# ---- mem_wb_pipe_stage ----
## src/rtl/mips_pkg.sv

```systemverilog
// Shared MEM->WB types: default widths, r0 index, payload layout and skid-buffer state encoding.
package mips_pkg;

  localparam int DATA_W_DEF     = 32;
  localparam int REG_ADDR_W_DEF = 5;

  localparam logic [REG_ADDR_W_DEF-1:0] REG_ZERO = '0;

  typedef struct packed {
    logic [DATA_W_DEF-1:0]     mem_data;
    logic [DATA_W_DEF-1:0]     alu_data;
    logic [REG_ADDR_W_DEF-1:0] wb_reg;
    logic                      reg_write;
    logic                      mem_to_reg;
  } memwb_payload_t;

  typedef enum logic [1:0] {
    EMPTY = 2'd0,
    ONE   = 2'd1,
    TWO   = 2'd2
  } skid_state_t;

endpackage

```

## src/rtl/pipe_skid_buf.sv

```systemverilog
// Generic 2-entry skid buffer: 1-cycle latency, full throughput, registered inReady.
// Back-pressure parks one extra beat in skid; flush drops both entries and the current input.
module pipe_skid_buf
  import mips_pkg::*;
#(
  parameter int WIDTH = 8
) (
  input  logic             clk,
  input  logic             rst_n,
  input  logic             flush,
  input  logic             inValid,
  output logic             inReady,
  input  logic [WIDTH-1:0] inData,
  output logic             outValid,
  input  logic             outReady,
  output logic [WIDTH-1:0] outData
);

  skid_state_t      state, nextState;
  logic [WIDTH-1:0] mainData, skidData;
  logic             loadMain, loadSkid, moveSkid;
  logic             inFire, outFire;

  assign outValid = (state != EMPTY);
  assign outData  = mainData;
  assign inFire   = inValid & inReady;
  assign outFire  = outValid & outReady;

  always_comb begin
    nextState = state;
    loadMain  = 1'b0;
    loadSkid  = 1'b0;
    moveSkid  = 1'b0;
    case (state)
      EMPTY: begin
        if (inFire) begin
          nextState = ONE;
          loadMain  = 1'b1;
        end
      end
      ONE: begin
        if (inFire && outFire) begin
          loadMain = 1'b1;
        end else if (inFire) begin
          nextState = TWO;
          loadSkid  = 1'b1;
        end else if (outFire) begin
          nextState = EMPTY;
        end
      end
      TWO: begin
        // inReady is low here, so only the drain path exists
        if (outFire) begin
          nextState = ONE;
          moveSkid  = 1'b1;
        end
      end
      default: nextState = EMPTY;
    endcase
  end

  always_ff @(posedge clk) begin
    if (!rst_n) begin
      state    <= EMPTY;
      inReady  <= 1'b1;
      mainData <= '0;
      skidData <= '0;
    end else if (flush) begin
      // payload is left stale; only occupancy is cleared
      state   <= EMPTY;
      inReady <= 1'b1;
    end else begin
      state   <= nextState;
      inReady <= (nextState != TWO);
      if (loadMain) begin
        mainData <= inData;
      end else if (moveSkid) begin
        mainData <= skidData;
      end
      if (loadSkid) begin
        skidData <= inData;
      end
    end
  end

endmodule

```

## src/rtl/mem_wb_pipe_stage.sv

```systemverilog
// MEM->WB stage over pipe_skid_buf: 1-cycle latency, lossless valid/ready, r0 write suppression.
// Optional MEMWB_WBMUX_EN adds out_wb_data, the combinational write-back select from the main entry.
module mem_wb_pipe_stage
  import mips_pkg::*;
#(
  parameter int DATA_W     = DATA_W_DEF,
  parameter int REG_ADDR_W = REG_ADDR_W_DEF
) (
  input  logic                  clk,
  input  logic                  rst_n,
  input  logic                  flush,
  input  logic                  in_valid,
  output logic                  in_ready,
  input  logic [DATA_W-1:0]     in_mem_data,
  input  logic [DATA_W-1:0]     in_alu_data,
  input  logic [REG_ADDR_W-1:0] in_wb_reg,
  input  logic                  in_reg_write,
  input  logic                  in_mem_to_reg,
  output logic                  out_valid,
  input  logic                  out_ready,
  output logic [DATA_W-1:0]     out_mem_data,
  output logic [DATA_W-1:0]     out_alu_data,
  output logic [REG_ADDR_W-1:0] out_wb_reg,
  output logic                  out_reg_write,
  output logic                  out_mem_to_reg
`ifdef MEMWB_WBMUX_EN
  ,
  output logic [DATA_W-1:0]     out_wb_data
`endif
);

  // Same field order as memwb_payload_t, sized by this instance's parameters
  typedef struct packed {
    logic [DATA_W-1:0]     mem_data;
    logic [DATA_W-1:0]     alu_data;
    logic [REG_ADDR_W-1:0] wb_reg;
    logic                  reg_write;
    logic                  mem_to_reg;
  } payload_t;

  payload_t inPayload, outPayload;

  always_comb begin
    inPayload            = '0;
    inPayload.mem_data   = in_mem_data;
    inPayload.alu_data   = in_alu_data;
    inPayload.wb_reg     = in_wb_reg;
    // r0 is hardwired, so its write enable is dropped at capture
    inPayload.reg_write  = in_reg_write & (in_wb_reg != REG_ADDR_W'(REG_ZERO));
    inPayload.mem_to_reg = in_mem_to_reg;
  end

  pipe_skid_buf #(
    .WIDTH($bits(payload_t))
  ) u_skid (
    .clk     (clk),
    .rst_n   (rst_n),
    .flush   (flush),
    .inValid (in_valid),
    .inReady (in_ready),
    .inData  (inPayload),
    .outValid(out_valid),
    .outReady(out_ready),
    .outData (outPayload)
  );

  assign out_mem_data   = outPayload.mem_data;
  assign out_alu_data   = outPayload.alu_data;
  assign out_wb_reg     = outPayload.wb_reg;
  assign out_reg_write  = outPayload.reg_write & out_valid;
  assign out_mem_to_reg = outPayload.mem_to_reg;

`ifdef MEMWB_WBMUX_EN
  assign out_wb_data = outPayload.mem_to_reg ? outPayload.mem_data : outPayload.alu_data;
`endif

endmodule

```

## config.mk

```make
export PLATFORM = sky130hd
export DESIGN_NAME = mem_wb_pipe_stage
export DESIGN_NICKNAME = d
export VERILOG_FILES = /design/src/rtl/mips_pkg.sv /design/src/rtl/pipe_skid_buf.sv /design/src/rtl/mem_wb_pipe_stage.sv
export SDC_FILE = /design/constraint.sdc
export NUM_CORES = 1
export LEC_CHECK = 0
export ABC_AREA = 0
export CAP_MARGIN = 25
export CORE_ASPECT_RATIO = 0.5
export CORE_MARGIN = 2
export CORE_UTILIZATION = 25
export CTS_CLUSTER_DIAMETER = 50
export DETAILED_ROUTE_END_ITERATION = 8
export GPL_ROUTABILITY_DRIVEN = 0
export PLACE_DENSITY_LB_ADDON = 0.05
export RECOVER_POWER = 100
export SYNTH_ARGS = -nofsm -noshare
export SYNTH_HDL_FRONTEND = slang
export SYNTH_SLANG_ARGS = --single-unit
```

## constraint.sdc

```tcl
create_clock -name clk -period 2.7 [get_ports clk]
set_input_delay 0.54 -clock clk [delete_from_list [all_inputs] [get_ports clk]]
set_output_delay 0.54 -clock clk [all_outputs]
set_load 0.02 [all_outputs]
```

==> metrics.yaml <==
run_status:
  status: "completed"
worst_setup_path:
  required_ns: 2.16
  critPathMaxFanout: 7
  critPathCapture: "out_reg_write"
  slowest_delay_ns: 0.64
  crit_family: "buffers and inverters"
  worstSetupPathDepth: 3
  worst_setup_path_start_kind: "flop"
clock_network:
  buffer_depth_of_the_longest_clock_path: 2
  post_cts_resized: 0
  tritoncts_num_sinks: 145
finish:
  register_fraction_of_the_total_cell_area: 0.353
  non_clock_inverter_count: 1
  seq_cell_count: 145
  layout.buffer.nonclock.area_share: 0.197
  finish.instance_area_sq_um: 8220
logic_synthesis:
  ys_seq_share: 0.447
  synthMuxAreaShare: 0.108
  syn_area_sq_um: 6490
  post_synth_tally_of_flip_flops_with_integrated_enable: 0
  post-synth-top-area-fraction: 0.447
  yosys_chip_area_sq_um: 6490
  synthTopLogicFamily: "AND-OR/OR-AND gates"
  yosys.cell_count.top_type: "dfxtp_1"
  cell_type_with_the_largest_total_area: "dfxtp_1"
  ys_sh_simple: 0.105
grt:
  globalRouteMet1Util: 0.158
  grt_max_degree: 91
  number_of_global_route_vias_before_repair: 4856
power:
  vdd_ir_drop_max_uv: 353
  power_report.internal_total_mw: 4.06
  largestPowerGroup: "the clock network"
  pwr.group.combinational_mw: 0.707
  switchingPower_mw: 1.35
timing:
  period_used_share: 0.901
  setup_viol: 0
die:
  dieArea_sq_um: 27400
  core_sq_um: 25300
routing:
  drt-initial-drc-count: 176
  ant_nets: 0
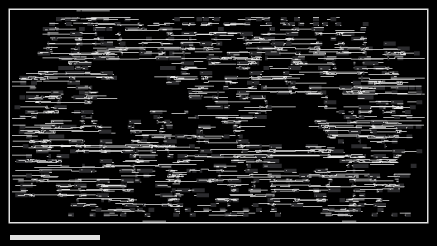
(mem_wb_pipe_stage/layer_met1.png)
Bar = 50 microns.
nets with wire on the layer = 784
longest straight run = 58.9 microns
share of all routed wire = 47%
main direction = horizontal

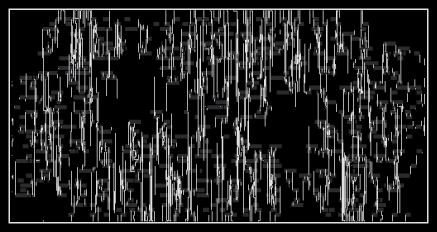
(mem_wb_pipe_stage/layer_met2.png)
longest straight run = 59.8 microns
share of all routed wire = 49%
wire length on this layer = 8,230 microns
main direction = vertical


# ---- pipe_scheduler ----
==> pipe_scheduler/layer_met1.png <==
Bar = 20 microns.
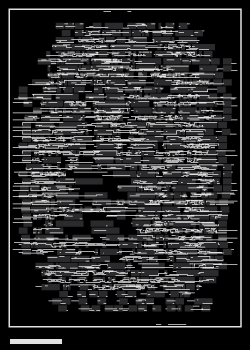
==> pipe_scheduler/layer_met2.png <==
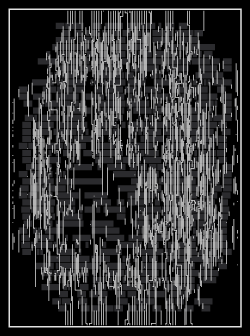
==> pipe_scheduler/layer_met3.png <==
Bar = 20 microns.
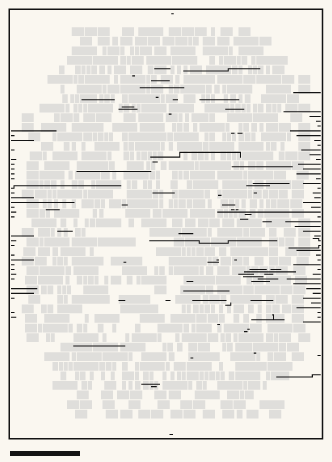
$ cat config.mk
export PLATFORM = sky130hd
export DESIGN_NAME = pipe_scheduler
export DESIGN_NICKNAME = d
export VERILOG_FILES = /design/src/rtl/pipe_pkg.sv /design/src/rtl/pipe_scheduler_tick_divider.sv /design/src/rtl/pipe_scheduler.sv
export SDC_FILE = /design/constraint.sdc
export NUM_CORES = 1
export LEC_CHECK = 0
export ABC_CLOCK_PERIOD_IN_PS = 5800
export CORE_ASPECT_RATIO = 1.4
export CORE_MARGIN = 3
export CORE_UTILIZATION = 50
export CTS_CLUSTER_DIAMETER = 40
export DETAILED_ROUTE_END_ITERATION = 6
export PLACE_DENSITY = 0.88
export SLEW_MARGIN = 20
export SYNTH_ARGS = -nofsm -noshare
export SYNTH_HDL_FRONTEND = slang
export SYNTH_SLANG_ARGS = --single-unit
$ cat constraint.sdc
create_clock -name clk -period 5.8 [get_ports clk]
set_clock_uncertainty 0.2 [all_clocks]
set_input_delay 1.16 -clock clk [delete_from_list [all_inputs] [get_ports clk]]
set_output_delay 1.16 -clock clk [all_outputs]
set_load 0.02 [all_outputs]
$ cat src/rtl/pipe_pkg.sv
// Shared types and constants for the scrolling pipe field: game states,
// gap patterns and the LFSR that picks between them.
package pipe_pkg;

    typedef enum logic [1:0] {
        IDLE = 2'd0,
        RUN  = 2'd1,
        OVER = 2'd2
    } state_t;

    // Each pattern leaves a two-row gap for the bird to fly through.
    localparam logic [7:0] PATTERN [0:3] = '{8'hE7, 8'hCF, 8'hF3, 8'h9F};

    localparam logic [3:0] LFSR_SEED = 4'b1001;

    function automatic logic [3:0] lfsr_step(input logic [3:0] value);
        return {value[2:0], value[3] ^ value[2]};
    endfunction

endpackage

$ cat src/rtl/pipe_scheduler_tick_divider.sv
// Scroll-rate divider: pulses tick on the last count of every TICK_DIV-cycle
// period while enabled, and sits at zero whenever enable is low.
module tick_divider #(
    parameter int TICK_DIV = 1024
) (
    input  logic clk,
    input  logic reset,
    input  logic enable,
    output logic tick
);

    localparam int CW = (TICK_DIV > 1) ? $clog2(TICK_DIV) : 1;
    localparam logic [CW-1:0] LAST = CW'(TICK_DIV - 1);

    logic [CW-1:0] count_reg;

    always_ff @(posedge clk) begin
        if (reset || !enable) begin
            count_reg <= '0;
        end else if (count_reg == LAST) begin
            count_reg <= '0;
        end else begin
            count_reg <= count_reg + CW'(1);
        end
    end

    assign tick = enable && (count_reg == LAST);

endmodule

$ cat src/rtl/pipe_scheduler.sv
// Game controller for the pipe field: scrolls and spawns pipe columns,
// detects bird/pipe collisions and keeps a saturating score.
module pipe_scheduler
    import pipe_pkg::*;
#(
    parameter int COLS     = 16,
    parameter int TICK_DIV = 1024,
    parameter int SPACING  = 4,
    parameter int BIRD_COL = 3
) (
    input  logic              clk,
    input  logic              reset,
    input  logic              start,
    input  logic [7:0]        bird_row,
    output logic [COLS*8-1:0] frame,
    output logic [7:0]        score,
    output logic              running,
    output logic              game_over
);

    localparam int SP_W = (SPACING > 1) ? $clog2(SPACING) : 1;
    localparam logic [SP_W-1:0] SP_RELOAD = SP_W'(SPACING - 1);

    state_t            state_reg;
    state_t            state_next;
    logic [COLS*8-1:0] frame_reg;
    logic [COLS*8-1:0] frame_shifted;
    logic [7:0]        score_reg;
    logic [3:0]        lfsr_reg;
    logic [SP_W-1:0]   spacing_reg;
    logic              running_reg;
    logic              game_over_reg;

    logic              tick;
    logic              in_run;
    logic              overlap;
    logic              scroll;
    logic              start_game;
    logic              spawn;
    logic [7:0]        spawn_col;
    logic [7:0]        bird_col_mask;
    logic [7:0]        behind_col_mask;
    logic              cleared;

    tick_divider #(
        .TICK_DIV (TICK_DIV)
    ) u_tick_divider (
        .clk    (clk),
        .reset  (reset),
        .enable (in_run),
        .tick   (tick)
    );

    assign in_run          = (state_reg == RUN);
    assign bird_col_mask   = frame_reg[BIRD_COL*8 +: 8];
    assign behind_col_mask = frame_reg[(BIRD_COL-1)*8 +: 8];
    assign overlap         = in_run && (|(bird_col_mask & bird_row));
    // A collision freezes the field on the very cycle it is seen.
    assign scroll          = tick && in_run && !overlap;
    assign start_game      = start && !in_run;
    assign spawn           = (spacing_reg == '0);
    assign spawn_col       = spawn ? PATTERN[lfsr_reg[1:0]] : 8'h00;
    assign cleared         = (behind_col_mask != 8'h00) && (bird_col_mask == 8'h00);

    generate
        for (genvar gi = 0; gi < COLS; gi++) begin : g_shift
            if (gi == COLS - 1) begin : g_new
                assign frame_shifted[gi*8 +: 8] = spawn_col;
            end else begin : g_move
                assign frame_shifted[gi*8 +: 8] = frame_reg[(gi+1)*8 +: 8];
            end
        end
    endgenerate

    always_comb begin
        state_next = state_reg;
        case (state_reg)
            IDLE:    if (start)   state_next = RUN;
            RUN:     if (overlap) state_next = OVER;
            OVER:    if (start)   state_next = RUN;
            default: state_next = IDLE;
        endcase
    end

    always_ff @(posedge clk) begin
        if (reset) begin
            state_reg     <= IDLE;
            running_reg   <= 1'b0;
            game_over_reg <= 1'b0;
        end else begin
            state_reg     <= state_next;
            running_reg   <= (state_next == RUN);
            game_over_reg <= (state_next == OVER);
        end
    end

    always_ff @(posedge clk) begin
        if (reset || start_game) begin
            frame_reg   <= '0;
            score_reg   <= 8'h00;
            lfsr_reg    <= LFSR_SEED;
            spacing_reg <= '0;
        end else if (scroll) begin
            frame_reg   <= frame_shifted;
            lfsr_reg    <= lfsr_step(lfsr_reg);
            spacing_reg <= spawn ? SP_RELOAD : spacing_reg - SP_W'(1);
            if (cleared && (score_reg != 8'hFF)) begin
                score_reg <= score_reg + 8'd1;
            end
        end
    end

    assign frame     = frame_reg;
    assign score     = score_reg;
    assign running   = running_reg;
    assign game_over = game_over_reg;

endmodule

==> metrics.yaml <==
grt:
  antenna_found_initial: 0
  grt_max_degree: 110
  overflow: 0
logic_synthesis:
  ys_seq_share: 0.519
  ys.flop_type: "dfxtp_1"
  xor_area_frac: 0.0165
  synth-seq-cells: 124
  synth.top_cells.by_area: "dfxtp_1 (52%), nand2_1 (16%), a21oi_1 (11%)"
  synthTopLogicFamily: "simple AND/OR/NAND/NOR gates"
  mean_area_per_synthesized_cell_sq_um: 8.02
  post-synth-top-area-fraction: 0.519
  synth_cell_type_count: 37
  yosys_chip_area_sq_um: 4790
finish:
  final_layout_size_suffix_gt1_frac: 0.0550
  largest_register_ff_count: 96
  num_antenna_cells: 0
  clockBufferCount: 21
  fraction_of_area_in_multi_input_gates: 0.283
routing:
  drt-initial-drc-count: 323
  ant_nets: 0
  routed_wire_length_per_instance_microns: 15.8
timing:
  postLayoutSetupSlackWorst_ns: 2.10
  setup_viol: 0
  timing.final.hold_violations: 0
  hold_slack_ns: 0.257
  drv_slew: 0
  final.min_clock_period_ns: 3.70
clock_network:
  clk_pin_slew_worst_paths_ns: 0.05
  cts.repair_timing.setup_buffer_count: 0
  ctsHoldBuffers: 0
  cts_root_buf: "clkbuf_16"
die:
  io-pin-count: 149
power:
  power_per_cell_area_nw_per_um2: 313
  vdd_ir_drop_max_uv: 233
  largestPowerGroup: "the clock network"
  p_leak_nw: 2.17
  power.clock.total_mw: 1.22
worst_setup_path:
  required_ns: 5.92
  crit-reg2reg-launch: "frame[26]"
  critPathMaxFanout: 63
run_status:
  status: "completed"
## Picture notes: pipe_scheduler/layer_met1.png
wire length on this layer = 5,090 microns
share of all routed wire = 40%

## Picture notes: pipe_scheduler/layer_met2.png
wire length on this layer = 6,670 microns
longest straight run = 43.2 microns
share of all routed wire = 52%
nets with wire on the layer = 625
WL final: 12,900 microns
total number of vias: 4,520
global-route track usage on met2: 0.406

## Picture notes: pipe_scheduler/layer_met3.png
share of all routed wire = 5.4%
wire length on this layer = 693 microns
nets with wire on the layer = 108
M3 GR Usage: 0.0717


# ---- traffic_phase_sequencer_flat ----
==> traffic_phase_sequencer_flat/flops_by_reg.png <==
Other cells in gray.
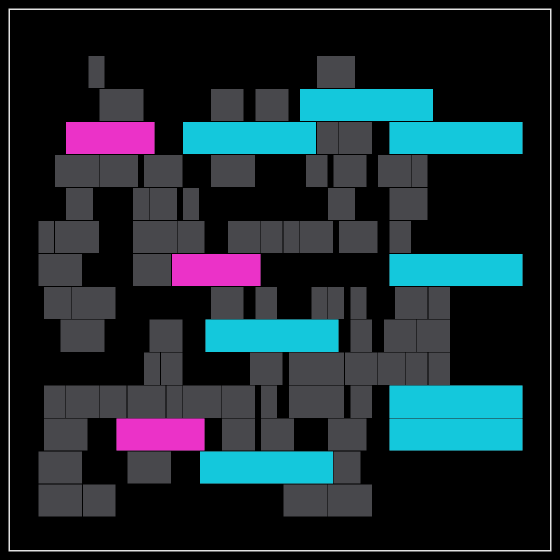
==> traffic_phase_sequencer_flat/layer_met2.png <==
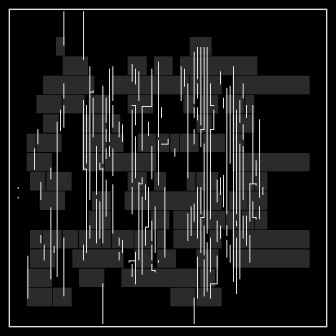
<file path="src/rtl/traffic_pkg.sv">
// Shared types for the traffic phase sequencer: phase codes, lamp encodings and
// the cyclic phase successor.
package traffic_pkg;

  typedef enum logic [2:0] {
    NS_GREEN  = 3'd0,
    NS_YELLOW = 3'd1,
    ALL_RED_1 = 3'd2,
    EW_GREEN  = 3'd3,
    EW_YELLOW = 3'd4,
    ALL_RED_2 = 3'd5
  } phase_e;

  localparam logic [2:0] LAMP_RED    = 3'b100;
  localparam logic [2:0] LAMP_YELLOW = 3'b010;
  localparam logic [2:0] LAMP_GREEN  = 3'b001;

  function automatic phase_e next_phase(input phase_e p);
    unique case (p)
      NS_GREEN:  return NS_YELLOW;
      NS_YELLOW: return ALL_RED_1;
      ALL_RED_1: return EW_GREEN;
      EW_GREEN:  return EW_YELLOW;
      EW_YELLOW: return ALL_RED_2;
      default:   return NS_GREEN;
    endcase
  endfunction

endpackage

</file>
<file path="src/rtl/traffic_phase_sequencer_if.sv">
// Request and lamp-drive bundle of the traffic phase sequencer.
// The sequencer sits on the slave side; stimulus or a controller on the master side.
interface traffic_phase_sequencer_if;

  logic       ped_req;
  logic       hold;
  logic [2:0] ns_light;
  logic [2:0] ew_light;
  logic       walk;
  logic [2:0] phase;

  modport master (
    output ped_req, hold,
    input  ns_light, ew_light, walk, phase
  );

  modport slave (
    input  ped_req, hold,
    output ns_light, ew_light, walk, phase
  );

endinterface

</file>
<file path="src/rtl/phase_timer.sv">
// Down-counter holding the time left in the current phase; o_done flags zero.
// Reset is applied by the owner through a load of the reset length.
module phase_timer #(
  parameter int unsigned CNT_WIDTH = 8
) (
  input  logic                 clk,
  input  logic                 i_load,
  input  logic [CNT_WIDTH-1:0] i_load_value,
  input  logic                 i_enable,
  output logic                 o_done
);

  logic [CNT_WIDTH-1:0] r_count;

  always_ff @(posedge clk) begin
    if (i_load) begin
      r_count <= i_load_value;
    end else if (i_enable && (r_count != '0)) begin
      r_count <= r_count - 1'b1;
    end
  end

  assign o_done = (r_count == '0);

endmodule

</file>
<file path="src/rtl/traffic_phase_sequencer.sv">
// Two-road phase controller: green/yellow/all-red sequencing with hold and an
// optional pedestrian walk service enabled by the TRAFFIC_PED_WALK_EN macro.
module traffic_phase_sequencer
  import traffic_pkg::*;
#(
  parameter int unsigned GREEN_CYCLES  = 8,
  parameter int unsigned YELLOW_CYCLES = 3,
  parameter int unsigned ALLRED_CYCLES = 2,
  parameter int unsigned WALK_CYCLES   = 6,
  parameter int unsigned CNT_WIDTH     = 8
) (
  input  logic                       clk,
  input  logic                       rst,
  traffic_phase_sequencer_if.slave   io_bus
);

  phase_e               r_phase;
  phase_e               w_next_phase;
  logic                 w_done;
  logic                 w_advance;
  logic                 w_load;
  logic [CNT_WIDTH-1:0] w_load_value;
  logic                 w_walk_next;
  logic                 w_walk;

  assign w_next_phase = next_phase(r_phase);
  assign w_advance    = !io_bus.hold && w_done;
  // Reset reloads the timer so the first all-red gets its full length.
  assign w_load       = rst || w_advance;

`ifdef TRAFFIC_PED_WALK_EN
  logic r_ped_pending;
  logic r_walk_active;

  assign w_walk_next = r_ped_pending &&
                       ((w_next_phase == ALL_RED_1) || (w_next_phase == ALL_RED_2));

  always_ff @(posedge clk) begin
    if (rst) begin
      r_ped_pending <= 1'b0;
      r_walk_active <= 1'b0;
    end else begin
      // A new press on the servicing edge keeps the request alive.
      if (io_bus.ped_req) begin
        r_ped_pending <= 1'b1;
      end else if (w_advance && w_walk_next) begin
        r_ped_pending <= 1'b0;
      end
      if (w_advance) begin
        r_walk_active <= w_walk_next;
      end
    end
  end

  assign w_walk = r_walk_active;
`else
  logic w_unused_ped;

  assign w_unused_ped = io_bus.ped_req;
  assign w_walk_next  = 1'b0;
  assign w_walk       = 1'b0;
`endif

  always_comb begin
    w_load_value = CNT_WIDTH'(ALLRED_CYCLES - 1);
    if (!rst) begin
      unique case (w_next_phase)
        NS_GREEN, EW_GREEN:   w_load_value = CNT_WIDTH'(GREEN_CYCLES - 1);
        NS_YELLOW, EW_YELLOW: w_load_value = CNT_WIDTH'(YELLOW_CYCLES - 1);
        default: begin
          w_load_value = w_walk_next ? CNT_WIDTH'(WALK_CYCLES - 1)
                                     : CNT_WIDTH'(ALLRED_CYCLES - 1);
        end
      endcase
    end
  end

  phase_timer #(
    .CNT_WIDTH (CNT_WIDTH)
  ) u_phase_timer (
    .clk          (clk),
    .i_load       (w_load),
    .i_load_value (w_load_value),
    .i_enable     (!io_bus.hold),
    .o_done       (w_done)
  );

  always_ff @(posedge clk) begin
    if (rst) begin
      r_phase <= ALL_RED_2;
    end else if (w_advance) begin
      r_phase <= w_next_phase;
    end
  end

  // Only one road can ever be non-red since each phase drives at most one lamp.
  always_comb begin
    io_bus.ns_light = LAMP_RED;
    io_bus.ew_light = LAMP_RED;
    unique case (r_phase)
      NS_GREEN:  io_bus.ns_light = LAMP_GREEN;
      NS_YELLOW: io_bus.ns_light = LAMP_YELLOW;
      EW_GREEN:  io_bus.ew_light = LAMP_GREEN;
      EW_YELLOW: io_bus.ew_light = LAMP_YELLOW;
      default: ;
    endcase
  end

  assign io_bus.walk  = w_walk;
  assign io_bus.phase = r_phase;

endmodule

</file>
<file path="src/flat_wrapper.sv">
// flat-port wrapper written by rule: the top's interface ports become plain ports
module traffic_phase_sequencer_flat import traffic_pkg::*;
#(
  parameter int unsigned GREEN_CYCLES  = 8,
  parameter int unsigned YELLOW_CYCLES = 3,
  parameter int unsigned ALLRED_CYCLES = 2,
  parameter int unsigned WALK_CYCLES   = 6,
  parameter int unsigned CNT_WIDTH     = 8
)
  (clk, rst, io_bus_ped_req, io_bus_hold, io_bus_ns_light, io_bus_ew_light, io_bus_walk, io_bus_phase);
  traffic_phase_sequencer_if io_bus_i ();
  input  logic clk;
  input  logic rst;
  input wire logic [$bits(io_bus_i.ped_req)-1:0] io_bus_ped_req;
  input wire logic [$bits(io_bus_i.hold)-1:0] io_bus_hold;
  output wire logic [$bits(io_bus_i.ns_light)-1:0] io_bus_ns_light;
  output wire logic [$bits(io_bus_i.ew_light)-1:0] io_bus_ew_light;
  output wire logic [$bits(io_bus_i.walk)-1:0] io_bus_walk;
  output wire logic [$bits(io_bus_i.phase)-1:0] io_bus_phase;
  assign io_bus_i.ped_req = io_bus_ped_req;
  assign io_bus_i.hold = io_bus_hold;
  assign io_bus_ns_light = io_bus_i.ns_light;
  assign io_bus_ew_light = io_bus_i.ew_light;
  assign io_bus_walk = io_bus_i.walk;
  assign io_bus_phase = io_bus_i.phase;
  traffic_phase_sequencer #(.GREEN_CYCLES(GREEN_CYCLES), .YELLOW_CYCLES(YELLOW_CYCLES), .ALLRED_CYCLES(ALLRED_CYCLES), .WALK_CYCLES(WALK_CYCLES), .CNT_WIDTH(CNT_WIDTH)) u_core (.clk(clk), .rst(rst), .io_bus(io_bus_i));
endmodule
</file>
<file path="config.mk">
export PLATFORM = sky130hd
export DESIGN_NAME = traffic_phase_sequencer_flat
export DESIGN_NICKNAME = d
export VERILOG_FILES = /design/src/rtl/traffic_pkg.sv /design/src/rtl/traffic_phase_sequencer_if.sv /design/src/rtl/phase_timer.sv /design/src/rtl/traffic_phase_sequencer.sv /design/src/flat_wrapper.sv
export SDC_FILE = /design/constraint.sdc
export NUM_CORES = 1
export LEC_CHECK = 0
export CORE_MARGIN = 2
export CORE_UTILIZATION = 45
export DETAILED_ROUTE_END_ITERATION = 6
export PLACE_DENSITY_LB_ADDON = 0.08
export SLEW_MARGIN = 10
export SYNTH_ARGS = -nofsm -noshare
export SYNTH_HDL_FRONTEND = slang
export SYNTH_SLANG_ARGS = --single-unit
</file>
<file path="constraint.sdc">
create_clock -name clk -period 2.8 [get_ports clk]
set_input_delay 0.56 -clock clk [delete_from_list [all_inputs] [get_ports clk]]
set_output_delay 0.56 -clock clk [all_outputs]
set_load 0.02 [all_outputs]
</file>
==> metrics.yaml <==
finish:
  layout_top_cell_excl_fill_tap: "clkdlybuf4s50_1"
  sequential_cell_area_sq_um: 300
  clockBufferCount: 4
  seq_cell_count: 11
logic_synthesis:
  ys_seq_share: 0.405
  synth.top_cells.by_area: "edfxtp_1 (32%), dfxtp_1 (8.1%), or4_1 (5.1%)"
  cell_count_after_synthesis: 77
  syn_area_sq_um: 741
  synth_cell_type_count: 34
  floorplan.nets: 83
worst_setup_path:
  critPathCapture: "io_bus_ew_light[0]"
  cp-end-kind: "output pin"
  reg2reg_to: "u_core.u_phase_timer.r_count[0]"
  critical_path.cell_chain: "inv_1 -> nor3b_1 -> clkdlybuf4s50_1"
  required_ns: 2.24
  worst_setup_path_start_kind: "flop"
  rrSetupSlack_ns: 0.65
die:
  io-pin-count: 14
  floorplan.initialDensity: 0.486
placement:
  dp_hpwl_microns: 1070
  place_ws_ns: 0.386
clock_network:
  ctsHoldBuffers: 0
grt:
  number_of_global_route_vias_before_repair: 577
routing:
  ant_nets: 0
  met1_length_microns: 715
run_status:
  status: "completed"
hold_path:
  hold_depth: 2
timing:
  postLayoutSetupSlackWorst_ns: 0.308
Notes on traffic_phase_sequencer_flat/flops_by_reg.png above:
magenta -> u_core.io_bus.phase  # flops 3
cyan -> u_core.u_phase_timer.r_count  # flops 8

Notes on traffic_phase_sequencer_flat/layer_met2.png above:
share of all routed wire = 48%
longest straight run = 30.3 microns
nets with wire on the layer = 78
main direction = vertical
wire length on this layer = 740 microns


# ---- trigger_arm_sequencer ----
File: config.mk
export PLATFORM = sky130hd
export DESIGN_NAME = trigger_arm_sequencer
export DESIGN_NICKNAME = d
export VERILOG_FILES = /design/src/rtl/trigger_arm_sequencer.sv
export SDC_FILE = /design/constraint.sdc
export NUM_CORES = 1
export LEC_CHECK = 0
export ABC_AREA = 1
export CORE_ASPECT_RATIO = 1.2
export CORE_MARGIN = 2
export CORE_UTILIZATION = 40
export DETAILED_ROUTE_END_ITERATION = 16
export PLACE_DENSITY = 0.6
export SLEW_MARGIN = 25
export SYNTH_ARGS = -nofsm -noshare
export SYNTH_HDL_FRONTEND = slang
export SYNTH_SLANG_ARGS = --single-unit
File: constraint.sdc
create_clock -name clk_i -period 3.4 [get_ports clk_i]
set_input_delay 1.02 -clock clk_i [delete_from_list [all_inputs] [get_ports clk_i]]
set_output_delay 1.02 -clock clk_i [all_outputs]
set_load 0.005 [all_outputs]
File: src/rtl/trigger_arm_sequencer.sv
// Purpose : arms the comparator trigger block, then gates post-trigger capture, clears the latch and reports completion.
// Latency : armed/capture_en/busy one clock after an accepted arm_req; done after post_count + RESET_CYCLES + 2 clocks from trigger rise.
// Backpr. : none; arm_req is single-cycle and dropped while busy, with no queue. WAIT_CLR holds until triggered drops.
//
// Ports:
//   clk_i, reset_n_i       clock; synchronous active-low reset
//   arm_req_i, abort_i     start request (IDLE only) and abort level
//   post_count_i           post-trigger capture length, latched on arm
//   triggered_i            comparator-fired flag from the trigger block
//   armed_o, t_reset_o     handshake outputs to the trigger block
//   capture_en_o           sample-buffer write enable
//   trig_mark_o            first post-trigger capture cycle marker
//   busy_o, done_o, aborted_o, acq_count_o   status to command/readout logic
module trigger_arm_sequencer #(
    parameter int CNT_W        = 16,
    parameter int RESET_CYCLES = 5
) (
    input  logic             clk_i,
    input  logic             reset_n_i,
    input  logic             arm_req_i,
    input  logic             abort_i,
    input  logic [CNT_W-1:0] post_count_i,
    input  logic             triggered_i,
    output logic             armed_o,
    output logic             t_reset_o,
    output logic             capture_en_o,
    output logic             trig_mark_o,
    output logic             busy_o,
    output logic             done_o,
    output logic             aborted_o,
    output logic [15:0]      acq_count_o
);

    localparam int RST_W = $clog2(RESET_CYCLES + 1);
    localparam logic [RST_W-1:0] RST_LAST = RST_W'(RESET_CYCLES);

    typedef enum logic [2:0] {
        S_IDLE, S_ARM, S_CAPTURE, S_CLEAR, S_WAIT_CLR, S_FINISH
    } state_t;

    state_t             state_q, state_d;
    logic [CNT_W-1:0]   cnt_lim_q, cnt_lim_d;
    logic [CNT_W-1:0]   cap_cnt_q, cap_cnt_d;
    logic [RST_W-1:0]   rst_cnt_q, rst_cnt_d;
    logic               abort_flag_q, abort_flag_d;
    logic               armed_d, t_reset_d, capture_en_d, trig_mark_d;
    logic               busy_d, done_d, aborted_d;
    logic [15:0]        acq_count_d;
    logic               go_clear;

    always_comb begin
        state_d      = state_q;
        cnt_lim_d    = cnt_lim_q;
        cap_cnt_d    = cap_cnt_q;
        rst_cnt_d    = rst_cnt_q;
        abort_flag_d = abort_flag_q;
        armed_d      = armed_o;
        t_reset_d    = t_reset_o;
        capture_en_d = capture_en_o;
        trig_mark_d  = 1'b0;
        busy_d       = busy_o;
        done_d       = 1'b0;
        aborted_d    = 1'b0;
        acq_count_d  = acq_count_o;
        go_clear     = 1'b0;

        case (state_q)
            S_IDLE: begin
                if (arm_req_i) begin
                    state_d      = S_ARM;
                    cnt_lim_d    = post_count_i;
                    armed_d      = 1'b1;
                    capture_en_d = 1'b1;   // pre-trigger fill starts immediately
                    busy_d       = 1'b1;
                end
            end
            S_ARM: begin
                // abort wins over a simultaneous trigger
                if (abort_i) begin
                    abort_flag_d = 1'b1;
                    go_clear     = 1'b1;
                end else if (triggered_i) begin
                    if (cnt_lim_q == '0) begin
                        go_clear = 1'b1;
                    end else begin
                        state_d     = S_CAPTURE;
                        armed_d     = 1'b0;
                        trig_mark_d = 1'b1;
                        cap_cnt_d   = CNT_W'(1);
                    end
                end
            end
            S_CAPTURE: begin
                if (abort_i) begin
                    abort_flag_d = 1'b1;
                    go_clear     = 1'b1;
                end else if (cap_cnt_q == cnt_lim_q) begin
                    // equality test, so an all-ones limit never needs the counter to wrap
                    go_clear = 1'b1;
                end else begin
                    cap_cnt_d = cap_cnt_q + CNT_W'(1);
                end
            end
            S_CLEAR: begin
                if (rst_cnt_q == RST_LAST) begin
                    state_d   = S_WAIT_CLR;
                    t_reset_d = 1'b0;
                end else begin
                    rst_cnt_d = rst_cnt_q + RST_W'(1);
                end
            end
            S_WAIT_CLR: begin
                if (!triggered_i) begin
                    state_d = S_FINISH;
                    if (abort_flag_q) begin
                        aborted_d = 1'b1;
                    end else begin
                        done_d      = 1'b1;
                        acq_count_d = acq_count_o + 16'd1;
                    end
                end
            end
            S_FINISH: begin
                state_d      = S_IDLE;
                abort_flag_d = 1'b0;
                busy_d       = 1'b0;
                cap_cnt_d    = '0;
                rst_cnt_d    = '0;
            end
            default: state_d = S_IDLE;
        endcase

        // common entry into CLEAR: stop capture, start the latch-clear pulse
        if (go_clear) begin
            state_d      = S_CLEAR;
            armed_d      = 1'b0;
            capture_en_d = 1'b0;
            t_reset_d    = 1'b1;
            rst_cnt_d    = RST_W'(1);
        end
    end

    always_ff @(posedge clk_i) begin
        if (!reset_n_i) begin
            state_q      <= S_IDLE;
            cnt_lim_q    <= '0;
            cap_cnt_q    <= '0;
            rst_cnt_q    <= '0;
            abort_flag_q <= 1'b0;
            armed_o      <= 1'b0;
            t_reset_o    <= 1'b0;
            capture_en_o <= 1'b0;
            trig_mark_o  <= 1'b0;
            busy_o       <= 1'b0;
            done_o       <= 1'b0;
            aborted_o    <= 1'b0;
            acq_count_o  <= '0;
        end else begin
            state_q      <= state_d;
            cnt_lim_q    <= cnt_lim_d;
            cap_cnt_q    <= cap_cnt_d;
            rst_cnt_q    <= rst_cnt_d;
            abort_flag_q <= abort_flag_d;
            armed_o      <= armed_d;
            t_reset_o    <= t_reset_d;
            capture_en_o <= capture_en_d;
            trig_mark_o  <= trig_mark_d;
            busy_o       <= busy_d;
            done_o       <= done_d;
            aborted_o    <= aborted_d;
            acq_count_o  <= acq_count_d;
        end
    end

endmodule
==> metrics.yaml <==
run_status:
  status: "completed"
grt:
  use_met2: 0.325
  globalRouteMet1Util: 0.267
  grt_first_pass_wirelength_microns: 15200
timing:
  worstMarginPinSlew_ns: 0.815
  postLayoutSetupSlackWorst_ns: 0.897
finish:
  synth_to_final_area_change_pct: 20.4
  final_layout_size_suffix_gt1_frac: 0.0583
  signal_buffers: 46
logic_synthesis:
  post-synth-top-area-fraction: 0.360
  ys.warnings.count: 0
  floorplan.nets: 564
  cell_count_after_synthesis: 539
  xor_area_frac: 0.0330
placement:
  finalWeightedCongestion: 0.898
  place_ws_ns: 0.540
flow_run:
  drv.max_cap_violation_count: 0
worst_setup_path:
  critPathCapture: "acq_count_o[12]"
  rrSetupSlack_ns: 1.32
power:
  power.share.clock: 0.288
hold_path:
  hold_depth: 2
  min_from: "cnt_lim_q[1]"
routing:
  met1_length_microns: 4110
clock_network:
  buffer_depth_of_the_longest_clock_path: 2
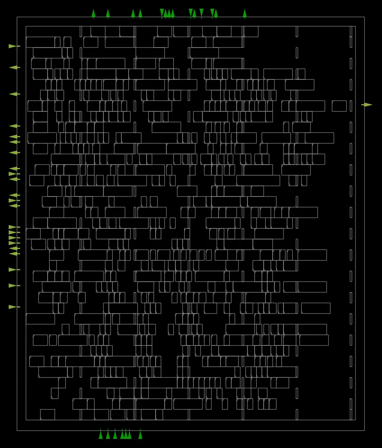
(trigger_arm_sequencer/placement.png)
number of filler instances in the final layout: 859
core area: 8470 sq um
Tapcell Cnt: 117
register fraction of the total cell area: 0.299


# ---- serial_subtractor ----
`config.mk`:
```
export PLATFORM = sky130hd
export DESIGN_NAME = serial_subtractor
export DESIGN_NICKNAME = d
export VERILOG_FILES = /design/src/rtl/serial_subtractor_pkg.sv /design/src/rtl/serial_subtractor_full_subtractor.sv /design/src/rtl/serial_subtractor.sv
export SDC_FILE = /design/constraint.sdc
export NUM_CORES = 1
export LEC_CHECK = 0
export CAP_MARGIN = 20
export CORE_ASPECT_RATIO = 0.6
export CORE_MARGIN = 2
export CORE_UTILIZATION = 45
export DETAILED_ROUTE_END_ITERATION = 8
export GPL_ROUTABILITY_DRIVEN = 0
export PLACE_DENSITY = 0.72
export SYNTH_ARGS = -nofsm -noshare
export SYNTH_HDL_FRONTEND = slang
export SYNTH_SLANG_ARGS = --single-unit
```
`constraint.sdc`:
```
create_clock -name clk -period 3 [get_ports clk]
set_clock_uncertainty 0.2 [all_clocks]
set_input_delay 0.75 -clock clk [delete_from_list [all_inputs] [get_ports clk]]
set_output_delay 0.75 -clock clk [all_outputs]
set_load 0.05 [all_outputs]
```
`src/rtl/serial_subtractor_pkg.sv`:
```
// Shared definitions for the bit-serial subtractor: FSM encoding, default width
// and the signed-overflow rule used when the last bit is produced.
package serial_subtractor_pkg;

  localparam int SUB_WIDTH = 8;

  typedef enum logic [1:0] {
    ST_IDLE  = 2'd0,
    ST_SHIFT = 2'd1,
    ST_DONE  = 2'd2
  } state_e;

  // Overflow when operand signs differ and the result sign differs from the minuend.
  function automatic logic signed_ovf(input logic a_msb, input logic b_msb,
                                      input logic d_msb);
    return (a_msb ^ b_msb) & (d_msb ^ a_msb);
  endfunction

endpackage

```
`src/rtl/serial_subtractor_full_subtractor.sv`:
```
// One-bit full-subtractor cell: d = x - y - bi, with borrow-out bo.
module full_subtractor (
  input  logic x,
  input  logic y,
  input  logic bi,
  output logic d,
  output logic bo
);

  assign d  = x ^ y ^ bi;
  assign bo = (~x & y) | (~(x ^ y) & bi);

endmodule

```
`src/rtl/serial_subtractor.sv`:
```
// Bit-serial WIDTH-bit subtractor: diff = a - b - borrow_in, one bit per clock,
// LSB first, with valid/ready handshakes on both sides.
module serial_subtractor
  import serial_subtractor_pkg::*;
#(
  parameter int WIDTH = SUB_WIDTH
) (
  input  logic             clk,
  input  logic             rst_n,
  input  logic             in_valid,
  output logic             in_ready,
  input  logic [WIDTH-1:0] a,
  input  logic [WIDTH-1:0] b,
  input  logic             borrow_in,
  output logic             out_valid,
  input  logic             out_ready,
  output logic [WIDTH-1:0] diff,
  output logic             borrow_out,
  output logic             ovf
);

  localparam int CW = $clog2(WIDTH) + 1;
  localparam logic [CW-1:0] LAST_BIT = CW'(WIDTH - 1);

  state_e           state_q, state_d;
  logic [WIDTH-1:0] a_sr_q, a_sr_d;
  logic [WIDTH-1:0] b_sr_q, b_sr_d;
  logic [WIDTH-1:0] res_q, res_d;
  logic             borrow_q, borrow_d;
  logic [CW-1:0]    cnt_q, cnt_d;
  logic             a_msb_q, a_msb_d;
  logic             b_msb_q, b_msb_d;
  logic             borrow_out_q, borrow_out_d;
  logic             ovf_q, ovf_d;

  logic fs_d, fs_bo;

  full_subtractor u_cell (
    .x  (a_sr_q[0]),
    .y  (b_sr_q[0]),
    .bi (borrow_q),
    .d  (fs_d),
    .bo (fs_bo)
  );

  always_comb begin
    // NOTE: every next-state signal starts from its current value, so no branch can infer a latch.
    state_d      = state_q;
    a_sr_d       = a_sr_q;
    b_sr_d       = b_sr_q;
    res_d        = res_q;
    borrow_d     = borrow_q;
    cnt_d        = cnt_q;
    a_msb_d      = a_msb_q;
    b_msb_d      = b_msb_q;
    borrow_out_d = borrow_out_q;
    ovf_d        = ovf_q;

    unique case (state_q)
      ST_IDLE: begin
        if (in_valid) begin
          a_sr_d   = a;
          b_sr_d   = b;
          borrow_d = borrow_in;
          a_msb_d  = a[WIDTH-1];
          b_msb_d  = b[WIDTH-1];
          cnt_d    = '0;
          state_d  = ST_SHIFT;
        end
      end
      ST_SHIFT: begin
        // Result enters from the MSB side so that after WIDTH bits it is aligned.
        a_sr_d   = a_sr_q >> 1;
        b_sr_d   = b_sr_q >> 1;
        res_d    = {fs_d, res_q[WIDTH-1:1]};
        borrow_d = fs_bo;
        cnt_d    = cnt_q + CW'(1);
        if (cnt_q == LAST_BIT) begin
          borrow_out_d = fs_bo;
          ovf_d        = signed_ovf(a_msb_q, b_msb_q, fs_d);
          state_d      = ST_DONE;
        end
      end
      ST_DONE: begin
        if (out_ready) state_d = ST_IDLE;
      end
      default: state_d = ST_IDLE;
    endcase
  end

  // NOTE: datapath registers are reset as well, so diff/borrow_out/ovf read 0 straight out of reset.
  always_ff @(posedge clk or negedge rst_n) begin
    if (!rst_n) begin
      state_q      <= ST_IDLE;
      a_sr_q       <= '0;
      b_sr_q       <= '0;
      res_q        <= '0;
      borrow_q     <= 1'b0;
      cnt_q        <= '0;
      a_msb_q      <= 1'b0;
      b_msb_q      <= 1'b0;
      borrow_out_q <= 1'b0;
      ovf_q        <= 1'b0;
    end else begin
      // NOTE: non-blocking assignments keep all registers updating from pre-edge values.
      state_q      <= state_d;
      a_sr_q       <= a_sr_d;
      b_sr_q       <= b_sr_d;
      res_q        <= res_d;
      borrow_q     <= borrow_d;
      cnt_q        <= cnt_d;
      a_msb_q      <= a_msb_d;
      b_msb_q      <= b_msb_d;
      borrow_out_q <= borrow_out_d;
      ovf_q        <= ovf_d;
    end
  end

  assign in_ready   = (state_q == ST_IDLE);
  assign out_valid  = (state_q == ST_DONE);
  assign diff       = res_q;
  assign borrow_out = borrow_out_q;
  assign ovf        = ovf_q;

endmodule

```
==> metrics.yaml <==
run_status:
  status: "completed"
timing:
  final.min_clock_period_ns: 2.47
  timing.final.hold_violations: 0
  maxSlewHeadroom: 0.575
logic_synthesis:
  yosys-top-cells-count: "dfrtp_1 (35), nand2_1 (22), o21ai_0 (17)"
  synthTopLogicFamily: "AND-OR/OR-AND gates"
  async_reset_ff_frac: 1.00
  ys_sh_simple: 0.103
  yosys.cell_count.top_type: "dfrtp_1"
  synth_cell_type_count: 27
  syn_area_sq_um: 1530
  yosys_chip_area_sq_um: 1530
  ys_seq_share: 0.573
hold_path:
  hold_path_end: "a_sr_q[2]"
  hold_depth: 2
grt:
  globalRouteMet1Util: 0.284
  number_of_global_route_vias_before_repair: 1222
  gr-max-usage-layer: "met1"
  antenna_found_initial: 0
power:
  power.clock.total_mw: 0.372
  power_report.internal_total_mw: 1.31
  power_per_cell_area_nw_per_um2: 1100
routing:
  routed_wire_length_per_instance_microns: 14.2
  drc_errors: 0
worst_setup_path:
  cp.arrival_ns: 1.52
  required_ns: 2.05
  critical_path.cell_chain: "nor2b_1 -> buf_4"
placement:
  place_ws_ns: 0.762
  io_buffers: 32
finish:
  layout.buffer.nonclock.area_share: 0.176
  sequential_cell_area_sq_um: 876
die:
  core_sq_um: 3240
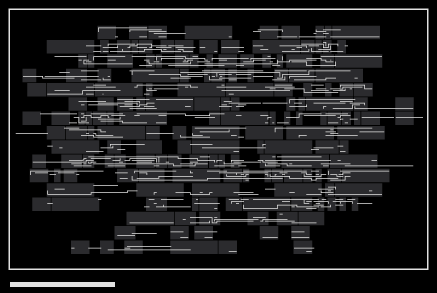
(serial_subtractor/layer_met1.png)
Bar = 20 microns.
nets with wire on the layer = 179
share of all routed wire = 48%
main direction = horizontal
longest straight run = 18.9 microns

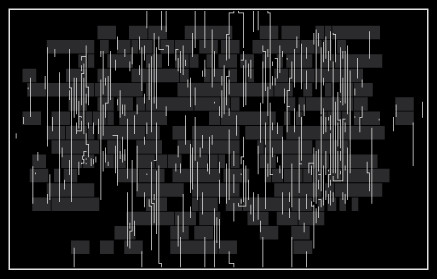
(serial_subtractor/layer_met2.png)
share of all routed wire = 45%
nets with wire on the layer = 167
main direction = vertical
longest straight run = 24.5 microns
total number of vias: 1,207
global-route track usage on met2: 0.280
WL final: 3150 microns


# ---- moore_seq_gen ----
===== config.mk =====
export PLATFORM = sky130hd
export DESIGN_NAME = moore_seq_gen
export DESIGN_NICKNAME = d
export VERILOG_FILES = /design/src/rtl/moore_seq_gen.sv
export SDC_FILE = /design/constraint.sdc
export NUM_CORES = 1
export LEC_CHECK = 0
export CAP_MARGIN = 30
export CORE_UTILIZATION = 48
export DETAILED_ROUTE_END_ITERATION = 6
export PLACE_DENSITY = 0.74
export SKIP_CTS_REPAIR_TIMING = 1
export SYNTH_ARGS = -nofsm -noshare
export SYNTH_HDL_FRONTEND = slang
export SYNTH_SLANG_ARGS = --single-unit

===== constraint.sdc =====
create_clock -name clk -period 1.7 [get_ports clk]
set_input_delay 0.34 -clock clk [delete_from_list [all_inputs] [get_ports clk]]
set_output_delay 0.34 -clock clk [all_outputs]
set_load 0.005 [all_outputs]

===== src/rtl/moore_seq_gen.sv =====
// Serial pattern transmitter: shifts a latched PAT_W-bit pattern out MSB first,
// repeat_n times, with an optional one-cycle idle gap between repeats.
module moore_seq_gen #(
  parameter int PAT_W = 3,
  parameter int CNT_W = 4
) (
  input  logic             clk,
  input  logic             rst,
  input  logic             start,
  input  logic [PAT_W-1:0] pattern,
  input  logic [CNT_W-1:0] repeat_n,
  input  logic             gap_en,
  output logic             data_out,
  output logic             valid_out,
  output logic             busy,
  output logic             done
);

  localparam int BW = $clog2(PAT_W);
  localparam logic [BW-1:0] LAST = BW'(PAT_W - 1);

  typedef enum logic [1:0] {IDLE, SHIFT, GAP, DONE} state_t;

  state_t           state, state_nx;
  logic [PAT_W-1:0] pat_q, pat_nx;
  logic [PAT_W-1:0] sreg, sreg_nx;
  logic [BW-1:0]    bit_cnt, bit_nx;
  logic [CNT_W-1:0] rep_cnt, rep_nx;
  logic             gap_q, gap_nx;
  logic             data_nx, valid_nx, busy_nx, done_nx;

  always_ff @(posedge clk or negedge rst) begin
    if (!rst) begin
      state     <= IDLE;
      pat_q     <= '0;
      sreg      <= '0;
      bit_cnt   <= '0;
      rep_cnt   <= '0;
      gap_q     <= 1'b0;
      data_out  <= 1'b0;
      valid_out <= 1'b0;
      busy      <= 1'b0;
      done      <= 1'b0;
    end else begin
      state     <= state_nx;
      pat_q     <= pat_nx;
      sreg      <= sreg_nx;
      bit_cnt   <= bit_nx;
      rep_cnt   <= rep_nx;
      gap_q     <= gap_nx;
      data_out  <= data_nx;
      valid_out <= valid_nx;
      busy      <= busy_nx;
      done      <= done_nx;
    end
  end

  // Outputs are computed for the next state and registered, so every output
  // reflects the state it is emitted in.
  always_comb begin
    state_nx = state;
    pat_nx   = pat_q;
    sreg_nx  = sreg;
    bit_nx   = bit_cnt;
    rep_nx   = rep_cnt;
    gap_nx   = gap_q;
    data_nx  = 1'b0;
    valid_nx = 1'b0;
    busy_nx  = 1'b1;
    done_nx  = 1'b0;
    case (state)
      IDLE: begin
        busy_nx = 1'b0;
        if (start) begin
          pat_nx  = pattern;
          sreg_nx = pattern;
          rep_nx  = repeat_n;
          gap_nx  = gap_en;
          bit_nx  = '0;
          busy_nx = 1'b1;
          if (repeat_n != '0) begin
            state_nx = SHIFT;
            data_nx  = pattern[PAT_W-1];
            valid_nx = 1'b1;
          end else begin
            state_nx = DONE;
            done_nx  = 1'b1;
          end
        end
      end
      SHIFT: begin
        if (bit_cnt == LAST) begin
          // rep_cnt >= 1 whenever SHIFT is entered, so this cannot underflow
          rep_nx = rep_cnt - 1'b1;
          if (rep_cnt == CNT_W'(1)) begin
            state_nx = DONE;
            done_nx  = 1'b1;
          end else if (gap_q) begin
            state_nx = GAP;
          end else begin
            sreg_nx  = pat_q;
            bit_nx   = '0;
            data_nx  = pat_q[PAT_W-1];
            valid_nx = 1'b1;
          end
        end else begin
          sreg_nx  = {sreg[PAT_W-2:0], 1'b0};
          bit_nx   = bit_cnt + 1'b1;
          data_nx  = sreg[PAT_W-2];
          valid_nx = 1'b1;
        end
      end
      GAP: begin
        state_nx = SHIFT;
        sreg_nx  = pat_q;
        bit_nx   = '0;
        data_nx  = pat_q[PAT_W-1];
        valid_nx = 1'b1;
      end
      DONE: begin
        state_nx = IDLE;
        busy_nx  = 1'b0;
      end
      default: begin
        state_nx = IDLE;
        busy_nx  = 1'b0;
      end
    endcase
  end

endmodule


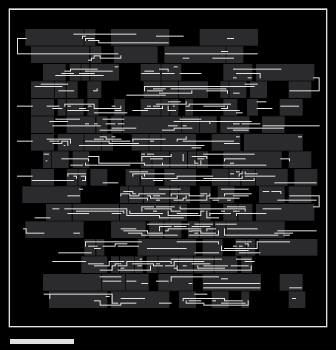
(moore_seq_gen/layer_met1.png)
Bar = 10 microns.
wire length on this layer = 1,030 microns
nets with wire on the layer = 133
main direction = horizontal

==> metrics.yaml <==
clock_network:
  tritoncts.num_buffers: 3
  clk_pin_slew_worst_paths_ns: 0.11
  buffer_depth_of_the_longest_clock_path: 2
  tritoncts_num_sinks: 18
finish:
  layout_top_cell_excl_fill_tap: "dfrtp_1"
  non_clock_inverter_count: 8
  num-multi-input-gates: 77
  layout.area.top_class: "logic gates"
  largest_register_ff_count: 4
  register_fraction_of_the_total_cell_area: 0.320
  final_layout_size_suffix_gt1_frac: 0.319
  clock_cell_area_share: 0.0257
  synth_to_final_area_change_pct: 32.5
  largest_registers: "rep_cnt: 4 flops, pat_q: 3 flops"
  design.final.nets: 154
  num_antenna_cells: 0
  fraction_of_area_in_multi_input_gates: 0.425
  clockBufferCount: 4
routing:
  topRoutingLayerUsed: "met4"
  drt-total-wl_microns: 2380
  ant_nets: 0
  met1_length_microns: 1030
worst_setup_path:
  cp-end-kind: "flop"
  critPathCapture: "sreg[0]"
  crit-reg2reg-launch: "rep_cnt[1]"
  ff2ff_path_depth: 6
  worst-path-buf-inv: 1
  worstSetupStartpoint: "rep_cnt[1]"
  critPathMaxFanout: 4
timing:
  drv_slew: 0
  postLayoutSetupSlackWorst_ns: 0.0756
  hold_slack_ns: 0.363
  fin_skew_ns: 0.00500
  timing.final.hold_violations: 0
logic_synthesis:
  mean_area_per_synthesized_cell_sq_um: 10.2
  synth_adder_area_share: 0.0822
  ys.warnings.count: 0
  synth-seq-cells: 18
  cell_type_with_the_largest_total_area: "dfrtp_1"
  syn_area_sq_um: 1070
  yosys_chip_area_sq_um: 1070
power:
  p_leak_nw: 0.627
  power.share.clock: 0.101
  vdd_ir_drop_max_uv: 1150
  power_per_cell_area_nw_per_um2: 1900
  power.clock.total_mw: 0.269
  power_report.internal_total_mw: 1.61
die:
  die_w_microns: 49.1
  core_sq_um: 2020
  dieArea_sq_um: 2410
flow_run:
  drv.max_cap_violation_count: 0
placement:
  placedCellCount: 156
  dp_hpwl_microns: 1750
  finalWeightedCongestion: 0.864
grt:
  number_of_global_route_vias_before_repair: 899
run_status:
  status: "completed"
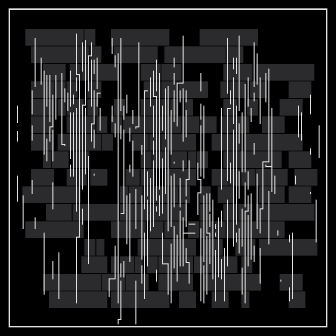
(moore_seq_gen/layer_met2.png)
main direction = vertical
longest straight run = 38.8 microns
share of all routed wire = 52%
nets with wire on the layer = 134
wire length on this layer = 1,240 microns


# ---- wbs_access_guard ----
$ cat config.mk
export PLATFORM = sky130hd
export DESIGN_NAME = wbs_access_guard
export DESIGN_NICKNAME = d
export VERILOG_FILES = /design/src/rtl/wbs_access_guard.sv
export SDC_FILE = /design/constraint.sdc
export NUM_CORES = 1
export LEC_CHECK = 0
export CORE_ASPECT_RATIO = 0.5
export CORE_MARGIN = 10
export CORE_UTILIZATION = 38
export CTS_CLUSTER_SIZE = 30
export DETAILED_ROUTE_END_ITERATION = 10
export GPL_ROUTABILITY_DRIVEN = 0
export MAX_ROUTING_LAYER = met4
export PLACE_DENSITY = 0.7
export SETUP_SLACK_MARGIN = 0.05
export SLEW_MARGIN = 20
export SYNTH_ARGS = -nofsm -noshare
export SYNTH_HDL_FRONTEND = slang
export SYNTH_SLANG_ARGS = --single-unit
$ cat constraint.sdc
create_clock -name wb_clk_i -period 8.15 [get_ports wb_clk_i]
set_input_delay 1.63 -clock wb_clk_i [delete_from_list [all_inputs] [get_ports wb_clk_i]]
set_output_delay 1.63 -clock wb_clk_i [all_outputs]
set_load 0.01 [all_outputs]
$ cat src/rtl/wbs_access_guard.sv
// Requester-side access guard: captures a master cycle, queries the protection checker,
// then forwards to the slave or rejects with err, with a slave watchdog and a violation log.
module wbs_access_guard #(
  parameter int TIMEOUT   = 1000,
  parameter int CNT_WIDTH = 8
) (
  input  logic                 wb_clk_i,
  input  logic                 wb_rst_i,
  input  logic                 wbm_cyc_i,
  input  logic                 wbm_stb_i,
  input  logic                 wbm_we_i,
  input  logic [15:0]          wbm_adr_i,
  input  logic [15:0]          wbm_dat_i,
  input  logic [3:0]           wbm_id_i,
  output logic [15:0]          wbm_dat_o,
  output logic                 wbm_ack_o,
  output logic                 wbm_err_o,
  output logic                 vcheck,
  output logic [15:0]          chk_adr,
  output logic                 chk_wr_en,
  output logic [3:0]           chk_wbm_id,
  input  logic                 vpass,
  input  logic                 vfail,
  output logic                 wbs_cyc_o,
  output logic                 wbs_stb_o,
  output logic                 wbs_we_o,
  output logic [15:0]          wbs_adr_o,
  output logic [15:0]          wbs_dat_o,
  input  logic [15:0]          wbs_dat_i,
  input  logic                 wbs_ack_i,
  input  logic                 viol_clr,
  output logic                 viol_valid,
  output logic [15:0]          viol_adr,
  output logic                 viol_we,
  output logic [3:0]           viol_id,
  output logic [CNT_WIDTH-1:0] viol_cnt,
  output logic [CNT_WIDTH-1:0] tout_cnt
);

  typedef enum logic [1:0] {S_IDLE, S_CHECK, S_FWD} state_t;

  localparam int WD_W = (TIMEOUT > 1) ? $clog2(TIMEOUT) : 1;
  localparam logic [WD_W-1:0] WD_LAST = (TIMEOUT > 0) ? WD_W'(TIMEOUT - 1) : '0;

  state_t                r_state;
  logic [15:0]           r_adr;
  logic                  r_we;
  logic [15:0]           r_dat;
  logic [3:0]            r_id;
  logic                  r_vcheck;
  logic                  r_wbs_cyc;
  logic                  r_ack;
  logic                  r_err;
  logic [15:0]           r_rdat;
  logic [WD_W-1:0]       r_wdog;
  logic                  r_viol_valid;
  logic [15:0]           r_viol_adr;
  logic                  r_viol_we;
  logic [3:0]            r_viol_id;
  logic [CNT_WIDTH-1:0]  r_viol_cnt;
  logic [CNT_WIDTH-1:0]  r_tout_cnt;

  logic w_req;
  logic w_viol;
  logic w_tout;

  // The response-cycle gating stops a still-held strobe from restarting the cycle.
  assign w_req  = wbm_cyc_i & wbm_stb_i & ~r_ack & ~r_err;
  assign w_viol = (r_state == S_CHECK) & ~(vpass & ~vfail);
  assign w_tout = (TIMEOUT != 0) & (r_state == S_FWD) & wbm_cyc_i & ~wbs_ack_i &
                  (r_wdog == WD_LAST);

  always_ff @(posedge wb_clk_i or posedge wb_rst_i) begin
    if (wb_rst_i) begin
      r_state   <= S_IDLE;
      r_adr     <= '0;
      r_we      <= 1'b0;
      r_dat     <= '0;
      r_id      <= '0;
      r_vcheck  <= 1'b0;
      r_wbs_cyc <= 1'b0;
      r_ack     <= 1'b0;
      r_err     <= 1'b0;
      r_rdat    <= '0;
      r_wdog    <= '0;
    end else begin
      r_vcheck <= 1'b0;
      r_ack    <= 1'b0;
      r_err    <= 1'b0;
      case (r_state)
        S_IDLE: begin
          if (w_req) begin
            r_adr    <= wbm_adr_i;
            r_we     <= wbm_we_i;
            r_dat    <= wbm_dat_i;
            r_id     <= wbm_id_i;
            r_vcheck <= 1'b1;
            r_state  <= S_CHECK;
          end
        end
        S_CHECK: begin
          if (vpass & ~vfail) begin
            r_wbs_cyc <= 1'b1;
            r_wdog    <= '0;
            r_state   <= S_FWD;
          end else begin
            r_err   <= 1'b1;
            r_state <= S_IDLE;
          end
        end
        S_FWD: begin
          // Master abort wins over a same-cycle ack or timeout.
          if (!wbm_cyc_i) begin
            r_wbs_cyc <= 1'b0;
            r_state   <= S_IDLE;
          end else if (wbs_ack_i) begin
            r_rdat    <= wbs_dat_i;
            r_ack     <= 1'b1;
            r_wbs_cyc <= 1'b0;
            r_state   <= S_IDLE;
          end else if (w_tout) begin
            r_err     <= 1'b1;
            r_wbs_cyc <= 1'b0;
            r_state   <= S_IDLE;
          end else begin
            r_wdog <= r_wdog + 1'b1;
          end
        end
        default: r_state <= S_IDLE;
      endcase
    end
  end

  // Clear beats a same-cycle capture or increment.
  always_ff @(posedge wb_clk_i or posedge wb_rst_i) begin
    if (wb_rst_i) begin
      r_viol_valid <= 1'b0;
      r_viol_adr   <= '0;
      r_viol_we    <= 1'b0;
      r_viol_id    <= '0;
      r_viol_cnt   <= '0;
      r_tout_cnt   <= '0;
    end else if (viol_clr) begin
      r_viol_valid <= 1'b0;
      r_viol_adr   <= '0;
      r_viol_we    <= 1'b0;
      r_viol_id    <= '0;
      r_viol_cnt   <= '0;
      r_tout_cnt   <= '0;
    end else begin
      if (w_viol) begin
        if (!r_viol_valid) begin
          r_viol_valid <= 1'b1;
          r_viol_adr   <= r_adr;
          r_viol_we    <= r_we;
          r_viol_id    <= r_id;
        end
        if (r_viol_cnt != '1) r_viol_cnt <= r_viol_cnt + 1'b1;
      end
      if (w_tout && (r_tout_cnt != '1)) r_tout_cnt <= r_tout_cnt + 1'b1;
    end
  end

  assign wbm_dat_o  = r_rdat;
  assign wbm_ack_o  = r_ack;
  assign wbm_err_o  = r_err;
  assign vcheck     = r_vcheck;
  assign chk_adr    = r_adr;
  assign chk_wr_en  = r_we;
  assign chk_wbm_id = r_id;
  assign wbs_cyc_o  = r_wbs_cyc;
  assign wbs_stb_o  = r_wbs_cyc;
  assign wbs_we_o   = r_we;
  assign wbs_adr_o  = r_adr;
  assign wbs_dat_o  = r_dat;
  assign viol_valid = r_viol_valid;
  assign viol_adr   = r_viol_adr;
  assign viol_we    = r_viol_we;
  assign viol_id    = r_viol_id;
  assign viol_cnt   = r_viol_cnt;
  assign tout_cnt   = r_tout_cnt;

endmodule

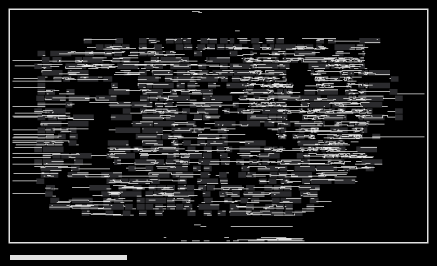
(wbs_access_guard/layer_met1.png)
Bar = 50 microns.
share of all routed wire = 41%
main direction = horizontal
longest straight run = 26.2 microns
wire length on this layer = 5,260 microns

==> metrics.yaml <==
run_status:
  status: "completed"
worst_setup_path:
  crit-reg2reg-launch: "r_state[0]"
  worst_setup_path_start_kind: "input pin"
clock_network:
  buffer_depth_of_the_longest_clock_path: 2
  worst_skew_pair.late_latency_ns: 0.34
  cts.repair_timing.setup_buffer_count: 0
  post_cts_resized: 0
hold_path:
  hold_depth: 1
  min_from: "viol_id[0]"
logic_synthesis:
  xor_area_frac: 0.00186
  yosys_chip_area_sq_um: 4720
  synth-seq-cells: 107
  post_synth_tally_of_flip_flops_with_integrated_enable: 0
  syn_area_sq_um: 4720
  cell_count_after_synthesis: 378
finish:
  sequential_cell_area_sq_um: 2680
  signal_buffers: 177
  layout.area.top_class: "sequential cells"
  clock_cell_area_share: 0.0490
  fill_cells: 1070
  num-multi-input-gates: 224
timing:
  drv_slew: 0
  postLayoutSetupSlackWorst_ns: 5.03
  grt_setup_unrepaired: "no"
routing:
  drt-initial-drc-count: 208
grt:
  grtUsageMet3: 0.0305
  grt_max_degree: 60
  antenna_found_initial: 0
power:
  seq_power_mw: 0.805
  swShare: 0.311
  vdd_ir_drop_max_uv: 144
  power_report.internal_total_mw: 1.50
placement:
  dp_hpwl_microns: 9430
  place_ws_ns: 4.51
die:
  io-pin-count: 174

# ---- pushbutton_conditioner ----
===== config.mk =====
export PLATFORM = sky130hd
export DESIGN_NAME = pushbutton_conditioner
export DESIGN_NICKNAME = d
export VERILOG_FILES = /design/src/rtl/pbc_pkg.sv /design/src/rtl/debounce_bit.sv /design/src/rtl/pushbutton_conditioner.sv
export SDC_FILE = /design/constraint.sdc
export NUM_CORES = 1
export LEC_CHECK = 0
export CAP_MARGIN = 20
export CORE_UTILIZATION = 50
export DETAILED_ROUTE_END_ITERATION = 8
export HOLD_SLACK_MARGIN = 0.15
export PLACE_DENSITY = 0.76
export SLEW_MARGIN = 15
export SYNTH_ARGS = -nofsm -noshare
export SYNTH_HDL_FRONTEND = slang
export SYNTH_HIERARCHICAL = 1
export SYNTH_SLANG_ARGS = --single-unit
export TNS_END_PERCENT = 10

===== constraint.sdc =====
create_clock -name clk -period 1.85 [get_ports clk]
set_clock_uncertainty 0.15 [all_clocks]
set_input_delay 0.185 -clock clk [delete_from_list [all_inputs] [get_ports clk]]
set_output_delay 0.185 -clock clk [all_outputs]
set_load 0.005 [all_outputs]

===== src/rtl/pbc_pkg.sv =====
// Shared definitions for the pushbutton conditioner.
// Latency: n/a (types and constants only).
// Backpressure: n/a.
package pbc_pkg;

    localparam int NBTN = 4;

    typedef enum logic {
        STABLE   = 1'b0,
        COUNTING = 1'b1
    } db_state_t;

endpackage


===== src/rtl/debounce_bit.sv =====
// Single-bit debouncer: accepts a level change after DEBOUNCE_CYCLES consecutive differing samples.
// Latency: DEBOUNCE_CYCLES clk edges from sync_in change to db_out; rise registered alongside db_out.
// Backpressure: none; free-running every clk.
module debounce_bit
    import pbc_pkg::*;
#(
    parameter int DEBOUNCE_CYCLES = 4
) (
    input  logic clk,
    input  logic reset,
    input  logic sync_in,
    output logic db_out,
    output logic rise
);

    localparam int              CW       = $clog2(DEBOUNCE_CYCLES + 1);
    localparam logic [CW-1:0]   CNT_ONE  = CW'(1);
    localparam logic [CW-1:0]   CNT_LAST = CW'(DEBOUNCE_CYCLES - 1);

    db_state_t       state_q;
    logic [CW-1:0]   cnt_q;
    logic            db_q;
    logic            rise_q;

    generate
        if (DEBOUNCE_CYCLES < 1 || DEBOUNCE_CYCLES > 255) begin : g_bad_cycles
            $error("debounce_bit: DEBOUNCE_CYCLES must be in 1..255");
        end
    endgenerate

    always_ff @(posedge clk or negedge reset) begin
        if (!reset) begin
            state_q <= STABLE;
            cnt_q   <= '0;
            db_q    <= 1'b0;
            rise_q  <= 1'b0;
        end else begin
            rise_q <= 1'b0;
            case (state_q)
                STABLE: begin
                    if (sync_in != db_q) begin
                        // A one-sample filter accepts the change immediately.
                        if (DEBOUNCE_CYCLES == 1) begin
                            db_q   <= sync_in;
                            rise_q <= sync_in;
                        end else begin
                            cnt_q   <= CNT_ONE;
                            state_q <= COUNTING;
                        end
                    end else begin
                        cnt_q <= '0;
                    end
                end
                COUNTING: begin
                    if (sync_in == db_q) begin
                        cnt_q   <= '0;
                        state_q <= STABLE;
                    end else if (cnt_q == CNT_LAST) begin
                        db_q    <= sync_in;
                        rise_q  <= sync_in;
                        cnt_q   <= '0;
                        state_q <= STABLE;
                    end else begin
                        cnt_q <= cnt_q + CNT_ONE;
                    end
                end
                default: begin
                    cnt_q   <= '0;
                    state_q <= STABLE;
                end
            endcase
        end
    end

    assign db_out = db_q;
    assign rise   = rise_q;

endmodule


===== src/rtl/pushbutton_conditioner.sv =====
// Synchronises, debounces and phase-holds the raw pushbutton nibble feeding the uP.
// Latency: 2 + DEBOUNCE_CYCLES edges to btn_db/btn_rise, one more edge (phase==0) to btn_out.
// Backpressure: none; btn_out simply holds while phase==1.
module pushbutton_conditioner
    import pbc_pkg::*;
#(
    parameter int DEBOUNCE_CYCLES = 4
) (
    input  logic            clk,
    input  logic            reset,
    input  logic [NBTN-1:0] btn_raw,
    input  logic            phase,
    output logic [NBTN-1:0] btn_out,
    output logic [NBTN-1:0] btn_db,
    output logic [NBTN-1:0] btn_rise
);

    logic [NBTN-1:0] sync1_q;
    logic [NBTN-1:0] sync2_q;
    logic [NBTN-1:0] btn_out_q;
    logic [NBTN-1:0] db_w;
    logic [NBTN-1:0] rise_w;

    generate
        if (DEBOUNCE_CYCLES < 1 || DEBOUNCE_CYCLES > 255) begin : g_bad_cycles
            $error("pushbutton_conditioner: DEBOUNCE_CYCLES must be in 1..255");
        end
    endgenerate

    always_ff @(posedge clk or negedge reset) begin
        if (!reset) begin
            sync1_q <= '0;
            sync2_q <= '0;
        end else begin
            sync1_q <= btn_raw;
            sync2_q <= sync1_q;
        end
    end

    generate
        for (genvar i = 0; i < NBTN; i++) begin : g_db
            debounce_bit #(
                .DEBOUNCE_CYCLES (DEBOUNCE_CYCLES)
            ) u_debounce_bit (
                .clk     (clk),
                .reset   (reset),
                .sync_in (sync2_q[i]),
                .db_out  (db_w[i]),
                .rise    (rise_w[i])
            );
        end
    endgenerate

    // Only update during fetch so an IN instruction sees a constant nibble.
    always_ff @(posedge clk or negedge reset) begin
        if (!reset) begin
            btn_out_q <= '0;
        end else if (!phase) begin
            btn_out_q <= db_w;
        end
    end

    assign btn_out  = btn_out_q;
    assign btn_db   = db_w;
    assign btn_rise = rise_w;

endmodule


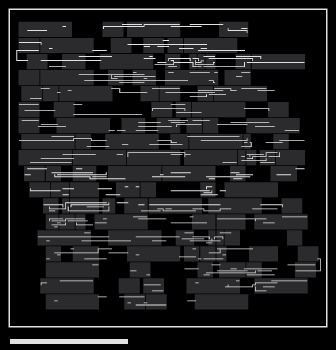
(pushbutton_conditioner/layer_met1.png)
Bar = 20 microns.
nets with wire on the layer = 114
main direction = horizontal
share of all routed wire = 45%
longest straight run = 17.5 microns
wire length on this layer = 843 microns

==> metrics.yaml <==
timing:
  summed_negative_setup_slack_over_all_endpoints_ns: 0
  timing.final.hold_violations: 0
  setup_viol: 0
  drv_slew: 0
  hold_slack_ns: 0.206
run_status:
  status: "completed"
logic_synthesis:
  post_synth_tally_of_flip_flops_with_integrated_enable: 0
  syn_area_sq_um: 1330
  yosys_chip_area_sq_um: 1330
  ys_seq_share: 0.676
  synthAoiAreaFrac: 0.0150
  synthMuxAreaShare: 0.0676
  cell_count_after_synthesis: 88
  yosys.cell_count.top_type: "dfrtp_1"
die:
  floorplan.die.height_microns: 53.6
  core_sq_um: 2500
  floorplan.initialDensity: 0.533
routing:
  met2_length_microns: 923
  met3_wirelength_microns: 101
  drt-total-wl_microns: 1880
  dr_total_vias: 754
power:
  vdd_ir_drop_max_uv: 830
  power_per_cell_area_nw_per_um2: 1350
  p_leak_nw: 0.749
  tot_pwr_mw: 2.26
  swShare: 0.271
  power_report.internal_total_mw: 1.65
  largestPowerGroup: "sequential cells"
  pwr.group.combinational_mw: 0.650
worst_setup_path:
  slowest_stage_cell_cp: "clkdlybuf4s50_1"
  critical_path.cell_chain: "clkdlybuf4s50_1"
  setup.worst_path.class: "reg -> out"
  crit-reg2reg-launch: "g_db[0].u_debounce_bit/cnt_q[0]"
  critPathMaxFanout: 5
placement:
  place_ws_ns: 0.427
  placed_cell_area_sq_um: 1560
clock_network:
  worst_skew_pair.late_latency_ns: 0.32
  clk_pin_slew_worst_paths_ns: 0.10
  post_cts_resized: 0
  cts_tree: "yes"
grt:
  number_of_global_route_vias_before_repair: 764
  gr-max-usage-layer: "met2"
  globalRouteMet1Util: 0.190
finish:
  seq_cell_count: 36
  non_clock_inverter_count: 0
  max_flop_register: "g_db.u_debounce_bit/cnt_q"
  layout.area.top_class: "sequential cells"
  finish.instance_area_sq_um: 1670
  num-multi-input-gates: 52
  register_fraction_of_the_total_cell_area: 0.539
  final_layout_size_suffix_gt1_frac: 0.210
  design.final.nets: 130
  post_route_core_utilization: 0.669
  synth_to_final_area_change_pct: 25.5
  signal_buffers: 24
  layout.buffer.nonclock.area_share: 0.142
  num_antenna_cells: 0
hold_path:
  min_from: "sync1_q[1]"

# ---- cam_frame_sequencer ----
===== src/rtl/cam_pkg.sv =====
// Shared types and helpers for the multi-camera frame capture sequencer.
package cam_pkg;

   typedef enum logic [1:0] {
      SWITCH   = 2'd0,
      WAIT_SOF = 2'd1,
      CAPTURE  = 2'd2,
      NEXT     = 2'd3
   } state_t;

   localparam logic MODE_RR    = 1'b0;
   localparam logic MODE_FIXED = 1'b1;

   // Ceiling log2 for elaboration-time width calculations.
   function automatic int clog2(input int value);
      int result;
      result = 0;
      for (int i = 0; i < 31; i++) begin
         if ((1 << i) < value) result = i + 1;
      end
      return result;
   endfunction

endpackage


===== src/rtl/frame_addr_gen.sv =====
// Registered frame-memory address generator: region base of a camera plus
// the linear offset y*WIDTH+x, with an in-frame flag.
module frame_addr_gen #(
   parameter int CAM_W  = 1,
   parameter int WIDTH  = 640,
   parameter int HEIGHT = 480,
   parameter int XY_W   = 10,
   parameter int ADDR_W = 20
) (
   input  logic              clk,
   input  logic              rst_n,
   input  logic [CAM_W-1:0]  cam,
   input  logic [XY_W-1:0]   x,
   input  logic [XY_W-1:0]   y,
   output logic [ADDR_W-1:0] addr,
   output logic              valid
);

   localparam logic [ADDR_W-1:0] FRAME_A = ADDR_W'(WIDTH * HEIGHT);
   localparam logic [ADDR_W-1:0] WIDTH_A = ADDR_W'(WIDTH);

   logic [ADDR_W-1:0] base;
   logic [ADDR_W-1:0] offset;
   logic              in_frame;
   logic [ADDR_W-1:0] addr_reg, addr_next;
   logic              valid_reg, valid_next;

   always_comb begin
      base       = ADDR_W'(cam) * FRAME_A;
      offset     = ADDR_W'(y) * WIDTH_A + ADDR_W'(x);
      in_frame   = (32'(x) < 32'(WIDTH)) && (32'(y) < 32'(HEIGHT));
      // Out-of-frame coordinates park the address on the region base.
      addr_next  = in_frame ? (base + offset) : base;
      valid_next = in_frame;
   end

   always_ff @(posedge clk or negedge rst_n) begin
      if (!rst_n) begin
         addr_reg  <= '0;
         valid_reg <= 1'b0;
      end else begin
         addr_reg  <= addr_next;
         valid_reg <= valid_next;
      end
   end

   assign addr  = addr_reg;
   assign valid = valid_reg;

endmodule


===== src/rtl/cam_frame_sequencer.sv =====
// N-camera frame capture sequencer: selects a camera, captures exactly one
// WIDTH x HEIGHT frame into its memory region, then advances or holds.
module cam_frame_sequencer
   import cam_pkg::*;
#(
   parameter int NUM_CAMS      = 2,
   parameter int WIDTH         = 640,
   parameter int HEIGHT        = 480,
   parameter int DATA_W        = 8,
   parameter int ADDR_W        = 20,
   parameter int XY_W          = 10,
   parameter int SETTLE_CYCLES = 16,
   localparam int CAM_W        = (NUM_CAMS > 1) ? clog2(NUM_CAMS) : 1
) (
   input  logic              clk,
   input  logic              rst_n,
   input  logic              mode,
   input  logic [CAM_W-1:0]  fixed_cam,
   output logic [CAM_W-1:0]  cam_sel,
   input  logic [DATA_W-1:0] pix_data,
   input  logic              pix_valid,
   input  logic              frame_start,
   input  logic              frame_end,
   output logic              wr_en,
   output logic [ADDR_W-1:0] wr_addr,
   output logic [DATA_W-1:0] wr_data,
   output logic              frame_done,
   output logic              frame_short,
   output logic [CAM_W-1:0]  disp_cam,
   input  logic [XY_W-1:0]   rd_x,
   input  logic [XY_W-1:0]   rd_y,
   output logic [ADDR_W-1:0] rd_addr,
   output logic              rd_valid
);

   localparam int FRAME = WIDTH * HEIGHT;
   localparam int SET_W = (SETTLE_CYCLES > 0) ? clog2(SETTLE_CYCLES + 1) : 1;
   localparam logic [ADDR_W-1:0] FRAME_A  = ADDR_W'(FRAME);
   localparam logic [ADDR_W-1:0] LAST_IDX = ADDR_W'(FRAME - 1);
   localparam logic [CAM_W-1:0]  MAX_CAM  = CAM_W'(NUM_CAMS - 1);

   state_t            state_reg, state_next;
   logic [SET_W-1:0]  settle_reg, settle_next;
   logic              boot_reg, boot_next;
   logic [CAM_W-1:0]  cam_sel_reg, cam_sel_next;
   logic [CAM_W-1:0]  disp_cam_reg, disp_cam_next;
   logic [ADDR_W-1:0] count_reg, count_next;
   logic [ADDR_W-1:0] ptr_reg, ptr_next;
   logic              wr_en_reg, wr_en_next;
   logic [ADDR_W-1:0] wr_addr_reg, wr_addr_next;
   logic [DATA_W-1:0] wr_data_reg, wr_data_next;
   logic              frame_done_reg, frame_done_next;
   logic              frame_short_reg, frame_short_next;

   logic              restart;
   logic              store;
   logic              end_seen;
   logic [ADDR_W-1:0] store_addr;
   logic [ADDR_W-1:0] store_idx;
   logic [ADDR_W-1:0] cam_base;
   logic [CAM_W-1:0]  rr_cam;
   logic [CAM_W-1:0]  clamped_cam;

   always_comb begin
      cam_base    = ADDR_W'(cam_sel_reg) * FRAME_A;
      rr_cam      = (cam_sel_reg == MAX_CAM) ? '0 : cam_sel_reg + 1'b1;
      // Widened compare so the clamp stays meaningful when CAM_W is exact.
      clamped_cam = ({1'b0, fixed_cam} > {1'b0, MAX_CAM}) ? MAX_CAM : fixed_cam;
   end

   always_comb begin
      state_next       = state_reg;
      settle_next      = settle_reg;
      boot_next        = boot_reg;
      cam_sel_next     = cam_sel_reg;
      disp_cam_next    = disp_cam_reg;
      count_next       = count_reg;
      ptr_next         = ptr_reg;
      wr_en_next       = 1'b0;
      wr_addr_next     = wr_addr_reg;
      wr_data_next     = wr_data_reg;
      frame_done_next  = 1'b0;
      frame_short_next = 1'b0;
      restart          = 1'b0;
      store            = 1'b0;
      end_seen         = 1'b0;
      store_addr       = ptr_reg;
      store_idx        = count_reg;

      case (state_reg)
         SWITCH: begin
            if (boot_reg) begin
               boot_next = 1'b0;
               if (mode == MODE_FIXED) cam_sel_next = clamped_cam;
            end
            if (int'(settle_reg) + 1 >= SETTLE_CYCLES) begin
               settle_next = '0;
               state_next  = WAIT_SOF;
            end else begin
               settle_next = settle_reg + 1'b1;
            end
         end
         WAIT_SOF: begin
            restart = frame_start;
         end
         CAPTURE: begin
            if (frame_start) begin
               restart          = 1'b1;
               frame_short_next = 1'b1;
            end else begin
               store    = pix_valid;
               end_seen = frame_end;
            end
         end
         NEXT: begin
            cam_sel_next = (mode == MODE_RR) ? rr_cam : clamped_cam;
            settle_next  = '0;
            state_next   = (cam_sel_next != cam_sel_reg) ? SWITCH : WAIT_SOF;
         end
         default: begin
            state_next = SWITCH;
         end
      endcase

      // A frame start may carry pixel 0 in the same cycle.
      if (restart) begin
         state_next = CAPTURE;
         count_next = '0;
         ptr_next   = cam_base;
         store      = pix_valid;
         store_addr = cam_base;
         store_idx  = '0;
      end

      if (store) begin
         wr_en_next   = 1'b1;
         wr_addr_next = store_addr;
         wr_data_next = pix_data;
         count_next   = store_idx + 1'b1;
         ptr_next     = store_addr + 1'b1;
         if (store_idx == LAST_IDX) begin
            frame_done_next = 1'b1;
            disp_cam_next   = cam_sel_reg;
            state_next      = NEXT;
         end
      end

      // End-of-frame only counts as short if this cycle did not complete it.
      if (end_seen && state_next == CAPTURE) begin
         frame_short_next = 1'b1;
         state_next       = WAIT_SOF;
      end
   end

   always_ff @(posedge clk or negedge rst_n) begin
      if (!rst_n) begin
         state_reg       <= SWITCH;
         settle_reg      <= '0;
         boot_reg        <= 1'b1;
         cam_sel_reg     <= '0;
         disp_cam_reg    <= '0;
         count_reg       <= '0;
         ptr_reg         <= '0;
         wr_en_reg       <= 1'b0;
         wr_addr_reg     <= '0;
         wr_data_reg     <= '0;
         frame_done_reg  <= 1'b0;
         frame_short_reg <= 1'b0;
      end else begin
         state_reg       <= state_next;
         settle_reg      <= settle_next;
         boot_reg        <= boot_next;
         cam_sel_reg     <= cam_sel_next;
         disp_cam_reg    <= disp_cam_next;
         count_reg       <= count_next;
         ptr_reg         <= ptr_next;
         wr_en_reg       <= wr_en_next;
         wr_addr_reg     <= wr_addr_next;
         wr_data_reg     <= wr_data_next;
         frame_done_reg  <= frame_done_next;
         frame_short_reg <= frame_short_next;
      end
   end

   assign cam_sel     = cam_sel_reg;
   assign disp_cam    = disp_cam_reg;
   assign wr_en       = wr_en_reg;
   assign wr_addr     = wr_addr_reg;
   assign wr_data     = wr_data_reg;
   assign frame_done  = frame_done_reg;
   assign frame_short = frame_short_reg;

   frame_addr_gen #(
      .CAM_W  (CAM_W),
      .WIDTH  (WIDTH),
      .HEIGHT (HEIGHT),
      .XY_W   (XY_W),
      .ADDR_W (ADDR_W)
   ) u_rd_addr (
      .clk   (clk),
      .rst_n (rst_n),
      .cam   (disp_cam_reg),
      .x     (rd_x),
      .y     (rd_y),
      .addr  (rd_addr),
      .valid (rd_valid)
   );

endmodule


===== config.mk =====
export PLATFORM = sky130hd
export DESIGN_NAME = cam_frame_sequencer
export DESIGN_NICKNAME = d
export VERILOG_FILES = /design/src/rtl/cam_pkg.sv /design/src/rtl/frame_addr_gen.sv /design/src/rtl/cam_frame_sequencer.sv
export SDC_FILE = /design/constraint.sdc
export NUM_CORES = 1
export LEC_CHECK = 0
export ABC_AREA = 1
export ABC_CLOCK_PERIOD_IN_PS = 3000
export CELL_PAD_IN_SITES_DETAIL_PLACEMENT = 1
export CELL_PAD_IN_SITES_GLOBAL_PLACEMENT = 1
export CORE_MARGIN = 2
export CORE_UTILIZATION = 40
export DETAILED_ROUTE_END_ITERATION = 8
export GPL_ROUTABILITY_DRIVEN = 0
export PLACE_DENSITY_LB_ADDON = 0.12
export REMOVE_ABC_BUFFERS = 1
export SLEW_MARGIN = 20
export SYNTH_ARGS = -nofsm -noshare
export SYNTH_HDL_FRONTEND = slang
export SYNTH_SLANG_ARGS = --single-unit

===== constraint.sdc =====
create_clock -name clk -period 3 [get_ports clk]
set_input_delay 0.75 -clock clk [delete_from_list [all_inputs] [get_ports clk]]
set_output_delay 0.75 -clock clk [all_outputs]
set_load 0.005 [all_outputs]

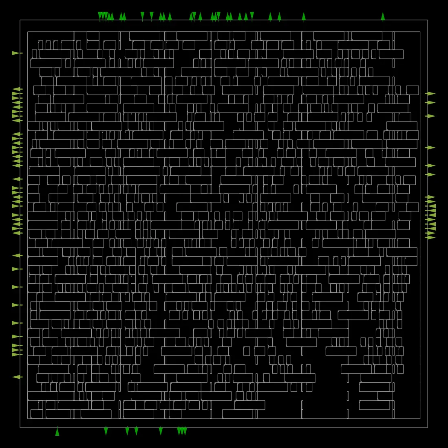
(cam_frame_sequencer/placement.png)
core area: 13,900 sq um
number of rows in the core area: 43
Tapcell Cnt: 180

==> metrics.yaml <==
run_status:
  status: "completed"
routing:
  drt-total-wl_microns: 16700
  dr_total_vias: 5089
  drt-initial-drc-count: 169
  met3_wirelength_microns: 582
  met1_length_microns: 6730
  met2_length_microns: 8980
logic_synthesis:
  synth.top_cells.by_area: "dfrtp_1 (44%), nand2_1 (14%), ha_1 (6.4%)"
  synth-seq-cells: 102
  synthMuxAreaShare: 0.00176
  syn_area_sq_um: 5690
  yosys.cell_count.top_type: "nand2_1"
  synth_cell_type_count: 41
  synthTopLogicFamily: "simple AND/OR/NAND/NOR gates"
  cell_type_with_the_largest_total_area: "dfrtp_1"
  yosys-top-cells-count: "nand2_1 (205), dfrtp_1 (101), inv_1 (88)"
  ys_seq_share: 0.449
  ys.warnings.count: 0
  synth_adder_area_share: 0.0708
placement:
  placed_cell_area_sq_um: 7040
  placedCellCount: 992
  io_buffers: 88
grt:
  groute.usage.overall: 0.224
  globalRouteMet1Util: 0.244
power:
  switchingPower_mw: 1.82
  vdd_ir_drop_max_uv: 382
  swShare: 0.370
  pwr.group.combinational_mw: 1.94
finish:
  layout.area.top_class: "logic gates"
  register_fraction_of_the_total_cell_area: 0.334
  signal_buffers: 143
  post_route_core_utilization: 0.551
  layout_top_cell_excl_fill_tap: "nand2_1"
  layout_top_cells_excl_fill_tap: "nand2_1 (200), dfrtp_1 (101), inv_1 (86)"
  num-multi-input-gates: 487
die:
  dieArea_sq_um: 15200
  floorplan.die.height_microns: 123
clock_network:
  buffer_depth_of_the_longest_clock_path: 2
  cts_root_buf: "clkbuf_16"
  cts_tree: "yes"
  tritoncts.num_buffers: 9
  ctsHoldBuffers: 0
  cts.repair_timing.setup_buffer_count: 9
  worst_skew_pair.late_latency_ns: 0.36
  post_cts_resized: 31
worst_setup_path:
  worst-path-buf-inv: 3
  worstSetupPathDepth: 15
  required_ns: 3.30
  setup.worst_path.class: "in -> reg"
  reg2reg_to: "ptr_reg[16]"
  crit-reg2reg-launch: "state_reg[0]"
  slowest_stage_cell_cp: "clkdlybuf4s50_1"
  critical_path.cell_chain: "clkdlybuf4s50_1 -> ha_4 -> ha_4 -> a21oi_2 -> nand2_2 -> a21oi_2 -> o21ai_2 -> xor2_1 -> ha_1 -> inv_2 -> nor2_2 -> nand3_1 -> nand3_1 -> nand2_1 -> inv_1"
timing:
  summed_negative_setup_slack_over_all_endpoints_ns: 0
  period_used_share: 0.983
  hold_slack_ns: 0.371
  maxSlewHeadroom: 0.624

# ---- xillybus_read_source ----
File: config.mk
export PLATFORM = sky130hd
export DESIGN_NAME = xillybus_read_source
export DESIGN_NICKNAME = d
export VERILOG_FILES = /design/src/rtl/xillybus_read_source.sv
export SDC_FILE = /design/constraint.sdc
export NUM_CORES = 1
export LEC_CHECK = 0
export ABC_AREA = 1
export ABC_CLOCK_PERIOD_IN_PS = 5300
export CAP_MARGIN = 20
export CORE_AREA = 2 2 353 285
export CTS_BUF_LIST = sky130_fd_sc_hd__clkbuf_8
export DETAILED_ROUTE_END_ITERATION = 8
export DIE_AREA = 0 0 355 287
export GPL_TIMING_DRIVEN = 1
export PLACE_DENSITY_LB_ADDON = 0.15
export RECOVER_POWER = 100
export SLEW_MARGIN = 20
export SYNTH_ARGS = -nofsm -noshare
export SYNTH_HDL_FRONTEND = slang
export SYNTH_SLANG_ARGS = --single-unit
File: constraint.sdc
create_clock -name bus_clk -period 5.3 [get_ports bus_clk]
set_clock_uncertainty 0.1 [all_clocks]
set_input_delay 1.06 -clock bus_clk [delete_from_list [all_inputs] [get_ports bus_clk]]
set_output_delay 1.06 -clock bus_clk [all_outputs]
set_load 0.05 [all_outputs]
File: src/rtl/xillybus_read_source.sv
// xillybus_read_source: counter-frame generator feeding the Xillybus read_32 pipe through a prefetch FIFO
module xillybus_read_source #(
  parameter int          DEPTH    = 16,
  parameter logic [23:0] LED_HOLD = 24'd1250000
) (
  input  logic        bus_clk,
  input  logic        PCIE_PERST_B_LS,
  input  logic        user_r_read_32_open,
  input  logic        user_r_read_32_rden,
  output logic [31:0] user_r_read_32_data,
  output logic        user_r_read_32_empty,
  output logic        user_r_read_32_eof,
  input  logic [15:0] frame_words,
  input  logic [31:0] seed,
  output logic [31:0] words_sent,
  output logic        proto_err,
  output logic        led_activity
);
  localparam int AW = $clog2(DEPTH);
  typedef enum logic [1:0] {IDLE, RUN, DRAIN, EOF_S} state_t;
  state_t state, state_nx;
  logic          open_q, rise, fall, push, pop, full;
  logic [AW:0]   count;
  logic [AW-1:0] wr_ptr, rd_ptr;
  logic [31:0]   gen;
  logic [15:0]   remaining;
  logic [23:0]   led_cnt;
  logic [31:0]   mem [DEPTH];
  assign rise = user_r_read_32_open & ~open_q;
  assign fall = ~user_r_read_32_open & open_q;
  assign full = count == (AW+1)'(DEPTH);
  assign user_r_read_32_empty = count == '0;
  assign pop = user_r_read_32_rden & ~user_r_read_32_empty;
  assign push = state == RUN & ~full & ~fall;
  assign led_activity = led_cnt != '0;
  always_comb begin
    state_nx = state;
    case (state)
      IDLE:    state_nx = rise ? (frame_words == '0 ? EOF_S : RUN) : IDLE;
      RUN:     state_nx = push && remaining == 16'd1 ? DRAIN : RUN;
      DRAIN:   state_nx = user_r_read_32_empty ? EOF_S : DRAIN;
      default: state_nx = EOF_S;
    endcase
    if (fall) state_nx = IDLE;
  end
  always_ff @(posedge bus_clk)
    if (push) mem[wr_ptr] <= gen;
  always_ff @(posedge bus_clk or negedge PCIE_PERST_B_LS) begin
    if (!PCIE_PERST_B_LS) begin
      state               <= IDLE;
      open_q              <= 1'b0;
      count               <= '0;
      wr_ptr              <= '0;
      rd_ptr              <= '0;
      gen                 <= '0;
      remaining           <= '0;
      led_cnt             <= '0;
      user_r_read_32_data <= '0;
      user_r_read_32_eof  <= 1'b0;
      words_sent          <= '0;
      proto_err           <= 1'b0;
    end else begin
      open_q             <= user_r_read_32_open;
      state              <= state_nx;
      user_r_read_32_eof <= state == EOF_S & ~fall;
      proto_err          <= proto_err | (user_r_read_32_rden & user_r_read_32_empty);
      if (state == IDLE && rise) begin
        gen       <= seed;
        remaining <= frame_words;
      end else if (push) begin
        gen       <= gen + 32'd1;
        remaining <= remaining - 16'd1;
      end
      // a closing file discards prefetched words, but a pop on that same edge still delivers
      if (fall) begin
        count  <= '0;
        wr_ptr <= '0;
        rd_ptr <= '0;
      end else begin
        count  <= count + (AW+1)'(push) - (AW+1)'(pop);
        wr_ptr <= wr_ptr + AW'(push);
        rd_ptr <= rd_ptr + AW'(pop);
      end
      if (pop) begin
        user_r_read_32_data <= mem[rd_ptr];
        words_sent          <= words_sent + 32'd1;
        led_cnt             <= LED_HOLD;
      end else if (led_activity) begin
        led_cnt <= led_cnt - 24'd1;
      end
    end
  end
endmodule

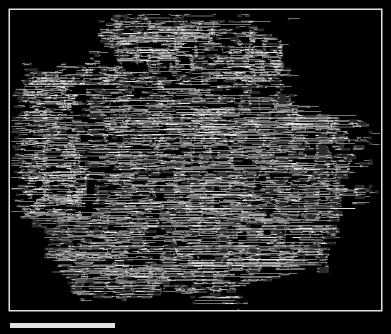
(xillybus_read_source/layer_met1.png)
Bar = 100 microns.
wire length on this layer = 43.9 mm
longest straight run = 118 microns
main direction = horizontal
share of all routed wire = 49%
Global Route met1 Usage: 0.259
WL final: 88,900 microns

==> metrics.yaml <==
power:
  swShare: 0.406
  power.clock.total_mw: 4.67
  tot_pwr_mw: 17.9
  seq_power_mw: 7.90
  vdd_ir_drop_max_uv: 321
flow_run:
  drv.max_cap_violation_count: 3
  warning_count: 39
worst_setup_path:
  timing.critical_path.mode_cell: "nor2_2"
  rrSetupSlack_ns: 1.45
  worstSetupStartpoint: "user_r_read_32_open"
  critPathCapture: "mem[6][26]"
  worstSetupPathDepth: 8
logic_synthesis:
  synth_cell_type_count: 40
  ys.warnings.count: 0
  synthMuxAreaShare: 0
  yosys_chip_area_sq_um: 29300
  yosys-top-cells-count: "nand2_1 (1,063), edfxtp_1 (512), nand3_1 (362)"
  synth.top_cells.by_area: "edfxtp_1 (53%), nand2_1 (14%), dfrtp_1 (13%)"
  synth.yosys.num_cells: 2915
  xor_area_frac: 0.00778
placement:
  placed_cell_area_sq_um: 32000
  dp_hpwl_microns: 56000
finish:
  num_antenna_cells: 3
  clock_cell_area_share: 0.0672
  signal_buffers: 161
  area.combinational_sq_um: 9070
  layout_top_cell_excl_fill_tap: "nand2_1"
  design.final.nets: 3133
  non_clock_inverter_count: 117
  register_fraction_of_the_total_cell_area: 0.562
timing:
  setup_viol: 0
  timing.final.hold_violations: 0
  fmaxAchievable_mhz: 231
  drv_slew: 142
grt:
  overflow: 0
routing:
  met1_length_microns: 43900
  met3_wirelength_microns: 5260
  topRoutingLayerUsed: "met4"
  drt-initial-drc-count: 1654
  ant_nets: 0
die:
  die_w_microns: 355
  dieArea_sq_um: 102000
  floorplan.die.height_microns: 287
  rows: 103
clock_network:
  post_cts_resized: 0
  buffer_depth_of_the_longest_clock_path: 3
  cts_tree: "yes"
hold_path:
  holdCritPathClass: "reg -> reg"
run_status:
  status: "finished, violations left"
  violated_checks: "capacitance limit, slew limit"
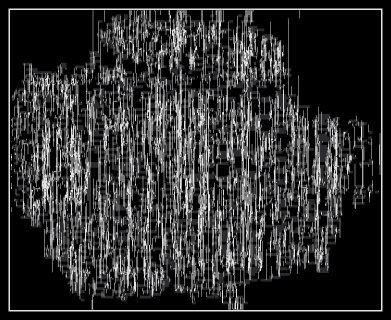
(xillybus_read_source/layer_met2.png)
longest straight run = 120 microns
main direction = vertical
share of all routed wire = 43%
nets with wire on the layer = 2,276
wire length on this layer = 38.2 mm
global-route track usage on met2: 0.258
total number of vias: 21,462


# ---- rcc_lp_mode_ctrl ----
==> rcc_lp_mode_ctrl/layer_met1.png <==
Bar = 10 microns.
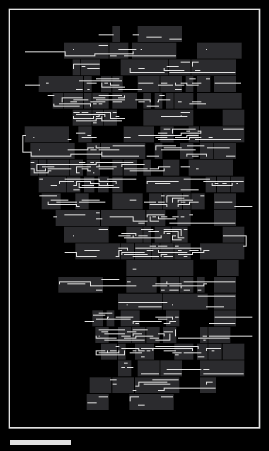
==> rcc_lp_mode_ctrl/layer_met2.png <==
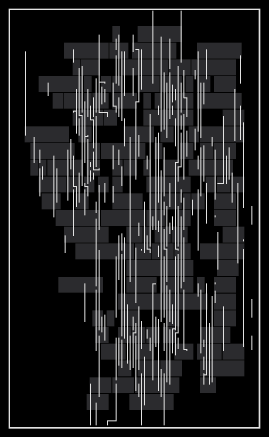
==> rcc_lp_mode_ctrl/layer_met3.png <==
Bar = 10 microns.
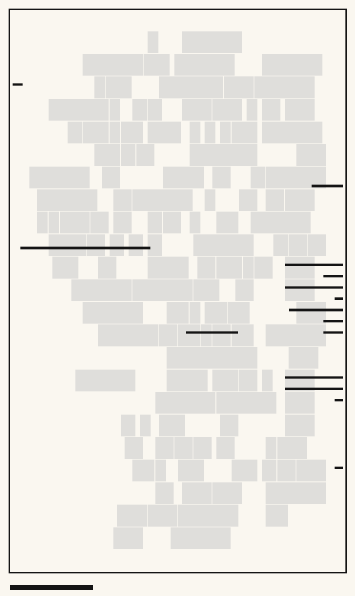
`src/rtl/rcc_lp_pkg.sv`:
```
// rcc_lp_pkg: shared state encodings and defaults for the low-power mode controller
package rcc_lp_pkg;
    typedef enum logic [1:0] {C_RUN, C_SLEEP, C_DSLEEP} cpu_lp_state_t;
    typedef enum logic [1:0] {S_RUN, S_DRAIN, S_STOP, S_WAKE} sys_lp_state_t;
    localparam int WAKE_DLY_DEF = 16;
endpackage

```
`src/rtl/rcc_lp_mode_ctrl_cpu_lp_fsm.sv`:
```
// rcc_cpu_lp_fsm: per-CPU run/sleep/deepsleep sequencer with deferred wake while the system is stopped
module rcc_cpu_lp_fsm
    import rcc_lp_pkg::*;
(
    input  logic sys_clk,
    input  logic sys_rst,
    input  logic sleep_req,
    input  logic sleepdeep,
    input  logic wakeup,
    input  logic sys_in_run,
    output logic sleep,
    output logic deepsleep,
    output logic in_dsleep
);
    cpu_lp_state_t state, nxt;
    logic pend, pend_nxt;
    always_comb begin
        nxt = state;
        pend_nxt = pend;
        case (state)
            C_RUN:    if (sleep_req && !wakeup) nxt = sleepdeep ? C_DSLEEP : C_SLEEP;
            C_SLEEP:  if (wakeup) nxt = C_RUN;
            C_DSLEEP: begin
                // a wake seen while the system is stopped is remembered until it is back in run
                if ((wakeup || pend) && sys_in_run) begin
                    nxt = C_RUN;
                    pend_nxt = 1'b0;
                end else if (wakeup) begin
                    pend_nxt = 1'b1;
                end
            end
            default:  nxt = C_RUN;
        endcase
    end
    assign in_dsleep = state == C_DSLEEP && nxt == C_DSLEEP;
    always_ff @(posedge sys_clk) begin
        if (sys_rst) begin
            state <= C_RUN;
            pend <= 1'b0;
            sleep <= 1'b0;
            deepsleep <= 1'b0;
        end else begin
            state <= nxt;
            pend <= pend_nxt;
            sleep <= nxt != C_RUN;
            deepsleep <= nxt == C_DSLEEP;
        end
    end
endmodule

```
`src/rtl/rcc_lp_mode_ctrl.sv`:
```
// rcc_lp_mode_ctrl: CPU sleep, domain stop and system stop/wake sequencing on the ungated clock
module rcc_lp_mode_ctrl
    import rcc_lp_pkg::*;
#(
    parameter int WAKE_DLY   = WAKE_DLY_DEF,
    parameter int WAKE_CNT_W = 8
) (
    input  logic sys_clk,
    input  logic sys_rst,
    input  logic c1_sleep_req,
    input  logic c1_sleepdeep,
    input  logic c1_wakeup,
    input  logic c2_sleep_req,
    input  logic c2_sleepdeep,
    input  logic c2_wakeup,
    input  logic d1_busy,
    input  logic d2_busy,
    input  logic flash_busy,
    input  logic sys_stop_en,
    output logic c1_sleep,
    output logic c1_deepsleep,
    output logic c2_sleep,
    output logic c2_deepsleep,
    output logic rcc_d1_stop,
    output logic rcc_d2_stop,
    output logic rcc_sys_stop,
    output logic stop_abort
);
    sys_lp_state_t sys_state, sys_nxt;
    logic [WAKE_CNT_W-1:0] wake_cnt;
    logic any_wakeup, wake_done, sys_in_run, abort, c1_in_dsleep, c2_in_dsleep;
    assign any_wakeup = c1_wakeup | c2_wakeup;
    assign wake_done = sys_state == S_WAKE && wake_cnt == WAKE_CNT_W'(WAKE_DLY - 1);
    // the release edge out of S_WAKE already counts as run so waking CPUs leave deepsleep on it
    assign sys_in_run = sys_state == S_RUN || sys_state == S_DRAIN || wake_done;
    assign abort = sys_state == S_DRAIN && (any_wakeup || !sys_stop_en);
    rcc_cpu_lp_fsm u_c1 (
        .sys_clk(sys_clk), .sys_rst(sys_rst), .sleep_req(c1_sleep_req), .sleepdeep(c1_sleepdeep),
        .wakeup(c1_wakeup), .sys_in_run(sys_in_run), .sleep(c1_sleep), .deepsleep(c1_deepsleep),
        .in_dsleep(c1_in_dsleep)
    );
    rcc_cpu_lp_fsm u_c2 (
        .sys_clk(sys_clk), .sys_rst(sys_rst), .sleep_req(c2_sleep_req), .sleepdeep(c2_sleepdeep),
        .wakeup(c2_wakeup), .sys_in_run(sys_in_run), .sleep(c2_sleep), .deepsleep(c2_deepsleep),
        .in_dsleep(c2_in_dsleep)
    );
    always_comb begin
        sys_nxt = sys_state;
        case (sys_state)
            S_RUN:   if (rcc_d1_stop && rcc_d2_stop && sys_stop_en) sys_nxt = S_DRAIN;
            S_DRAIN: sys_nxt = abort ? S_RUN : flash_busy ? S_DRAIN : S_STOP;
            S_STOP:  if (any_wakeup) sys_nxt = S_WAKE;
            S_WAKE:  if (wake_done) sys_nxt = S_RUN;
            default: sys_nxt = S_RUN;
        endcase
    end
    always_ff @(posedge sys_clk) begin
        if (sys_rst) begin
            sys_state <= S_RUN;
            wake_cnt <= '0;
            rcc_d1_stop <= 1'b0;
            rcc_d2_stop <= 1'b0;
            rcc_sys_stop <= 1'b0;
            stop_abort <= 1'b0;
        end else begin
            sys_state <= sys_nxt;
            wake_cnt <= sys_state != S_WAKE ? '0 : &wake_cnt ? wake_cnt : wake_cnt + 1'b1;
            rcc_d1_stop <= sys_state != S_WAKE && c1_in_dsleep && (rcc_d1_stop || !d1_busy);
            rcc_d2_stop <= sys_state != S_WAKE && c2_in_dsleep && (rcc_d2_stop || !d2_busy);
            rcc_sys_stop <= sys_nxt == S_STOP;
            stop_abort <= abort;
        end
    end
endmodule

```
`config.mk`:
```
export PLATFORM = sky130hd
export DESIGN_NAME = rcc_lp_mode_ctrl
export DESIGN_NICKNAME = d
export VERILOG_FILES = /design/src/rtl/rcc_lp_pkg.sv /design/src/rtl/rcc_lp_mode_ctrl_cpu_lp_fsm.sv /design/src/rtl/rcc_lp_mode_ctrl.sv
export SDC_FILE = /design/constraint.sdc
export NUM_CORES = 1
export LEC_CHECK = 0
export CAP_MARGIN = 20
export CORE_ASPECT_RATIO = 1.75
export CORE_MARGIN = 2
export CORE_UTILIZATION = 45
export DETAILED_ROUTE_END_ITERATION = 12
export PLACE_DENSITY = 0.8
export SLEW_MARGIN = 25
export SYNTH_ARGS = -nofsm -noshare
export SYNTH_HDL_FRONTEND = slang
export SYNTH_HIERARCHICAL = 1
export SYNTH_SLANG_ARGS = --single-unit
```
`constraint.sdc`:
```
create_clock -name sys_clk -period 2.09 [get_ports sys_clk]
set_input_delay 0.209 -clock sys_clk [delete_from_list [all_inputs] [get_ports sys_clk]]
set_output_delay 0.209 -clock sys_clk [all_outputs]
set_load 0.05 [all_outputs]
```
==> metrics.yaml <==
run_status:
  status: "completed"
timing:
  hold_slack_ns: 0.476
  setup_viol: 0
  timing.final.hold_violations: 0
clock_network:
  buffer_depth_of_the_longest_clock_path: 2
  cts-htree-levels: 1
  tritoncts_num_sinks: 24
logic_synthesis:
  mean_area_per_synthesized_cell_sq_um: 9.43
  async_reset_ff_frac: 0
  floorplan.nets: 124
  ys_sh_simple: 0.277
  yosys_chip_area_sq_um: 1050
  synthMuxAreaShare: 0.0311
finish:
  layout.buffer.nonclock.area_share: 0.148
  synth_to_final_area_change_pct: 28.0
power:
  tot_pwr_mw: 0.955
  vdd_ir_drop_max_uv: 406
worst_setup_path:
  setup.worst_path.class: "reg -> reg"
  crit_family: "simple AND/OR/NAND/NOR gates"
  worstSetupStartpoint: "wake_cnt[4]"
  rrSetupSlack_ns: 0.22
die:
  dieArea_sq_um: 2740
About rcc_lp_mode_ctrl/layer_met1.png:
nets with wire on the layer = 130
share of all routed wire = 40%
WL final: 2190 microns
total number of vias: 899
Global Route met1 Usage: 0.186

About rcc_lp_mode_ctrl/layer_met2.png:
share of all routed wire = 57%
longest straight run = 24.5 microns
nets with wire on the layer = 133

About rcc_lp_mode_ctrl/layer_met3.png:
longest straight run = 15.4 microns
main direction = horizontal


# ---- tetris_ctrl ----
==> tetris_ctrl/flops_by_reg.png <==
Other sequential cells in the stronger gray, the rest of the logic in the fainter gray.
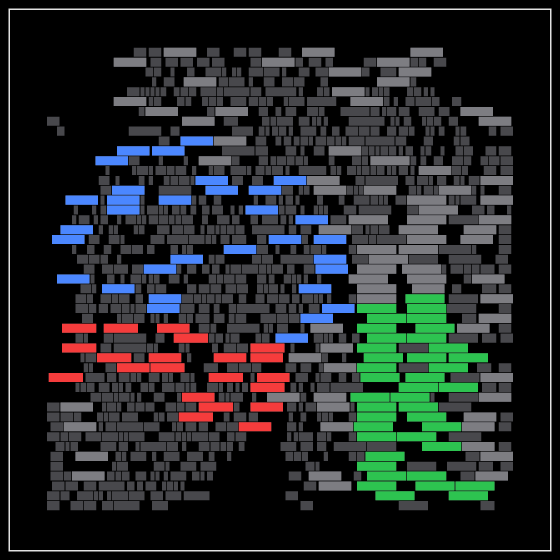
==> tetris_ctrl/placement.png <==
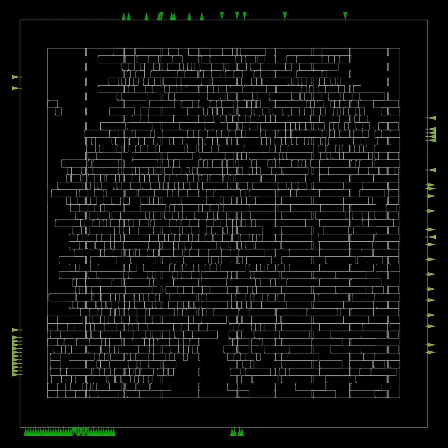
**src/rtl/tetris_ctrl.sv**
```systemverilog
// tetris_ctrl: turns buttons, gravity and garbage requests into single-cycle core commands.
// Optional LEFT/RIGHT/DOWN autorepeat is compiled in by defining TETRIS_CTRL_AUTOREPEAT_EN.
package enum_type;
  typedef enum logic [3:0] {
    NONE, INIT, WAIT, LEFT, RIGHT, ROTATE, ROTATE_REV, DOWN, DROP, HOLD, BAR, END
  } state_type;
endpackage

module tetris_ctrl
  import enum_type::*;
#(
  parameter int unsigned FIFO_DEPTH   = 4,
  parameter int unsigned GRAVITY_BASE = 50_000_000,
  parameter int unsigned GRAVITY_STEP = 4_000_000,
  parameter int unsigned GRAVITY_MIN  = 5_000_000,
  parameter int unsigned REPEAT_DELAY = 10_000_000,
  parameter int unsigned REPEAT_RATE  = 2_500_000
) (
  input  logic        clk,
  input  logic        reset,
  input  logic [6:0]  btn,
  input  logic        start,
  input  logic        bar_req,
  input  logic [31:0] rng,
  input  state_type   state,
  input  logic [15:0] score,
  output state_type   ctrl,
  output logic [9:0]  bar_mask,
  output logic [3:0]  level,
  output logic [7:0]  drop_cnt
);
  localparam int AW = $clog2(FIFO_DEPTH);
  localparam logic [AW:0] PTR_ONE = 1;
  // Pending-flag index equals btn bit index; index 7 is BAR. Listed highest priority first.
  localparam logic [2:0] PRIO [8] = '{3'd6, 3'd2, 3'd3, 3'd0, 3'd1, 3'd5, 3'd4, 3'd7};

  function automatic state_type srcCmd(input logic [2:0] idx);
    case (idx)
      3'd0:    return LEFT;
      3'd1:    return RIGHT;
      3'd2:    return ROTATE;
      3'd3:    return ROTATE_REV;
      3'd4:    return DOWN;
      3'd5:    return DROP;
      3'd6:    return HOLD;
      default: return BAR;
    endcase
  endfunction

  function automatic logic [31:0] periodFor(input logic [3:0] lvl);
    logic [31:0] red, raw;
    red = 32'(lvl) * GRAVITY_STEP;
    raw = (red >= GRAVITY_BASE) ? 32'd0 : GRAVITY_BASE - red;
    return (raw > GRAVITY_MIN) ? raw : GRAVITY_MIN;
  endfunction

  logic [6:0]  r_btnQ;
  logic        r_startQ;
  logic [7:0]  r_pend;
  logic [9:0]  r_barPend;
  logic [AW:0] r_wrPtr, r_rdPtr;
  state_type   r_fifoCmd [FIFO_DEPTH];
  logic [9:0]  r_fifoMask [FIFO_DEPTH];
  state_type   r_ctrl;
  logic [9:0]  r_barMask;
  logic [3:0]  r_level;
  logic [7:0]  r_dropCnt;
  logic [31:0] r_gravCnt, r_period;

  logic        w_active, w_startRise, w_gravEvt, w_empty, w_full, w_pop, w_push, w_canWrite;
  logic [6:0]  w_btnEvt, w_repEvt;
  logic [7:0]  w_evt, w_grant;
  logic [3:0]  w_col, w_dropInc;
  logic [8:0]  w_dropSum;
  state_type   w_pushCmd;
  logic [9:0]  w_pushMask;

`ifdef TETRIS_CTRL_AUTOREPEAT_EN
  // One repeat timer follows the lowest-index held button of LEFT, RIGHT, DOWN.
  logic [1:0]  w_repSel, r_repSel;
  logic [31:0] r_repCnt;
  logic        r_repArmed, w_repFire;

  always_comb begin
    w_repSel = 2'd0;
    if (btn[0])      w_repSel = 2'd1;
    else if (btn[1]) w_repSel = 2'd2;
    else if (btn[4]) w_repSel = 2'd3;
  end

  assign w_repFire = (w_repSel == r_repSel) && (r_repSel != 2'd0) &&
                     (r_repCnt == (r_repArmed ? (REPEAT_RATE - 1) : (REPEAT_DELAY - 1)));

  always_ff @(posedge clk or posedge reset) begin
    if (reset) begin
      r_repSel   <= 2'd0;
      r_repCnt   <= 32'd0;
      r_repArmed <= 1'b0;
    end else if (w_repSel != r_repSel) begin
      r_repSel   <= w_repSel;
      r_repCnt   <= 32'd0;
      r_repArmed <= 1'b0;
    end else if (r_repSel != 2'd0) begin
      r_repCnt   <= w_repFire ? 32'd0 : r_repCnt + 32'd1;
      r_repArmed <= r_repArmed | w_repFire;
    end
  end

  always_comb begin
    w_repEvt = '0;
    case (r_repSel)
      2'd1:    w_repEvt[0] = w_repFire;
      2'd2:    w_repEvt[1] = w_repFire;
      2'd3:    w_repEvt[4] = w_repFire;
      default: w_repEvt = '0;
    endcase
  end

  logic w_unusedBits;
  assign w_unusedBits = ^{rng[31:4], score[3:0]};
`else
  logic w_unusedBits;
  assign w_repEvt     = '0;
  assign w_unusedBits = ^{rng[31:4], score[3:0], 32'(REPEAT_DELAY), 32'(REPEAT_RATE)};
`endif

  assign w_active    = (state != INIT) && (state != END);
  assign w_startRise = start & ~r_startQ;
  assign w_btnEvt    = (btn & ~r_btnQ) | w_repEvt;
  assign w_gravEvt   = w_active && (r_gravCnt == r_period - 32'd1);
  assign w_col       = (rng[3:0] >= 4'd10) ? rng[3:0] - 4'd10 : rng[3:0];

  assign w_empty = (r_wrPtr == r_rdPtr);
  assign w_full  = (r_wrPtr[AW] != r_rdPtr[AW]) && (r_wrPtr[AW-1:0] == r_rdPtr[AW-1:0]);
  assign w_pop   = (state == WAIT) && !w_empty && (r_ctrl == NONE);

  // Events are ignored while the core is idle in INIT/END, so nothing is counted as merged.
  always_comb begin
    w_evt    = {bar_req, w_btnEvt};
    w_evt[4] = w_evt[4] | w_gravEvt;
    if (!w_active) w_evt = '0;
  end

  always_comb begin
    w_grant    = '0;
    w_pushCmd  = NONE;
    w_canWrite = w_active && (!w_full || w_pop);
    for (int p = 0; p < 8; p++) begin
      if (w_canWrite && (w_grant == '0) && r_pend[PRIO[p]]) begin
        w_grant[PRIO[p]] = 1'b1;
        w_pushCmd        = srcCmd(PRIO[p]);
      end
    end
    w_push     = |w_grant;
    w_pushMask = w_grant[7] ? r_barPend : 10'd0;
  end

  // A button DOWN edge coinciding with a gravity tick is two events on one flag.
  always_comb begin
    w_dropInc = {3'd0, w_btnEvt[4] & w_gravEvt & w_active};
    for (int i = 0; i < 8; i++) begin
      if (w_evt[i] && r_pend[i] && !w_grant[i]) w_dropInc = w_dropInc + 4'd1;
    end
    w_dropSum = {1'b0, r_dropCnt} + {5'd0, w_dropInc};
  end

  always_ff @(posedge clk) begin
    if (w_push) begin
      r_fifoCmd[r_wrPtr[AW-1:0]]  <= w_pushCmd;
      r_fifoMask[r_wrPtr[AW-1:0]] <= w_pushMask;
    end
  end

  always_ff @(posedge clk or posedge reset) begin
    if (reset) begin
      r_btnQ    <= '0;
      r_startQ  <= 1'b0;
      r_pend    <= '0;
      r_barPend <= '0;
      r_wrPtr   <= '0;
      r_rdPtr   <= '0;
      r_ctrl    <= NONE;
      r_barMask <= '0;
      r_level   <= 4'd0;
      r_dropCnt <= 8'd0;
      r_gravCnt <= 32'd0;
      r_period  <= periodFor(4'd0);
    end else begin
      r_btnQ    <= btn;
      r_startQ  <= start;
      r_level   <= (score[15:8] == 8'd0) ? score[7:4] : 4'd9;
      r_dropCnt <= w_dropSum[8] ? 8'hFF : w_dropSum[7:0];
      if (!w_active) begin
        r_pend    <= '0;
        r_wrPtr   <= '0;
        r_rdPtr   <= '0;
        r_gravCnt <= 32'd0;
        r_period  <= periodFor(r_level);
        r_ctrl    <= w_startRise ? WAIT : NONE;
      end else begin
        r_pend <= (r_pend & ~w_grant) | w_evt;
        if (w_push) r_wrPtr <= r_wrPtr + PTR_ONE;
        if (w_pop) begin
          r_rdPtr <= r_rdPtr + PTR_ONE;
          r_ctrl  <= r_fifoCmd[r_rdPtr[AW-1:0]];
          if (r_fifoCmd[r_rdPtr[AW-1:0]] == BAR) r_barMask <= r_fifoMask[r_rdPtr[AW-1:0]];
        end else begin
          r_ctrl <= NONE;
        end
        // A new level's period is only picked up at a wrap.
        if (w_gravEvt) begin
          r_gravCnt <= 32'd0;
          r_period  <= periodFor(r_level);
        end else begin
          r_gravCnt <= r_gravCnt + 32'd1;
        end
        if (bar_req) r_barPend <= 10'd1 << w_col;
      end
    end
  end

  assign ctrl     = r_ctrl;
  assign bar_mask = r_barMask;
  assign level    = r_level;
  assign drop_cnt = r_dropCnt;
endmodule

```
**config.mk**
```make
export PLATFORM = sky130hd
export DESIGN_NAME = tetris_ctrl
export DESIGN_NICKNAME = d
export VERILOG_FILES = /design/src/rtl/tetris_ctrl.sv
export SDC_FILE = /design/constraint.sdc
export NUM_CORES = 1
export LEC_CHECK = 0
export ABC_AREA = 0
export CAP_MARGIN = 40
export CORE_MARGIN = 10
export CORE_UTILIZATION = 58
export CTS_CLUSTER_SIZE = 40
export DETAILED_ROUTE_END_ITERATION = 10
export MAX_ROUTING_LAYER = met4
export PLACE_DENSITY = 0.8
export SYNTH_ARGS = -nofsm -noshare
export SYNTH_HDL_FRONTEND = slang
export SYNTH_SLANG_ARGS = --single-unit
```
**constraint.sdc**
```tcl
create_clock -name clk -period 9.9 [get_ports clk]
set_input_delay 1.485 -clock clk [delete_from_list [all_inputs] [get_ports clk]]
set_output_delay 1.485 -clock clk [all_outputs]
set_load 0.005 [all_outputs]
```
==> metrics.yaml <==
worst_setup_path:
  worst-path-buf-inv: 4
  critPathMaxFanout: 6
  crit_family: "simple AND/OR/NAND/NOR gates"
  reg2reg_to: "drop_cnt[5]"
finish:
  clockBufferCount: 18
  layout_top_cell_excl_fill_tap: "dfrtp_1"
  layout.area.top_class: "logic gates"
  clock_cell_area_share: 0.0493
  synth_to_final_area_change_pct: 13.6
  layout.buffer.nonclock.area_share: 0.0564
clock_network:
  clk_pin_slew_worst_paths_ns: 0.07
  tritoncts_num_sinks: 167
  cts-htree-levels: 4
  cts_root_buf: "clkbuf_16"
  cts_tree: "yes"
logic_synthesis:
  cell_count_after_synthesis: 913
  yosys-top-cells-count: "dfrtp_1 (99), nor2_1 (95), nand2_1 (71)"
routing:
  drt-total-wl_microns: 19400
  dr_total_vias: 6914
die:
  floorplan.die.height_microns: 149
power:
  pwr.group.combinational_mw: 0.598
  power.clock.total_mw: 0.614
  switchingPower_mw: 0.702
timing:
  fmaxAchievable_mhz: 111
placement:
  placed_cell_area_sq_um: 10400
  dp_hpwl_microns: 13900
run_status:
  status: "completed"
## Picture notes: tetris_ctrl/flops_by_reg.png
blue -> r_gravCnt  # flops 32
red -> r_period  # flops 21
green -> r_fifoMask  # flops 40

## Picture notes: tetris_ctrl/placement.png
number of rows in the core area: 47
filler-free cell count of the finished design: 1,198
core area: 16,500 sq um
count of flip-flops and latches: 167


# ---- sramlike_arbiter ----
==> sramlike_arbiter/layer_met1.png <==
Bar = 20 microns.
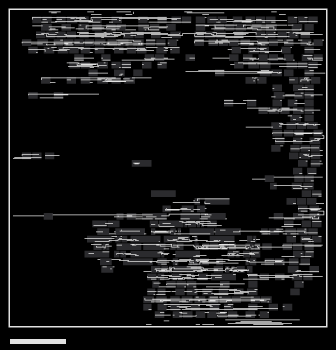
==> sramlike_arbiter/layer_met2.png <==
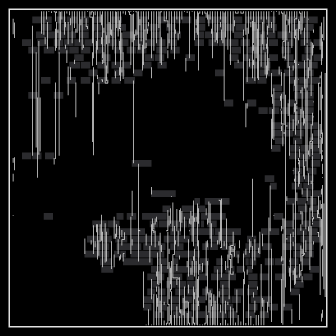
==> sramlike_arbiter/layer_met3.png <==
Bar = 20 microns.
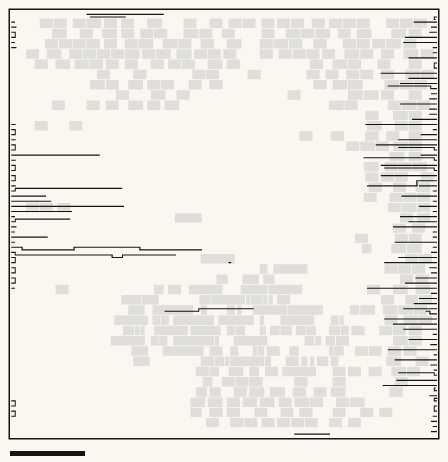
<file path="src/rtl/sramlike_pkg.sv">
// Shared types for the sram-like arbiter: transfer sizes, FSM states and
// the channel-ID width helper.
package sramlike_pkg;

  typedef enum logic [1:0] {
    SIZE_BYTE = 2'd0,
    SIZE_HALF = 2'd1,
    SIZE_WORD = 2'd2
  } size_e;

  typedef enum logic {
    ST_ARB  = 1'b0,
    ST_HOLD = 1'b1
  } arb_state_e;

  // A single channel still needs one bit so ID vectors never collapse to zero width.
  function automatic int id_width(input int num_ch);
    return (num_ch > 1) ? $clog2(num_ch) : 1;
  endfunction

endpackage

</file>
<file path="src/rtl/sramlike_id_fifo.sv">
// In-order FIFO of accepted channel IDs; the head names the channel that
// owns the next slave data response.
module sramlike_id_fifo
  import sramlike_pkg::*;
#(
  parameter int DEPTH = 4,
  parameter int ID_W  = 1
) (
  input  logic                       clk,
  input  logic                       rst,
  input  logic                       push,
  input  logic                       pop,
  input  logic [ID_W-1:0]            din,
  output logic [ID_W-1:0]            head,
  output logic                       full,
  output logic                       empty,
  output logic [$clog2(DEPTH):0]     count
);

  localparam int PTR_W = $clog2(DEPTH);
  localparam int CNT_W = PTR_W + 1;

  logic [ID_W-1:0]  mem_q [DEPTH];
  logic [PTR_W-1:0] wr_ptr_q, wr_ptr_d;
  logic [PTR_W-1:0] rd_ptr_q, rd_ptr_d;
  logic [CNT_W-1:0] count_q, count_d;
  logic             do_push, do_pop;

  assign full    = (count_q == CNT_W'(DEPTH));
  assign empty   = (count_q == '0);
  assign count   = count_q;
  assign head    = mem_q[rd_ptr_q];
  assign do_push = push && !full;
  assign do_pop  = pop && !empty;

  // DEPTH is a power of two, so the pointers wrap by plain overflow.
  always_comb begin
    wr_ptr_d = wr_ptr_q;
    rd_ptr_d = rd_ptr_q;
    count_d  = count_q;
    if (do_push) wr_ptr_d = wr_ptr_q + PTR_W'(1);
    if (do_pop)  rd_ptr_d = rd_ptr_q + PTR_W'(1);
    case ({do_push, do_pop})
      2'b10:   count_d = count_q + CNT_W'(1);
      2'b01:   count_d = count_q - CNT_W'(1);
      default: count_d = count_q;
    endcase
  end

  always_ff @(posedge clk or negedge rst) begin
    if (!rst) begin
      wr_ptr_q <= '0;
      rd_ptr_q <= '0;
      count_q  <= '0;
    end else begin
      wr_ptr_q <= wr_ptr_d;
      rd_ptr_q <= rd_ptr_d;
      count_q  <= count_d;
    end
  end

  always_ff @(posedge clk) begin
    if (do_push) mem_q[wr_ptr_q] <= din;
  end

endmodule

</file>
<file path="src/rtl/sramlike_arbiter.sv">
// Round-robin arbiter merging NUM_CH sram-like masters onto one slave port,
// with an ID FIFO routing data responses back in acceptance order.
module sramlike_arbiter
  import sramlike_pkg::*;
#(
  parameter int NUM_CH = 2,
  parameter int ADDR_W = 32,
  parameter int DATA_W = 32,
  parameter int DEPTH  = 4
) (
  input  logic                     clk,
  input  logic                     rst,
  input  logic [NUM_CH-1:0]        m_req,
  input  logic [NUM_CH-1:0]        m_wr,
  input  logic [2*NUM_CH-1:0]      m_size,
  input  logic [ADDR_W*NUM_CH-1:0] m_addr,
  input  logic [DATA_W*NUM_CH-1:0] m_wdata,
  output logic [NUM_CH-1:0]        m_addr_ok,
  output logic [NUM_CH-1:0]        m_data_ok,
  output logic [DATA_W-1:0]        m_rdata,
  output logic                     s_req,
  output logic                     s_wr,
  output logic [1:0]               s_size,
  output logic [ADDR_W-1:0]        s_addr,
  output logic [DATA_W-1:0]        s_wdata,
  input  logic                     s_addr_ok,
  input  logic                     s_data_ok,
  input  logic [DATA_W-1:0]        s_rdata,
  output logic                     err
);

  localparam int ID_W  = id_width(NUM_CH);
  localparam int CNT_W = $clog2(DEPTH) + 1;

  arb_state_e       state_q;
  logic [ID_W-1:0]  grant_q;
  logic [ID_W-1:0]  ptr_q;
  logic             err_q;

  logic [ADDR_W-1:0] addr_a  [NUM_CH];
  logic [DATA_W-1:0] wdata_a [NUM_CH];
  logic [1:0]        size_a  [NUM_CH];

  for (genvar g = 0; g < NUM_CH; g++) begin : g_unpack
    assign addr_a[g]  = m_addr[g*ADDR_W +: ADDR_W];
    assign wdata_a[g] = m_wdata[g*DATA_W +: DATA_W];
    assign size_a[g]  = m_size[2*g +: 2];
  end

  function automatic logic [ID_W-1:0] wrap_id(input int v);
    int r;
    r = (v >= NUM_CH) ? v - NUM_CH : v;
    return ID_W'(r);
  endfunction

  logic [2*NUM_CH-1:0] req_rot;
  logic                found;
  logic [ID_W-1:0]     pick;

  // Rotate the request vector so bit 0 is the channel at the priority pointer.
  assign req_rot = {m_req, m_req} >> ptr_q;

  always_comb begin
    found = 1'b0;
    pick  = '0;
    for (int i = 0; i < NUM_CH; i++) begin
      if (!found && req_rot[i]) begin
        found = 1'b1;
        pick  = wrap_id(int'(ptr_q) + i);
      end
    end
  end

  logic             hold, gnt_live, accept, viol;
  logic             fifo_push, fifo_pop, fifo_full, fifo_empty;
  logic             bypass, data_err;
  logic [ID_W-1:0]  fifo_head;
  logic [CNT_W-1:0] fifo_count;

  assign hold     = (state_q == ST_HOLD);
  assign gnt_live = hold && m_req[grant_q];
  assign viol     = hold && !m_req[grant_q];
  assign accept   = gnt_live && s_addr_ok;

  // An empty FIFO with a same-cycle accept means the slave answered this very
  // request, so the response goes straight to the grant instead of the FIFO.
  assign fifo_pop  = s_data_ok && !fifo_empty;
  assign bypass    = s_data_ok && fifo_empty && accept;
  assign data_err  = s_data_ok && fifo_empty && !accept;
  assign fifo_push = accept && !bypass;

  sramlike_id_fifo #(
    .DEPTH (DEPTH),
    .ID_W  (ID_W)
  ) u_fifo (
    .clk   (clk),
    .rst   (rst),
    .push  (fifo_push),
    .pop   (fifo_pop),
    .din   (grant_q),
    .head  (fifo_head),
    .full  (fifo_full),
    .empty (fifo_empty),
    .count (fifo_count)
  );

  assign s_req   = gnt_live;
  assign s_wr    = m_wr[grant_q];
  assign s_size  = size_a[grant_q];
  assign s_addr  = addr_a[grant_q];
  assign s_wdata = wdata_a[grant_q];
  assign m_rdata = s_rdata;
  assign err     = err_q;

  always_comb begin
    m_addr_ok = '0;
    m_data_ok = '0;
    if (accept) m_addr_ok = NUM_CH'(1) << grant_q;
    if (fifo_pop)    m_data_ok = NUM_CH'(1) << fifo_head;
    else if (bypass) m_data_ok = NUM_CH'(1) << grant_q;
  end

  always_ff @(posedge clk or negedge rst) begin
    if (!rst) begin
      state_q <= ST_ARB;
      grant_q <= '0;
      ptr_q   <= '0;
      err_q   <= 1'b0;
    end else begin
      if (data_err) err_q <= 1'b1;
      case (state_q)
        ST_ARB: begin
          if (found && !fifo_full) begin
            grant_q <= pick;
            state_q <= ST_HOLD;
          end
        end
        ST_HOLD: begin
          if (viol) begin
            err_q   <= 1'b1;
            state_q <= ST_ARB;
          end else if (s_addr_ok) begin
            ptr_q   <= wrap_id(int'(grant_q) + 1);
            state_q <= ST_ARB;
          end
        end
        default: state_q <= ST_ARB;
      endcase
    end
  end

  logic unused_count;
  assign unused_count = ^fifo_count;

endmodule

</file>
<file path="config.mk">
export PLATFORM = sky130hd
export DESIGN_NAME = sramlike_arbiter
export DESIGN_NICKNAME = d
export VERILOG_FILES = /design/src/rtl/sramlike_pkg.sv /design/src/rtl/sramlike_id_fifo.sv /design/src/rtl/sramlike_arbiter.sv
export SDC_FILE = /design/constraint.sdc
export NUM_CORES = 1
export LEC_CHECK = 0
export CELL_PAD_IN_SITES_DETAIL_PLACEMENT = 0
export CELL_PAD_IN_SITES_GLOBAL_PLACEMENT = 1
export CORE_UTILIZATION = 15
export CTS_BUF_LIST = sky130_fd_sc_hd__clkbuf_4 sky130_fd_sc_hd__clkbuf_8 sky130_fd_sc_hd__clkbuf_16
export CTS_CLUSTER_SIZE = 8
export DETAILED_ROUTE_END_ITERATION = 10
export PLACE_DENSITY = 0.94
export SETUP_SLACK_MARGIN = 0.1
export SYNTH_ARGS = -nofsm -noshare
export SYNTH_HDL_FRONTEND = slang
export SYNTH_SLANG_ARGS = --single-unit
</file>
<file path="constraint.sdc">
create_clock -name clk -period 2.9 [get_ports clk]
set_input_delay 0.58 -clock clk [delete_from_list [all_inputs] [get_ports clk]]
set_output_delay 0.58 -clock clk [all_outputs]
set_load 0.02 [all_outputs]
</file>
==> metrics.yaml <==
run_status:
  status: "completed"
logic_synthesis:
  floorplan.nets: 356
  synth.top_cells.by_area: "mux2_2 (40%), dfrtp_1 (15%), buf_4 (13%)"
  xor_area_frac: 0.0281
  post-synth-top-area-fraction: 0.403
  ys.warnings.count: 0
  synth.yosys.num_cells: 178
  yosys_chip_area_sq_um: 1870
die:
  tapCellCount: 168
  floorplan.initialDensity: 0.155
  die_w_microns: 114
  dieArea_sq_um: 12900
clock_network:
  cts_tree: "yes"
  post_cts_resized: 3
  cts_root_buf: "clkbuf_16"
finish:
  largest_register_ff_count: 4
  final_layout_size_suffix_gt1_frac: 0.231
  clock_cell_area_share: 0.0202
worst_setup_path:
  cp.arrival_ns: 2.13
  crit_family: "buffers and inverters"
  slowest_stage_cell_cp: "dfrtp_2"
  worstSetupPathDepth: 3
grt:
  gr-max-usage-layer: "met2"
  grt_max_degree: 41
power:
  power.sequential.fraction: 0.149
  power.share.clock: 0.094
  swShare: 0.409
placement:
  io_buffers: 212
routing:
  topRoutingLayerUsed: "met4"
  ant_nets: 0
flow_run:
  drv.max_cap_violation_count: 0
  warning_count: 29
timing:
  setup_viol: 0
  hold_slack_ns: 0.484
## Picture notes: sramlike_arbiter/layer_met1.png
wire length on this layer = 3,220 microns
nets with wire on the layer = 448
main direction = horizontal

## Picture notes: sramlike_arbiter/layer_met2.png
main direction = vertical
longest straight run = 80.4 microns
nets with wire on the layer = 479
share of all routed wire = 51%
wire length on this layer = 4,290 microns
total number of vias: 2,013
global-route track usage on met2: 0.216

## Picture notes: sramlike_arbiter/layer_met3.png
share of all routed wire = 10%
longest straight run = 29.7 microns
wire length on this layer = 865 microns
main direction = horizontal


# ---- multicycle_control_unit ----
==> multicycle_control_unit/layer_met1.png <==
Bar = 20 microns.
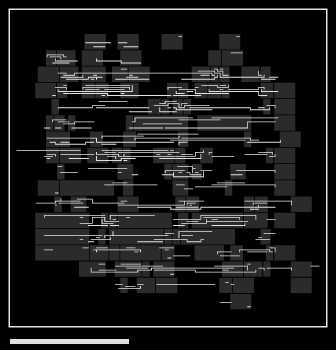
==> multicycle_control_unit/layer_met2.png <==
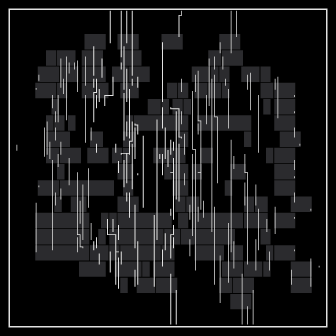
<file path="config.mk">
export PLATFORM = sky130hd
export DESIGN_NAME = multicycle_control_unit
export DESIGN_NICKNAME = d
export VERILOG_FILES = /design/src/rtl/multicycle_control_unit.sv
export SDC_FILE = /design/constraint.sdc
export NUM_CORES = 1
export LEC_CHECK = 0
export CAP_MARGIN = 15
export CELL_PAD_IN_SITES_DETAIL_PLACEMENT = 0
export CELL_PAD_IN_SITES_GLOBAL_PLACEMENT = 1
export CORE_MARGIN = 2
export CORE_UTILIZATION = 33
export CTS_CLUSTER_SIZE = 40
export DETAILED_ROUTE_END_ITERATION = 7
export MAX_ROUTING_LAYER = met4
export PLACE_DENSITY_LB_ADDON = 0.1
export SYNTH_ARGS = -nofsm -noshare
export SYNTH_HDL_FRONTEND = slang
export SYNTH_SLANG_ARGS = --single-unit
</file>
<file path="constraint.sdc">
create_clock -name clk -period 4.4 [get_ports clk]
set_clock_uncertainty 0.05 [all_clocks]
set_input_delay 0.88 -clock clk [delete_from_list [all_inputs] [get_ports clk]]
set_output_delay 0.88 -clock clk [all_outputs]
set_load 0.02 [all_outputs]
</file>
<file path="src/rtl/multicycle_control_unit.sv">
// Multi-cycle MIPS main controller: a Moore FSM that steps each instruction through
// fetch/decode/execute/memory/write-back and drives the shared-memory datapath strobes.
module multicycle_control_unit #(
  parameter int MEM_LAT = 0,
  parameter bit EXT_OPS = 1'b1
) (
  input  logic       clk,
  input  logic       rst,
  input  logic [5:0] instr_op,
  output logic       pc_write,
  output logic       pc_write_cond,
  output logic       i_or_d,
  output logic       mem_read,
  output logic       mem_write,
  output logic       ir_write,
  output logic       mem_to_reg,
  output logic       reg_dst,
  output logic       reg_write,
  output logic       alu_src_a,
  output logic [1:0] alu_src_b,
  output logic [1:0] alu_op,
  output logic [1:0] pc_source,
  output logic       illegal_op,
  output logic [3:0] state
);

  typedef enum logic [3:0] {
    S_IDLE   = 4'd0,
    S_FETCH  = 4'd1,
    S_DECODE = 4'd2,
    S_MEMADR = 4'd3,
    S_MEMRD  = 4'd4,
    S_MEMWB  = 4'd5,
    S_MEMWR  = 4'd6,
    S_EXEC   = 4'd7,
    S_ALUWB  = 4'd8,
    S_BRANCH = 4'd9,
    S_JUMP   = 4'd10,
    S_ADDIEX = 4'd11,
    S_ADDIWB = 4'd12
  } state_t;

  localparam logic [5:0] OP_RTYPE = 6'b000000;
  localparam logic [5:0] OP_LW    = 6'b100011;
  localparam logic [5:0] OP_SW    = 6'b101011;
  localparam logic [5:0] OP_BEQ   = 6'b000100;
  localparam logic [5:0] OP_J     = 6'b000010;
  localparam logic [5:0] OP_ADDI  = 6'b001000;

  localparam logic [3:0] LAT = 4'(MEM_LAT);

  state_t     state_q, state_d;
  logic [3:0] cnt_q, cnt_d;
  logic       is_sw_q;
  logic       in_mem;
  logic       mem_done;
  logic       op_legal;

  assign in_mem   = (state_q == S_FETCH) || (state_q == S_MEMRD) || (state_q == S_MEMWR);
  assign mem_done = (cnt_q == LAT);

  // Counter returns to zero whenever a memory state exits, so every entry starts clean.
  assign cnt_d = (in_mem && !mem_done) ? cnt_q + 4'd1 : 4'd0;

  always_comb begin
    op_legal = 1'b0;
    case (instr_op)
      OP_RTYPE, OP_LW, OP_SW, OP_BEQ: op_legal = 1'b1;
      OP_J, OP_ADDI:                  op_legal = EXT_OPS;
      default:                        op_legal = 1'b0;
    endcase
  end

  // NOTE: sequential state uses non-blocking assignments so all flops update together.
  always_ff @(posedge clk or posedge rst) begin
    if (rst) begin
      state_q <= S_IDLE;
      cnt_q   <= 4'd0;
      is_sw_q <= 1'b0;
    end else begin
      state_q <= state_d;
      cnt_q   <= cnt_d;
      // The opcode is only trusted in DECODE; remember the load/store split for MEMADR.
      if (state_q == S_DECODE) is_sw_q <= (instr_op == OP_SW);
    end
  end

  // NOTE: every combinational output gets a default first, so no path infers a latch.
  always_comb begin
    state_d = state_q;
    case (state_q)
      S_IDLE:   state_d = S_FETCH;
      S_FETCH:  if (mem_done) state_d = S_DECODE;
      S_DECODE: begin
        case (instr_op)
          OP_RTYPE:     state_d = S_EXEC;
          OP_LW, OP_SW: state_d = S_MEMADR;
          OP_BEQ:       state_d = S_BRANCH;
          OP_J:         state_d = EXT_OPS ? S_JUMP : S_FETCH;
          OP_ADDI:      state_d = EXT_OPS ? S_ADDIEX : S_FETCH;
          default:      state_d = S_FETCH;
        endcase
      end
      S_MEMADR: state_d = is_sw_q ? S_MEMWR : S_MEMRD;
      S_MEMRD:  if (mem_done) state_d = S_MEMWB;
      S_MEMWR:  if (mem_done) state_d = S_FETCH;
      S_MEMWB:  state_d = S_FETCH;
      S_EXEC:   state_d = S_ALUWB;
      S_ALUWB:  state_d = S_FETCH;
      S_BRANCH: state_d = S_FETCH;
      S_JUMP:   state_d = S_FETCH;
      S_ADDIEX: state_d = S_ADDIWB;
      S_ADDIWB: state_d = S_FETCH;
      default:  state_d = S_IDLE;
    endcase
  end

  always_comb begin
    pc_write      = 1'b0;
    pc_write_cond = 1'b0;
    i_or_d        = 1'b0;
    mem_read      = 1'b0;
    mem_write     = 1'b0;
    ir_write      = 1'b0;
    mem_to_reg    = 1'b0;
    reg_dst       = 1'b0;
    reg_write     = 1'b0;
    alu_src_a     = 1'b0;
    alu_src_b     = 2'b00;
    alu_op        = 2'b00;
    pc_source     = 2'b00;
    illegal_op    = 1'b0;
    case (state_q)
      S_FETCH: begin
        mem_read  = 1'b1;
        alu_src_b = 2'b01;
        // IR load and PC+4 commit only once the instruction word is actually valid.
        ir_write  = mem_done;
        pc_write  = mem_done;
      end
      S_DECODE: begin
        alu_src_b  = 2'b11;
        illegal_op = !op_legal;
      end
      S_MEMADR, S_ADDIEX: begin
        alu_src_a = 1'b1;
        alu_src_b = 2'b10;
      end
      S_MEMRD: begin
        mem_read = 1'b1;
        i_or_d   = 1'b1;
      end
      S_MEMWR: begin
        mem_write = 1'b1;
        i_or_d    = 1'b1;
      end
      S_MEMWB: begin
        reg_write  = 1'b1;
        mem_to_reg = 1'b1;
      end
      S_EXEC: begin
        alu_src_a = 1'b1;
        alu_op    = 2'b10;
      end
      S_ALUWB: begin
        reg_write = 1'b1;
        reg_dst   = 1'b1;
      end
      S_ADDIWB: reg_write = 1'b1;
      S_BRANCH: begin
        alu_src_a     = 1'b1;
        alu_op        = 2'b01;
        pc_write_cond = 1'b1;
        pc_source     = 2'b01;
      end
      S_JUMP: begin
        pc_write  = 1'b1;
        pc_source = 2'b10;
      end
      default: ;
    endcase
  end

  assign state = state_q;

endmodule

</file>
==> metrics.yaml <==
worst_setup_path:
  required_ns: 3.47
  slowest_stage_cell_cp: "clkdlybuf4s50_1"
  timing.critical_path.mode_cell: "clkdlybuf4s50_1"
  critPathCapture: "illegal_op"
  ff2ff_path_depth: 4
  rrSetupSlack_ns: 2.85
  worst-path-buf-inv: 2
  cp.arrival_ns: 2.52
  critical_path.cell_chain: "clkdlybuf4s50_1 -> a21oi_1 -> o21ai_1 -> and3_4 -> clkdlybuf4s50_1"
die:
  core_sq_um: 2230
  dieArea_sq_um: 2800
  floorplan.initialDensity: 0.354
run_status:
  status: "completed"
grt:
  grt_first_pass_wirelength_microns: 3200
  antenna_found_initial: 0
  grt_max_degree: 16
  groute.usage.overall: 0.158
  number_of_global_route_vias_before_repair: 678
routing:
  drc_errors: 0
  topRoutingLayerUsed: "met3"
  firstDrtPassIters: 4
  met3_wirelength_microns: 88
finish:
  layout.buffer.nonclock.area_share: 0.256
  layout.area.top_class: "logic gates"
  num-multi-input-gates: 76
  fraction_of_area_in_multi_input_gates: 0.464
clock_network:
  ctsHoldBuffers: 0
  post_cts_resized: 0
logic_synthesis:
  synthTopLogicFamily: "simple AND/OR/NAND/NOR gates"
  async_reset_ff_frac: 1.00
  yosys.cell_count.top_type: "nor2_1"
  ys_sh_simple: 0.391
  synth.yosys.num_cells: 96
  post_synth_tally_of_flip_flops_with_integrated_enable: 0
  synth_adder_area_share: 0.0317
  synthAoiAreaFrac: 0.163
  ys.warnings.count: 0
flow_run:
  warning_count: 27
  drv.max_cap_violation_count: 0
power:
  seq_power_mw: 0.164
  switchingPower_mw: 0.302
  vdd_ir_drop_max_uv: 332
  tot_pwr_mw: 0.640
  power_report.internal_total_mw: 0.338
timing:
  final.min_clock_period_ns: 3.45
  period_used_share: 0.784
  fmaxAchievable_mhz: 290
placement:
  place_ws_ns: 0.942
## Picture notes: multicycle_control_unit/layer_met1.png
nets with wire on the layer = 106
longest straight run = 23.0 microns
main direction = horizontal
share of all routed wire = 52%
wire length on this layer = 974 microns
Global Route met1 Usage: 0.230
WL final: 1860 microns
total number of vias: 753

## Picture notes: multicycle_control_unit/layer_met2.png
nets with wire on the layer = 109
longest straight run = 25.5 microns
share of all routed wire = 43%
global-route track usage on met2: 0.221


# ---- scarv_cop_insn_buf ----
==> scarv_cop_insn_buf/layer_met1.png <==
Bar = 50 microns.
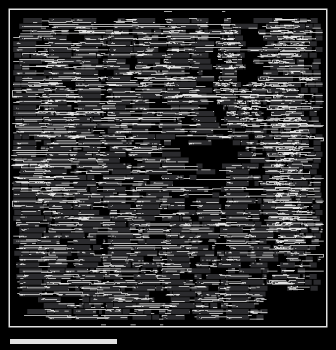
==> scarv_cop_insn_buf/layer_met2.png <==
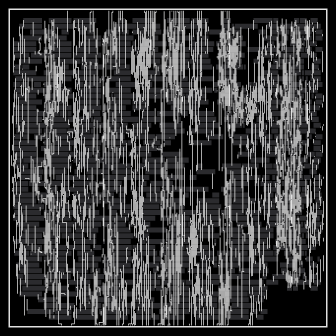
<file path="src/rtl/scarv_cop_insn_buf_pkg.sv">
//------------------------------------------------------------------------------
// Module   : scarv_cop_insn_buf_pkg
// Purpose  : Shared result codes, FSM states and response record for the
//            coprocessor instruction buffer.
// Revision : 1.0
//------------------------------------------------------------------------------
`default_nettype none

package scarv_cop_insn_buf_pkg;

    localparam logic [2:0] SCARV_COP_INSN_SUCCESS = 3'b000;
    localparam logic [2:0] SCARV_COP_INSN_ABORT   = 3'b001;
    localparam logic [2:0] SCARV_COP_INSN_BAD_INS = 3'b010;

    typedef enum logic [1:0] {
        S_ISSUE = 2'b00,
        S_EXEC  = 2'b01,
        S_RESP  = 2'b10
    } insn_buf_state_t;

    typedef struct packed {
        logic [2:0]  result;
        logic        wen;
        logic [31:0] wdata;
    } insn_rsp_t;

endpackage

`default_nettype wire

</file>
<file path="src/rtl/scarv_cop_insn_fifo.sv">
//------------------------------------------------------------------------------
// Module   : scarv_cop_insn_fifo
// Purpose  : Generic synchronous FIFO with occupancy count and head data.
// Revision : 1.0
//------------------------------------------------------------------------------
`default_nettype none

module scarv_cop_insn_fifo #(
    parameter int WIDTH = 64,
    parameter int DEPTH = 4,
    parameter int CW    = $clog2(DEPTH + 1)
) (
    input  logic             clk,
    input  logic             rst,
    input  logic             push,
    input  logic [WIDTH-1:0] push_data,
    input  logic             pop,
    output logic             full,
    output logic             empty,
    output logic [CW-1:0]    count,
    output logic [WIDTH-1:0] head_data
);

    localparam int PW = $clog2(DEPTH);

    logic [WIDTH-1:0] r_mem [DEPTH];
    logic [PW-1:0]    r_wr_ptr;
    logic [PW-1:0]    r_rd_ptr;
    logic [CW-1:0]    r_count;
    logic             w_do_push;
    logic             w_do_pop;

    assign full      = (r_count == CW'(DEPTH));
    assign empty     = (r_count == '0);
    assign count     = r_count;
    assign head_data = r_mem[r_rd_ptr];

    assign w_do_push = push && !full;
    assign w_do_pop  = pop && !empty;

    // DEPTH is a power of two, so pointers wrap by natural overflow.
    always_ff @(posedge clk) begin
        if (rst) begin
            r_wr_ptr <= '0;
            r_rd_ptr <= '0;
            r_count  <= '0;
        end else begin
            if (w_do_push) begin
                r_wr_ptr <= r_wr_ptr + PW'(1);
            end
            if (w_do_pop) begin
                r_rd_ptr <= r_rd_ptr + PW'(1);
            end
            case ({w_do_push, w_do_pop})
                2'b10:   r_count <= r_count + CW'(1);
                2'b01:   r_count <= r_count - CW'(1);
                default: r_count <= r_count;
            endcase
        end
    end

    always_ff @(posedge clk) begin
        if (w_do_push) begin
            r_mem[r_wr_ptr] <= push_data;
        end
    end

endmodule

`default_nettype wire

</file>
<file path="src/rtl/scarv_cop_insn_buf.sv">
//------------------------------------------------------------------------------
// Module   : scarv_cop_insn_buf
// Purpose  : Queues CPU coprocessor instructions, issues them one at a time to
//            execute and returns one in-order response per instruction.
// Revision : 1.0
//------------------------------------------------------------------------------
`default_nettype none

module scarv_cop_insn_buf
    import scarv_cop_insn_buf_pkg::*;
#(
    parameter int DEPTH = 4,
    parameter int CW    = 3
) (
    input  logic          g_clk,
    input  logic          g_reset,

    input  logic          cpu_insn_req,
    output logic          cpu_insn_ack,
    input  logic [31:0]   cpu_insn_enc,
    input  logic [31:0]   cpu_rs1,

    output logic          cpu_rsp_valid,
    input  logic          cpu_rsp_ready,
    output logic [2:0]    cpu_rsp_result,
    output logic          cpu_rsp_wen,
    output logic [31:0]   cpu_rsp_wdata,

    output logic [31:0]   id_encoded,
    input  logic          id_exception,

    output logic          dispatch_valid,
    input  logic          dispatch_ready,
    output logic [31:0]   dispatch_rs1,

    input  logic          exec_done,
    input  logic [2:0]    exec_result,
    input  logic          exec_wen,
    input  logic [31:0]   exec_wdata,

    output logic [CW-1:0] buf_count
);

    insn_buf_state_t r_state;
    insn_rsp_t       r_rsp;
    logic            r_rsp_valid;

    logic            w_full;
    logic            w_empty;
    logic            w_nonempty;
    logic            w_push;
    logic            w_pop;
    logic            w_in_issue;
    logic            w_take_bad;
    logic [63:0]     w_head;

    scarv_cop_insn_fifo #(
        .WIDTH (64),
        .DEPTH (DEPTH),
        .CW    (CW)
    ) u_fifo (
        .clk       (g_clk),
        .rst       (g_reset),
        .push      (w_push),
        .push_data ({cpu_rs1, cpu_insn_enc}),
        .pop       (w_pop),
        .full      (w_full),
        .empty     (w_empty),
        .count     (buf_count),
        .head_data (w_head)
    );

    // Acceptance depends only on occupancy: no pass-through when full.
    assign cpu_insn_ack = !w_full;
    assign w_push       = cpu_insn_req && cpu_insn_ack;
    assign w_nonempty   = !w_empty;

    assign id_encoded   = w_nonempty ? w_head[31:0]  : 32'h0;
    assign dispatch_rs1 = w_nonempty ? w_head[63:32] : 32'h0;

    assign w_in_issue     = (r_state == S_ISSUE);
    assign w_take_bad     = w_in_issue && w_nonempty && id_exception;
    assign dispatch_valid = w_in_issue && w_nonempty && !id_exception;
    assign w_pop          = w_take_bad || (dispatch_valid && dispatch_ready);

    assign cpu_rsp_valid  = r_rsp_valid;
    assign cpu_rsp_result = r_rsp.result;
    assign cpu_rsp_wen    = r_rsp.wen;
    assign cpu_rsp_wdata  = r_rsp.wdata;

    always_ff @(posedge g_clk) begin
        if (g_reset) begin
            r_state     <= S_ISSUE;
            r_rsp_valid <= 1'b0;
            r_rsp       <= '0;
        end else begin
            case (r_state)
                S_ISSUE: begin
                    if (w_take_bad) begin
                        r_rsp       <= '{result: SCARV_COP_INSN_BAD_INS,
                                         wen:    1'b0,
                                         wdata:  32'h0};
                        r_rsp_valid <= 1'b1;
                        r_state     <= S_RESP;
                    end else if (dispatch_valid && dispatch_ready) begin
                        r_state     <= S_EXEC;
                    end
                end
                S_EXEC: begin
                    if (exec_done) begin
                        r_rsp       <= '{result: exec_result,
                                         wen:    exec_wen,
                                         wdata:  exec_wdata};
                        r_rsp_valid <= 1'b1;
                        r_state     <= S_RESP;
                    end
                end
                S_RESP: begin
                    if (cpu_rsp_ready) begin
                        r_rsp_valid <= 1'b0;
                        r_state     <= S_ISSUE;
                    end
                end
                default: begin
                    r_state     <= S_ISSUE;
                    r_rsp_valid <= 1'b0;
                end
            endcase
        end
    end

endmodule

`default_nettype wire

</file>
<file path="config.mk">
export PLATFORM = sky130hd
export DESIGN_NAME = scarv_cop_insn_buf
export DESIGN_NICKNAME = d
export VERILOG_FILES = /design/src/rtl/scarv_cop_insn_buf_pkg.sv /design/src/rtl/scarv_cop_insn_fifo.sv /design/src/rtl/scarv_cop_insn_buf.sv
export SDC_FILE = /design/constraint.sdc
export NUM_CORES = 1
export LEC_CHECK = 0
export CAP_MARGIN = 20
export CORE_UTILIZATION = 57
export DETAILED_ROUTE_END_ITERATION = 7
export GPL_TIMING_DRIVEN = 0
export PLACE_DENSITY = 0.85
export SLEW_MARGIN = 20
export SYNTH_ARGS = -nofsm -noshare
export SYNTH_HDL_FRONTEND = slang
export SYNTH_SLANG_ARGS = --single-unit
</file>
<file path="constraint.sdc">
create_clock -name g_clk -period 8.9 [get_ports g_clk]
set_clock_uncertainty 0.2 [all_clocks]
set_input_delay 1.335 -clock g_clk [delete_from_list [all_inputs] [get_ports g_clk]]
set_output_delay 1.335 -clock g_clk [all_outputs]
set_load 0.01 [all_outputs]
</file>
==> metrics.yaml <==
run_status:
  status: "completed"
worst_setup_path:
  reg2reg_to: "u_fifo.count[2]"
  rrSetupSlack_ns: 6.19
  critPathMaxFanout: 10
  critical_path.cell_chain: "buf_2 -> clkbuf_1 -> mux4_2 -> and2_1 -> clkdlybuf4s50_1"
  worstSetupPathDepth: 5
finish:
  sequential_cell_area_sq_um: 8650
  fraction_of_area_in_multi_input_gates: 0.194
  layout.area.top_class: "sequential cells"
  signal_buffers: 260
  register_fraction_of_the_total_cell_area: 0.549
  finish.instance_area_sq_um: 15800
  fill_cells: 1155
die:
  die_w_microns: 148
  floorplan.die.height_microns: 148
power:
  power.sequential.fraction: 0.377
  switchingPower_mw: 1.32
  pwr.group.combinational_mw: 1.54
  largestPowerGroup: "sequential cells"
clock_network:
  tritoncts_num_sinks: 304
  ctsHoldBuffers: 0
  tritoncts.num_buffers: 30
  post_cts_resized: 0
timing:
  worstMarginPinSlew_ns: 0.754
logic_synthesis:
  synth_cell_type_count: 38
  ys_seq_share: 0.715
  ys_sh_simple: 0.0694
grt:
  overflow: 0
  groute.usage.overall: 0.248
routing:
  topRoutingLayerUsed: "met4"
flow_run:
  warning_count: 30
## Picture notes: scarv_cop_insn_buf/layer_met1.png
longest straight run = 67.2 microns
main direction = horizontal
wire length on this layer = 10,000 microns
share of all routed wire = 38%

## Picture notes: scarv_cop_insn_buf/layer_met2.png
main direction = vertical
share of all routed wire = 52%
wire length on this layer = 13,600 microns
nets with wire on the layer = 939


# ---- cs147_control_unit_flat ----
`config.mk`:
```
export PLATFORM = sky130hd
export DESIGN_NAME = cs147_control_unit_flat
export DESIGN_NICKNAME = d
export VERILOG_FILES = /design/src/rtl/cs147_control_unit_if.sv /design/src/rtl/cs147_control_unit.sv /design/src/flat_wrapper.sv
export SDC_FILE = /design/constraint.sdc
export NUM_CORES = 1
export LEC_CHECK = 0
export CORE_MARGIN = 1.5
export CORE_UTILIZATION = 44
export DETAILED_ROUTE_END_ITERATION = 6
export GPL_TIMING_DRIVEN = 0
export PLACE_DENSITY = 0.86
export SLEW_MARGIN = 0
export SYNTH_ARGS = -nofsm -noshare
export SYNTH_HDL_FRONTEND = slang
export SYNTH_SLANG_ARGS = --single-unit
```
`constraint.sdc`:
```
create_clock -name clk -period 4.7 [get_ports clk]
set_input_delay 1.175 -clock clk [delete_from_list [all_inputs] [get_ports clk]]
set_output_delay 1.175 -clock clk [all_outputs]
set_load 0.005 [all_outputs]
```
`src/rtl/cs147_control_unit_if.sv`:
```
// Bus between the cs147 control unit and the memory model / datapath.
// master: the control unit (drives IR, control word and memory strobes).
// slave:  the surrounding processor (supplies ZERO and memory read data).
interface cs147_control_unit_if;
    logic        zero;
    logic [31:0] mem_data;
    logic [31:0] instruction;
    logic [31:0] ctrl;
    logic        read;
    logic        write;
    logic        illegal;

    modport master (
        input  zero,
        input  mem_data,
        output instruction,
        output ctrl,
        output read,
        output write,
        output illegal
    );

    modport slave (
        output zero,
        output mem_data,
        input  instruction,
        input  ctrl,
        input  read,
        input  write,
        input  illegal
    );
endinterface

```
`src/rtl/cs147_control_unit.sv`:
```
// Multi-cycle control unit for the 32-bit cs147sec05 processor.
// Steps FETCH -> DECODE -> EXECUTE -> MEMORY -> WRITEBACK for every instruction and
// drives the datapath control word plus memory READ/WRITE strobes.
// Optional feature macro: CS147_STACK_EN enables push (0x1b) and pop (0x1c); without it
// those opcodes decode as illegal NOPs.
module cs147_control_unit (
    input  logic                 clk,
    input  logic                 rst,
    cs147_control_unit_if.master bus
);

    // FSM state encoding
    localparam logic [2:0] StFetch     = 3'd0;
    localparam logic [2:0] StDecode    = 3'd1;
    localparam logic [2:0] StExecute   = 3'd2;
    localparam logic [2:0] StMemory    = 3'd3;
    localparam logic [2:0] StWriteback = 3'd4;

    // Control word bit positions
    localparam int unsigned BitPcLoad  = 0;
    localparam int unsigned BitPcSel1  = 1;
    localparam int unsigned BitPcSel2  = 2;
    localparam int unsigned BitPcSel3  = 3;
    localparam int unsigned BitR1Sel1  = 5;
    localparam int unsigned BitRegR    = 6;
    localparam int unsigned BitRegW    = 7;
    localparam int unsigned BitSpLoad  = 8;
    localparam int unsigned BitOp1Sel1 = 9;
    localparam int unsigned BitOp2Sel1 = 10;
    localparam int unsigned BitOp2Sel2 = 11;
    localparam int unsigned BitOp2Sel3 = 12;
    localparam int unsigned BitOp2Sel4 = 13;
    localparam int unsigned BitMaSel1  = 20;
    localparam int unsigned BitMaSel2  = 21;
    localparam int unsigned BitMdSel1  = 22;
    localparam int unsigned BitWdSel1  = 23;
    localparam int unsigned BitWdSel2  = 24;
    localparam int unsigned BitWdSel3  = 25;
    localparam int unsigned BitWaSel1  = 26;
    localparam int unsigned BitWaSel2  = 27;
    localparam int unsigned BitWaSel3  = 28;

    // ALU operation codes (control word [19:14])
    localparam logic [5:0] AluNone = 6'd0;
    localparam logic [5:0] AluAdd  = 6'd1;
    localparam logic [5:0] AluSub  = 6'd2;
    localparam logic [5:0] AluMul  = 6'd3;
    localparam logic [5:0] AluShr  = 6'd4;
    localparam logic [5:0] AluShl  = 6'd5;
    localparam logic [5:0] AluAnd  = 6'd6;
    localparam logic [5:0] AluOr   = 6'd7;
    localparam logic [5:0] AluNor  = 6'd8;
    localparam logic [5:0] AluSlt  = 6'd9;

    // Opcodes
    localparam logic [5:0] OpRType = 6'h00;
    localparam logic [5:0] OpJmp   = 6'h02;
    localparam logic [5:0] OpJal   = 6'h03;
    localparam logic [5:0] OpBeq   = 6'h04;
    localparam logic [5:0] OpBne   = 6'h05;
    localparam logic [5:0] OpAddi  = 6'h08;
    localparam logic [5:0] OpSlti  = 6'h0a;
    localparam logic [5:0] OpAndi  = 6'h0c;
    localparam logic [5:0] OpOri   = 6'h0d;
    localparam logic [5:0] OpLui   = 6'h0f;
    localparam logic [5:0] OpMuli  = 6'h1d;
    localparam logic [5:0] OpLw    = 6'h23;
    localparam logic [5:0] OpSw    = 6'h2b;
`ifdef CS147_STACK_EN
    localparam logic [5:0] OpPush  = 6'h1b;
    localparam logic [5:0] OpPop   = 6'h1c;
`endif

    // R-type funct codes
    localparam logic [5:0] FnSll = 6'h01;
    localparam logic [5:0] FnSrl = 6'h02;
    localparam logic [5:0] FnJr  = 6'h08;
    localparam logic [5:0] FnAdd = 6'h20;
    localparam logic [5:0] FnSub = 6'h22;
    localparam logic [5:0] FnAnd = 6'h24;
    localparam logic [5:0] FnOr  = 6'h25;
    localparam logic [5:0] FnNor = 6'h27;
    localparam logic [5:0] FnSlt = 6'h2a;
    localparam logic [5:0] FnMul = 6'h2c;

    logic [2:0]  state_q, state_d;
    logic [31:0] ir_q;

    logic [5:0]  opcode;
    logic [5:0]  funct;

    // Per-instruction decode results
    logic [31:0] exec_w;   // operand selects, ALU op, pop SP update
    logic [31:0] mem_w;    // memory address/data selects
    logic [31:0] wb_w;     // register write selects
    logic [5:0]  alu;
    logic        r_alu;    // R-type op that writes rd from the ALU
    logic        legal;
    logic        mem_rd;
    logic        mem_wr;
    logic        is_beq;
    logic        is_bne;
    logic        is_jump;
    logic        is_jr;
    logic        is_push;

    logic [31:0] ctrl;
    logic        read;
    logic        write;
    logic        illegal;

    assign opcode = ir_q[31:26];
    assign funct  = ir_q[5:0];

    // State and instruction register; IR only loads at the close of FETCH
    always_ff @(posedge clk) begin
        if (rst) begin
            state_q <= StFetch;
            ir_q    <= '0;
        end else begin
            state_q <= state_d;
            if (state_q == StFetch) begin
                ir_q <= bus.mem_data;
            end
        end
    end

    // Unconditional five-state sequence
    always_comb begin
        state_d = StFetch;
        case (state_q)
            StFetch:     state_d = StDecode;
            StDecode:    state_d = StExecute;
            StExecute:   state_d = StMemory;
            StMemory:    state_d = StWriteback;
            StWriteback: state_d = StFetch;
            default:     state_d = StFetch;
        endcase
    end

    // Instruction decode from IR
    always_comb begin
        exec_w  = '0;
        mem_w   = '0;
        wb_w    = '0;
        alu     = AluNone;
        r_alu   = 1'b0;
        legal   = 1'b1;
        mem_rd  = 1'b0;
        mem_wr  = 1'b0;
        is_beq  = 1'b0;
        is_bne  = 1'b0;
        is_jump = 1'b0;
        is_jr   = 1'b0;
        is_push = 1'b0;

        case (opcode)
            OpRType: begin
                case (funct)
                    FnAdd: begin alu = AluAdd; r_alu = 1'b1; end
                    FnSub: begin alu = AluSub; r_alu = 1'b1; end
                    FnMul: begin alu = AluMul; r_alu = 1'b1; end
                    FnAnd: begin alu = AluAnd; r_alu = 1'b1; end
                    FnOr:  begin alu = AluOr;  r_alu = 1'b1; end
                    FnNor: begin alu = AluNor; r_alu = 1'b1; end
                    FnSlt: begin alu = AluSlt; r_alu = 1'b1; end
                    FnSll: begin
                        alu                = AluShl;
                        wb_w[BitRegW]      = 1'b1;
                        wb_w[BitWdSel3]    = 1'b1;
                        wb_w[BitWaSel3]    = 1'b1;
                        exec_w[BitOp2Sel3] = 1'b1;
                        exec_w[BitOp2Sel1] = 1'b1;
                    end
                    FnSrl: begin
                        alu                = AluShr;
                        wb_w[BitRegW]      = 1'b1;
                        wb_w[BitWdSel3]    = 1'b1;
                        wb_w[BitWaSel3]    = 1'b1;
                        exec_w[BitOp2Sel3] = 1'b1;
                        exec_w[BitOp2Sel1] = 1'b1;
                    end
                    FnJr:    is_jr = 1'b1;
                    default: legal = 1'b0;
                endcase
                if (r_alu) begin
                    exec_w[BitOp2Sel4] = 1'b1;
                    wb_w[BitRegW]      = 1'b1;
                    wb_w[BitWdSel3]    = 1'b1;
                    wb_w[BitWaSel3]    = 1'b1;
                end
            end
            OpAddi, OpMuli, OpSlti, OpAndi, OpOri: begin
                case (opcode)
                    OpAddi:  alu = AluAdd;
                    OpMuli:  alu = AluMul;
                    OpSlti:  alu = AluSlt;
                    OpAndi:  alu = AluAnd;
                    default: alu = AluOr;
                endcase
                // andi/ori take the zero-extended immediate
                exec_w[BitOp2Sel2] = (opcode != OpAndi) && (opcode != OpOri);
                wb_w[BitRegW]      = 1'b1;
                wb_w[BitWdSel3]    = 1'b1;
                wb_w[BitWaSel1]    = 1'b1;
                wb_w[BitWaSel3]    = 1'b1;
            end
            OpLui: begin
                wb_w[BitRegW]   = 1'b1;
                wb_w[BitWdSel2] = 1'b1;
                wb_w[BitWdSel3] = 1'b1;
                wb_w[BitWaSel1] = 1'b1;
                wb_w[BitWaSel3] = 1'b1;
            end
            OpBeq, OpBne: begin
                alu                = AluSub;
                exec_w[BitOp2Sel4] = 1'b1;
                is_beq             = (opcode == OpBeq);
                is_bne             = (opcode == OpBne);
            end
            OpLw: begin
                alu                = AluAdd;
                exec_w[BitOp2Sel2] = 1'b1;
                mem_rd             = 1'b1;
                wb_w[BitRegW]      = 1'b1;
                wb_w[BitWdSel1]    = 1'b1;
                wb_w[BitWdSel3]    = 1'b1;
                wb_w[BitWaSel1]    = 1'b1;
                wb_w[BitWaSel3]    = 1'b1;
            end
            OpSw: begin
                alu                = AluAdd;
                exec_w[BitOp2Sel2] = 1'b1;
                mem_wr             = 1'b1;
            end
            OpJmp: is_jump = 1'b1;
            OpJal: begin
                // wd_sel_3=0 picks PC+1, wa_sel_3=0 with wa_sel_2=1 picks r31
                is_jump         = 1'b1;
                wb_w[BitRegW]   = 1'b1;
                wb_w[BitWaSel2] = 1'b1;
            end
`ifdef CS147_STACK_EN
            OpPush: begin
                // SP decrement happens in WRITEBACK, after the store
                is_push          = 1'b1;
                mem_wr           = 1'b1;
                mem_w[BitMaSel1] = 1'b1;
                mem_w[BitMdSel1] = 1'b1;
            end
            OpPop: begin
                // SP increments at the close of EXECUTE, then memory reads at the new SP
                alu                = AluAdd;
                exec_w[BitOp1Sel1] = 1'b1;
                exec_w[BitOp2Sel3] = 1'b1;
                exec_w[BitSpLoad]  = 1'b1;
                mem_rd             = 1'b1;
                mem_w[BitMaSel1]   = 1'b1;
                wb_w[BitRegW]      = 1'b1;
                wb_w[BitWdSel1]    = 1'b1;
                wb_w[BitWdSel3]    = 1'b1;
            end
`endif
            default: legal = 1'b0;
        endcase

        exec_w[19:14] = alu;
    end

    // Per-state control word and strobes; everything forced low while in reset
    always_comb begin
        ctrl    = '0;
        read    = 1'b0;
        write   = 1'b0;
        illegal = 1'b0;
        if (!rst) begin
            case (state_q)
                StFetch: begin
                    ctrl[BitMaSel2] = 1'b1;
                    read            = 1'b1;
                end
                StDecode: begin
                    ctrl[BitRegR]   = 1'b1;
                    ctrl[BitR1Sel1] = is_push;
                end
                StExecute: begin
                    ctrl            = exec_w;
                    ctrl[BitRegR]   = 1'b1;
                    ctrl[BitR1Sel1] = is_push;
                end
                StMemory: begin
                    ctrl            = exec_w | mem_w;
                    ctrl[BitSpLoad] = 1'b0;
                    ctrl[BitRegR]   = 1'b1;
                    ctrl[BitR1Sel1] = is_push;
                    read            = mem_rd;
                    write           = mem_wr;
                end
                StWriteback: begin
                    ctrl            = exec_w | mem_w | wb_w;
                    ctrl[BitSpLoad] = 1'b0;
                    ctrl[BitRegR]   = 1'b1;
                    ctrl[BitR1Sel1] = is_push;
                    ctrl[BitPcLoad] = 1'b1;
                    ctrl[BitPcSel1] = !is_jr;
                    ctrl[BitPcSel2] = (is_beq && bus.zero) || (is_bne && !bus.zero);
                    ctrl[BitPcSel3] = !is_jump;
                    if (is_push) begin
                        ctrl[BitOp1Sel1] = 1'b1;
                        ctrl[BitOp2Sel3] = 1'b1;
                        ctrl[BitOp2Sel1] = 1'b0;
                        ctrl[BitOp2Sel4] = 1'b0;
                        ctrl[19:14]      = AluSub;
                        ctrl[BitSpLoad]  = 1'b1;
                    end
                    illegal = !legal;
                end
                default: ;
            endcase
        end
    end

    assign bus.instruction = ir_q;
    assign bus.ctrl        = ctrl;
    assign bus.read        = read;
    assign bus.write       = write;
    assign bus.illegal     = illegal;

endmodule

```
`src/flat_wrapper.sv`:
```
// flat-port wrapper written by rule: the top's interface ports become plain ports
module cs147_control_unit_flat 
  (clk, rst, bus_zero, bus_mem_data, bus_instruction, bus_ctrl, bus_read, bus_write, bus_illegal);
  cs147_control_unit_if bus_i ();
  input  logic clk;
  input  logic rst;
  input wire logic [$bits(bus_i.zero)-1:0] bus_zero;
  input wire logic [$bits(bus_i.mem_data)-1:0] bus_mem_data;
  output wire logic [$bits(bus_i.instruction)-1:0] bus_instruction;
  output wire logic [$bits(bus_i.ctrl)-1:0] bus_ctrl;
  output wire logic [$bits(bus_i.read)-1:0] bus_read;
  output wire logic [$bits(bus_i.write)-1:0] bus_write;
  output wire logic [$bits(bus_i.illegal)-1:0] bus_illegal;
  assign bus_i.zero = bus_zero;
  assign bus_i.mem_data = bus_mem_data;
  assign bus_instruction = bus_i.instruction;
  assign bus_ctrl = bus_i.ctrl;
  assign bus_read = bus_i.read;
  assign bus_write = bus_i.write;
  assign bus_illegal = bus_i.illegal;
  cs147_control_unit u_core (.clk(clk), .rst(rst), .bus(bus_i));
endmodule
```
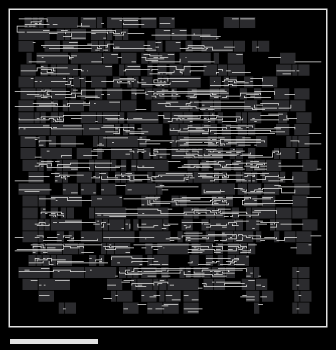
(cs147_control_unit_flat/layer_met1.png)
Bar = 20 microns.
main direction = horizontal
nets with wire on the layer = 368
wire length on this layer = 2,390 microns
share of all routed wire = 41%
longest straight run = 27.1 microns

==> metrics.yaml <==
power:
  tot_pwr_mw: 0.853
  seq_power_mw: 0.351
  power.sequential.fraction: 0.411
  switchingPower_mw: 0.277
worst_setup_path:
  ff2ff_path_depth: 4
  slowest_delay_ns: 0.55
  critPathMaxFanout: 10
  rrSetupSlack_ns: 3.06
finish:
  layout_top_cells_excl_fill_tap: "clkdlybuf4s50_1 (90), nand2_1 (73), a21oi_1 (40)"
  final_cells: 449
  fraction_of_area_in_multi_input_gates: 0.378
  fill_cells: 397
  largest_register_ff_count: 32
  num-multi-input-gates: 219
  design.final.nets: 429
routing:
  ant_nets: 0
  routed_wire_length_per_instance_microns: 13.1
  met2_length_microns: 2750
  topRoutingLayerUsed: "met4"
grt:
  antenna_found_initial: 0
  grtUsageMet3: 0.0903
logic_synthesis:
  ys_sh_simple: 0.341
  ys.flop_type: "dfxtp_1"
timing:
  fmaxAchievable_mhz: 234
  fin_skew_ns: 0.00139
  hold_slack_ns: 0.460
  drv_slew: 0
clock_network:
  ctsHoldBuffers: 0
  cts.repair_timing.setup_buffer_count: 0
  worst_skew_pair.late_latency_ns: 0.28
hold_path:
  holdCritPathClass: "reg -> reg"
  hold_depth: 2
placement:
  dp_hpwl_microns: 4520
  io_buffers: 90
  finalWeightedCongestion: 0.869
  placedCellCount: 441
  place_ws_ns: 0.443
run_status:
  status: "completed"
die:
  dieArea_sq_um: 5220

# ---- conv_mac_engine_flat ----
<file path="src/rtl/conv_mac_if.sv">
// Device-bus port bundle for the convolution MAC engine: a held request
// from the master, answered by a one-cycle ready pulse carrying read data.
interface conv_mac_if #(
  parameter int unsigned XLEN = 32
) ();
  logic            en;
  logic            we;
  logic [XLEN-1:0] addr;
  logic [XLEN-1:0] wdata;
  logic            ready;
  logic [XLEN-1:0] rdata;

  modport master (output en, we, addr, wdata, input ready, rdata);
  modport slave  (input en, we, addr, wdata, output ready, rdata);
endinterface

</file>
<file path="src/rtl/conv_mac_engine.sv">
// Memory-mapped FP32 convolution MAC: weight buffer plus a chained FMA that accumulates one window.
// Build option RELU_EN clamps negative results to +0 on the result read and sets status bit 15.
module conv_mac_engine #(
  parameter int unsigned XLEN      = 32,
  parameter int unsigned KSIZE     = 25,
  parameter logic [31:0] BASE_ADDR = 32'hC430_0000
) (
  input  logic       clk_i,
  input  logic       rst_i,
  conv_mac_if.slave  bus
);
  localparam int unsigned PW      = (KSIZE > 1) ? $clog2(KSIZE) : 1;
  localparam int unsigned FMA_LAT = 3;

  typedef enum logic [1:0] {S_IDLE, S_ISSUE, S_WAIT, S_RESP} state_e;
  typedef enum logic [2:0] {
    R_WEIGHT = 3'd0, R_ACT = 3'd1, R_BIAS = 3'd2, R_RESULT = 3'd3,
    R_STATUS = 3'd4, R_CTRL = 3'd5, R_NONE = 3'd7
  } reg_e;

  // Single-rounding FP32 a*b+c; denormals flush to zero, inf/NaN inputs are not special-cased.
  function automatic logic [74:0] shr_sticky(input logic [74:0] v, input logic [11:0] sh);
    logic [74:0] mask;
    if (sh >= 12'd75) return {74'h0, |v};
    mask = ~({75{1'b1}} << sh);
    return (v >> sh) | {74'h0, |(v & mask)};
  endfunction

  function automatic logic [31:0] fma32(input logic [31:0] a, input logic [31:0] b,
                                        input logic [31:0] c);
    logic               sp, sc, sr, grd, stk;
    logic [47:0]        p;
    logic signed [11:0] ep, ec, er;
    logic [74:0]        x, y, m, n;
    logic [6:0]         l;
    logic [24:0]        mr;
    sp = a[31] ^ b[31];
    sc = c[31];
    p  = 48'({1'b1, a[22:0]}) * 48'({1'b1, b[22:0]});
    ep = $signed({4'b0, a[30:23]}) + $signed({4'b0, b[30:23]}) - 12'sd127;
    ec = $signed({4'b0, c[30:23]});
    x  = {1'b0, p, 26'b0};
    y  = {2'b00, 1'b1, c[22:0], 49'b0};
    if (a[30:23] == 8'd0 || b[30:23] == 8'd0) begin x = '0; ep = ec; end
    if (c[30:23] == 8'd0) begin y = '0; ec = ep; end
    if (ep >= ec) begin er = ep; y = shr_sticky(y, $unsigned(ep - ec)); end
    else          begin er = ec; x = shr_sticky(x, $unsigned(ec - ep)); end
    if (sp == sc)    begin m = x + y; sr = sp; end
    else if (x >= y) begin m = x - y; sr = sp; end
    else             begin m = y - x; sr = sc; end
    if (m == '0) return 32'h0;
    l = '0;
    for (int i = 0; i < 75; i++) if (m[i]) l = 7'(i);
    n   = m << (7'd74 - l);
    grd = n[50];
    stk = |n[49:0];
    mr  = {1'b0, n[74:51]} + 25'(grd & (stk | n[51]));
    er  = er - 12'sd72 + $signed({5'b0, l});
    if (mr[24]) er = er + 12'sd1;
    if (er <= 12'sd0)   return {sr, 31'h0};
    if (er >= 12'sd255) return {sr, 8'hFF, 23'h0};
    return {sr, er[7:0], mr[24] ? 23'h0 : mr[22:0]};
  endfunction

  state_e          state_q, state_d;
  reg_e            sel;
  logic            capture, fma_vld, done_q, ovf_q;
  logic [PW-1:0]   wptr_q, tap_q;
  logic [XLEN-1:0] acc_q, bias_q, result_q, act_q, rd_q, rd_val, status, result_rd, fma_c, fma_res;
  logic [31:0]     off;
  logic [XLEN-1:0] weight_mem [KSIZE];
  logic [XLEN-1:0] fma_pipe   [FMA_LAT];
  logic [FMA_LAT-1:0] vld_pipe;

`ifdef RELU_EN
  localparam logic RELU_BIT = 1'b1;
  assign result_rd = result_q[31] ? '0 : result_q;
`else
  localparam logic RELU_BIT = 1'b0;
  assign result_rd = result_q;
`endif

  assign off     = bus.addr - BASE_ADDR;
  assign status  = {ovf_q, done_q, (state_q != S_IDLE), 13'(tap_q), RELU_BIT, 2'b00, 13'(wptr_q)};
  assign fma_c   = (tap_q == '0) ? bias_q : acc_q;
  assign fma_vld = vld_pipe[FMA_LAT-1];
  assign fma_res = fma_pipe[FMA_LAT-1];

  always_comb begin
    // NOTE: every always_comb output gets a default first so no path leaves it unassigned (no latch).
    sel = R_NONE;
    if (off[31:5] == '0 && off[1:0] == 2'b00 && off[4:2] <= 3'd5) sel = reg_e'(off[4:2]);
    rd_val = '0;
    if (!bus.we) begin
      case (sel)
        R_RESULT: rd_val = result_rd;
        R_STATUS: rd_val = status;
        default:  rd_val = '0;
      endcase
    end
  end

  always_comb begin
    state_d = state_q;
    capture = 1'b0;
    unique case (state_q)
      S_IDLE: if (bus.en && !bus.ready) begin
        capture = 1'b1;
        state_d = (bus.we && sel == R_ACT) ? S_ISSUE : S_RESP;
      end
      S_ISSUE: state_d = S_WAIT;
      S_WAIT:  if (fma_vld) state_d = S_RESP;
      S_RESP:  state_d = S_IDLE;
      default: state_d = S_IDLE;
    endcase
  end

  // NOTE: state registers use non-blocking assignments so every flop samples pre-edge values.
  always_ff @(posedge clk_i) begin
    if (rst_i) begin
      state_q   <= S_IDLE;
      bus.ready <= 1'b0;
      bus.rdata <= '0;
      wptr_q    <= '0;
      tap_q     <= '0;
      acc_q     <= '0;
      bias_q    <= '0;
      result_q  <= '0;
      act_q     <= '0;
      rd_q      <= '0;
      done_q    <= 1'b0;
      ovf_q     <= 1'b0;
    end else begin
      state_q   <= state_d;
      bus.ready <= (state_q == S_RESP);
      if (state_q == S_RESP) bus.rdata <= rd_q;
      // Side effects and read data are taken at capture, while the engine is still idle.
      if (capture) begin
        rd_q  <= rd_val;
        act_q <= bus.wdata;
        if (bus.we) begin
          case (sel)
            R_WEIGHT: wptr_q <= (wptr_q == PW'(KSIZE - 1)) ? '0 : wptr_q + PW'(1);
            R_BIAS:   bias_q <= bus.wdata;
            R_CTRL:   if (bus.wdata[0]) begin
              wptr_q <= '0;
              tap_q  <= '0;
              acc_q  <= '0;
              done_q <= 1'b0;
              ovf_q  <= 1'b0;
            end
            default: ;
          endcase
        end else if (sel == R_RESULT) begin
          done_q <= 1'b0;
          ovf_q  <= 1'b0;
        end
      end
      if (state_q == S_WAIT && fma_vld) begin
        acc_q <= fma_res;
        if (tap_q == PW'(KSIZE - 1)) begin
          result_q <= fma_res;
          ovf_q    <= done_q;
          done_q   <= 1'b1;
          tap_q    <= '0;
        end else begin
          tap_q <= tap_q + PW'(1);
        end
      end
    end
  end

  // NOTE: the weight RAM and FMA data stages carry no reset so they map to plain storage;
  // weights deliberately survive reset, and only the valid chain needs clearing.
  always_ff @(posedge clk_i) begin
    if (capture && bus.we && sel == R_WEIGHT) weight_mem[wptr_q] <= bus.wdata;
    if (state_q == S_ISSUE) fma_pipe[0] <= fma32(weight_mem[tap_q], act_q, fma_c);
    for (int i = 1; i < FMA_LAT; i++) fma_pipe[i] <= fma_pipe[i-1];
  end

  // Clearing the valid chain on reset discards any result still in flight.
  always_ff @(posedge clk_i) begin
    if (rst_i) vld_pipe <= '0;
    else       vld_pipe <= {vld_pipe[FMA_LAT-2:0], (state_q == S_ISSUE)};
  end
endmodule
</file>
<file path="src/flat_wrapper.sv">
// flat-port wrapper written by rule: the top's interface ports become plain ports
module conv_mac_engine_flat 
#(
  parameter int unsigned XLEN      = 32,
  parameter int unsigned KSIZE     = 25,
  parameter logic [31:0] BASE_ADDR = 32'hC430_0000
)
  (clk_i, rst_i, bus_en, bus_we, bus_addr, bus_wdata, bus_ready, bus_rdata);
  conv_mac_if #(.XLEN(XLEN)) bus_i ();
  input  logic clk_i;
  input  logic rst_i;
  input wire logic [$bits(bus_i.en)-1:0] bus_en;
  input wire logic [$bits(bus_i.we)-1:0] bus_we;
  input wire logic [$bits(bus_i.addr)-1:0] bus_addr;
  input wire logic [$bits(bus_i.wdata)-1:0] bus_wdata;
  output wire logic [$bits(bus_i.ready)-1:0] bus_ready;
  output wire logic [$bits(bus_i.rdata)-1:0] bus_rdata;
  assign bus_i.en = bus_en;
  assign bus_i.we = bus_we;
  assign bus_i.addr = bus_addr;
  assign bus_i.wdata = bus_wdata;
  assign bus_ready = bus_i.ready;
  assign bus_rdata = bus_i.rdata;
  conv_mac_engine #(.XLEN(XLEN), .KSIZE(KSIZE), .BASE_ADDR(BASE_ADDR)) u_core (.clk_i(clk_i), .rst_i(rst_i), .bus(bus_i));
endmodule
</file>
<file path="config.mk">
export PLATFORM = sky130hd
export DESIGN_NAME = conv_mac_engine_flat
export DESIGN_NICKNAME = d
export VERILOG_FILES = /design/src/rtl/conv_mac_if.sv /design/src/rtl/conv_mac_engine.sv /design/src/flat_wrapper.sv
export SDC_FILE = /design/constraint.sdc
export NUM_CORES = 2
export LEC_CHECK = 0
export ABC_AREA = 1
export CORE_ASPECT_RATIO = 1.4
export CORE_MARGIN = 2
export CORE_UTILIZATION = 25
export CTS_CLUSTER_DIAMETER = 40
export DETAILED_ROUTE_END_ITERATION = 6
export GPL_TIMING_DRIVEN = 0
export PLACE_DENSITY_LB_ADDON = 0.3
export SYNTH_ARGS = -nofsm -noshare
export SYNTH_HDL_FRONTEND = slang
export SYNTH_SLANG_ARGS = --single-unit
</file>
<file path="constraint.sdc">
create_clock -name clk_i -period 23.5 [get_ports clk_i]
set_input_delay 4.7 -clock clk_i [delete_from_list [all_inputs] [get_ports clk_i]]
set_output_delay 4.7 -clock clk_i [all_outputs]
set_load 0.03 [all_outputs]
</file>
==> metrics.yaml <==
logic_synthesis:
  synth-seq-cells: 1111
  synthMuxAreaShare: 0.00171
  synthAoiAreaFrac: 0.151
  yosys-top-cells-count: "nand2_1 (2,485), inv_1 (1,887), nor2_1 (1,522)"
grt:
  grt_max_degree: 34
finish:
  layout_top_cells_excl_fill_tap: "nand2_1 (2,433), inv_1 (1,868), nor2_1 (1,436)"
  seq_cell_count: 1111
  synth_to_final_area_change_pct: 16.8
routing:
  met3_wirelength_microns: 28600
timing:
  maxSlewHeadroom: -0.128
  final.min_clock_period_ns: 22.48
  timing.final.hold_violations: 0
  drv_slew: 31
run_status:
  status: "finished, violations left"
  violated_checks: "capacitance limit, slew limit"
flow_run:
  drv.max_cap_violation_count: 3
worst_setup_path:
  critPathMaxFanout: 19
placement:
  io_buffers: 99
die:
  tapCellCount: 4958
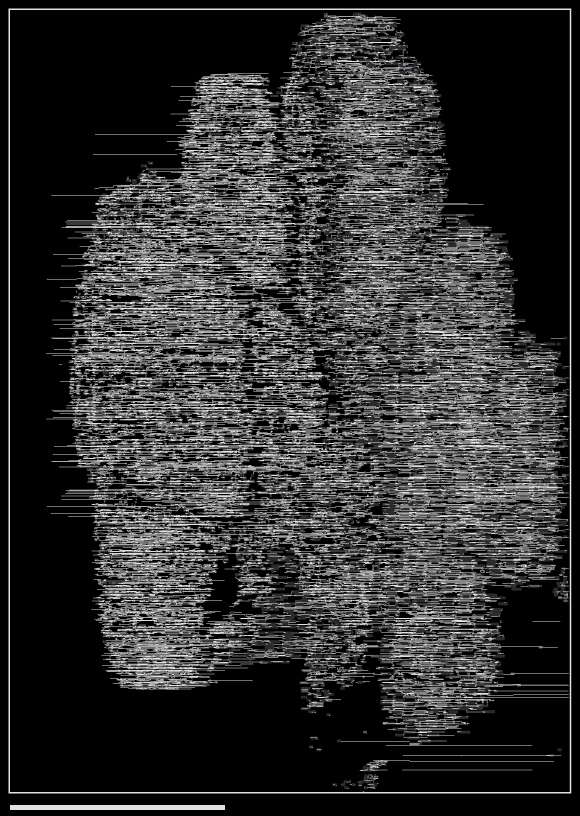
(conv_mac_engine_flat/layer_met1.png)
Bar = 200 microns.
nets with wire on the layer = 13,155
main direction = horizontal
wire length on this layer = 167 mm
share of all routed wire = 35%
total number of vias: 93,005
WL final: 475,000 microns
Global Route met1 Usage: 0.261

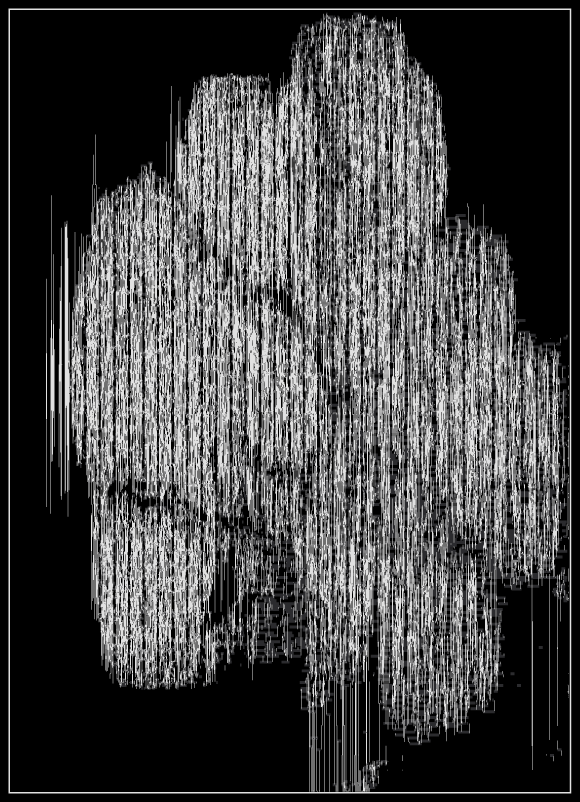
(conv_mac_engine_flat/layer_met2.png)
share of all routed wire = 49%
main direction = vertical
nets with wire on the layer = 11,397
wire length on this layer = 233 mm


# ---- alarm_match_unit_flat ----
==> alarm_match_unit_flat/placement.png <==
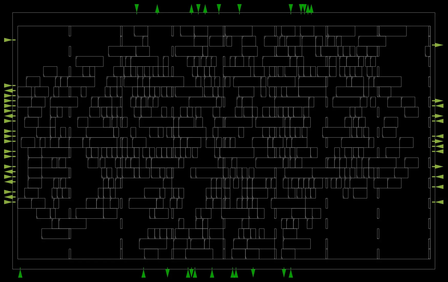
==> alarm_match_unit_flat/layer_met2.png <==
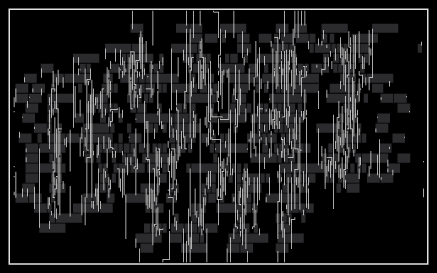
==> alarm_match_unit_flat/layer_met3.png <==
Bar = 20 microns.
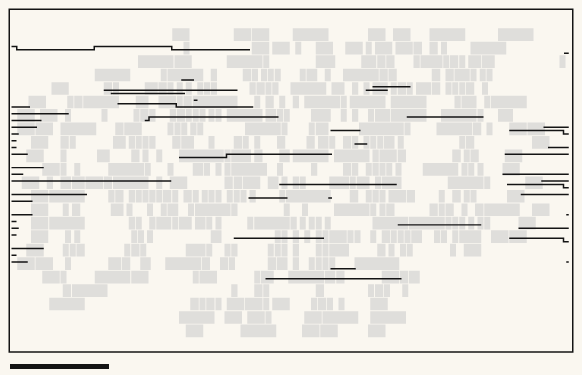
### config.mk
export PLATFORM = sky130hd
export DESIGN_NAME = alarm_match_unit_flat
export DESIGN_NICKNAME = d
export VERILOG_FILES = /design/src/rtl/alarm_match_unit_if.sv /design/src/rtl/alarm_match_unit.sv /design/src/flat_wrapper.sv
export SDC_FILE = /design/constraint.sdc
export NUM_CORES = 1
export LEC_CHECK = 0
export ABC_AREA = 1
export ABC_CLOCK_PERIOD_IN_PS = 4340
export CAP_MARGIN = 20
export CORE_ASPECT_RATIO = 0.6
export CORE_UTILIZATION = 35
export DETAILED_ROUTE_END_ITERATION = 8
export PLACE_DENSITY = 0.68
export SETUP_SLACK_MARGIN = 0.02
export SYNTH_ARGS = -nofsm -noshare
export SYNTH_HDL_FRONTEND = slang
export SYNTH_SLANG_ARGS = --single-unit
### constraint.sdc
create_clock -name clk -period 4.34 [get_ports clk]
set_input_delay 0.651 -clock clk [delete_from_list [all_inputs] [get_ports clk]]
set_output_delay 0.651 -clock clk [all_outputs]
set_load 0.005 [all_outputs]
### src/rtl/alarm_match_unit_if.sv
// rtl/alarm_match_unit_if.sv - keypad control, time counter and buzzer signals of the alarm match unit
interface alarm_match_unit_if;
  logic       setalarm;
  logic [7:0] alarm_hr_in;
  logic [7:0] alarm_min_in;
  logic       enablealarm;
  logic [7:0] cur_hr;
  logic [7:0] cur_min;
  logic       sec_tick;
  logic       stop;
  logic       snooze;
  logic       buzzer;
  logic       armed;
  logic       snoozing;
  logic [7:0] alm_hr;
  logic [7:0] alm_min;

  modport master (
    output setalarm, alarm_hr_in, alarm_min_in, enablealarm,
    output cur_hr, cur_min, sec_tick, stop, snooze,
    input  buzzer, armed, snoozing, alm_hr, alm_min
  );

  modport slave (
    input  setalarm, alarm_hr_in, alarm_min_in, enablealarm,
    input  cur_hr, cur_min, sec_tick, stop, snooze,
    output buzzer, armed, snoozing, alm_hr, alm_min
  );
endinterface

### src/rtl/alarm_match_unit.sv
// rtl/alarm_match_unit.sv - alarm time store, BCD time compare and buzzer FSM
// Optional snooze state and BCD snooze adder are built only when SNOOZE_EN is defined.
module alarm_match_unit #(
  parameter int RING_SECS  = 60,
  parameter int SNOOZE_MIN = 5
) (
  input  logic               clk,
  input  logic               reset,
  alarm_match_unit_if.slave  bus
);

  typedef enum logic [1:0] {IDLE = 2'd0, RINGING = 2'd1, SNOOZE = 2'd2} state_t;

  localparam logic [7:0] RING_LAST = 8'(RING_SECS - 1);

  state_t     state, state_n;
  logic       valid, setalarm_d, match_d;
  logic [7:0] alm_hr_q, alm_min_q;
  logic [7:0] tgt_hr, tgt_min, tgt_hr_n, tgt_min_n;
  logic [7:0] cnt;
  logic       load_edge, match_edge, armed_c, ring_done;

  assign load_edge  = bus.setalarm & ~setalarm_d;
  assign armed_c    = valid & bus.enablealarm;
  assign match_edge = (bus.cur_hr == tgt_hr) && (bus.cur_min == tgt_min) && !match_d;
  assign ring_done  = bus.sec_tick && (cnt == RING_LAST);

`ifdef SNOOZE_EN
  localparam logic [7:0] SNZ = 8'(SNOOZE_MIN);

  logic [7:0] snz_m, snz_h, snz_hr, snz_min;

  function automatic logic [7:0] bcd_to_bin(input logic [7:0] b);
    return {4'd0, b[7:4]} * 8'd10 + {4'd0, b[3:0]};
  endfunction

  function automatic logic [7:0] bin_to_bcd(input logic [7:0] v);
    return {4'(v / 8'd10), 4'(v % 8'd10)};
  endfunction

  // Snooze target is built on the current target so repeated snoozes accumulate.
  always_comb begin
    snz_m = bcd_to_bin(tgt_min) + SNZ;
    snz_h = bcd_to_bin(tgt_hr);
    if (snz_m >= 8'd60) begin
      snz_m = snz_m - 8'd60;
      snz_h = snz_h + 8'd1;
    end
    if (snz_h >= 8'd24) snz_h = snz_h - 8'd24;
    snz_hr  = bin_to_bcd(snz_h);
    snz_min = bin_to_bcd(snz_m);
  end
`else
  logic unused_snooze;
  assign unused_snooze = bus.snooze | (SNOOZE_MIN == 0);
`endif

  always_ff @(posedge clk) begin
    if (reset) state <= IDLE;
    else       state <= state_n;
  end

  always_comb begin
    state_n = state;
    if (load_edge) begin
      state_n = IDLE;
    end else begin
      unique case (state)
        IDLE: if (match_edge && armed_c) state_n = RINGING;
        RINGING: begin
          if (!bus.enablealarm || bus.stop) state_n = IDLE;
`ifdef SNOOZE_EN
          else if (bus.snooze)              state_n = SNOOZE;
`endif
          else if (ring_done)               state_n = IDLE;
        end
`ifdef SNOOZE_EN
        SNOOZE: begin
          if (!bus.enablealarm || bus.stop) state_n = IDLE;
          else if (match_edge)              state_n = RINGING;
        end
`endif
        default: state_n = IDLE;
      endcase
    end
  end

  always_comb begin
    bus.buzzer   = (state == RINGING);
    bus.armed    = armed_c;
    bus.snoozing = 1'b0;
`ifdef SNOOZE_EN
    bus.snoozing = (state == SNOOZE);
`endif
    bus.alm_hr   = alm_hr_q;
    bus.alm_min  = alm_min_q;
  end

  // Any return to IDLE drops the snooze offset and compares against the stored alarm again.
  always_comb begin
    tgt_hr_n  = tgt_hr;
    tgt_min_n = tgt_min;
    if (load_edge) begin
      tgt_hr_n  = bus.alarm_hr_in;
      tgt_min_n = bus.alarm_min_in;
    end else if (state_n == IDLE && state != IDLE) begin
      tgt_hr_n  = alm_hr_q;
      tgt_min_n = alm_min_q;
    end
`ifdef SNOOZE_EN
    else if (state_n == SNOOZE && state == RINGING) begin
      tgt_hr_n  = snz_hr;
      tgt_min_n = snz_min;
    end
`endif
  end

  // match_d is taken against the next target, so a target change never creates a false edge.
  always_ff @(posedge clk) begin
    if (reset) begin
      setalarm_d <= 1'b0;
      match_d    <= 1'b0;
      valid      <= 1'b0;
      alm_hr_q   <= 8'h00;
      alm_min_q  <= 8'h00;
      tgt_hr     <= 8'h00;
      tgt_min    <= 8'h00;
      cnt        <= 8'd0;
    end else begin
      setalarm_d <= bus.setalarm;
      match_d    <= (bus.cur_hr == tgt_hr_n) && (bus.cur_min == tgt_min_n);
      if (load_edge) begin
        alm_hr_q  <= bus.alarm_hr_in;
        alm_min_q <= bus.alarm_min_in;
        valid     <= 1'b1;
      end
      tgt_hr  <= tgt_hr_n;
      tgt_min <= tgt_min_n;
      if (state_n == RINGING && state != RINGING) cnt <= 8'd0;
      else if (state == RINGING && bus.sec_tick)  cnt <= cnt + 8'd1;
    end
  end

endmodule

### src/flat_wrapper.sv
// flat-port wrapper written by rule: the top's interface ports become plain ports
module alarm_match_unit_flat 
#(
  parameter int RING_SECS  = 60,
  parameter int SNOOZE_MIN = 5
)
  (clk, reset, bus_setalarm, bus_alarm_hr_in, bus_alarm_min_in, bus_enablealarm, bus_cur_hr, bus_cur_min, bus_sec_tick, bus_stop, bus_snooze, bus_buzzer, bus_armed, bus_snoozing, bus_alm_hr, bus_alm_min);
  alarm_match_unit_if bus_i ();
  input  logic clk;
  input  logic reset;
  input wire logic [$bits(bus_i.setalarm)-1:0] bus_setalarm;
  input wire logic [$bits(bus_i.alarm_hr_in)-1:0] bus_alarm_hr_in;
  input wire logic [$bits(bus_i.alarm_min_in)-1:0] bus_alarm_min_in;
  input wire logic [$bits(bus_i.enablealarm)-1:0] bus_enablealarm;
  input wire logic [$bits(bus_i.cur_hr)-1:0] bus_cur_hr;
  input wire logic [$bits(bus_i.cur_min)-1:0] bus_cur_min;
  input wire logic [$bits(bus_i.sec_tick)-1:0] bus_sec_tick;
  input wire logic [$bits(bus_i.stop)-1:0] bus_stop;
  input wire logic [$bits(bus_i.snooze)-1:0] bus_snooze;
  output wire logic [$bits(bus_i.buzzer)-1:0] bus_buzzer;
  output wire logic [$bits(bus_i.armed)-1:0] bus_armed;
  output wire logic [$bits(bus_i.snoozing)-1:0] bus_snoozing;
  output wire logic [$bits(bus_i.alm_hr)-1:0] bus_alm_hr;
  output wire logic [$bits(bus_i.alm_min)-1:0] bus_alm_min;
  assign bus_i.setalarm = bus_setalarm;
  assign bus_i.alarm_hr_in = bus_alarm_hr_in;
  assign bus_i.alarm_min_in = bus_alarm_min_in;
  assign bus_i.enablealarm = bus_enablealarm;
  assign bus_i.cur_hr = bus_cur_hr;
  assign bus_i.cur_min = bus_cur_min;
  assign bus_i.sec_tick = bus_sec_tick;
  assign bus_i.stop = bus_stop;
  assign bus_i.snooze = bus_snooze;
  assign bus_buzzer = bus_i.buzzer;
  assign bus_armed = bus_i.armed;
  assign bus_snoozing = bus_i.snoozing;
  assign bus_alm_hr = bus_i.alm_hr;
  assign bus_alm_min = bus_i.alm_min;
  alarm_match_unit #(.RING_SECS(RING_SECS), .SNOOZE_MIN(SNOOZE_MIN)) u_core (.clk(clk), .reset(reset), .bus(bus_i));
endmodule
==> metrics.yaml <==
run_status:
  status: "completed"
grt:
  globalRouteMet1Util: 0.267
  grt_first_pass_wirelength_microns: 11400
  gr-max-usage-layer: "met2"
  groute.usage.overall: 0.193
timing:
  maxSlewHeadroom: 0.517
  fin_skew_ns: 0.00745
  grt_setup_unrepaired: "no"
  hold_slack_ns: 0.480
  worstMarginPinSlew_ns: 0.722
  timing.final.hold_violations: 0
  setup_viol: 0
  final.min_clock_period_ns: 2.88
  postLayoutSetupSlackWorst_ns: 1.46
logic_synthesis:
  yosys.cell_count.top_type: "nand2_1"
  synthAoiAreaFrac: 0.0853
  yosys-top-cells-count: "nand2_1 (131), inv_1 (49), dfxtp_1 (45)"
  cell_count_after_synthesis: 404
  async_reset_ff_frac: 0
  ys_sh_simple: 0.431
  mean_area_per_synthesized_cell_sq_um: 6.46
  synthTopLogicFamily: "simple AND/OR/NAND/NOR gates"
  synth.top_cells.by_area: "dfxtp_1 (35%), nand2_1 (19%), inv_1 (7.0%)"
  ys.warnings.count: 0
placement:
  io_buffers: 55
  finalWeightedCongestion: 0.809
  placed_cell_area_sq_um: 3230
  placedCellCount: 550
finish:
  sequential_cell_area_sq_um: 901
  finish.instance_area_sq_um: 3370
  signal_buffers: 58
  clock_cell_area_share: 0.0438
  synth_to_final_area_change_pct: 29.2
  fraction_of_area_in_multi_input_gates: 0.419
die:
  io-pin-count: 58
  dieArea_sq_um: 7820
  floorplan.die.height_microns: 68.9
  die_w_microns: 113
power:
  power.share.clock: 0.370
  vdd_ir_drop_max_uv: 148
  largestPowerGroup: "sequential cells"
  seq_power_mw: 0.447
  switchingPower_mw: 0.298
  power_per_cell_area_nw_per_um2: 308
  pwr.group.combinational_mw: 0.208
worst_setup_path:
  required_ns: 4.57
  rrSetupSlack_ns: 2.00
  reg2reg_to: "u_core.match_d"
  critical_path.cell_chain: "clkdlybuf4s50_1 -> inv_2 -> nand2_1 -> nand2_1 -> nor2_1 -> nand2_1 -> nor2_1 -> nand3_1 -> nand2_2 -> nand2_4 -> nand2_4 -> a21oi_1 -> o21ai_2 -> nand2_1 -> nand2_1 -> nand2_1 -> a21oi_1 -> nand2_1 -> nor2_2"
routing:
  firstDrtPassIters: 4
  drt-initial-drc-count: 105
  met1_length_microns: 3450
clock_network:
  cts.repair_timing.setup_buffer_count: 0
  cts-htree-levels: 2
  tritoncts.num_buffers: 5
  buffer_depth_of_the_longest_clock_path: 2
## Picture notes: alarm_match_unit_flat/placement.png
Tapcell Cnt: 100
number of rows in the core area: 23
register fraction of the total cell area: 0.267
number of filler instances in the final layout: 705

## Picture notes: alarm_match_unit_flat/layer_met2.png
longest straight run = 32.0 microns
main direction = vertical

## Picture notes: alarm_match_unit_flat/layer_met3.png
main direction = horizontal
nets with wire on the layer = 45
share of all routed wire = 7.6%
longest straight run = 32.0 microns
total number of vias: 2,567
M3 GR Usage: 0.0516
WL final: 6830 microns


# ---- bcd_clock_ctrl ----
--- config.mk ---
export PLATFORM = sky130hd
export DESIGN_NAME = bcd_clock_ctrl
export DESIGN_NICKNAME = d
export VERILOG_FILES = /design/src/rtl/bcd_clock_ctrl.sv
export SDC_FILE = /design/constraint.sdc
export NUM_CORES = 1
export LEC_CHECK = 0
export CORE_MARGIN = 2
export CORE_UTILIZATION = 25
export DETAILED_ROUTE_END_ITERATION = 7
export PLACE_DENSITY = 0.52
export SYNTH_ARGS = -nofsm -noshare
export SYNTH_HDL_FRONTEND = slang
export SYNTH_SLANG_ARGS = --single-unit
--- constraint.sdc ---
create_clock -name ck -period 2.44 [get_ports ck]
set_input_delay 0.244 -clock ck [delete_from_list [all_inputs] [get_ports ck]]
set_output_delay 0.244 -clock ck [all_outputs]
set_load 0.1 [all_outputs]
--- src/rtl/bcd_clock_ctrl.sv ---
// BCD hours:minutes clock with RUN / SET_H / SET_M modes, edge-detected buttons and a blink strobe.
// Define BCD_CLOCK_CTRL_AUTO_REPEAT_EN to auto-repeat btn_inc while it is held in a set mode.
module bcd_clock_ctrl #(
    parameter int BLINK_DIV = 8,
    parameter int HOLD_CYC  = 16,
    parameter int REP_CYC   = 4
) (
    input  logic       ck,
    input  logic       rs_n,
    input  logic       tick_in,
    input  logic       btn_mode,
    input  logic       btn_inc,
    output logic [7:0] hour_bcd,
    output logic [7:0] min_bcd,
    output logic [1:0] mode,
    output logic       blink
);

    typedef enum logic [1:0] {
        RUN   = 2'b00,
        SET_H = 2'b01,
        SET_M = 2'b10
    } mode_e;

    mode_e      state;
    mode_e      state_nxt;
    logic       btn_mode_q;
    logic       btn_inc_q;
    logic       mode_edge;
    logic       inc_edge;
    logic       rep_fire;
    logic       inc_fire;
    logic [7:0] blink_cnt;

    function automatic logic [7:0] min_next(input logic [7:0] v);
        if (v[3:0] == 4'd9)
            return {(v[7:4] == 4'd5) ? 4'd0 : v[7:4] + 4'd1, 4'd0};
        return {v[7:4], v[3:0] + 4'd1};
    endfunction

    function automatic logic [7:0] hour_next(input logic [7:0] v);
        if (v == 8'h23)
            return 8'h00;
        if (v[3:0] == 4'd9)
            return {v[7:4] + 4'd1, 4'd0};
        return {v[7:4], v[3:0] + 4'd1};
    endfunction

    assign mode_edge = btn_mode & ~btn_mode_q;
    assign inc_edge  = btn_inc  & ~btn_inc_q;
    // A mode change in the same cycle swallows any increment.
    assign inc_fire  = (inc_edge | rep_fire) & ~mode_edge;
    assign mode      = state;

    // NOTE: next state defaults to the current state first, so no latch is inferred.
    always_comb begin
        state_nxt = state;
        if (mode_edge) begin
            case (state)
                RUN:     state_nxt = SET_H;
                SET_H:   state_nxt = SET_M;
                default: state_nxt = RUN;
            endcase
        end
    end

    // NOTE: sequential state uses non-blocking assignments so every register samples pre-edge values.
    always_ff @(posedge ck) begin
        if (!rs_n)
            state <= RUN;
        else
            state <= state_nxt;
    end

`ifdef BCD_CLOCK_CTRL_AUTO_REPEAT_EN
    // rep_cnt is zero when disarmed; an inc edge arms it and it then counts held cycles.
    logic [8:0] rep_cnt;
    logic       rep_phase;
    logic       rep_clr;
    logic [8:0] rep_limit;

    assign rep_clr   = ~btn_inc | mode_edge | (state == RUN);
    assign rep_limit = rep_phase ? 9'(REP_CYC + 1) : 9'(HOLD_CYC);
    assign rep_fire  = ~rep_clr & ~inc_edge & (rep_cnt != 9'd0) & (rep_cnt == rep_limit);

    always_ff @(posedge ck) begin
        if (!rs_n || rep_clr) begin
            rep_cnt   <= 9'd0;
            rep_phase <= 1'b0;
        end else if (inc_edge) begin
            rep_cnt   <= 9'd1;
            rep_phase <= 1'b0;
        end else if (rep_fire) begin
            rep_cnt   <= 9'd1;
            rep_phase <= 1'b1;
        end else if (rep_cnt != 9'd0) begin
            rep_cnt   <= rep_cnt + 9'd1;
        end
    end
`else
    assign rep_fire = 1'b0;
`endif

    always_ff @(posedge ck) begin
        if (!rs_n) begin
            btn_mode_q <= 1'b1;
            btn_inc_q  <= 1'b1;
            hour_bcd   <= 8'h00;
            min_bcd    <= 8'h00;
            blink_cnt  <= 8'd0;
            blink      <= 1'b0;
        end else begin
            btn_mode_q <= btn_mode;
            btn_inc_q  <= btn_inc;

            case (state)
                RUN: begin
                    if (tick_in) begin
                        min_bcd <= min_next(min_bcd);
                        if (min_bcd == 8'h59)
                            hour_bcd <= hour_next(hour_bcd);
                    end
                end
                SET_H:   if (inc_fire) hour_bcd <= hour_next(hour_bcd);
                SET_M:   if (inc_fire) min_bcd  <= min_next(min_bcd);
                default: ;
            endcase

            // Divider restarts on every mode change and idles in RUN.
            if (state_nxt != state || state_nxt == RUN) begin
                blink_cnt <= 8'd0;
                blink     <= 1'b0;
            end else if (blink_cnt == 8'(BLINK_DIV - 1)) begin
                blink_cnt <= 8'd0;
                blink     <= ~blink;
            end else begin
                blink_cnt <= blink_cnt + 8'd1;
            end
        end
    end

endmodule

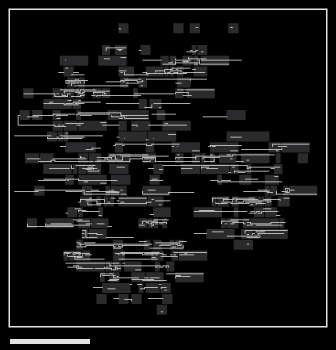
(bcd_clock_ctrl/layer_met1.png)
Bar = 20 microns.
main direction = horizontal
nets with wire on the layer = 169
WL final: 2860 microns
Global Route met1 Usage: 0.124

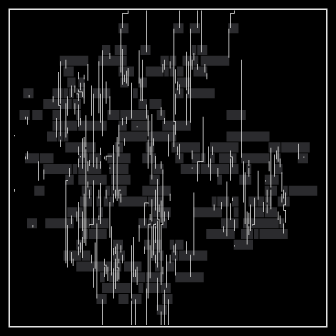
(bcd_clock_ctrl/layer_met2.png)
wire length on this layer = 1,260 microns
main direction = vertical

==> metrics.yaml <==
run_status:
  status: "completed"
die:
  tapCellCount: 72
  io-pin-count: 24
  dieArea_sq_um: 6300
  rows: 27
clock_network:
  buffer_depth_of_the_longest_clock_path: 2
  cts-htree-levels: 2
power:
  seq_power_mw: 0.491
  swShare: 0.234
  power.sequential.fraction: 0.446
  power.clock.total_mw: 0.520
  pwr.group.combinational_mw: 0.0889
  power_per_cell_area_nw_per_um2: 611
  combinationalPowerShare: 0.081
timing:
  setup_viol: 0
  fmaxAchievable_mhz: 523
  postLayoutSetupSlackWorst_ns: 0.528
  fin_skew_ns: 0.00767
  grt_setup_unrepaired: "no"
  hold_slack_ns: 0.437
finish:
  largest_registers: "blink_cnt: 8 flops, hour_bcd: 8 flops, min_bcd: 8 flops"
  num_antenna_cells: 0
  non_clock_inverter_count: 7
  synth_to_final_area_change_pct: 26.7
  clock_cell_area_share: 0.0646
worst_setup_path:
  slowest_delay_ns: 0.49
  worst-path-buf-inv: 1
  crit_family: "AND-OR/OR-AND gates"
  ff2ff_path_depth: 6
  reg2reg_to: "hour_bcd[1]"
logic_synthesis:
  floorplan.nets: 168
  post_synth_tally_of_flip_flops_with_integrated_enable: 0
  post-synth-top-area-fraction: 0.408
  async_reset_ff_frac: 0
  synth.yosys.num_cells: 158
  xor_area_frac: 0.0616
  synthTopLogicFamily: "simple AND/OR/NAND/NOR gates"
routing:
  drt-initial-drc-count: 18
  topRoutingLayerUsed: "met4"
grt:
  grtUsageMet3: 0.0419
  use_met2: 0.153
  grt_first_pass_wirelength_microns: 4860
flow_run:
  drv.max_cap_violation_count: 0
placement:
  placedCellCount: 250
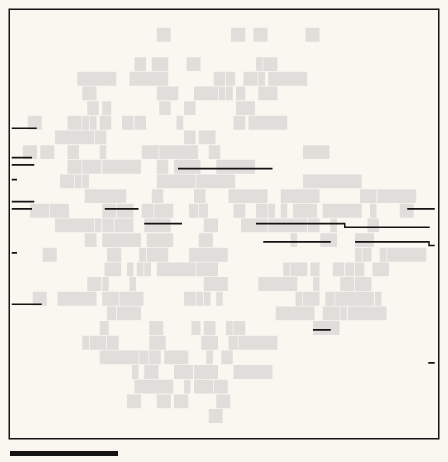
(bcd_clock_ctrl/layer_met3.png)
Bar = 20 microns.
nets with wire on the layer = 13
wire length on this layer = 124 microns
longest straight run = 17.2 microns
share of all routed wire = 4.3%
main direction = horizontal


# ---- interval_timer ----
==> interval_timer/layer_met1.png <==
Bar = 20 microns.
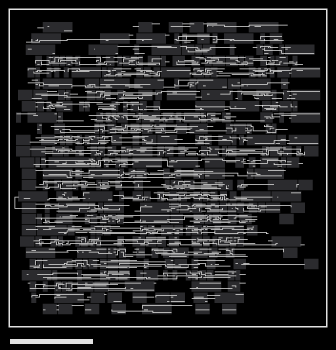
File: src/rtl/interval_timer.sv
// Programmable tick-based interval timer: prescaler plus down-counter, one-shot or periodic.
// Optional TIMER_PAUSE_EN adds a pause input that freezes the running interval.
module interval_timer #(
  parameter int CLK_HZ  = 100_000_000,
  parameter int TICK_HZ = 1000,
  parameter int CNT_W   = 16
) (
  input  logic             clk,
  input  logic             reset,
  input  logic             start,
  input  logic             stop,
  input  logic             periodic,
  input  logic [CNT_W-1:0] period,
`ifdef TIMER_PAUSE_EN
  input  logic             pause,
`endif
  output logic             elapsed,
  output logic             busy,
  output logic [CNT_W-1:0] remaining
);

  localparam int DIV   = CLK_HZ / TICK_HZ;
  localparam int PRE_W = (DIV > 1) ? $clog2(DIV) : 1;
  localparam logic [PRE_W-1:0] PRE_LAST = PRE_W'(DIV - 1);

  localparam logic [0:0] IDLE = 1'b0;
  localparam logic [0:0] RUN  = 1'b1;

  logic [0:0]       state;
  logic [PRE_W-1:0] pre;
  logic [CNT_W-1:0] period_q;
  logic             periodic_q;
  logic             hold;

`ifdef TIMER_PAUSE_EN
  assign hold = pause;
`else
  assign hold = 1'b0;
`endif

  assign busy = (state == RUN);

  // NOTE: every register here uses non-blocking assignment so all state updates
  // see the values from before the edge; reset is synchronous, so it lives inside the clocked block.
  always_ff @(posedge clk) begin
    if (reset) begin
      state      <= IDLE;
      pre        <= '0;
      remaining  <= '0;
      period_q   <= '0;
      periodic_q <= 1'b0;
      elapsed    <= 1'b0;
    end else begin
      elapsed <= 1'b0;
      if (stop) begin
        state     <= IDLE;
        pre       <= '0;
        remaining <= '0;
      end else if (start && period != '0) begin
        // Restart discards the current interval, including a coincident end strobe.
        state      <= RUN;
        pre        <= '0;
        remaining  <= period;
        period_q   <= period;
        periodic_q <= periodic;
      end else if (state == RUN && !hold) begin
        if (pre == PRE_LAST) begin
          pre <= '0;
          if (remaining == CNT_W'(1)) begin
            elapsed <= 1'b1;
            if (periodic_q) begin
              remaining <= period_q;
            end else begin
              remaining <= '0;
              state     <= IDLE;
            end
          end else begin
            remaining <= remaining - 1'b1;
          end
        end else begin
          pre <= pre + 1'b1;
        end
      end
    end
  end

endmodule

File: config.mk
export PLATFORM = sky130hd
export DESIGN_NAME = interval_timer
export DESIGN_NICKNAME = d
export VERILOG_FILES = /design/src/rtl/interval_timer.sv
export SDC_FILE = /design/constraint.sdc
export NUM_CORES = 1
export LEC_CHECK = 0
export ABC_CLOCK_PERIOD_IN_PS = 2800
export CORE_UTILIZATION = 50
export DETAILED_ROUTE_END_ITERATION = 8
export GPL_ROUTABILITY_DRIVEN = 0
export GPL_TIMING_DRIVEN = 0
export PLACE_DENSITY = 0.74
export SLEW_MARGIN = 10
export SYNTH_ARGS = -nofsm -noshare
export SYNTH_HDL_FRONTEND = slang
export SYNTH_SLANG_ARGS = --single-unit
File: constraint.sdc
create_clock -name clk -period 2.8 [get_ports clk]
set_input_delay 0.56 -clock clk [delete_from_list [all_inputs] [get_ports clk]]
set_output_delay 0.56 -clock clk [all_outputs]
set_load 0.1 [all_outputs]
==> metrics.yaml <==
run_status:
  status: "completed"
logic_synthesis:
  ys.warnings.count: 0
  synthAoiAreaFrac: 0.188
  post_synth_tally_of_flip_flops_with_integrated_enable: 0
  yosys_chip_area_sq_um: 2760
  ys_sh_simple: 0.315
  floorplan.nets: 376
  xor_area_frac: 0.0604
  synth.yosys.num_cells: 352
  async_reset_ff_frac: 0
  yosys-top-cells-count: "dfxtp_1 (52), nand2_1 (52), a21oi_1 (34)"
worst_setup_path:
  setup.worst_path.class: "in -> reg"
  worst-path-buf-inv: 4
  cp-end-kind: "flop"
  rrSetupSlack_ns: 0.26
  worst_setup_path_start_kind: "input pin"
  slowest_delay_ns: 0.56
  critical_path.cell_chain: "clkdlybuf4s50_1 -> or4_4 -> o41a_1 -> buf_2 -> nand2b_1 -> buf_2 -> buf_4 -> nand2_1 -> a21oi_1"
finish:
  synth_to_final_area_change_pct: 20.9
  clockBufferCount: 5
  seq_cell_count: 52
  area.combinational_sq_um: 1630
  non_clock_inverter_count: 3
  design.final.nets: 422
  post_route_core_utilization: 0.640
  fill_cells: 500
  fraction_of_area_in_multi_input_gates: 0.488
  layout.area.top_class: "logic gates"
placement:
  place_ws_ns: -0.279
  placedCellCount: 459
timing:
  fin_skew_ns: 0.00703
  final.min_clock_period_ns: 2.71
  fmaxAchievable_mhz: 369
  worstMarginPinSlew_ns: 0.968
  hold_slack_ns: 0.461
die:
  core_sq_um: 5200
grt:
  grt_max_degree: 17
  overflow: 0
routing:
  ant_nets: 0
  drc_errors: 0
  vias_per_cell: 5.97
power:
  power_per_cell_area_nw_per_um2: 456
  power.share.clock: 0.285
flow_run:
  drv.max_cap_violation_count: 0
  warning_count: 27
clock_network:
  ctsHoldBuffers: 0
  tritoncts_num_sinks: 52
About interval_timer/layer_met1.png:
wire length on this layer = 3,420 microns
share of all routed wire = 45%


# ---- seq_alu ----
==> seq_alu/layer_met1.png <==
Bar = 50 microns.
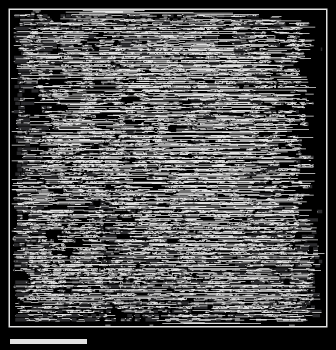
==> seq_alu/layer_met2.png <==
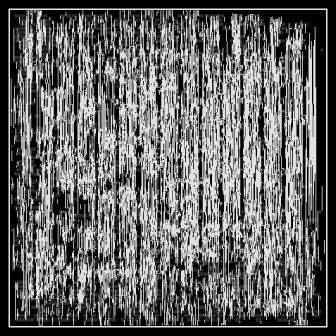
==> seq_alu/layer_met3.png <==
Bar = 50 microns.
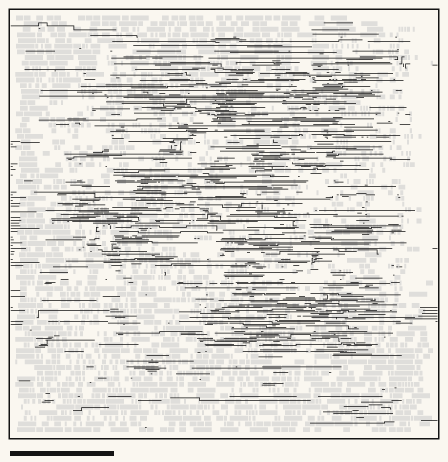
===== src/rtl/seq_alu.sv =====
// seq_alu: multi-cycle ALU with a start/done handshake.
//   Single-cycle ops (logic, shift, rotate, add, sub, neg, not) finish one
//   cycle after accept. mul is a radix-2 Booth iteration. div is a restoring
//   divide on magnitudes followed by a sign fix-up.
//   Optional divider: define SEQ_ALU_DIV_EN to build it. When it is undefined,
//   opcode 10000 acts as an unknown opcode and div_by_zero is tied low.
// Ports:
//   clk         system clock, rising edge
//   clr         asynchronous active-low reset
//   start       request, sampled while busy = 0
//   opcode[4:0] operation select, latched at accept
//   y, b        operands, latched at accept
//   busy        iterative op in progress
//   done        one-cycle pulse when z is updated
//   z[2W-1:0]   result, held until the next done
//   div_by_zero set with done on a divide by zero
//
// state | meaning
// IDLE  | accepting; single-cycle results retire from here
// MUL   | Booth iterations, then result write
// DIV   | restoring iterations on magnitudes
// FIX   | apply quotient/remainder signs, write result
module seq_alu #(
    parameter int WIDTH = 32,
    parameter int SHW   = $clog2(WIDTH)
) (
    input  logic               clk,
    input  logic               clr,
    input  logic               start,
    input  logic [4:0]         opcode,
    input  logic [WIDTH-1:0]   y,
    input  logic [WIDTH-1:0]   b,
    output logic               busy,
    output logic               done,
    output logic [2*WIDTH-1:0] z,
    output logic               div_by_zero
);
    localparam int CW = $clog2(WIDTH + 1);

    localparam logic [4:0] OP_LOAD  = 5'b00000, OP_LOADI = 5'b00001,
                           OP_STORE = 5'b00010, OP_ADD   = 5'b00011,
                           OP_SUB   = 5'b00100, OP_AND   = 5'b00101,
                           OP_OR    = 5'b00110, OP_SHR   = 5'b00111,
                           OP_SHRA  = 5'b01000, OP_SHL   = 5'b01001,
                           OP_ROR   = 5'b01010, OP_ROL   = 5'b01011,
                           OP_ADDI  = 5'b01100, OP_ANDI  = 5'b01101,
                           OP_ORI   = 5'b01110, OP_MUL   = 5'b01111,
                           OP_DIV   = 5'b10000, OP_NEG   = 5'b10001,
                           OP_NOT   = 5'b10010;

    typedef enum logic [1:0] {S_IDLE, S_MUL, S_DIV, S_FIX} state_t;

    state_t               state_q, state_d;
    logic [CW-1:0]        cnt_q, cnt_d;
    logic [4:0]           op_q, op_d;
    logic [WIDTH-1:0]     y_q, y_d, b_q, b_d;
    logic                 pend_q, pend_d;
    logic [WIDTH:0]       acc_q, acc_d;
    logic [WIDTH-1:0]     qr_q, qr_d;
    logic                 q1_q, q1_d;
    logic [2*WIDTH-1:0]   z_q, z_d;
    logic                 done_q, done_d;

    logic accept;
    assign accept = start && (state_q == S_IDLE);

    // Single-cycle datapath, evaluated on the latched operands.
    logic [SHW-1:0]     sh;
    logic [2*WIDTH-1:0] yy, rr, rl;
    logic [WIDTH-1:0]   sc_lo, sc_hi;
    logic [WIDTH:0]     booth_sum;

    assign sh = b_q[SHW-1:0];
    assign yy = {y_q, y_q};
    assign rr = yy >> sh;
    assign rl = yy << sh;

`ifdef SEQ_ALU_DIV_EN
    logic                 sc_dbz;
    logic                 dbz_q, dbz_d;
    logic [WIDTH-1:0]     ymag, dmag;
    logic [WIDTH:0]       rs;

    assign ymag = y[WIDTH-1] ? -y : y;
    assign dmag = b_q[WIDTH-1] ? -b_q : b_q;
    assign rs   = {acc_q[WIDTH-1:0], qr_q[WIDTH-1]};
`endif

    always_comb begin
        sc_lo = '0;
        sc_hi = '0;
`ifdef SEQ_ALU_DIV_EN
        sc_dbz = 1'b0;
`endif
        case (op_q)
            OP_ADD, OP_ADDI, OP_LOAD, OP_LOADI, OP_STORE: sc_lo = y_q + b_q;
            OP_SUB:          sc_lo = y_q - b_q;
            OP_AND, OP_ANDI: sc_lo = y_q & b_q;
            OP_OR, OP_ORI:   sc_lo = y_q | b_q;
            OP_SHR:          sc_lo = y_q >> sh;
            OP_SHRA:         sc_lo = WIDTH'($signed(y_q) >>> sh);
            OP_SHL:          sc_lo = y_q << sh;
            OP_ROR:          sc_lo = rr[WIDTH-1:0];
            OP_ROL:          sc_lo = rl[2*WIDTH-1:WIDTH];
            OP_NEG:          sc_lo = -y_q;
            OP_NOT:          sc_lo = ~y_q;
`ifdef SEQ_ALU_DIV_EN
            // Only a zero divisor retires through this path.
            OP_DIV: begin
                sc_hi  = y_q;
                sc_lo  = '1;
                sc_dbz = 1'b1;
            end
`endif
            default: ;
        endcase
    end

    always_comb begin
        booth_sum = acc_q;
        case ({qr_q[0], q1_q})
            2'b01:   booth_sum = acc_q + {b_q[WIDTH-1], b_q};
            2'b10:   booth_sum = acc_q - {b_q[WIDTH-1], b_q};
            default: ;
        endcase
    end

    always_comb begin
        state_d = state_q;
        cnt_d   = cnt_q;
        op_d    = op_q;
        y_d     = y_q;
        b_d     = b_q;
        pend_d  = 1'b0;
        acc_d   = acc_q;
        qr_d    = qr_q;
        q1_d    = q1_q;
        z_d     = z_q;
        done_d  = 1'b0;

        if (pend_q) begin
            z_d    = {sc_hi, sc_lo};
            done_d = 1'b1;
        end

        case (state_q)
            S_IDLE: begin
                if (accept) begin
                    op_d = opcode;
                    y_d  = y;
                    b_d  = b;
                    if (opcode == OP_MUL) begin
                        state_d = S_MUL;
                        cnt_d   = CW'(WIDTH);
                        acc_d   = '0;
                        qr_d    = y;
                        q1_d    = 1'b0;
                    end
`ifdef SEQ_ALU_DIV_EN
                    else if (opcode == OP_DIV && b != '0) begin
                        state_d = S_DIV;
                        cnt_d   = CW'(WIDTH);
                        acc_d   = '0;
                        qr_d    = ymag;
                    end
`endif
                    else begin
                        pend_d = 1'b1;
                    end
                end
            end
            S_MUL: begin
                if (cnt_q != '0) begin
                    // Arithmetic shift right of {acc, qr, q1}.
                    acc_d = {booth_sum[WIDTH], booth_sum[WIDTH:1]};
                    qr_d  = {booth_sum[0], qr_q[WIDTH-1:1]};
                    q1_d  = qr_q[0];
                    cnt_d = cnt_q - 1'b1;
                end else begin
                    z_d     = {acc_q[WIDTH-1:0], qr_q};
                    done_d  = 1'b1;
                    state_d = S_IDLE;
                end
            end
`ifdef SEQ_ALU_DIV_EN
            S_DIV: begin
                if (cnt_q != '0) begin
                    if (rs >= {1'b0, dmag}) begin
                        acc_d = rs - {1'b0, dmag};
                        qr_d  = {qr_q[WIDTH-2:0], 1'b1};
                    end else begin
                        acc_d = rs;
                        qr_d  = {qr_q[WIDTH-2:0], 1'b0};
                    end
                    cnt_d = cnt_q - 1'b1;
                end else begin
                    state_d = S_FIX;
                end
            end
            S_FIX: begin
                // Quotient negative when signs differ; remainder follows y.
                z_d[WIDTH-1:0]       = (y_q[WIDTH-1] ^ b_q[WIDTH-1]) ? -qr_q : qr_q;
                z_d[2*WIDTH-1:WIDTH] = y_q[WIDTH-1] ? -acc_q[WIDTH-1:0] : acc_q[WIDTH-1:0];
                done_d  = 1'b1;
                state_d = S_IDLE;
            end
`endif
            default: state_d = S_IDLE;
        endcase
    end

`ifdef SEQ_ALU_DIV_EN
    // Iterative completions never coincide with pend_q, so they clear the flag.
    assign dbz_d = done_d ? (pend_q && sc_dbz) : dbz_q;

    always_ff @(posedge clk or negedge clr) begin
        if (!clr) dbz_q <= 1'b0;
        else      dbz_q <= dbz_d;
    end

    assign div_by_zero = dbz_q;
`else
    assign div_by_zero = 1'b0;
`endif

    always_ff @(posedge clk or negedge clr) begin
        if (!clr) begin
            state_q <= S_IDLE;
            cnt_q   <= '0;
            op_q    <= '0;
            y_q     <= '0;
            b_q     <= '0;
            pend_q  <= 1'b0;
            acc_q   <= '0;
            qr_q    <= '0;
            q1_q    <= 1'b0;
            z_q     <= '0;
            done_q  <= 1'b0;
        end else begin
            state_q <= state_d;
            cnt_q   <= cnt_d;
            op_q    <= op_d;
            y_q     <= y_d;
            b_q     <= b_d;
            pend_q  <= pend_d;
            acc_q   <= acc_d;
            qr_q    <= qr_d;
            q1_q    <= q1_d;
            z_q     <= z_d;
            done_q  <= done_d;
        end
    end

    assign busy = (state_q != S_IDLE);
    assign done = done_q;
    assign z    = z_q;
endmodule


===== config.mk =====
export PLATFORM = sky130hd
export DESIGN_NAME = seq_alu
export DESIGN_NICKNAME = d
export VERILOG_FILES = /design/src/rtl/seq_alu.sv
export SDC_FILE = /design/constraint.sdc
export NUM_CORES = 1
export LEC_CHECK = 0
export CAP_MARGIN = 20
export CORE_MARGIN = 2
export CORE_UTILIZATION = 48
export CTS_BUF_LIST = sky130_fd_sc_hd__clkbuf_8
export CTS_CLUSTER_SIZE = 16
export DETAILED_ROUTE_END_ITERATION = 6
export PLACE_DENSITY = 0.65
export SLEW_MARGIN = 20
export SYNTH_ARGS = -nofsm -noshare
export SYNTH_HDL_FRONTEND = slang
export SYNTH_SLANG_ARGS = --single-unit

===== constraint.sdc =====
create_clock -name clk -period 6.5 [get_ports clk]
set_input_delay 1.625 -clock clk [delete_from_list [all_inputs] [get_ports clk]]
set_output_delay 1.625 -clock clk [all_outputs]
set_load 0.005 [all_outputs]

==> metrics.yaml <==
worst_setup_path:
  required_ns: 6.99
  setup.worst_path.class: "reg -> reg"
  rrSetupSlack_ns: 1.08
hold_path:
  hold_path_end: "z[4]"
  holdCritPathClass: "reg -> reg"
routing:
  met2_length_microns: 40100
  drc_errors: 1
logic_synthesis:
  syn_area_sq_um: 19700
  ys.warnings.count: 0
finish:
  clock_cell_area_share: 0.0360
clock_network:
  worst_skew_pair.late_latency_ns: 0.64
  post_cts_resized: 0
run_status:
  violated_checks: "DRC"
  status: "finished, violations left"
flow_run:
  drv.max_cap_violation_count: 0
grt:
  overflow: 0
timing:
  summed_negative_setup_slack_over_all_endpoints_ns: 0
placement:
  finalWeightedCongestion: 1.08
About seq_alu/layer_met1.png:
nets with wire on the layer = 2,455
wire length on this layer = 35.7 mm

About seq_alu/layer_met2.png:
nets with wire on the layer = 2,221
longest straight run = 115 microns
main direction = vertical
share of all routed wire = 43%
wire length on this layer = 40.1 mm
global-route track usage on met2: 0.651
WL final: 93,600 microns
total number of vias: 21,206

About seq_alu/layer_met3.png:
longest straight run = 164 microns
main direction = horizontal


# ---- seg_scan_ctrl ----
`config.mk`:
```
export PLATFORM = sky130hd
export DESIGN_NAME = seg_scan_ctrl
export DESIGN_NICKNAME = d
export VERILOG_FILES = /design/src/rtl/seg_pkg.sv /design/src/rtl/seg_hex_dec.sv /design/src/rtl/seg_scan_ctrl.sv
export SDC_FILE = /design/constraint.sdc
export NUM_CORES = 1
export LEC_CHECK = 0
export ABC_AREA = 1
export ABC_CLOCK_PERIOD_IN_PS = 1600
export CAP_MARGIN = 15
export CORE_ASPECT_RATIO = 1.4
export CORE_MARGIN = 10
export CORE_UTILIZATION = 30
export CTS_CLUSTER_SIZE = 28
export DETAILED_ROUTE_END_ITERATION = 7
export GPL_ROUTABILITY_DRIVEN = 0
export PLACE_DENSITY_LB_ADDON = 0.12
export SLEW_MARGIN = 20
export SYNTH_ARGS = -nofsm -noshare
export SYNTH_HDL_FRONTEND = slang
export SYNTH_SLANG_ARGS = --single-unit
```
`constraint.sdc`:
```
create_clock -name clk -period 1.6 [get_ports clk]
set_clock_uncertainty 0.15 [all_clocks]
set_input_delay 0.24 -clock clk [delete_from_list [all_inputs] [get_ports clk]]
set_output_delay 0.24 -clock clk [all_outputs]
set_load 0.05 [all_outputs]
```
`src/rtl/seg_pkg.sv`:
```
// Shared constants for the 7-segment scan controller: blank pattern, anode
// polarity, the hex segment table and width helpers.
package seg_pkg;

    localparam logic [6:0] SEG_BLANK = 7'b1111111;
    localparam logic       AN_ON     = 1'b0;
    localparam logic       AN_OFF    = 1'b1;

    // Active-low {a,b,c,d,e,f,g}; element [n] is the pattern for hex digit n.
    localparam logic [15:0][6:0] HEX_SEG_TABLE = {
        7'b0111000,  // F
        7'b0110000,  // E
        7'b1000010,  // d
        7'b0110001,  // C
        7'b1100000,  // b
        7'b0001000,  // A
        7'b0000100,  // 9
        7'b0000000,  // 8
        7'b0001111,  // 7
        7'b0100000,  // 6
        7'b0100100,  // 5
        7'b1001100,  // 4
        7'b0000110,  // 3
        7'b0010010,  // 2
        7'b1001111,  // 1
        7'b0000001   // 0
    };

    function automatic int clog2(input int n);
        int w;
        w = 0;
        while ((1 << w) < n) begin
            w = w + 1;
        end
        return w;
    endfunction

    // Register width for a counter over n states; never narrower than one bit.
    function automatic int idx_width(input int n);
        return (n > 1) ? clog2(n) : 1;
    endfunction

endpackage

```
`src/rtl/seg_hex_dec.sv`:
```
// Combinational hex nibble to active-low 7-segment decoder.
module seg_hex_dec
    import seg_pkg::*;
(
    input  logic [3:0] nib,
    output logic [6:0] seg
);

    assign seg = HEX_SEG_TABLE[nib];

endmodule

```
`src/rtl/seg_scan_ctrl.sv`:
```
// Time-multiplexed common-anode 7-segment scan controller with a dead-time
// blank per slot and frame-synchronous double-buffered display value.
// Optional leading-zero blanking is enabled by defining SEG_LZB_EN.
module seg_scan_ctrl
    import seg_pkg::*;
#(
    parameter int DIGITS   = 4,
    parameter int PRESCALE = 50000,
    parameter int DEAD     = 16
) (
    input  logic                  clk,
    input  logic                  rst_n,
    input  logic                  load,
    input  logic [4*DIGITS-1:0]   value,
    input  logic [DIGITS-1:0]     en_mask,
    output logic [DIGITS-1:0]     an,
    output logic [6:0]            seg,
    output logic                  frame_tick
);

    localparam int CNT_W = idx_width(PRESCALE);
    localparam int IDX_W = idx_width(DIGITS);

    logic [CNT_W-1:0]    cnt_q, cnt_d;
    logic [IDX_W-1:0]    idx_q, idx_d;
    logic [4*DIGITS-1:0] pending_q, pending_d;
    logic [4*DIGITS-1:0] active_q, active_d;
    logic                pend_valid_q, pend_valid_d;
    logic [DIGITS-1:0]   an_q, an_d;
    logic [6:0]          seg_q, seg_d;
    logic                wrap_q, wrap_d;
    logic                frame_tick_q, frame_tick_d;

    logic                last_cnt_s;
    logic                last_idx_s;
    logic                boundary_s;
    logic [3:0]          nib_s;
    logic [6:0]          dec_seg_s;
    logic [DIGITS-1:0]   lzb_blank_s;

    // Single shared decoder fed with the nibble of the slot being scanned.
    assign nib_s = 4'(active_q >> {idx_q, 2'b00});

    seg_hex_dec u_dec (
        .nib (nib_s),
        .seg (dec_seg_s)
    );

`ifdef SEG_LZB_EN
    // A digit is a leading zero when it and every digit above it are zero.
    always_comb begin
        logic zero_run;
        zero_run    = 1'b1;
        lzb_blank_s = '0;
        for (int k = DIGITS - 1; k >= 1; k--) begin
            zero_run       = zero_run & (active_q[4*k +: 4] == 4'h0);
            lzb_blank_s[k] = zero_run;
        end
    end
`else
    // Without blanking every enabled digit shows its nibble.
    always_comb begin
        lzb_blank_s = '0;
    end
`endif

    // Prescaler, slot index and the frame-boundary buffer transfer.
    always_comb begin
        last_cnt_s   = (cnt_q == CNT_W'(PRESCALE - 1));
        last_idx_s   = (idx_q == IDX_W'(DIGITS - 1));
        boundary_s   = last_cnt_s && last_idx_s;
        pending_d    = pending_q;
        pend_valid_d = pend_valid_q;
        active_d     = active_q;

        if (last_cnt_s) begin
            cnt_d = '0;
            idx_d = last_idx_s ? '0 : idx_q + IDX_W'(1);
        end else begin
            cnt_d = cnt_q + CNT_W'(1);
            idx_d = idx_q;
        end

        // A load on the boundary itself goes straight to the active buffer.
        if (boundary_s) begin
            active_d     = load ? value : (pend_valid_q ? pending_q : active_q);
            pend_valid_d = 1'b0;
        end else if (load) begin
            pending_d    = value;
            pend_valid_d = 1'b1;
        end else begin
            pending_d    = pending_q;
            pend_valid_d = pend_valid_q;
        end
    end

    // Next-cycle anode/segment drive; frame_tick lags one extra stage so it
    // lines up with the registered outputs of slot 0's first blank cycle.
    always_comb begin
        an_d         = {DIGITS{AN_OFF}};
        seg_d        = SEG_BLANK;
        wrap_d       = boundary_s;
        frame_tick_d = wrap_q;
        if (cnt_q >= CNT_W'(DEAD)) begin
            an_d[idx_q] = en_mask[idx_q] ? AN_ON : AN_OFF;
            seg_d       = lzb_blank_s[idx_q] ? SEG_BLANK : dec_seg_s;
        end else begin
            an_d  = {DIGITS{AN_OFF}};
            seg_d = SEG_BLANK;
        end
    end

    // State and output registers.
    always_ff @(posedge clk or negedge rst_n) begin
        if (!rst_n) begin
            cnt_q        <= '0;
            idx_q        <= '0;
            pending_q    <= '0;
            active_q     <= '0;
            pend_valid_q <= 1'b0;
            an_q         <= {DIGITS{AN_OFF}};
            seg_q        <= SEG_BLANK;
            wrap_q       <= 1'b0;
            frame_tick_q <= 1'b0;
        end else begin
            cnt_q        <= cnt_d;
            idx_q        <= idx_d;
            pending_q    <= pending_d;
            active_q     <= active_d;
            pend_valid_q <= pend_valid_d;
            an_q         <= an_d;
            seg_q        <= seg_d;
            wrap_q       <= wrap_d;
            frame_tick_q <= frame_tick_d;
        end
    end

    assign an         = an_q;
    assign seg        = seg_q;
    assign frame_tick = frame_tick_q;

endmodule

```
==> metrics.yaml <==
routing:
  drc_errors: 0
  met1_length_microns: 3850
  ant_nets: 0
logic_synthesis:
  synth_adder_area_share: 0.0431
  yosys.cell_count.top_type: "nand2_1"
  synth.top_cells.by_area: "dfrtp_1 (38%), nand2_1 (18%), dfstp_2 (8.3%)"
  post-synth-top-area-fraction: 0.380
  floorplan.nets: 492
  ys.flop_type: "dfrtp_1"
  synthMuxAreaShare: 0
  yosys-top-cells-count: "nand2_1 (163), dfrtp_1 (53), nand3_1 (50)"
  async_reset_ff_frac: 1.00
  synth-seq-cells: 64
  post_synth_tally_of_flip_flops_with_integrated_enable: 0
  synth_cell_type_count: 26
  synthTopLogicFamily: "simple AND/OR/NAND/NOR gates"
  xor_area_frac: 0.0176
  ys.warnings.count: 0
worst_setup_path:
  cp.arrival_ns: 1.70
  slowest_stage_cell_cp: "dfrtp_2"
  crit_family: "simple AND/OR/NAND/NOR gates"
  critPathMaxFanout: 7
  rrSetupSlack_ns: 0.01
  critical_path.cell_chain: "inv_4 -> nand2_2 -> nand3_2 -> nand2_4 -> ha_4 -> inv_4 -> nand3_2 -> nand2_1 -> nand2_1 -> nand3_1"
  setup.worst_path.class: "reg -> reg"
  cp-end-kind: "flop"
  worst_setup_path_start_kind: "flop"
  slowest_delay_ns: 0.45
die:
  core_sq_um: 11300
  rows: 46
  floorplan.initialDensity: 0.308
  floorplan.die.height_microns: 148
finish:
  signal_buffers: 102
  num_antenna_cells: 0
  synth_to_final_area_change_pct: 51.5
  post_route_core_utilization: 0.466
  sequential_cell_area_sq_um: 1620
  clock_cell_area_share: 0.0609
  num-multi-input-gates: 329
run_status:
  status: "completed"
power:
  largestPowerGroup: "the clock network"
  power.sequential.fraction: 0.417
  vdd_ir_drop_max_uv: 680
  p_leak_nw: 2.59
  pwr.group.combinational_mw: 0.230
  power_report.internal_total_mw: 3.14
clock_network:
  cts-htree-levels: 3
  tritoncts_num_sinks: 64
  cts_root_buf: "clkbuf_16"
timing:
  timing.final.hold_violations: 0
  hold_slack_ns: 0.197
grt:
  number_of_global_route_vias_before_repair: 3132
  use_met2: 0.193
  antenna_found_initial: 0
  overflow: 0
  groute.usage.overall: 0.111
  grt_first_pass_wirelength_microns: 15000
  gr-max-usage-layer: "met2"
flow_run:
  warning_count: 39
hold_path:
  hold_depth: 0
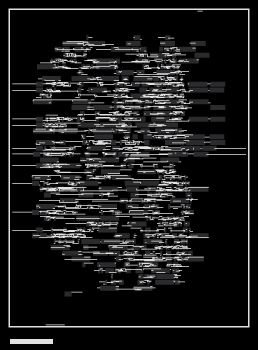
(seg_scan_ctrl/layer_met1.png)
Bar = 20 microns.
share of all routed wire = 42%
longest straight run = 25.3 microns

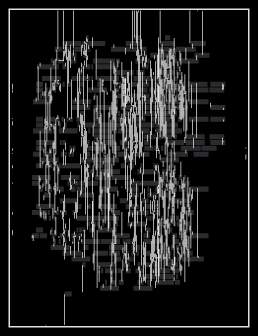
(seg_scan_ctrl/layer_met2.png)
nets with wire on the layer = 435
main direction = vertical


# ---- udma_lsu_arb ----
==> udma_lsu_arb/layer_met1.png <==
Bar = 20 microns.
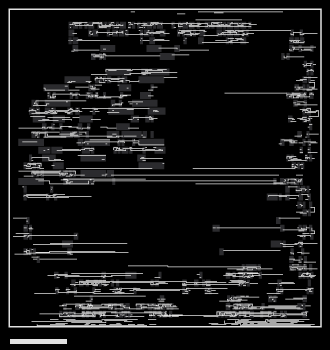
--- config.mk ---
export PLATFORM = sky130hd
export DESIGN_NAME = udma_lsu_arb
export DESIGN_NICKNAME = d
export VERILOG_FILES = /design/src/rtl/udma_lsu_pkg.sv /design/src/rtl/udma_lsu_owner_fifo.sv /design/src/rtl/udma_lsu_arb.sv
export SDC_FILE = /design/constraint.sdc
export NUM_CORES = 1
export LEC_CHECK = 0
export ABC_AREA = 1
export CAP_MARGIN = 20
export CELL_PAD_IN_SITES_DETAIL_PLACEMENT = 0
export CELL_PAD_IN_SITES_GLOBAL_PLACEMENT = 1
export CORE_AREA = 2 2 106 108
export DETAILED_ROUTE_END_ITERATION = 16
export DIE_AREA = 0 0 108 110
export DONT_BUFFER_PORTS = 1
export GPL_ROUTABILITY_DRIVEN = 0
export GPL_TIMING_DRIVEN = 0
export MAX_ROUTING_LAYER = met4
export PLACE_DENSITY = 0.55
export SETUP_SLACK_MARGIN = 0.1
export SKIP_LAST_GASP = 1
export SYNTH_ARGS = -nofsm -noshare
export SYNTH_HDL_FRONTEND = slang
export SYNTH_SLANG_ARGS = --single-unit
--- constraint.sdc ---
create_clock -name clk_i -period 5.6 [get_ports clk_i]
set_input_delay 1.12 -clock clk_i [delete_from_list [all_inputs] [get_ports clk_i]]
set_output_delay 1.12 -clock clk_i [all_outputs]
set_load 0.01 [all_outputs]
--- src/rtl/udma_lsu_pkg.sv ---
// Shared types and width helpers for the uDMA LSU arbiter and LSU tap.
package udma_lsu_pkg;

  typedef enum logic {
    IDLE = 1'b0,
    LOCK = 1'b1
  } lsu_arb_state_e;

  localparam int LSU_NREQ    = 2;
  localparam int LSU_MAX_OUT = 4;

  // Index width that stays at least one bit wide for single-entry ranges.
  function automatic int idx_w(input int n);
    return (n > 1) ? $clog2(n) : 1;
  endfunction

endpackage

--- src/rtl/udma_lsu_owner_fifo.sv ---
// In-order owner-ID FIFO: remembers which requester owns each outstanding response.
module udma_lsu_owner_fifo
  import udma_lsu_pkg::*;
#(
  parameter int  DEPTH = LSU_MAX_OUT,
  parameter int  WIDTH = 1,
  localparam int CW    = $clog2(DEPTH) + 1
) (
  input  logic             clk_i,
  input  logic             rstn_i,
  input  logic             push_i,
  input  logic             pop_i,
  input  logic [WIDTH-1:0] data_i,
  output logic [WIDTH-1:0] head_o,
  output logic             full_o,
  output logic             empty_o,
  output logic [CW-1:0]    count_o
);

  localparam int PW = idx_w(DEPTH);

  logic [WIDTH-1:0] mem_r [DEPTH];
  logic [PW-1:0]    wr_ptr_r;
  logic [PW-1:0]    rd_ptr_r;
  logic [CW-1:0]    count_r;
  logic             do_push_s;
  logic             do_pop_s;

  function automatic logic [PW-1:0] ptr_inc(input logic [PW-1:0] p);
    return (p == PW'(DEPTH - 1)) ? '0 : p + PW'(1);
  endfunction

  assign empty_o   = (count_r == CW'(0));
  assign full_o    = (count_r == CW'(DEPTH));
  assign count_o   = count_r;
  assign head_o    = mem_r[rd_ptr_r];
  assign do_pop_s  = pop_i & ~empty_o;
  // A push into a full FIFO is only legal when a pop frees a slot in the same cycle.
  assign do_push_s = push_i & (~full_o | do_pop_s);

  // Storage, pointers and occupancy count.
  always_ff @(posedge clk_i or negedge rstn_i) begin
    if (!rstn_i) begin
      for (int i = 0; i < DEPTH; i++) begin
        mem_r[i] <= '0;
      end
      wr_ptr_r <= '0;
      rd_ptr_r <= '0;
      count_r  <= '0;
    end else begin
      if (do_push_s) begin
        mem_r[wr_ptr_r] <= data_i;
        wr_ptr_r        <= ptr_inc(wr_ptr_r);
      end
      if (do_pop_s) begin
        rd_ptr_r <= ptr_inc(rd_ptr_r);
      end
      case ({do_push_s, do_pop_s})
        2'b10:   count_r <= count_r + CW'(1);
        2'b01:   count_r <= count_r - CW'(1);
        default: count_r <= count_r;
      endcase
    end
  end

endmodule

--- src/rtl/udma_lsu_arb.sv ---
// Round-robin arbiter sharing one LSU master port between NREQ requesters,
// with in-order response routing through an owner-ID FIFO.
module udma_lsu_arb
  import udma_lsu_pkg::*;
#(
  parameter int NREQ    = LSU_NREQ,
  parameter int MAX_OUT = LSU_MAX_OUT,
  parameter int AW      = 32,
  parameter int DW      = 32
) (
  input  logic               clk_i,
  input  logic               rstn_i,
  input  logic               en_i,
  input  logic [NREQ-1:0]    req_i,
  input  logic [NREQ-1:0]    we_i,
  input  logic [NREQ*AW-1:0] addr_i,
  input  logic [NREQ*DW-1:0] wdata_i,
  output logic [NREQ-1:0]    gnt_o,
  output logic [NREQ-1:0]    rvalid_o,
  output logic [DW-1:0]      rdata_o,
  output logic               req_o,
  output logic               we_o,
  output logic [AW-1:0]      addr_o,
  output logic [DW-1:0]      wdata_o,
  input  logic               gnt_i,
  input  logic               rvalid_i,
  input  logic [DW-1:0]      rdata_i,
  output logic               busy_o,
  output logic               err_o
);

  localparam int SW = idx_w(NREQ);
  localparam int CW = $clog2(MAX_OUT) + 1;

  lsu_arb_state_e state_r, state_nxt_s;
  logic [SW-1:0]  sel_r, sel_nxt_s;
  logic [SW-1:0]  rr_ptr_r, rr_ptr_nxt_s;
  logic           err_r;
  logic           push_s;
  logic           pop_s;
  logic [SW-1:0]  fifo_head_s;
  logic           fifo_full_s;
  logic           fifo_empty_s;
  logic [CW-1:0]  fifo_cnt_s;

  // First set request at or after ptr, wrapping; only called when some request is set.
  function automatic logic [SW-1:0] rr_pick(input logic [NREQ-1:0] req, input logic [SW-1:0] ptr);
    logic [SW-1:0] res;
    logic          found;
    int            idx;
    res   = ptr;
    found = 1'b0;
    for (int i = 0; i < NREQ; i++) begin
      idx   = (int'(ptr) + i) % NREQ;
      res   = (!found && req[idx]) ? SW'(idx) : res;
      found = found | req[idx];
    end
    return res;
  endfunction

  udma_lsu_owner_fifo #(
    .DEPTH (MAX_OUT),
    .WIDTH (SW)
  ) u_owner_fifo (
    .clk_i   (clk_i),
    .rstn_i  (rstn_i),
    .push_i  (push_s),
    .pop_i   (pop_s),
    .data_i  (sel_r),
    .head_o  (fifo_head_s),
    .full_o  (fifo_full_s),
    .empty_o (fifo_empty_s),
    .count_o (fifo_cnt_s)
  );

  // Arbitration state, selection, round-robin pointer and sticky error.
  always_ff @(posedge clk_i or negedge rstn_i) begin
    if (!rstn_i) begin
      state_r  <= IDLE;
      sel_r    <= '0;
      rr_ptr_r <= '0;
      err_r    <= 1'b0;
    end else begin
      state_r  <= state_nxt_s;
      sel_r    <= sel_nxt_s;
      rr_ptr_r <= rr_ptr_nxt_s;
      err_r    <= err_r | (rvalid_i & fifo_empty_s);
    end
  end

  // Next-state logic and master-side request mux.
  always_comb begin
    state_nxt_s  = state_r;
    sel_nxt_s    = sel_r;
    rr_ptr_nxt_s = rr_ptr_r;
    push_s       = 1'b0;
    gnt_o        = '0;
    req_o        = 1'b0;
    we_o         = 1'b0;
    addr_o       = '0;
    wdata_o      = '0;
    case (state_r)
      IDLE: begin
        // Not full means a later grant always has a FIFO slot.
        if (en_i && !fifo_full_s && (|req_i)) begin
          sel_nxt_s   = rr_pick(req_i, rr_ptr_r);
          state_nxt_s = LOCK;
        end else begin
          state_nxt_s = IDLE;
        end
      end
      LOCK: begin
        req_o   = 1'b1;
        we_o    = we_i[sel_r];
        addr_o  = addr_i[int'(sel_r)*AW +: AW];
        wdata_o = wdata_i[int'(sel_r)*DW +: DW];
        if (gnt_i) begin
          gnt_o        = NREQ'(1'b1) << sel_r;
          push_s       = 1'b1;
          rr_ptr_nxt_s = (sel_r == SW'(NREQ - 1)) ? '0 : sel_r + SW'(1);
          state_nxt_s  = IDLE;
        end else begin
          state_nxt_s = LOCK;
        end
      end
      default: begin
        state_nxt_s = IDLE;
      end
    endcase
  end

  assign pop_s    = rvalid_i & ~fifo_empty_s;
  assign rvalid_o = pop_s ? (NREQ'(1'b1) << fifo_head_s) : '0;
  assign rdata_o  = pop_s ? rdata_i : '0;
  assign busy_o   = (fifo_cnt_s != CW'(0)) | req_o;
  assign err_o    = err_r;

endmodule

==> metrics.yaml <==
die:
  floorplan.die.height_microns: 110
  io-pin-count: 273
  tapCellCount: 140
  die_w_microns: 108
  floorplan.initialDensity: 0.207
timing:
  final.min_clock_period_ns: 2.79
  fin_skew_ns: 0.00220
  drv_slew: 0
  worstMarginPinSlew_ns: 0.441
  period_used_share: 0.499
  postLayoutSetupSlackWorst_ns: 2.81
  maxSlewHeadroom: 0.705
  grt_setup_unrepaired: "no"
  summed_negative_setup_slack_over_all_endpoints_ns: 0
  setup_viol: 0
finish:
  fill_cells: 1264
  layout.area.top_class: "logic gates"
  final_cells: 535
  finish.instance_area_sq_um: 2440
  num-multi-input-gates: 303
  signal_buffers: 26
  largest_register_ff_count: 4
  layout_top_cell_excl_fill_tap: "nor2_1"
  max_flop_register: "u_owner_fifo.mem_r"
  register_fraction_of_the_total_cell_area: 0.154
worst_setup_path:
  crit_family: "flip-flops"
  worstSetupStartpoint: "state_r"
  ff2ff_path_depth: 9
  slowest_stage_cell_cp: "dfrtp_1"
  worst-path-buf-inv: 1
  critPathCapture: "wdata_o[7]"
  cp.arrival_ns: 1.67
  reg2reg_to: "u_owner_fifo.count_o[2]"
  setup.worst_path.class: "reg -> out"
clock_network:
  worst_skew_pair.late_latency_ns: 0.25
  cts-htree-levels: 1
  post_cts_resized: 0
  tritoncts_num_sinks: 15
power:
  p_leak_nw: 1.22
  seq_power_mw: 0.206
  largestPowerGroup: "combinational cells"
hold_path:
  holdCritPathClass: "reg -> reg"
grt:
  grt_first_pass_wirelength_microns: 11100
  antenna_found_initial: 0
  use_met2: 0.225
flow_run:
  drv.max_cap_violation_count: 0
placement:
  placed_cell_area_sq_um: 2390
routing:
  topRoutingLayerUsed: "met4"
  dr_total_vias: 2444
logic_synthesis:
  floorplan.nets: 567
  async_reset_ff_frac: 1.00
  ys.warnings.count: 0
  ys_sh_simple: 0.443
  synth-seq-cells: 15
  xor_area_frac: 0.00790
  yosys-top-cells-count: "nor2_1 (140), o21ai_0 (59), inv_1 (44)"
  ys_seq_share: 0.169
  yosys.cell_count.top_type: "nor2_1"
  yosys_chip_area_sq_um: 2220
  synth_cell_type_count: 30
run_status:
  status: "completed"
## Picture notes: udma_lsu_arb/layer_met1.png
main direction = horizontal
share of all routed wire = 41%
Global Route met1 Usage: 0.147
WL final: 8330 microns


# ---- fix_tx_arbiter ----
==> fix_tx_arbiter/layer_met1.png <==
Bar = 20 microns.
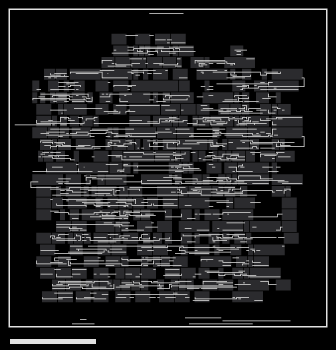
==> fix_tx_arbiter/layer_met2.png <==
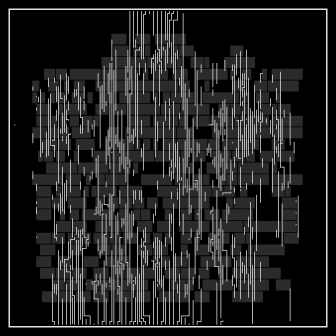
==> fix_tx_arbiter/layer_met3.png <==
Bar = 20 microns.
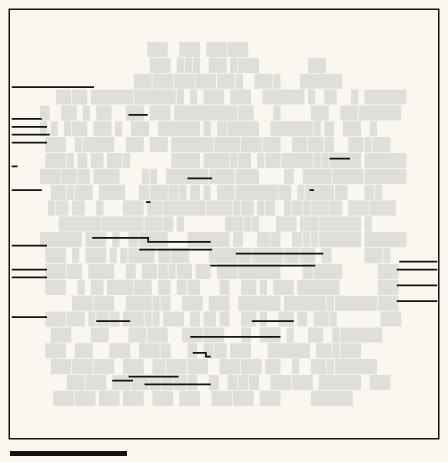
===== src/rtl/fix_tx_arbiter.sv =====
// fix_tx_arbiter: message-atomic round-robin arbiter sharing the byte-wide TX FIFO port between sources.
// Optional feature macro FIX_ARB_ADMIN_PRIO_EN: source 0 (session admin) always wins arbitration in IDLE.
module fix_tx_arbiter #(
  parameter int NUM_SRC = 4,
  parameter int MAX_LEN = 512
) (
  input  logic                 clk,
  input  logic                 rst,
  input  logic [NUM_SRC-1:0]   req_i,
  input  logic [8*NUM_SRC-1:0] src_data_i,
  input  logic [NUM_SRC-1:0]   src_valid_i,
  input  logic [NUM_SRC-1:0]   src_end_i,
  output logic [NUM_SRC-1:0]   src_ready_o,
  input  logic                 fifo_full_i,
  output logic                 fifo_write_o,
  output logic [7:0]           message_o,
  output logic                 end_o,
  output logic [NUM_SRC-1:0]   grant_o,
  output logic                 busy_o,
  output logic                 len_err_o
);

  localparam int PW = $clog2(NUM_SRC);
  localparam int CW = $clog2(MAX_LEN + 1);
  localparam logic [CW-1:0] LAST_CNT  = CW'(MAX_LEN - 1);
  localparam logic [PW:0]   NUM_SRC_W = (PW + 1)'(NUM_SRC);

  typedef enum logic [1:0] {
    IDLE  = 2'd0,
    XFER  = 2'd1,
    FLUSH = 2'd2
  } state_t;

  state_t               state_r, state_s;
  logic [PW-1:0]        rr_ptr_r, rr_ptr_s;
  logic [PW-1:0]        gidx_r, gidx_s;
  logic [NUM_SRC-1:0]   grant_r, grant_s;
  logic [CW-1:0]        cnt_r, cnt_s;
  logic                 wr_r, wr_s;
  logic [7:0]           msg_r, msg_s;
  logic                 end_r, end_s;
  logic                 err_r, err_s;

  logic [NUM_SRC-1:0]   rot_s;
  logic [PW-1:0]        off_s;
  logic [PW:0]          sum_s;
  logic [PW-1:0]        pick_s;
  logic [NUM_SRC-1:0]   pick_oh_s;
  logic [PW-1:0]        rel_rr_s;
  logic [7:0]           sel_byte_s;
  logic                 sel_end_s;
  logic                 accept_s;

  function automatic logic [PW-1:0] wrap_inc(input logic [PW-1:0] idx);
    if (idx == PW'(NUM_SRC - 1)) begin
      wrap_inc = {PW{1'b0}};
    end else begin
      wrap_inc = idx + PW'(1);
    end
  endfunction

  // Arbitration: rotate requests so rr_ptr lands at bit 0, take the lowest set bit, rotate back.
  always_comb begin
    rot_s = NUM_SRC'({req_i, req_i} >> rr_ptr_r);
    off_s = {PW{1'b0}};
    for (int i = NUM_SRC - 1; i >= 0; i--) begin
      off_s = rot_s[i] ? PW'(i) : off_s;
    end
    sum_s  = {1'b0, off_s} + {1'b0, rr_ptr_r};
    pick_s = (sum_s >= NUM_SRC_W) ? PW'(sum_s - NUM_SRC_W) : sum_s[PW-1:0];
`ifdef FIX_ARB_ADMIN_PRIO_EN
    pick_s = req_i[0] ? {PW{1'b0}} : pick_s;
`endif
    pick_oh_s = {{(NUM_SRC-1){1'b0}}, 1'b1} << pick_s;
  end

  // Pointer value used when the current owner releases the port.
  always_comb begin
`ifdef FIX_ARB_ADMIN_PRIO_EN
    rel_rr_s = (gidx_r == {PW{1'b0}}) ? rr_ptr_r : wrap_inc(gidx_r);
`else
    rel_rr_s = wrap_inc(gidx_r);
`endif
  end

  // Byte/end mux from the granted source.
  always_comb begin
    sel_byte_s = 8'h00;
    sel_end_s  = 1'b0;
    for (int i = 0; i < NUM_SRC; i++) begin
      sel_byte_s = (gidx_r == PW'(i)) ? src_data_i[8*i +: 8] : sel_byte_s;
      sel_end_s  = (gidx_r == PW'(i)) ? src_end_i[i] : sel_end_s;
    end
  end

  // Ready: stalled by FIFO almost-full while transferring, unconditional while flushing.
  always_comb begin
    case (state_r)
      XFER:    src_ready_o = grant_r & {NUM_SRC{~fifo_full_i}};
      FLUSH:   src_ready_o = grant_r;
      default: src_ready_o = {NUM_SRC{1'b0}};
    endcase
  end

  assign accept_s = |(src_valid_i & src_ready_o);

  // FSM next state and registered-output next values.
  always_comb begin
    state_s  = state_r;
    rr_ptr_s = rr_ptr_r;
    gidx_s   = gidx_r;
    grant_s  = grant_r;
    cnt_s    = cnt_r;
    wr_s     = 1'b0;
    msg_s    = msg_r;
    end_s    = end_r;
    err_s    = 1'b0;
    case (state_r)
      IDLE: begin
        if (|req_i) begin
          state_s = XFER;
          grant_s = pick_oh_s;
          gidx_s  = pick_s;
        end else begin
          state_s = IDLE;
        end
      end
      XFER: begin
        if (accept_s) begin
          wr_s  = 1'b1;
          msg_s = sel_byte_s;
          if (sel_end_s) begin
            end_s    = 1'b1;
            state_s  = IDLE;
            grant_s  = {NUM_SRC{1'b0}};
            rr_ptr_s = rel_rr_s;
            cnt_s    = {CW{1'b0}};
          end else if (cnt_r == LAST_CNT) begin
            // Runaway source: terminate the message here and swallow the rest.
            end_s   = 1'b1;
            err_s   = 1'b1;
            state_s = FLUSH;
            cnt_s   = {CW{1'b0}};
          end else begin
            end_s = 1'b0;
            cnt_s = cnt_r + CW'(1);
          end
        end else begin
          state_s = XFER;
        end
      end
      FLUSH: begin
        if (accept_s && sel_end_s) begin
          state_s  = IDLE;
          grant_s  = {NUM_SRC{1'b0}};
          rr_ptr_s = rel_rr_s;
        end else begin
          state_s = FLUSH;
        end
      end
      default: begin
        state_s = IDLE;
        grant_s = {NUM_SRC{1'b0}};
        cnt_s   = {CW{1'b0}};
      end
    endcase
  end

  // State and output registers with synchronous reset.
  always_ff @(posedge clk) begin
    if (rst) begin
      state_r  <= IDLE;
      rr_ptr_r <= {PW{1'b0}};
      gidx_r   <= {PW{1'b0}};
      grant_r  <= {NUM_SRC{1'b0}};
      cnt_r    <= {CW{1'b0}};
      wr_r     <= 1'b0;
      msg_r    <= 8'h00;
      end_r    <= 1'b0;
      err_r    <= 1'b0;
    end else begin
      state_r  <= state_s;
      rr_ptr_r <= rr_ptr_s;
      gidx_r   <= gidx_s;
      grant_r  <= grant_s;
      cnt_r    <= cnt_s;
      wr_r     <= wr_s;
      msg_r    <= msg_s;
      end_r    <= end_s;
      err_r    <= err_s;
    end
  end

  assign fifo_write_o = wr_r;
  assign message_o    = msg_r;
  assign end_o        = end_r;
  assign grant_o      = grant_r;
  assign len_err_o    = err_r;
  assign busy_o       = (state_r != IDLE);

endmodule


===== config.mk =====
export PLATFORM = sky130hd
export DESIGN_NAME = fix_tx_arbiter
export DESIGN_NICKNAME = d
export VERILOG_FILES = /design/src/rtl/fix_tx_arbiter.sv
export SDC_FILE = /design/constraint.sdc
export NUM_CORES = 1
export LEC_CHECK = 0
export CORE_MARGIN = 5
export CORE_UTILIZATION = 49
export DETAILED_ROUTE_END_ITERATION = 6
export GPL_TIMING_DRIVEN = 0
export PLACE_DENSITY = 0.83
export SLEW_MARGIN = 25
export SYNTH_ARGS = -nofsm -noshare
export SYNTH_HDL_FRONTEND = slang
export SYNTH_SLANG_ARGS = --single-unit

===== constraint.sdc =====
create_clock -name clk -period 4.46 [get_ports clk]
set_input_delay 0.446 -clock clk [delete_from_list [all_inputs] [get_ports clk]]
set_output_delay 0.446 -clock clk [all_outputs]
set_load 0.01 [all_outputs]

==> metrics.yaml <==
worst_setup_path:
  slowest_delay_ns: 0.49
  worstSetupPathDepth: 6
  crit-reg2reg-launch: "state_r[0]"
  critPathCapture: "src_ready_o[3]"
  worst_setup_path_start_kind: "flop"
  rrSetupSlack_ns: 2.25
finish:
  signal_buffers: 80
  design.final.nets: 366
  register_fraction_of_the_total_cell_area: 0.223
  finish.instance_area_sq_um: 2780
  final_layout_size_suffix_gt1_frac: 0.0774
  sequential_cell_area_sq_um: 621
  fraction_of_area_in_multi_input_gates: 0.437
power:
  swShare: 0.259
  largestPowerGroup: "sequential cells"
  vdd_ir_drop_max_uv: 216
  power_per_cell_area_nw_per_um2: 266
  power.clock.total_mw: 0.284
timing:
  fmaxAchievable_mhz: 381
  summed_negative_setup_slack_over_all_endpoints_ns: 0
  hold_slack_ns: 0.498
  maxSlewHeadroom: 0.671
logic_synthesis:
  async_reset_ff_frac: 0
  mean_area_per_synthesized_cell_sq_um: 8.25
  synth.yosys.num_cells: 239
  synth_cell_type_count: 50
  synthMuxAreaShare: 0.0203
run_status:
  status: "completed"
placement:
  placedCellCount: 352
clock_network:
  tritoncts.num_buffers: 5
  buffer_depth_of_the_longest_clock_path: 2
flow_run:
  warning_count: 32
About fix_tx_arbiter/layer_met1.png:
wire length on this layer = 2,320 microns
share of all routed wire = 45%
main direction = horizontal

About fix_tx_arbiter/layer_met2.png:
share of all routed wire = 50%
wire length on this layer = 2,600 microns
main direction = vertical

About fix_tx_arbiter/layer_met3.png:
longest straight run = 17.7 microns
wire length on this layer = 221 microns
nets with wire on the layer = 24
WL final: 5210 microns
total number of vias: 1,976


# ---- ethercat_dgram_parser ----
==> ethercat_dgram_parser/layer_met3.png <==
Bar = 50 microns.
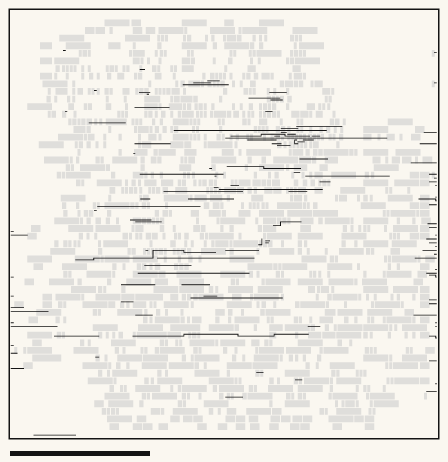
==> ethercat_dgram_parser/placement.png <==
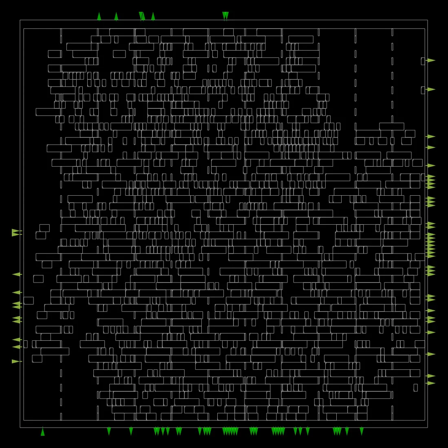
<file path="config.mk">
export PLATFORM = sky130hd
export DESIGN_NAME = ethercat_dgram_parser
export DESIGN_NICKNAME = d
export VERILOG_FILES = /design/src/rtl/ethercat_dgram_parser.sv
export SDC_FILE = /design/constraint.sdc
export NUM_CORES = 1
export LEC_CHECK = 0
export ABC_AREA = 1
export CAP_MARGIN = 20
export CORE_UTILIZATION = 38
export CTS_BUF_LIST = sky130_fd_sc_hd__clkbuf_8
export DETAILED_ROUTE_END_ITERATION = 8
export PLACE_DENSITY = 0.56
export SETUP_SLACK_MARGIN = 0.5
export SYNTH_ARGS = -nofsm -noshare
export SYNTH_HDL_FRONTEND = slang
export SYNTH_SLANG_ARGS = --single-unit
</file>
<file path="constraint.sdc">
create_clock -name rxc -period 12.26 [get_ports rxc]
set_clock_uncertainty 0.15 [all_clocks]
set_input_delay 3.065 -clock rxc [delete_from_list [all_inputs] [get_ports rxc]]
set_output_delay 3.065 -clock rxc [all_outputs]
set_load 0.02 [all_outputs]
</file>
<file path="src/rtl/ethercat_dgram_parser.sv">
// EtherCAT datagram parser: assembles MII nibbles into bytes, validates the Ethernet/EtherCAT
// headers, then walks each datagram header, payload and working counter for the FMMU.
module ethercat_dgram_parser #(
    parameter logic [15:0] ETHERTYPE  = 16'h88A4,
    parameter logic [3:0]  ECAT_TYPE  = 4'h1,
    parameter logic [10:0] MAX_DG_LEN = 11'd1486
) (
    input  logic        rxc,
    input  logic        rst_n,
    input  logic        rx_dv,
    input  logic [3:0]  rx_data,
    output logic [7:0]  sub_command,
    output logic [7:0]  sub_index,
    output logic [31:0] sub_address,
    output logic [15:0] sub_len,
    output logic        sub_more,
    output logic        subdv,
    output logic        hdr_valid,
    output logic        data_valid,
    output logic [7:0]  data_byte,
    output logic        wkc_valid,
    output logic        wkc_hi,
    output logic        frame_err
);

    localparam logic [2:0] IDLE = 3'd0;
    localparam logic [2:0] PRE  = 3'd1;
    localparam logic [2:0] ETH  = 3'd2;
    localparam logic [2:0] ECAT = 3'd3;
    localparam logic [2:0] DGH  = 3'd4;
    localparam logic [2:0] DAT  = 3'd5;
    localparam logic [2:0] WKC  = 3'd6;
    localparam logic [2:0] SKIP = 3'd7;

    typedef struct packed {
        logic [7:0]  cmd;
        logic [7:0]  idx;
        logic [31:0] adr;
        logic [10:0] len;
        logic        more;
    } dg_hdr_t;

    dg_hdr_t     hdr;
    logic [2:0]  state;
    logic        hi_phase;
    logic [3:0]  lo_nib;
    logic [3:0]  prev_nib;
    logic [10:0] cnt;
    logic [10:0] rem;
    logic [7:0]  prev_byte;
    logic [1:0]  rst_sync;
    logic        rst_q;
    logic [7:0]  byte_in;
    logic        byte_stb;
    logic        dv_lost;

    // Reset asserts immediately but releases only on a clock edge.
    always_ff @(posedge rxc or negedge rst_n) begin
        if (!rst_n) rst_sync <= 2'b00;
        else        rst_sync <= {rst_sync[0], 1'b1};
    end
    assign rst_q = rst_sync[1];

    assign byte_in  = {rx_data, lo_nib};
    assign byte_stb = rx_dv & hi_phase;
    assign dv_lost  = !rx_dv && (state inside {ETH, ECAT, DGH, DAT, WKC});

    always_ff @(posedge rxc or negedge rst_q) begin
        if (!rst_q) begin
            state       <= IDLE;
            hi_phase    <= 1'b0;
            lo_nib      <= '0;
            prev_nib    <= '0;
            cnt         <= '0;
            rem         <= '0;
            prev_byte   <= '0;
            hdr         <= '0;
            sub_command <= '0;
            sub_index   <= '0;
            sub_address <= '0;
            sub_len     <= '0;
            sub_more    <= 1'b0;
            subdv       <= 1'b0;
            hdr_valid   <= 1'b0;
            data_valid  <= 1'b0;
            data_byte   <= '0;
            wkc_valid   <= 1'b0;
            wkc_hi      <= 1'b0;
            frame_err   <= 1'b0;
        end else begin
            hdr_valid  <= 1'b0;
            data_valid <= 1'b0;
            wkc_valid  <= 1'b0;
            wkc_hi     <= 1'b0;
            frame_err  <= 1'b0;
            if (rx_dv) begin
                hi_phase <= ~hi_phase;
                if (!hi_phase) lo_nib <= rx_data;
            end
            // Saturating: an over-long datagram is caught by the header check, not by wrap.
            if (byte_stb && (state inside {DGH, DAT, WKC}) && rem != 11'd0)
                rem <= rem - 11'd1;

            if (dv_lost) begin
                state     <= IDLE;
                frame_err <= 1'b1;
                subdv     <= 1'b0;
                hi_phase  <= 1'b0;
            end else begin
                case (state)
                    IDLE: begin
                        hi_phase <= 1'b0;
                        prev_nib <= rx_data;
                        if (rx_dv) state <= PRE;
                    end
                    PRE: begin
                        if (!rx_dv) state <= IDLE;
                        else begin
                            prev_nib <= rx_data;
                            if (prev_nib == 4'h5 && rx_data == 4'hD) begin
                                state    <= ETH;
                                hi_phase <= 1'b0;
                                cnt      <= '0;
                            end
                        end
                    end
                    ETH: if (byte_stb) begin
                        cnt <= cnt + 11'd1;
                        if (cnt == 11'd12) prev_byte <= byte_in;
                        if (cnt == 11'd13) begin
                            cnt   <= '0;
                            state <= ({prev_byte, byte_in} == ETHERTYPE) ? ECAT : SKIP;
                        end
                    end
                    ECAT: if (byte_stb) begin
                        if (cnt == 11'd0) begin
                            prev_byte <= byte_in;
                            cnt       <= 11'd1;
                        end else begin
                            cnt <= '0;
                            if (byte_in[7:4] != ECAT_TYPE) begin
                                state     <= SKIP;
                                frame_err <= 1'b1;
                            end else begin
                                rem   <= {byte_in[2:0], prev_byte};
                                state <= DGH;
                            end
                        end
                    end
                    DGH: if (byte_stb) begin
                        cnt <= cnt + 11'd1;
                        case (cnt[3:0])
                            4'd0: hdr.cmd <= byte_in;
                            4'd1: hdr.idx <= byte_in;
                            4'd2, 4'd3, 4'd4, 4'd5: hdr.adr <= {byte_in, hdr.adr[31:8]};
                            4'd6: hdr.len[7:0] <= byte_in;
                            4'd7: begin
                                hdr.len[10:8] <= byte_in[2:0];
                                hdr.more      <= byte_in[7];
                            end
                            4'd9: begin
                                cnt <= '0;
                                // rem here is 9 below its value at the CMD byte: 12+LEN > rem0.
                                if (hdr.len > MAX_DG_LEN ||
                                    ({1'b0, hdr.len} + 12'd3) > {1'b0, rem}) begin
                                    state     <= SKIP;
                                    frame_err <= 1'b1;
                                end else begin
                                    sub_command <= hdr.cmd;
                                    sub_index   <= hdr.idx;
                                    sub_address <= hdr.adr;
                                    sub_len     <= {5'b0, hdr.len};
                                    sub_more    <= hdr.more;
                                    hdr_valid   <= 1'b1;
                                    if (hdr.len != 11'd0) begin
                                        state <= DAT;
                                        subdv <= 1'b1;
                                    end else begin
                                        state <= WKC;
                                    end
                                end
                            end
                            default: ;
                        endcase
                    end
                    DAT: if (byte_stb) begin
                        data_valid <= 1'b1;
                        data_byte  <= byte_in;
                        if (cnt == hdr.len - 11'd1) begin
                            cnt   <= '0;
                            state <= WKC;
                        end else begin
                            cnt <= cnt + 11'd1;
                        end
                    end
                    WKC: begin
                        subdv <= 1'b0;
                        if (byte_stb) begin
                            wkc_valid <= 1'b1;
                            if (cnt[0]) begin
                                wkc_hi <= 1'b1;
                                cnt    <= '0;
                                state  <= hdr.more ? DGH : SKIP;
                            end else begin
                                cnt <= 11'd1;
                            end
                        end
                    end
                    default: begin
                        if (!rx_dv) begin
                            state     <= IDLE;
                            frame_err <= hi_phase;
                        end
                    end
                endcase
            end
        end
    end

endmodule
</file>
==> metrics.yaml <==
run_status:
  status: "completed"
power:
  power_report.internal_total_mw: 0.984
  combinationalPowerShare: 0.256
  seq_power_mw: 0.716
  power.sequential.fraction: 0.461
  power.clock.total_mw: 0.441
worst_setup_path:
  critPathMaxFanout: 13
  cp.arrival_ns: 5.67
  worst-path-buf-inv: 2
  ff2ff_path_depth: 17
  timing.critical_path.mode_cell: "nand2_1"
die:
  die_w_microns: 153
  io-pin-count: 86
  floorplan.initialDensity: 0.391
  core_sq_um: 22100
  floorplan.die.height_microns: 153
  dieArea_sq_um: 23400
routing:
  met3_wirelength_microns: 1040
  met1_length_microns: 11300
  ant_nets: 0
finish:
  area.combinational_sq_um: 3540
  design.final.nets: 1170
  layout_top_cells_excl_fill_tap: "nand2_1 (338), dfrtp_1 (177), inv_1 (119)"
  layout_top_cell_excl_fill_tap: "nand2_1"
  sequential_cell_area_sq_um: 4460
  max_flop_register: "hdr"
  final_layout_size_suffix_gt1_frac: 0.0504
  layout.buffer.nonclock.area_share: 0.0848
  clock_cell_area_share: 0.0435
timing:
  timing.final.hold_violations: 0
  period_used_share: 0.443
  hold_slack_ns: 0.127
  postLayoutSetupSlackWorst_ns: 6.83
  grt_setup_unrepaired: "no"
  setup_viol: 0
  worstMarginPinSlew_ns: 0.934
logic_synthesis:
  ys.flop_type: "dfrtp_1"
  synthTopLogicFamily: "simple AND/OR/NAND/NOR gates"
  cell_type_with_the_largest_total_area: "dfrtp_1"
  synth_adder_area_share: 0.0362
  xor_area_frac: 0.0233
  ys.warnings.count: 0
  ys_seq_share: 0.515
  mean_area_per_synthesized_cell_sq_um: 8.11
grt:
  globalRouteMet1Util: 0.294
  gr-max-usage-layer: "met2"
  grt_max_degree: 79
  number_of_global_route_vias_before_repair: 6786
clock_network:
  clk_pin_slew_worst_paths_ns: 0.10
  cts_root_buf: "clkbuf_8"
  post_cts_resized: 0
  cts.repair_timing.setup_buffer_count: 0
placement:
  io_buffers: 80
  placedCellCount: 1398
  finalWeightedCongestion: 0.903
flow_run:
  warning_count: 35
  drv.max_cap_violation_count: 0
Notes on ethercat_dgram_parser/layer_met3.png above:
nets with wire on the layer = 94
wire length on this layer = 1,040 microns
main direction = horizontal
total number of vias: 7,039
M3 GR Usage: 0.0403
WL final: 22,500 microns

Notes on ethercat_dgram_parser/placement.png above:
Tapcell Cnt: 280
register fraction of the total cell area: 0.441
number of rows in the core area: 54
count of flip-flops and latches: 178



==> screenshots <==
M2 wires.
shot_01.png
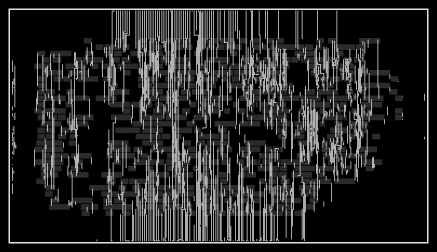
shot_02.png
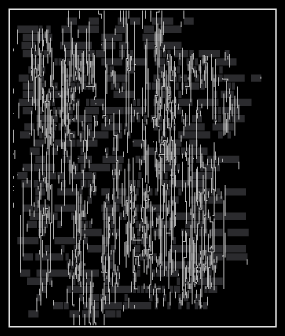
shot_03.png
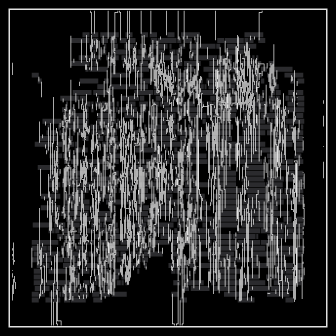
shot_04.png
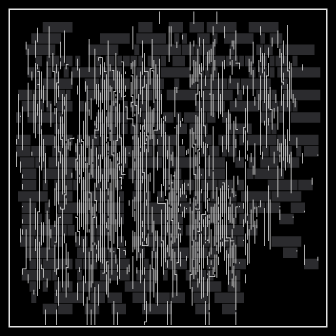
shot_05.png
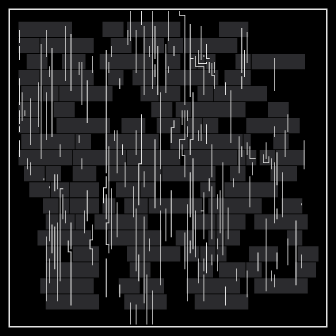
shot_06.png
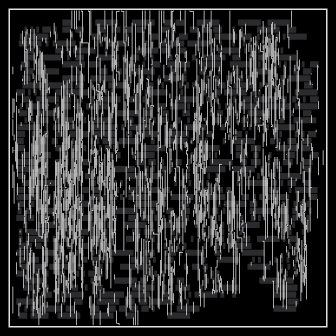
trigger_arm_sequencer is shot_02.png.
wbs_access_guard is shot_01.png.
tetris_ctrl is shot_03.png.
interval_timer is shot_04.png.
cam_frame_sequencer is shot_06.png.
pushbutton_conditioner is shot_05.png.


## Gallery

M2 wires.
Plate I
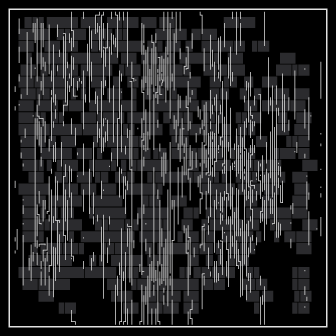
Plate II
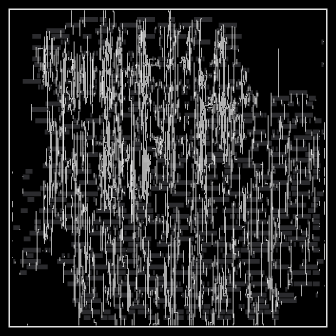
Plate III
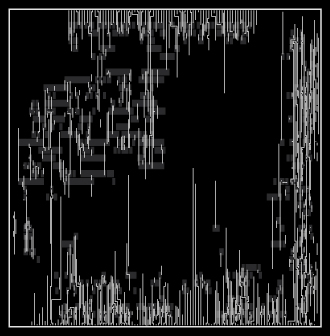
| from | picture |
|---|---|
| ethercat_dgram_parser | Plate II |
| cs147_control_unit_flat | Plate I |
| udma_lsu_arb | Plate III |

Key to Plate III:
nets with wire on the layer = 469
share of all routed wire = 51%
longest straight run = 54.6 microns

Power and IR drop assume default switching activity.
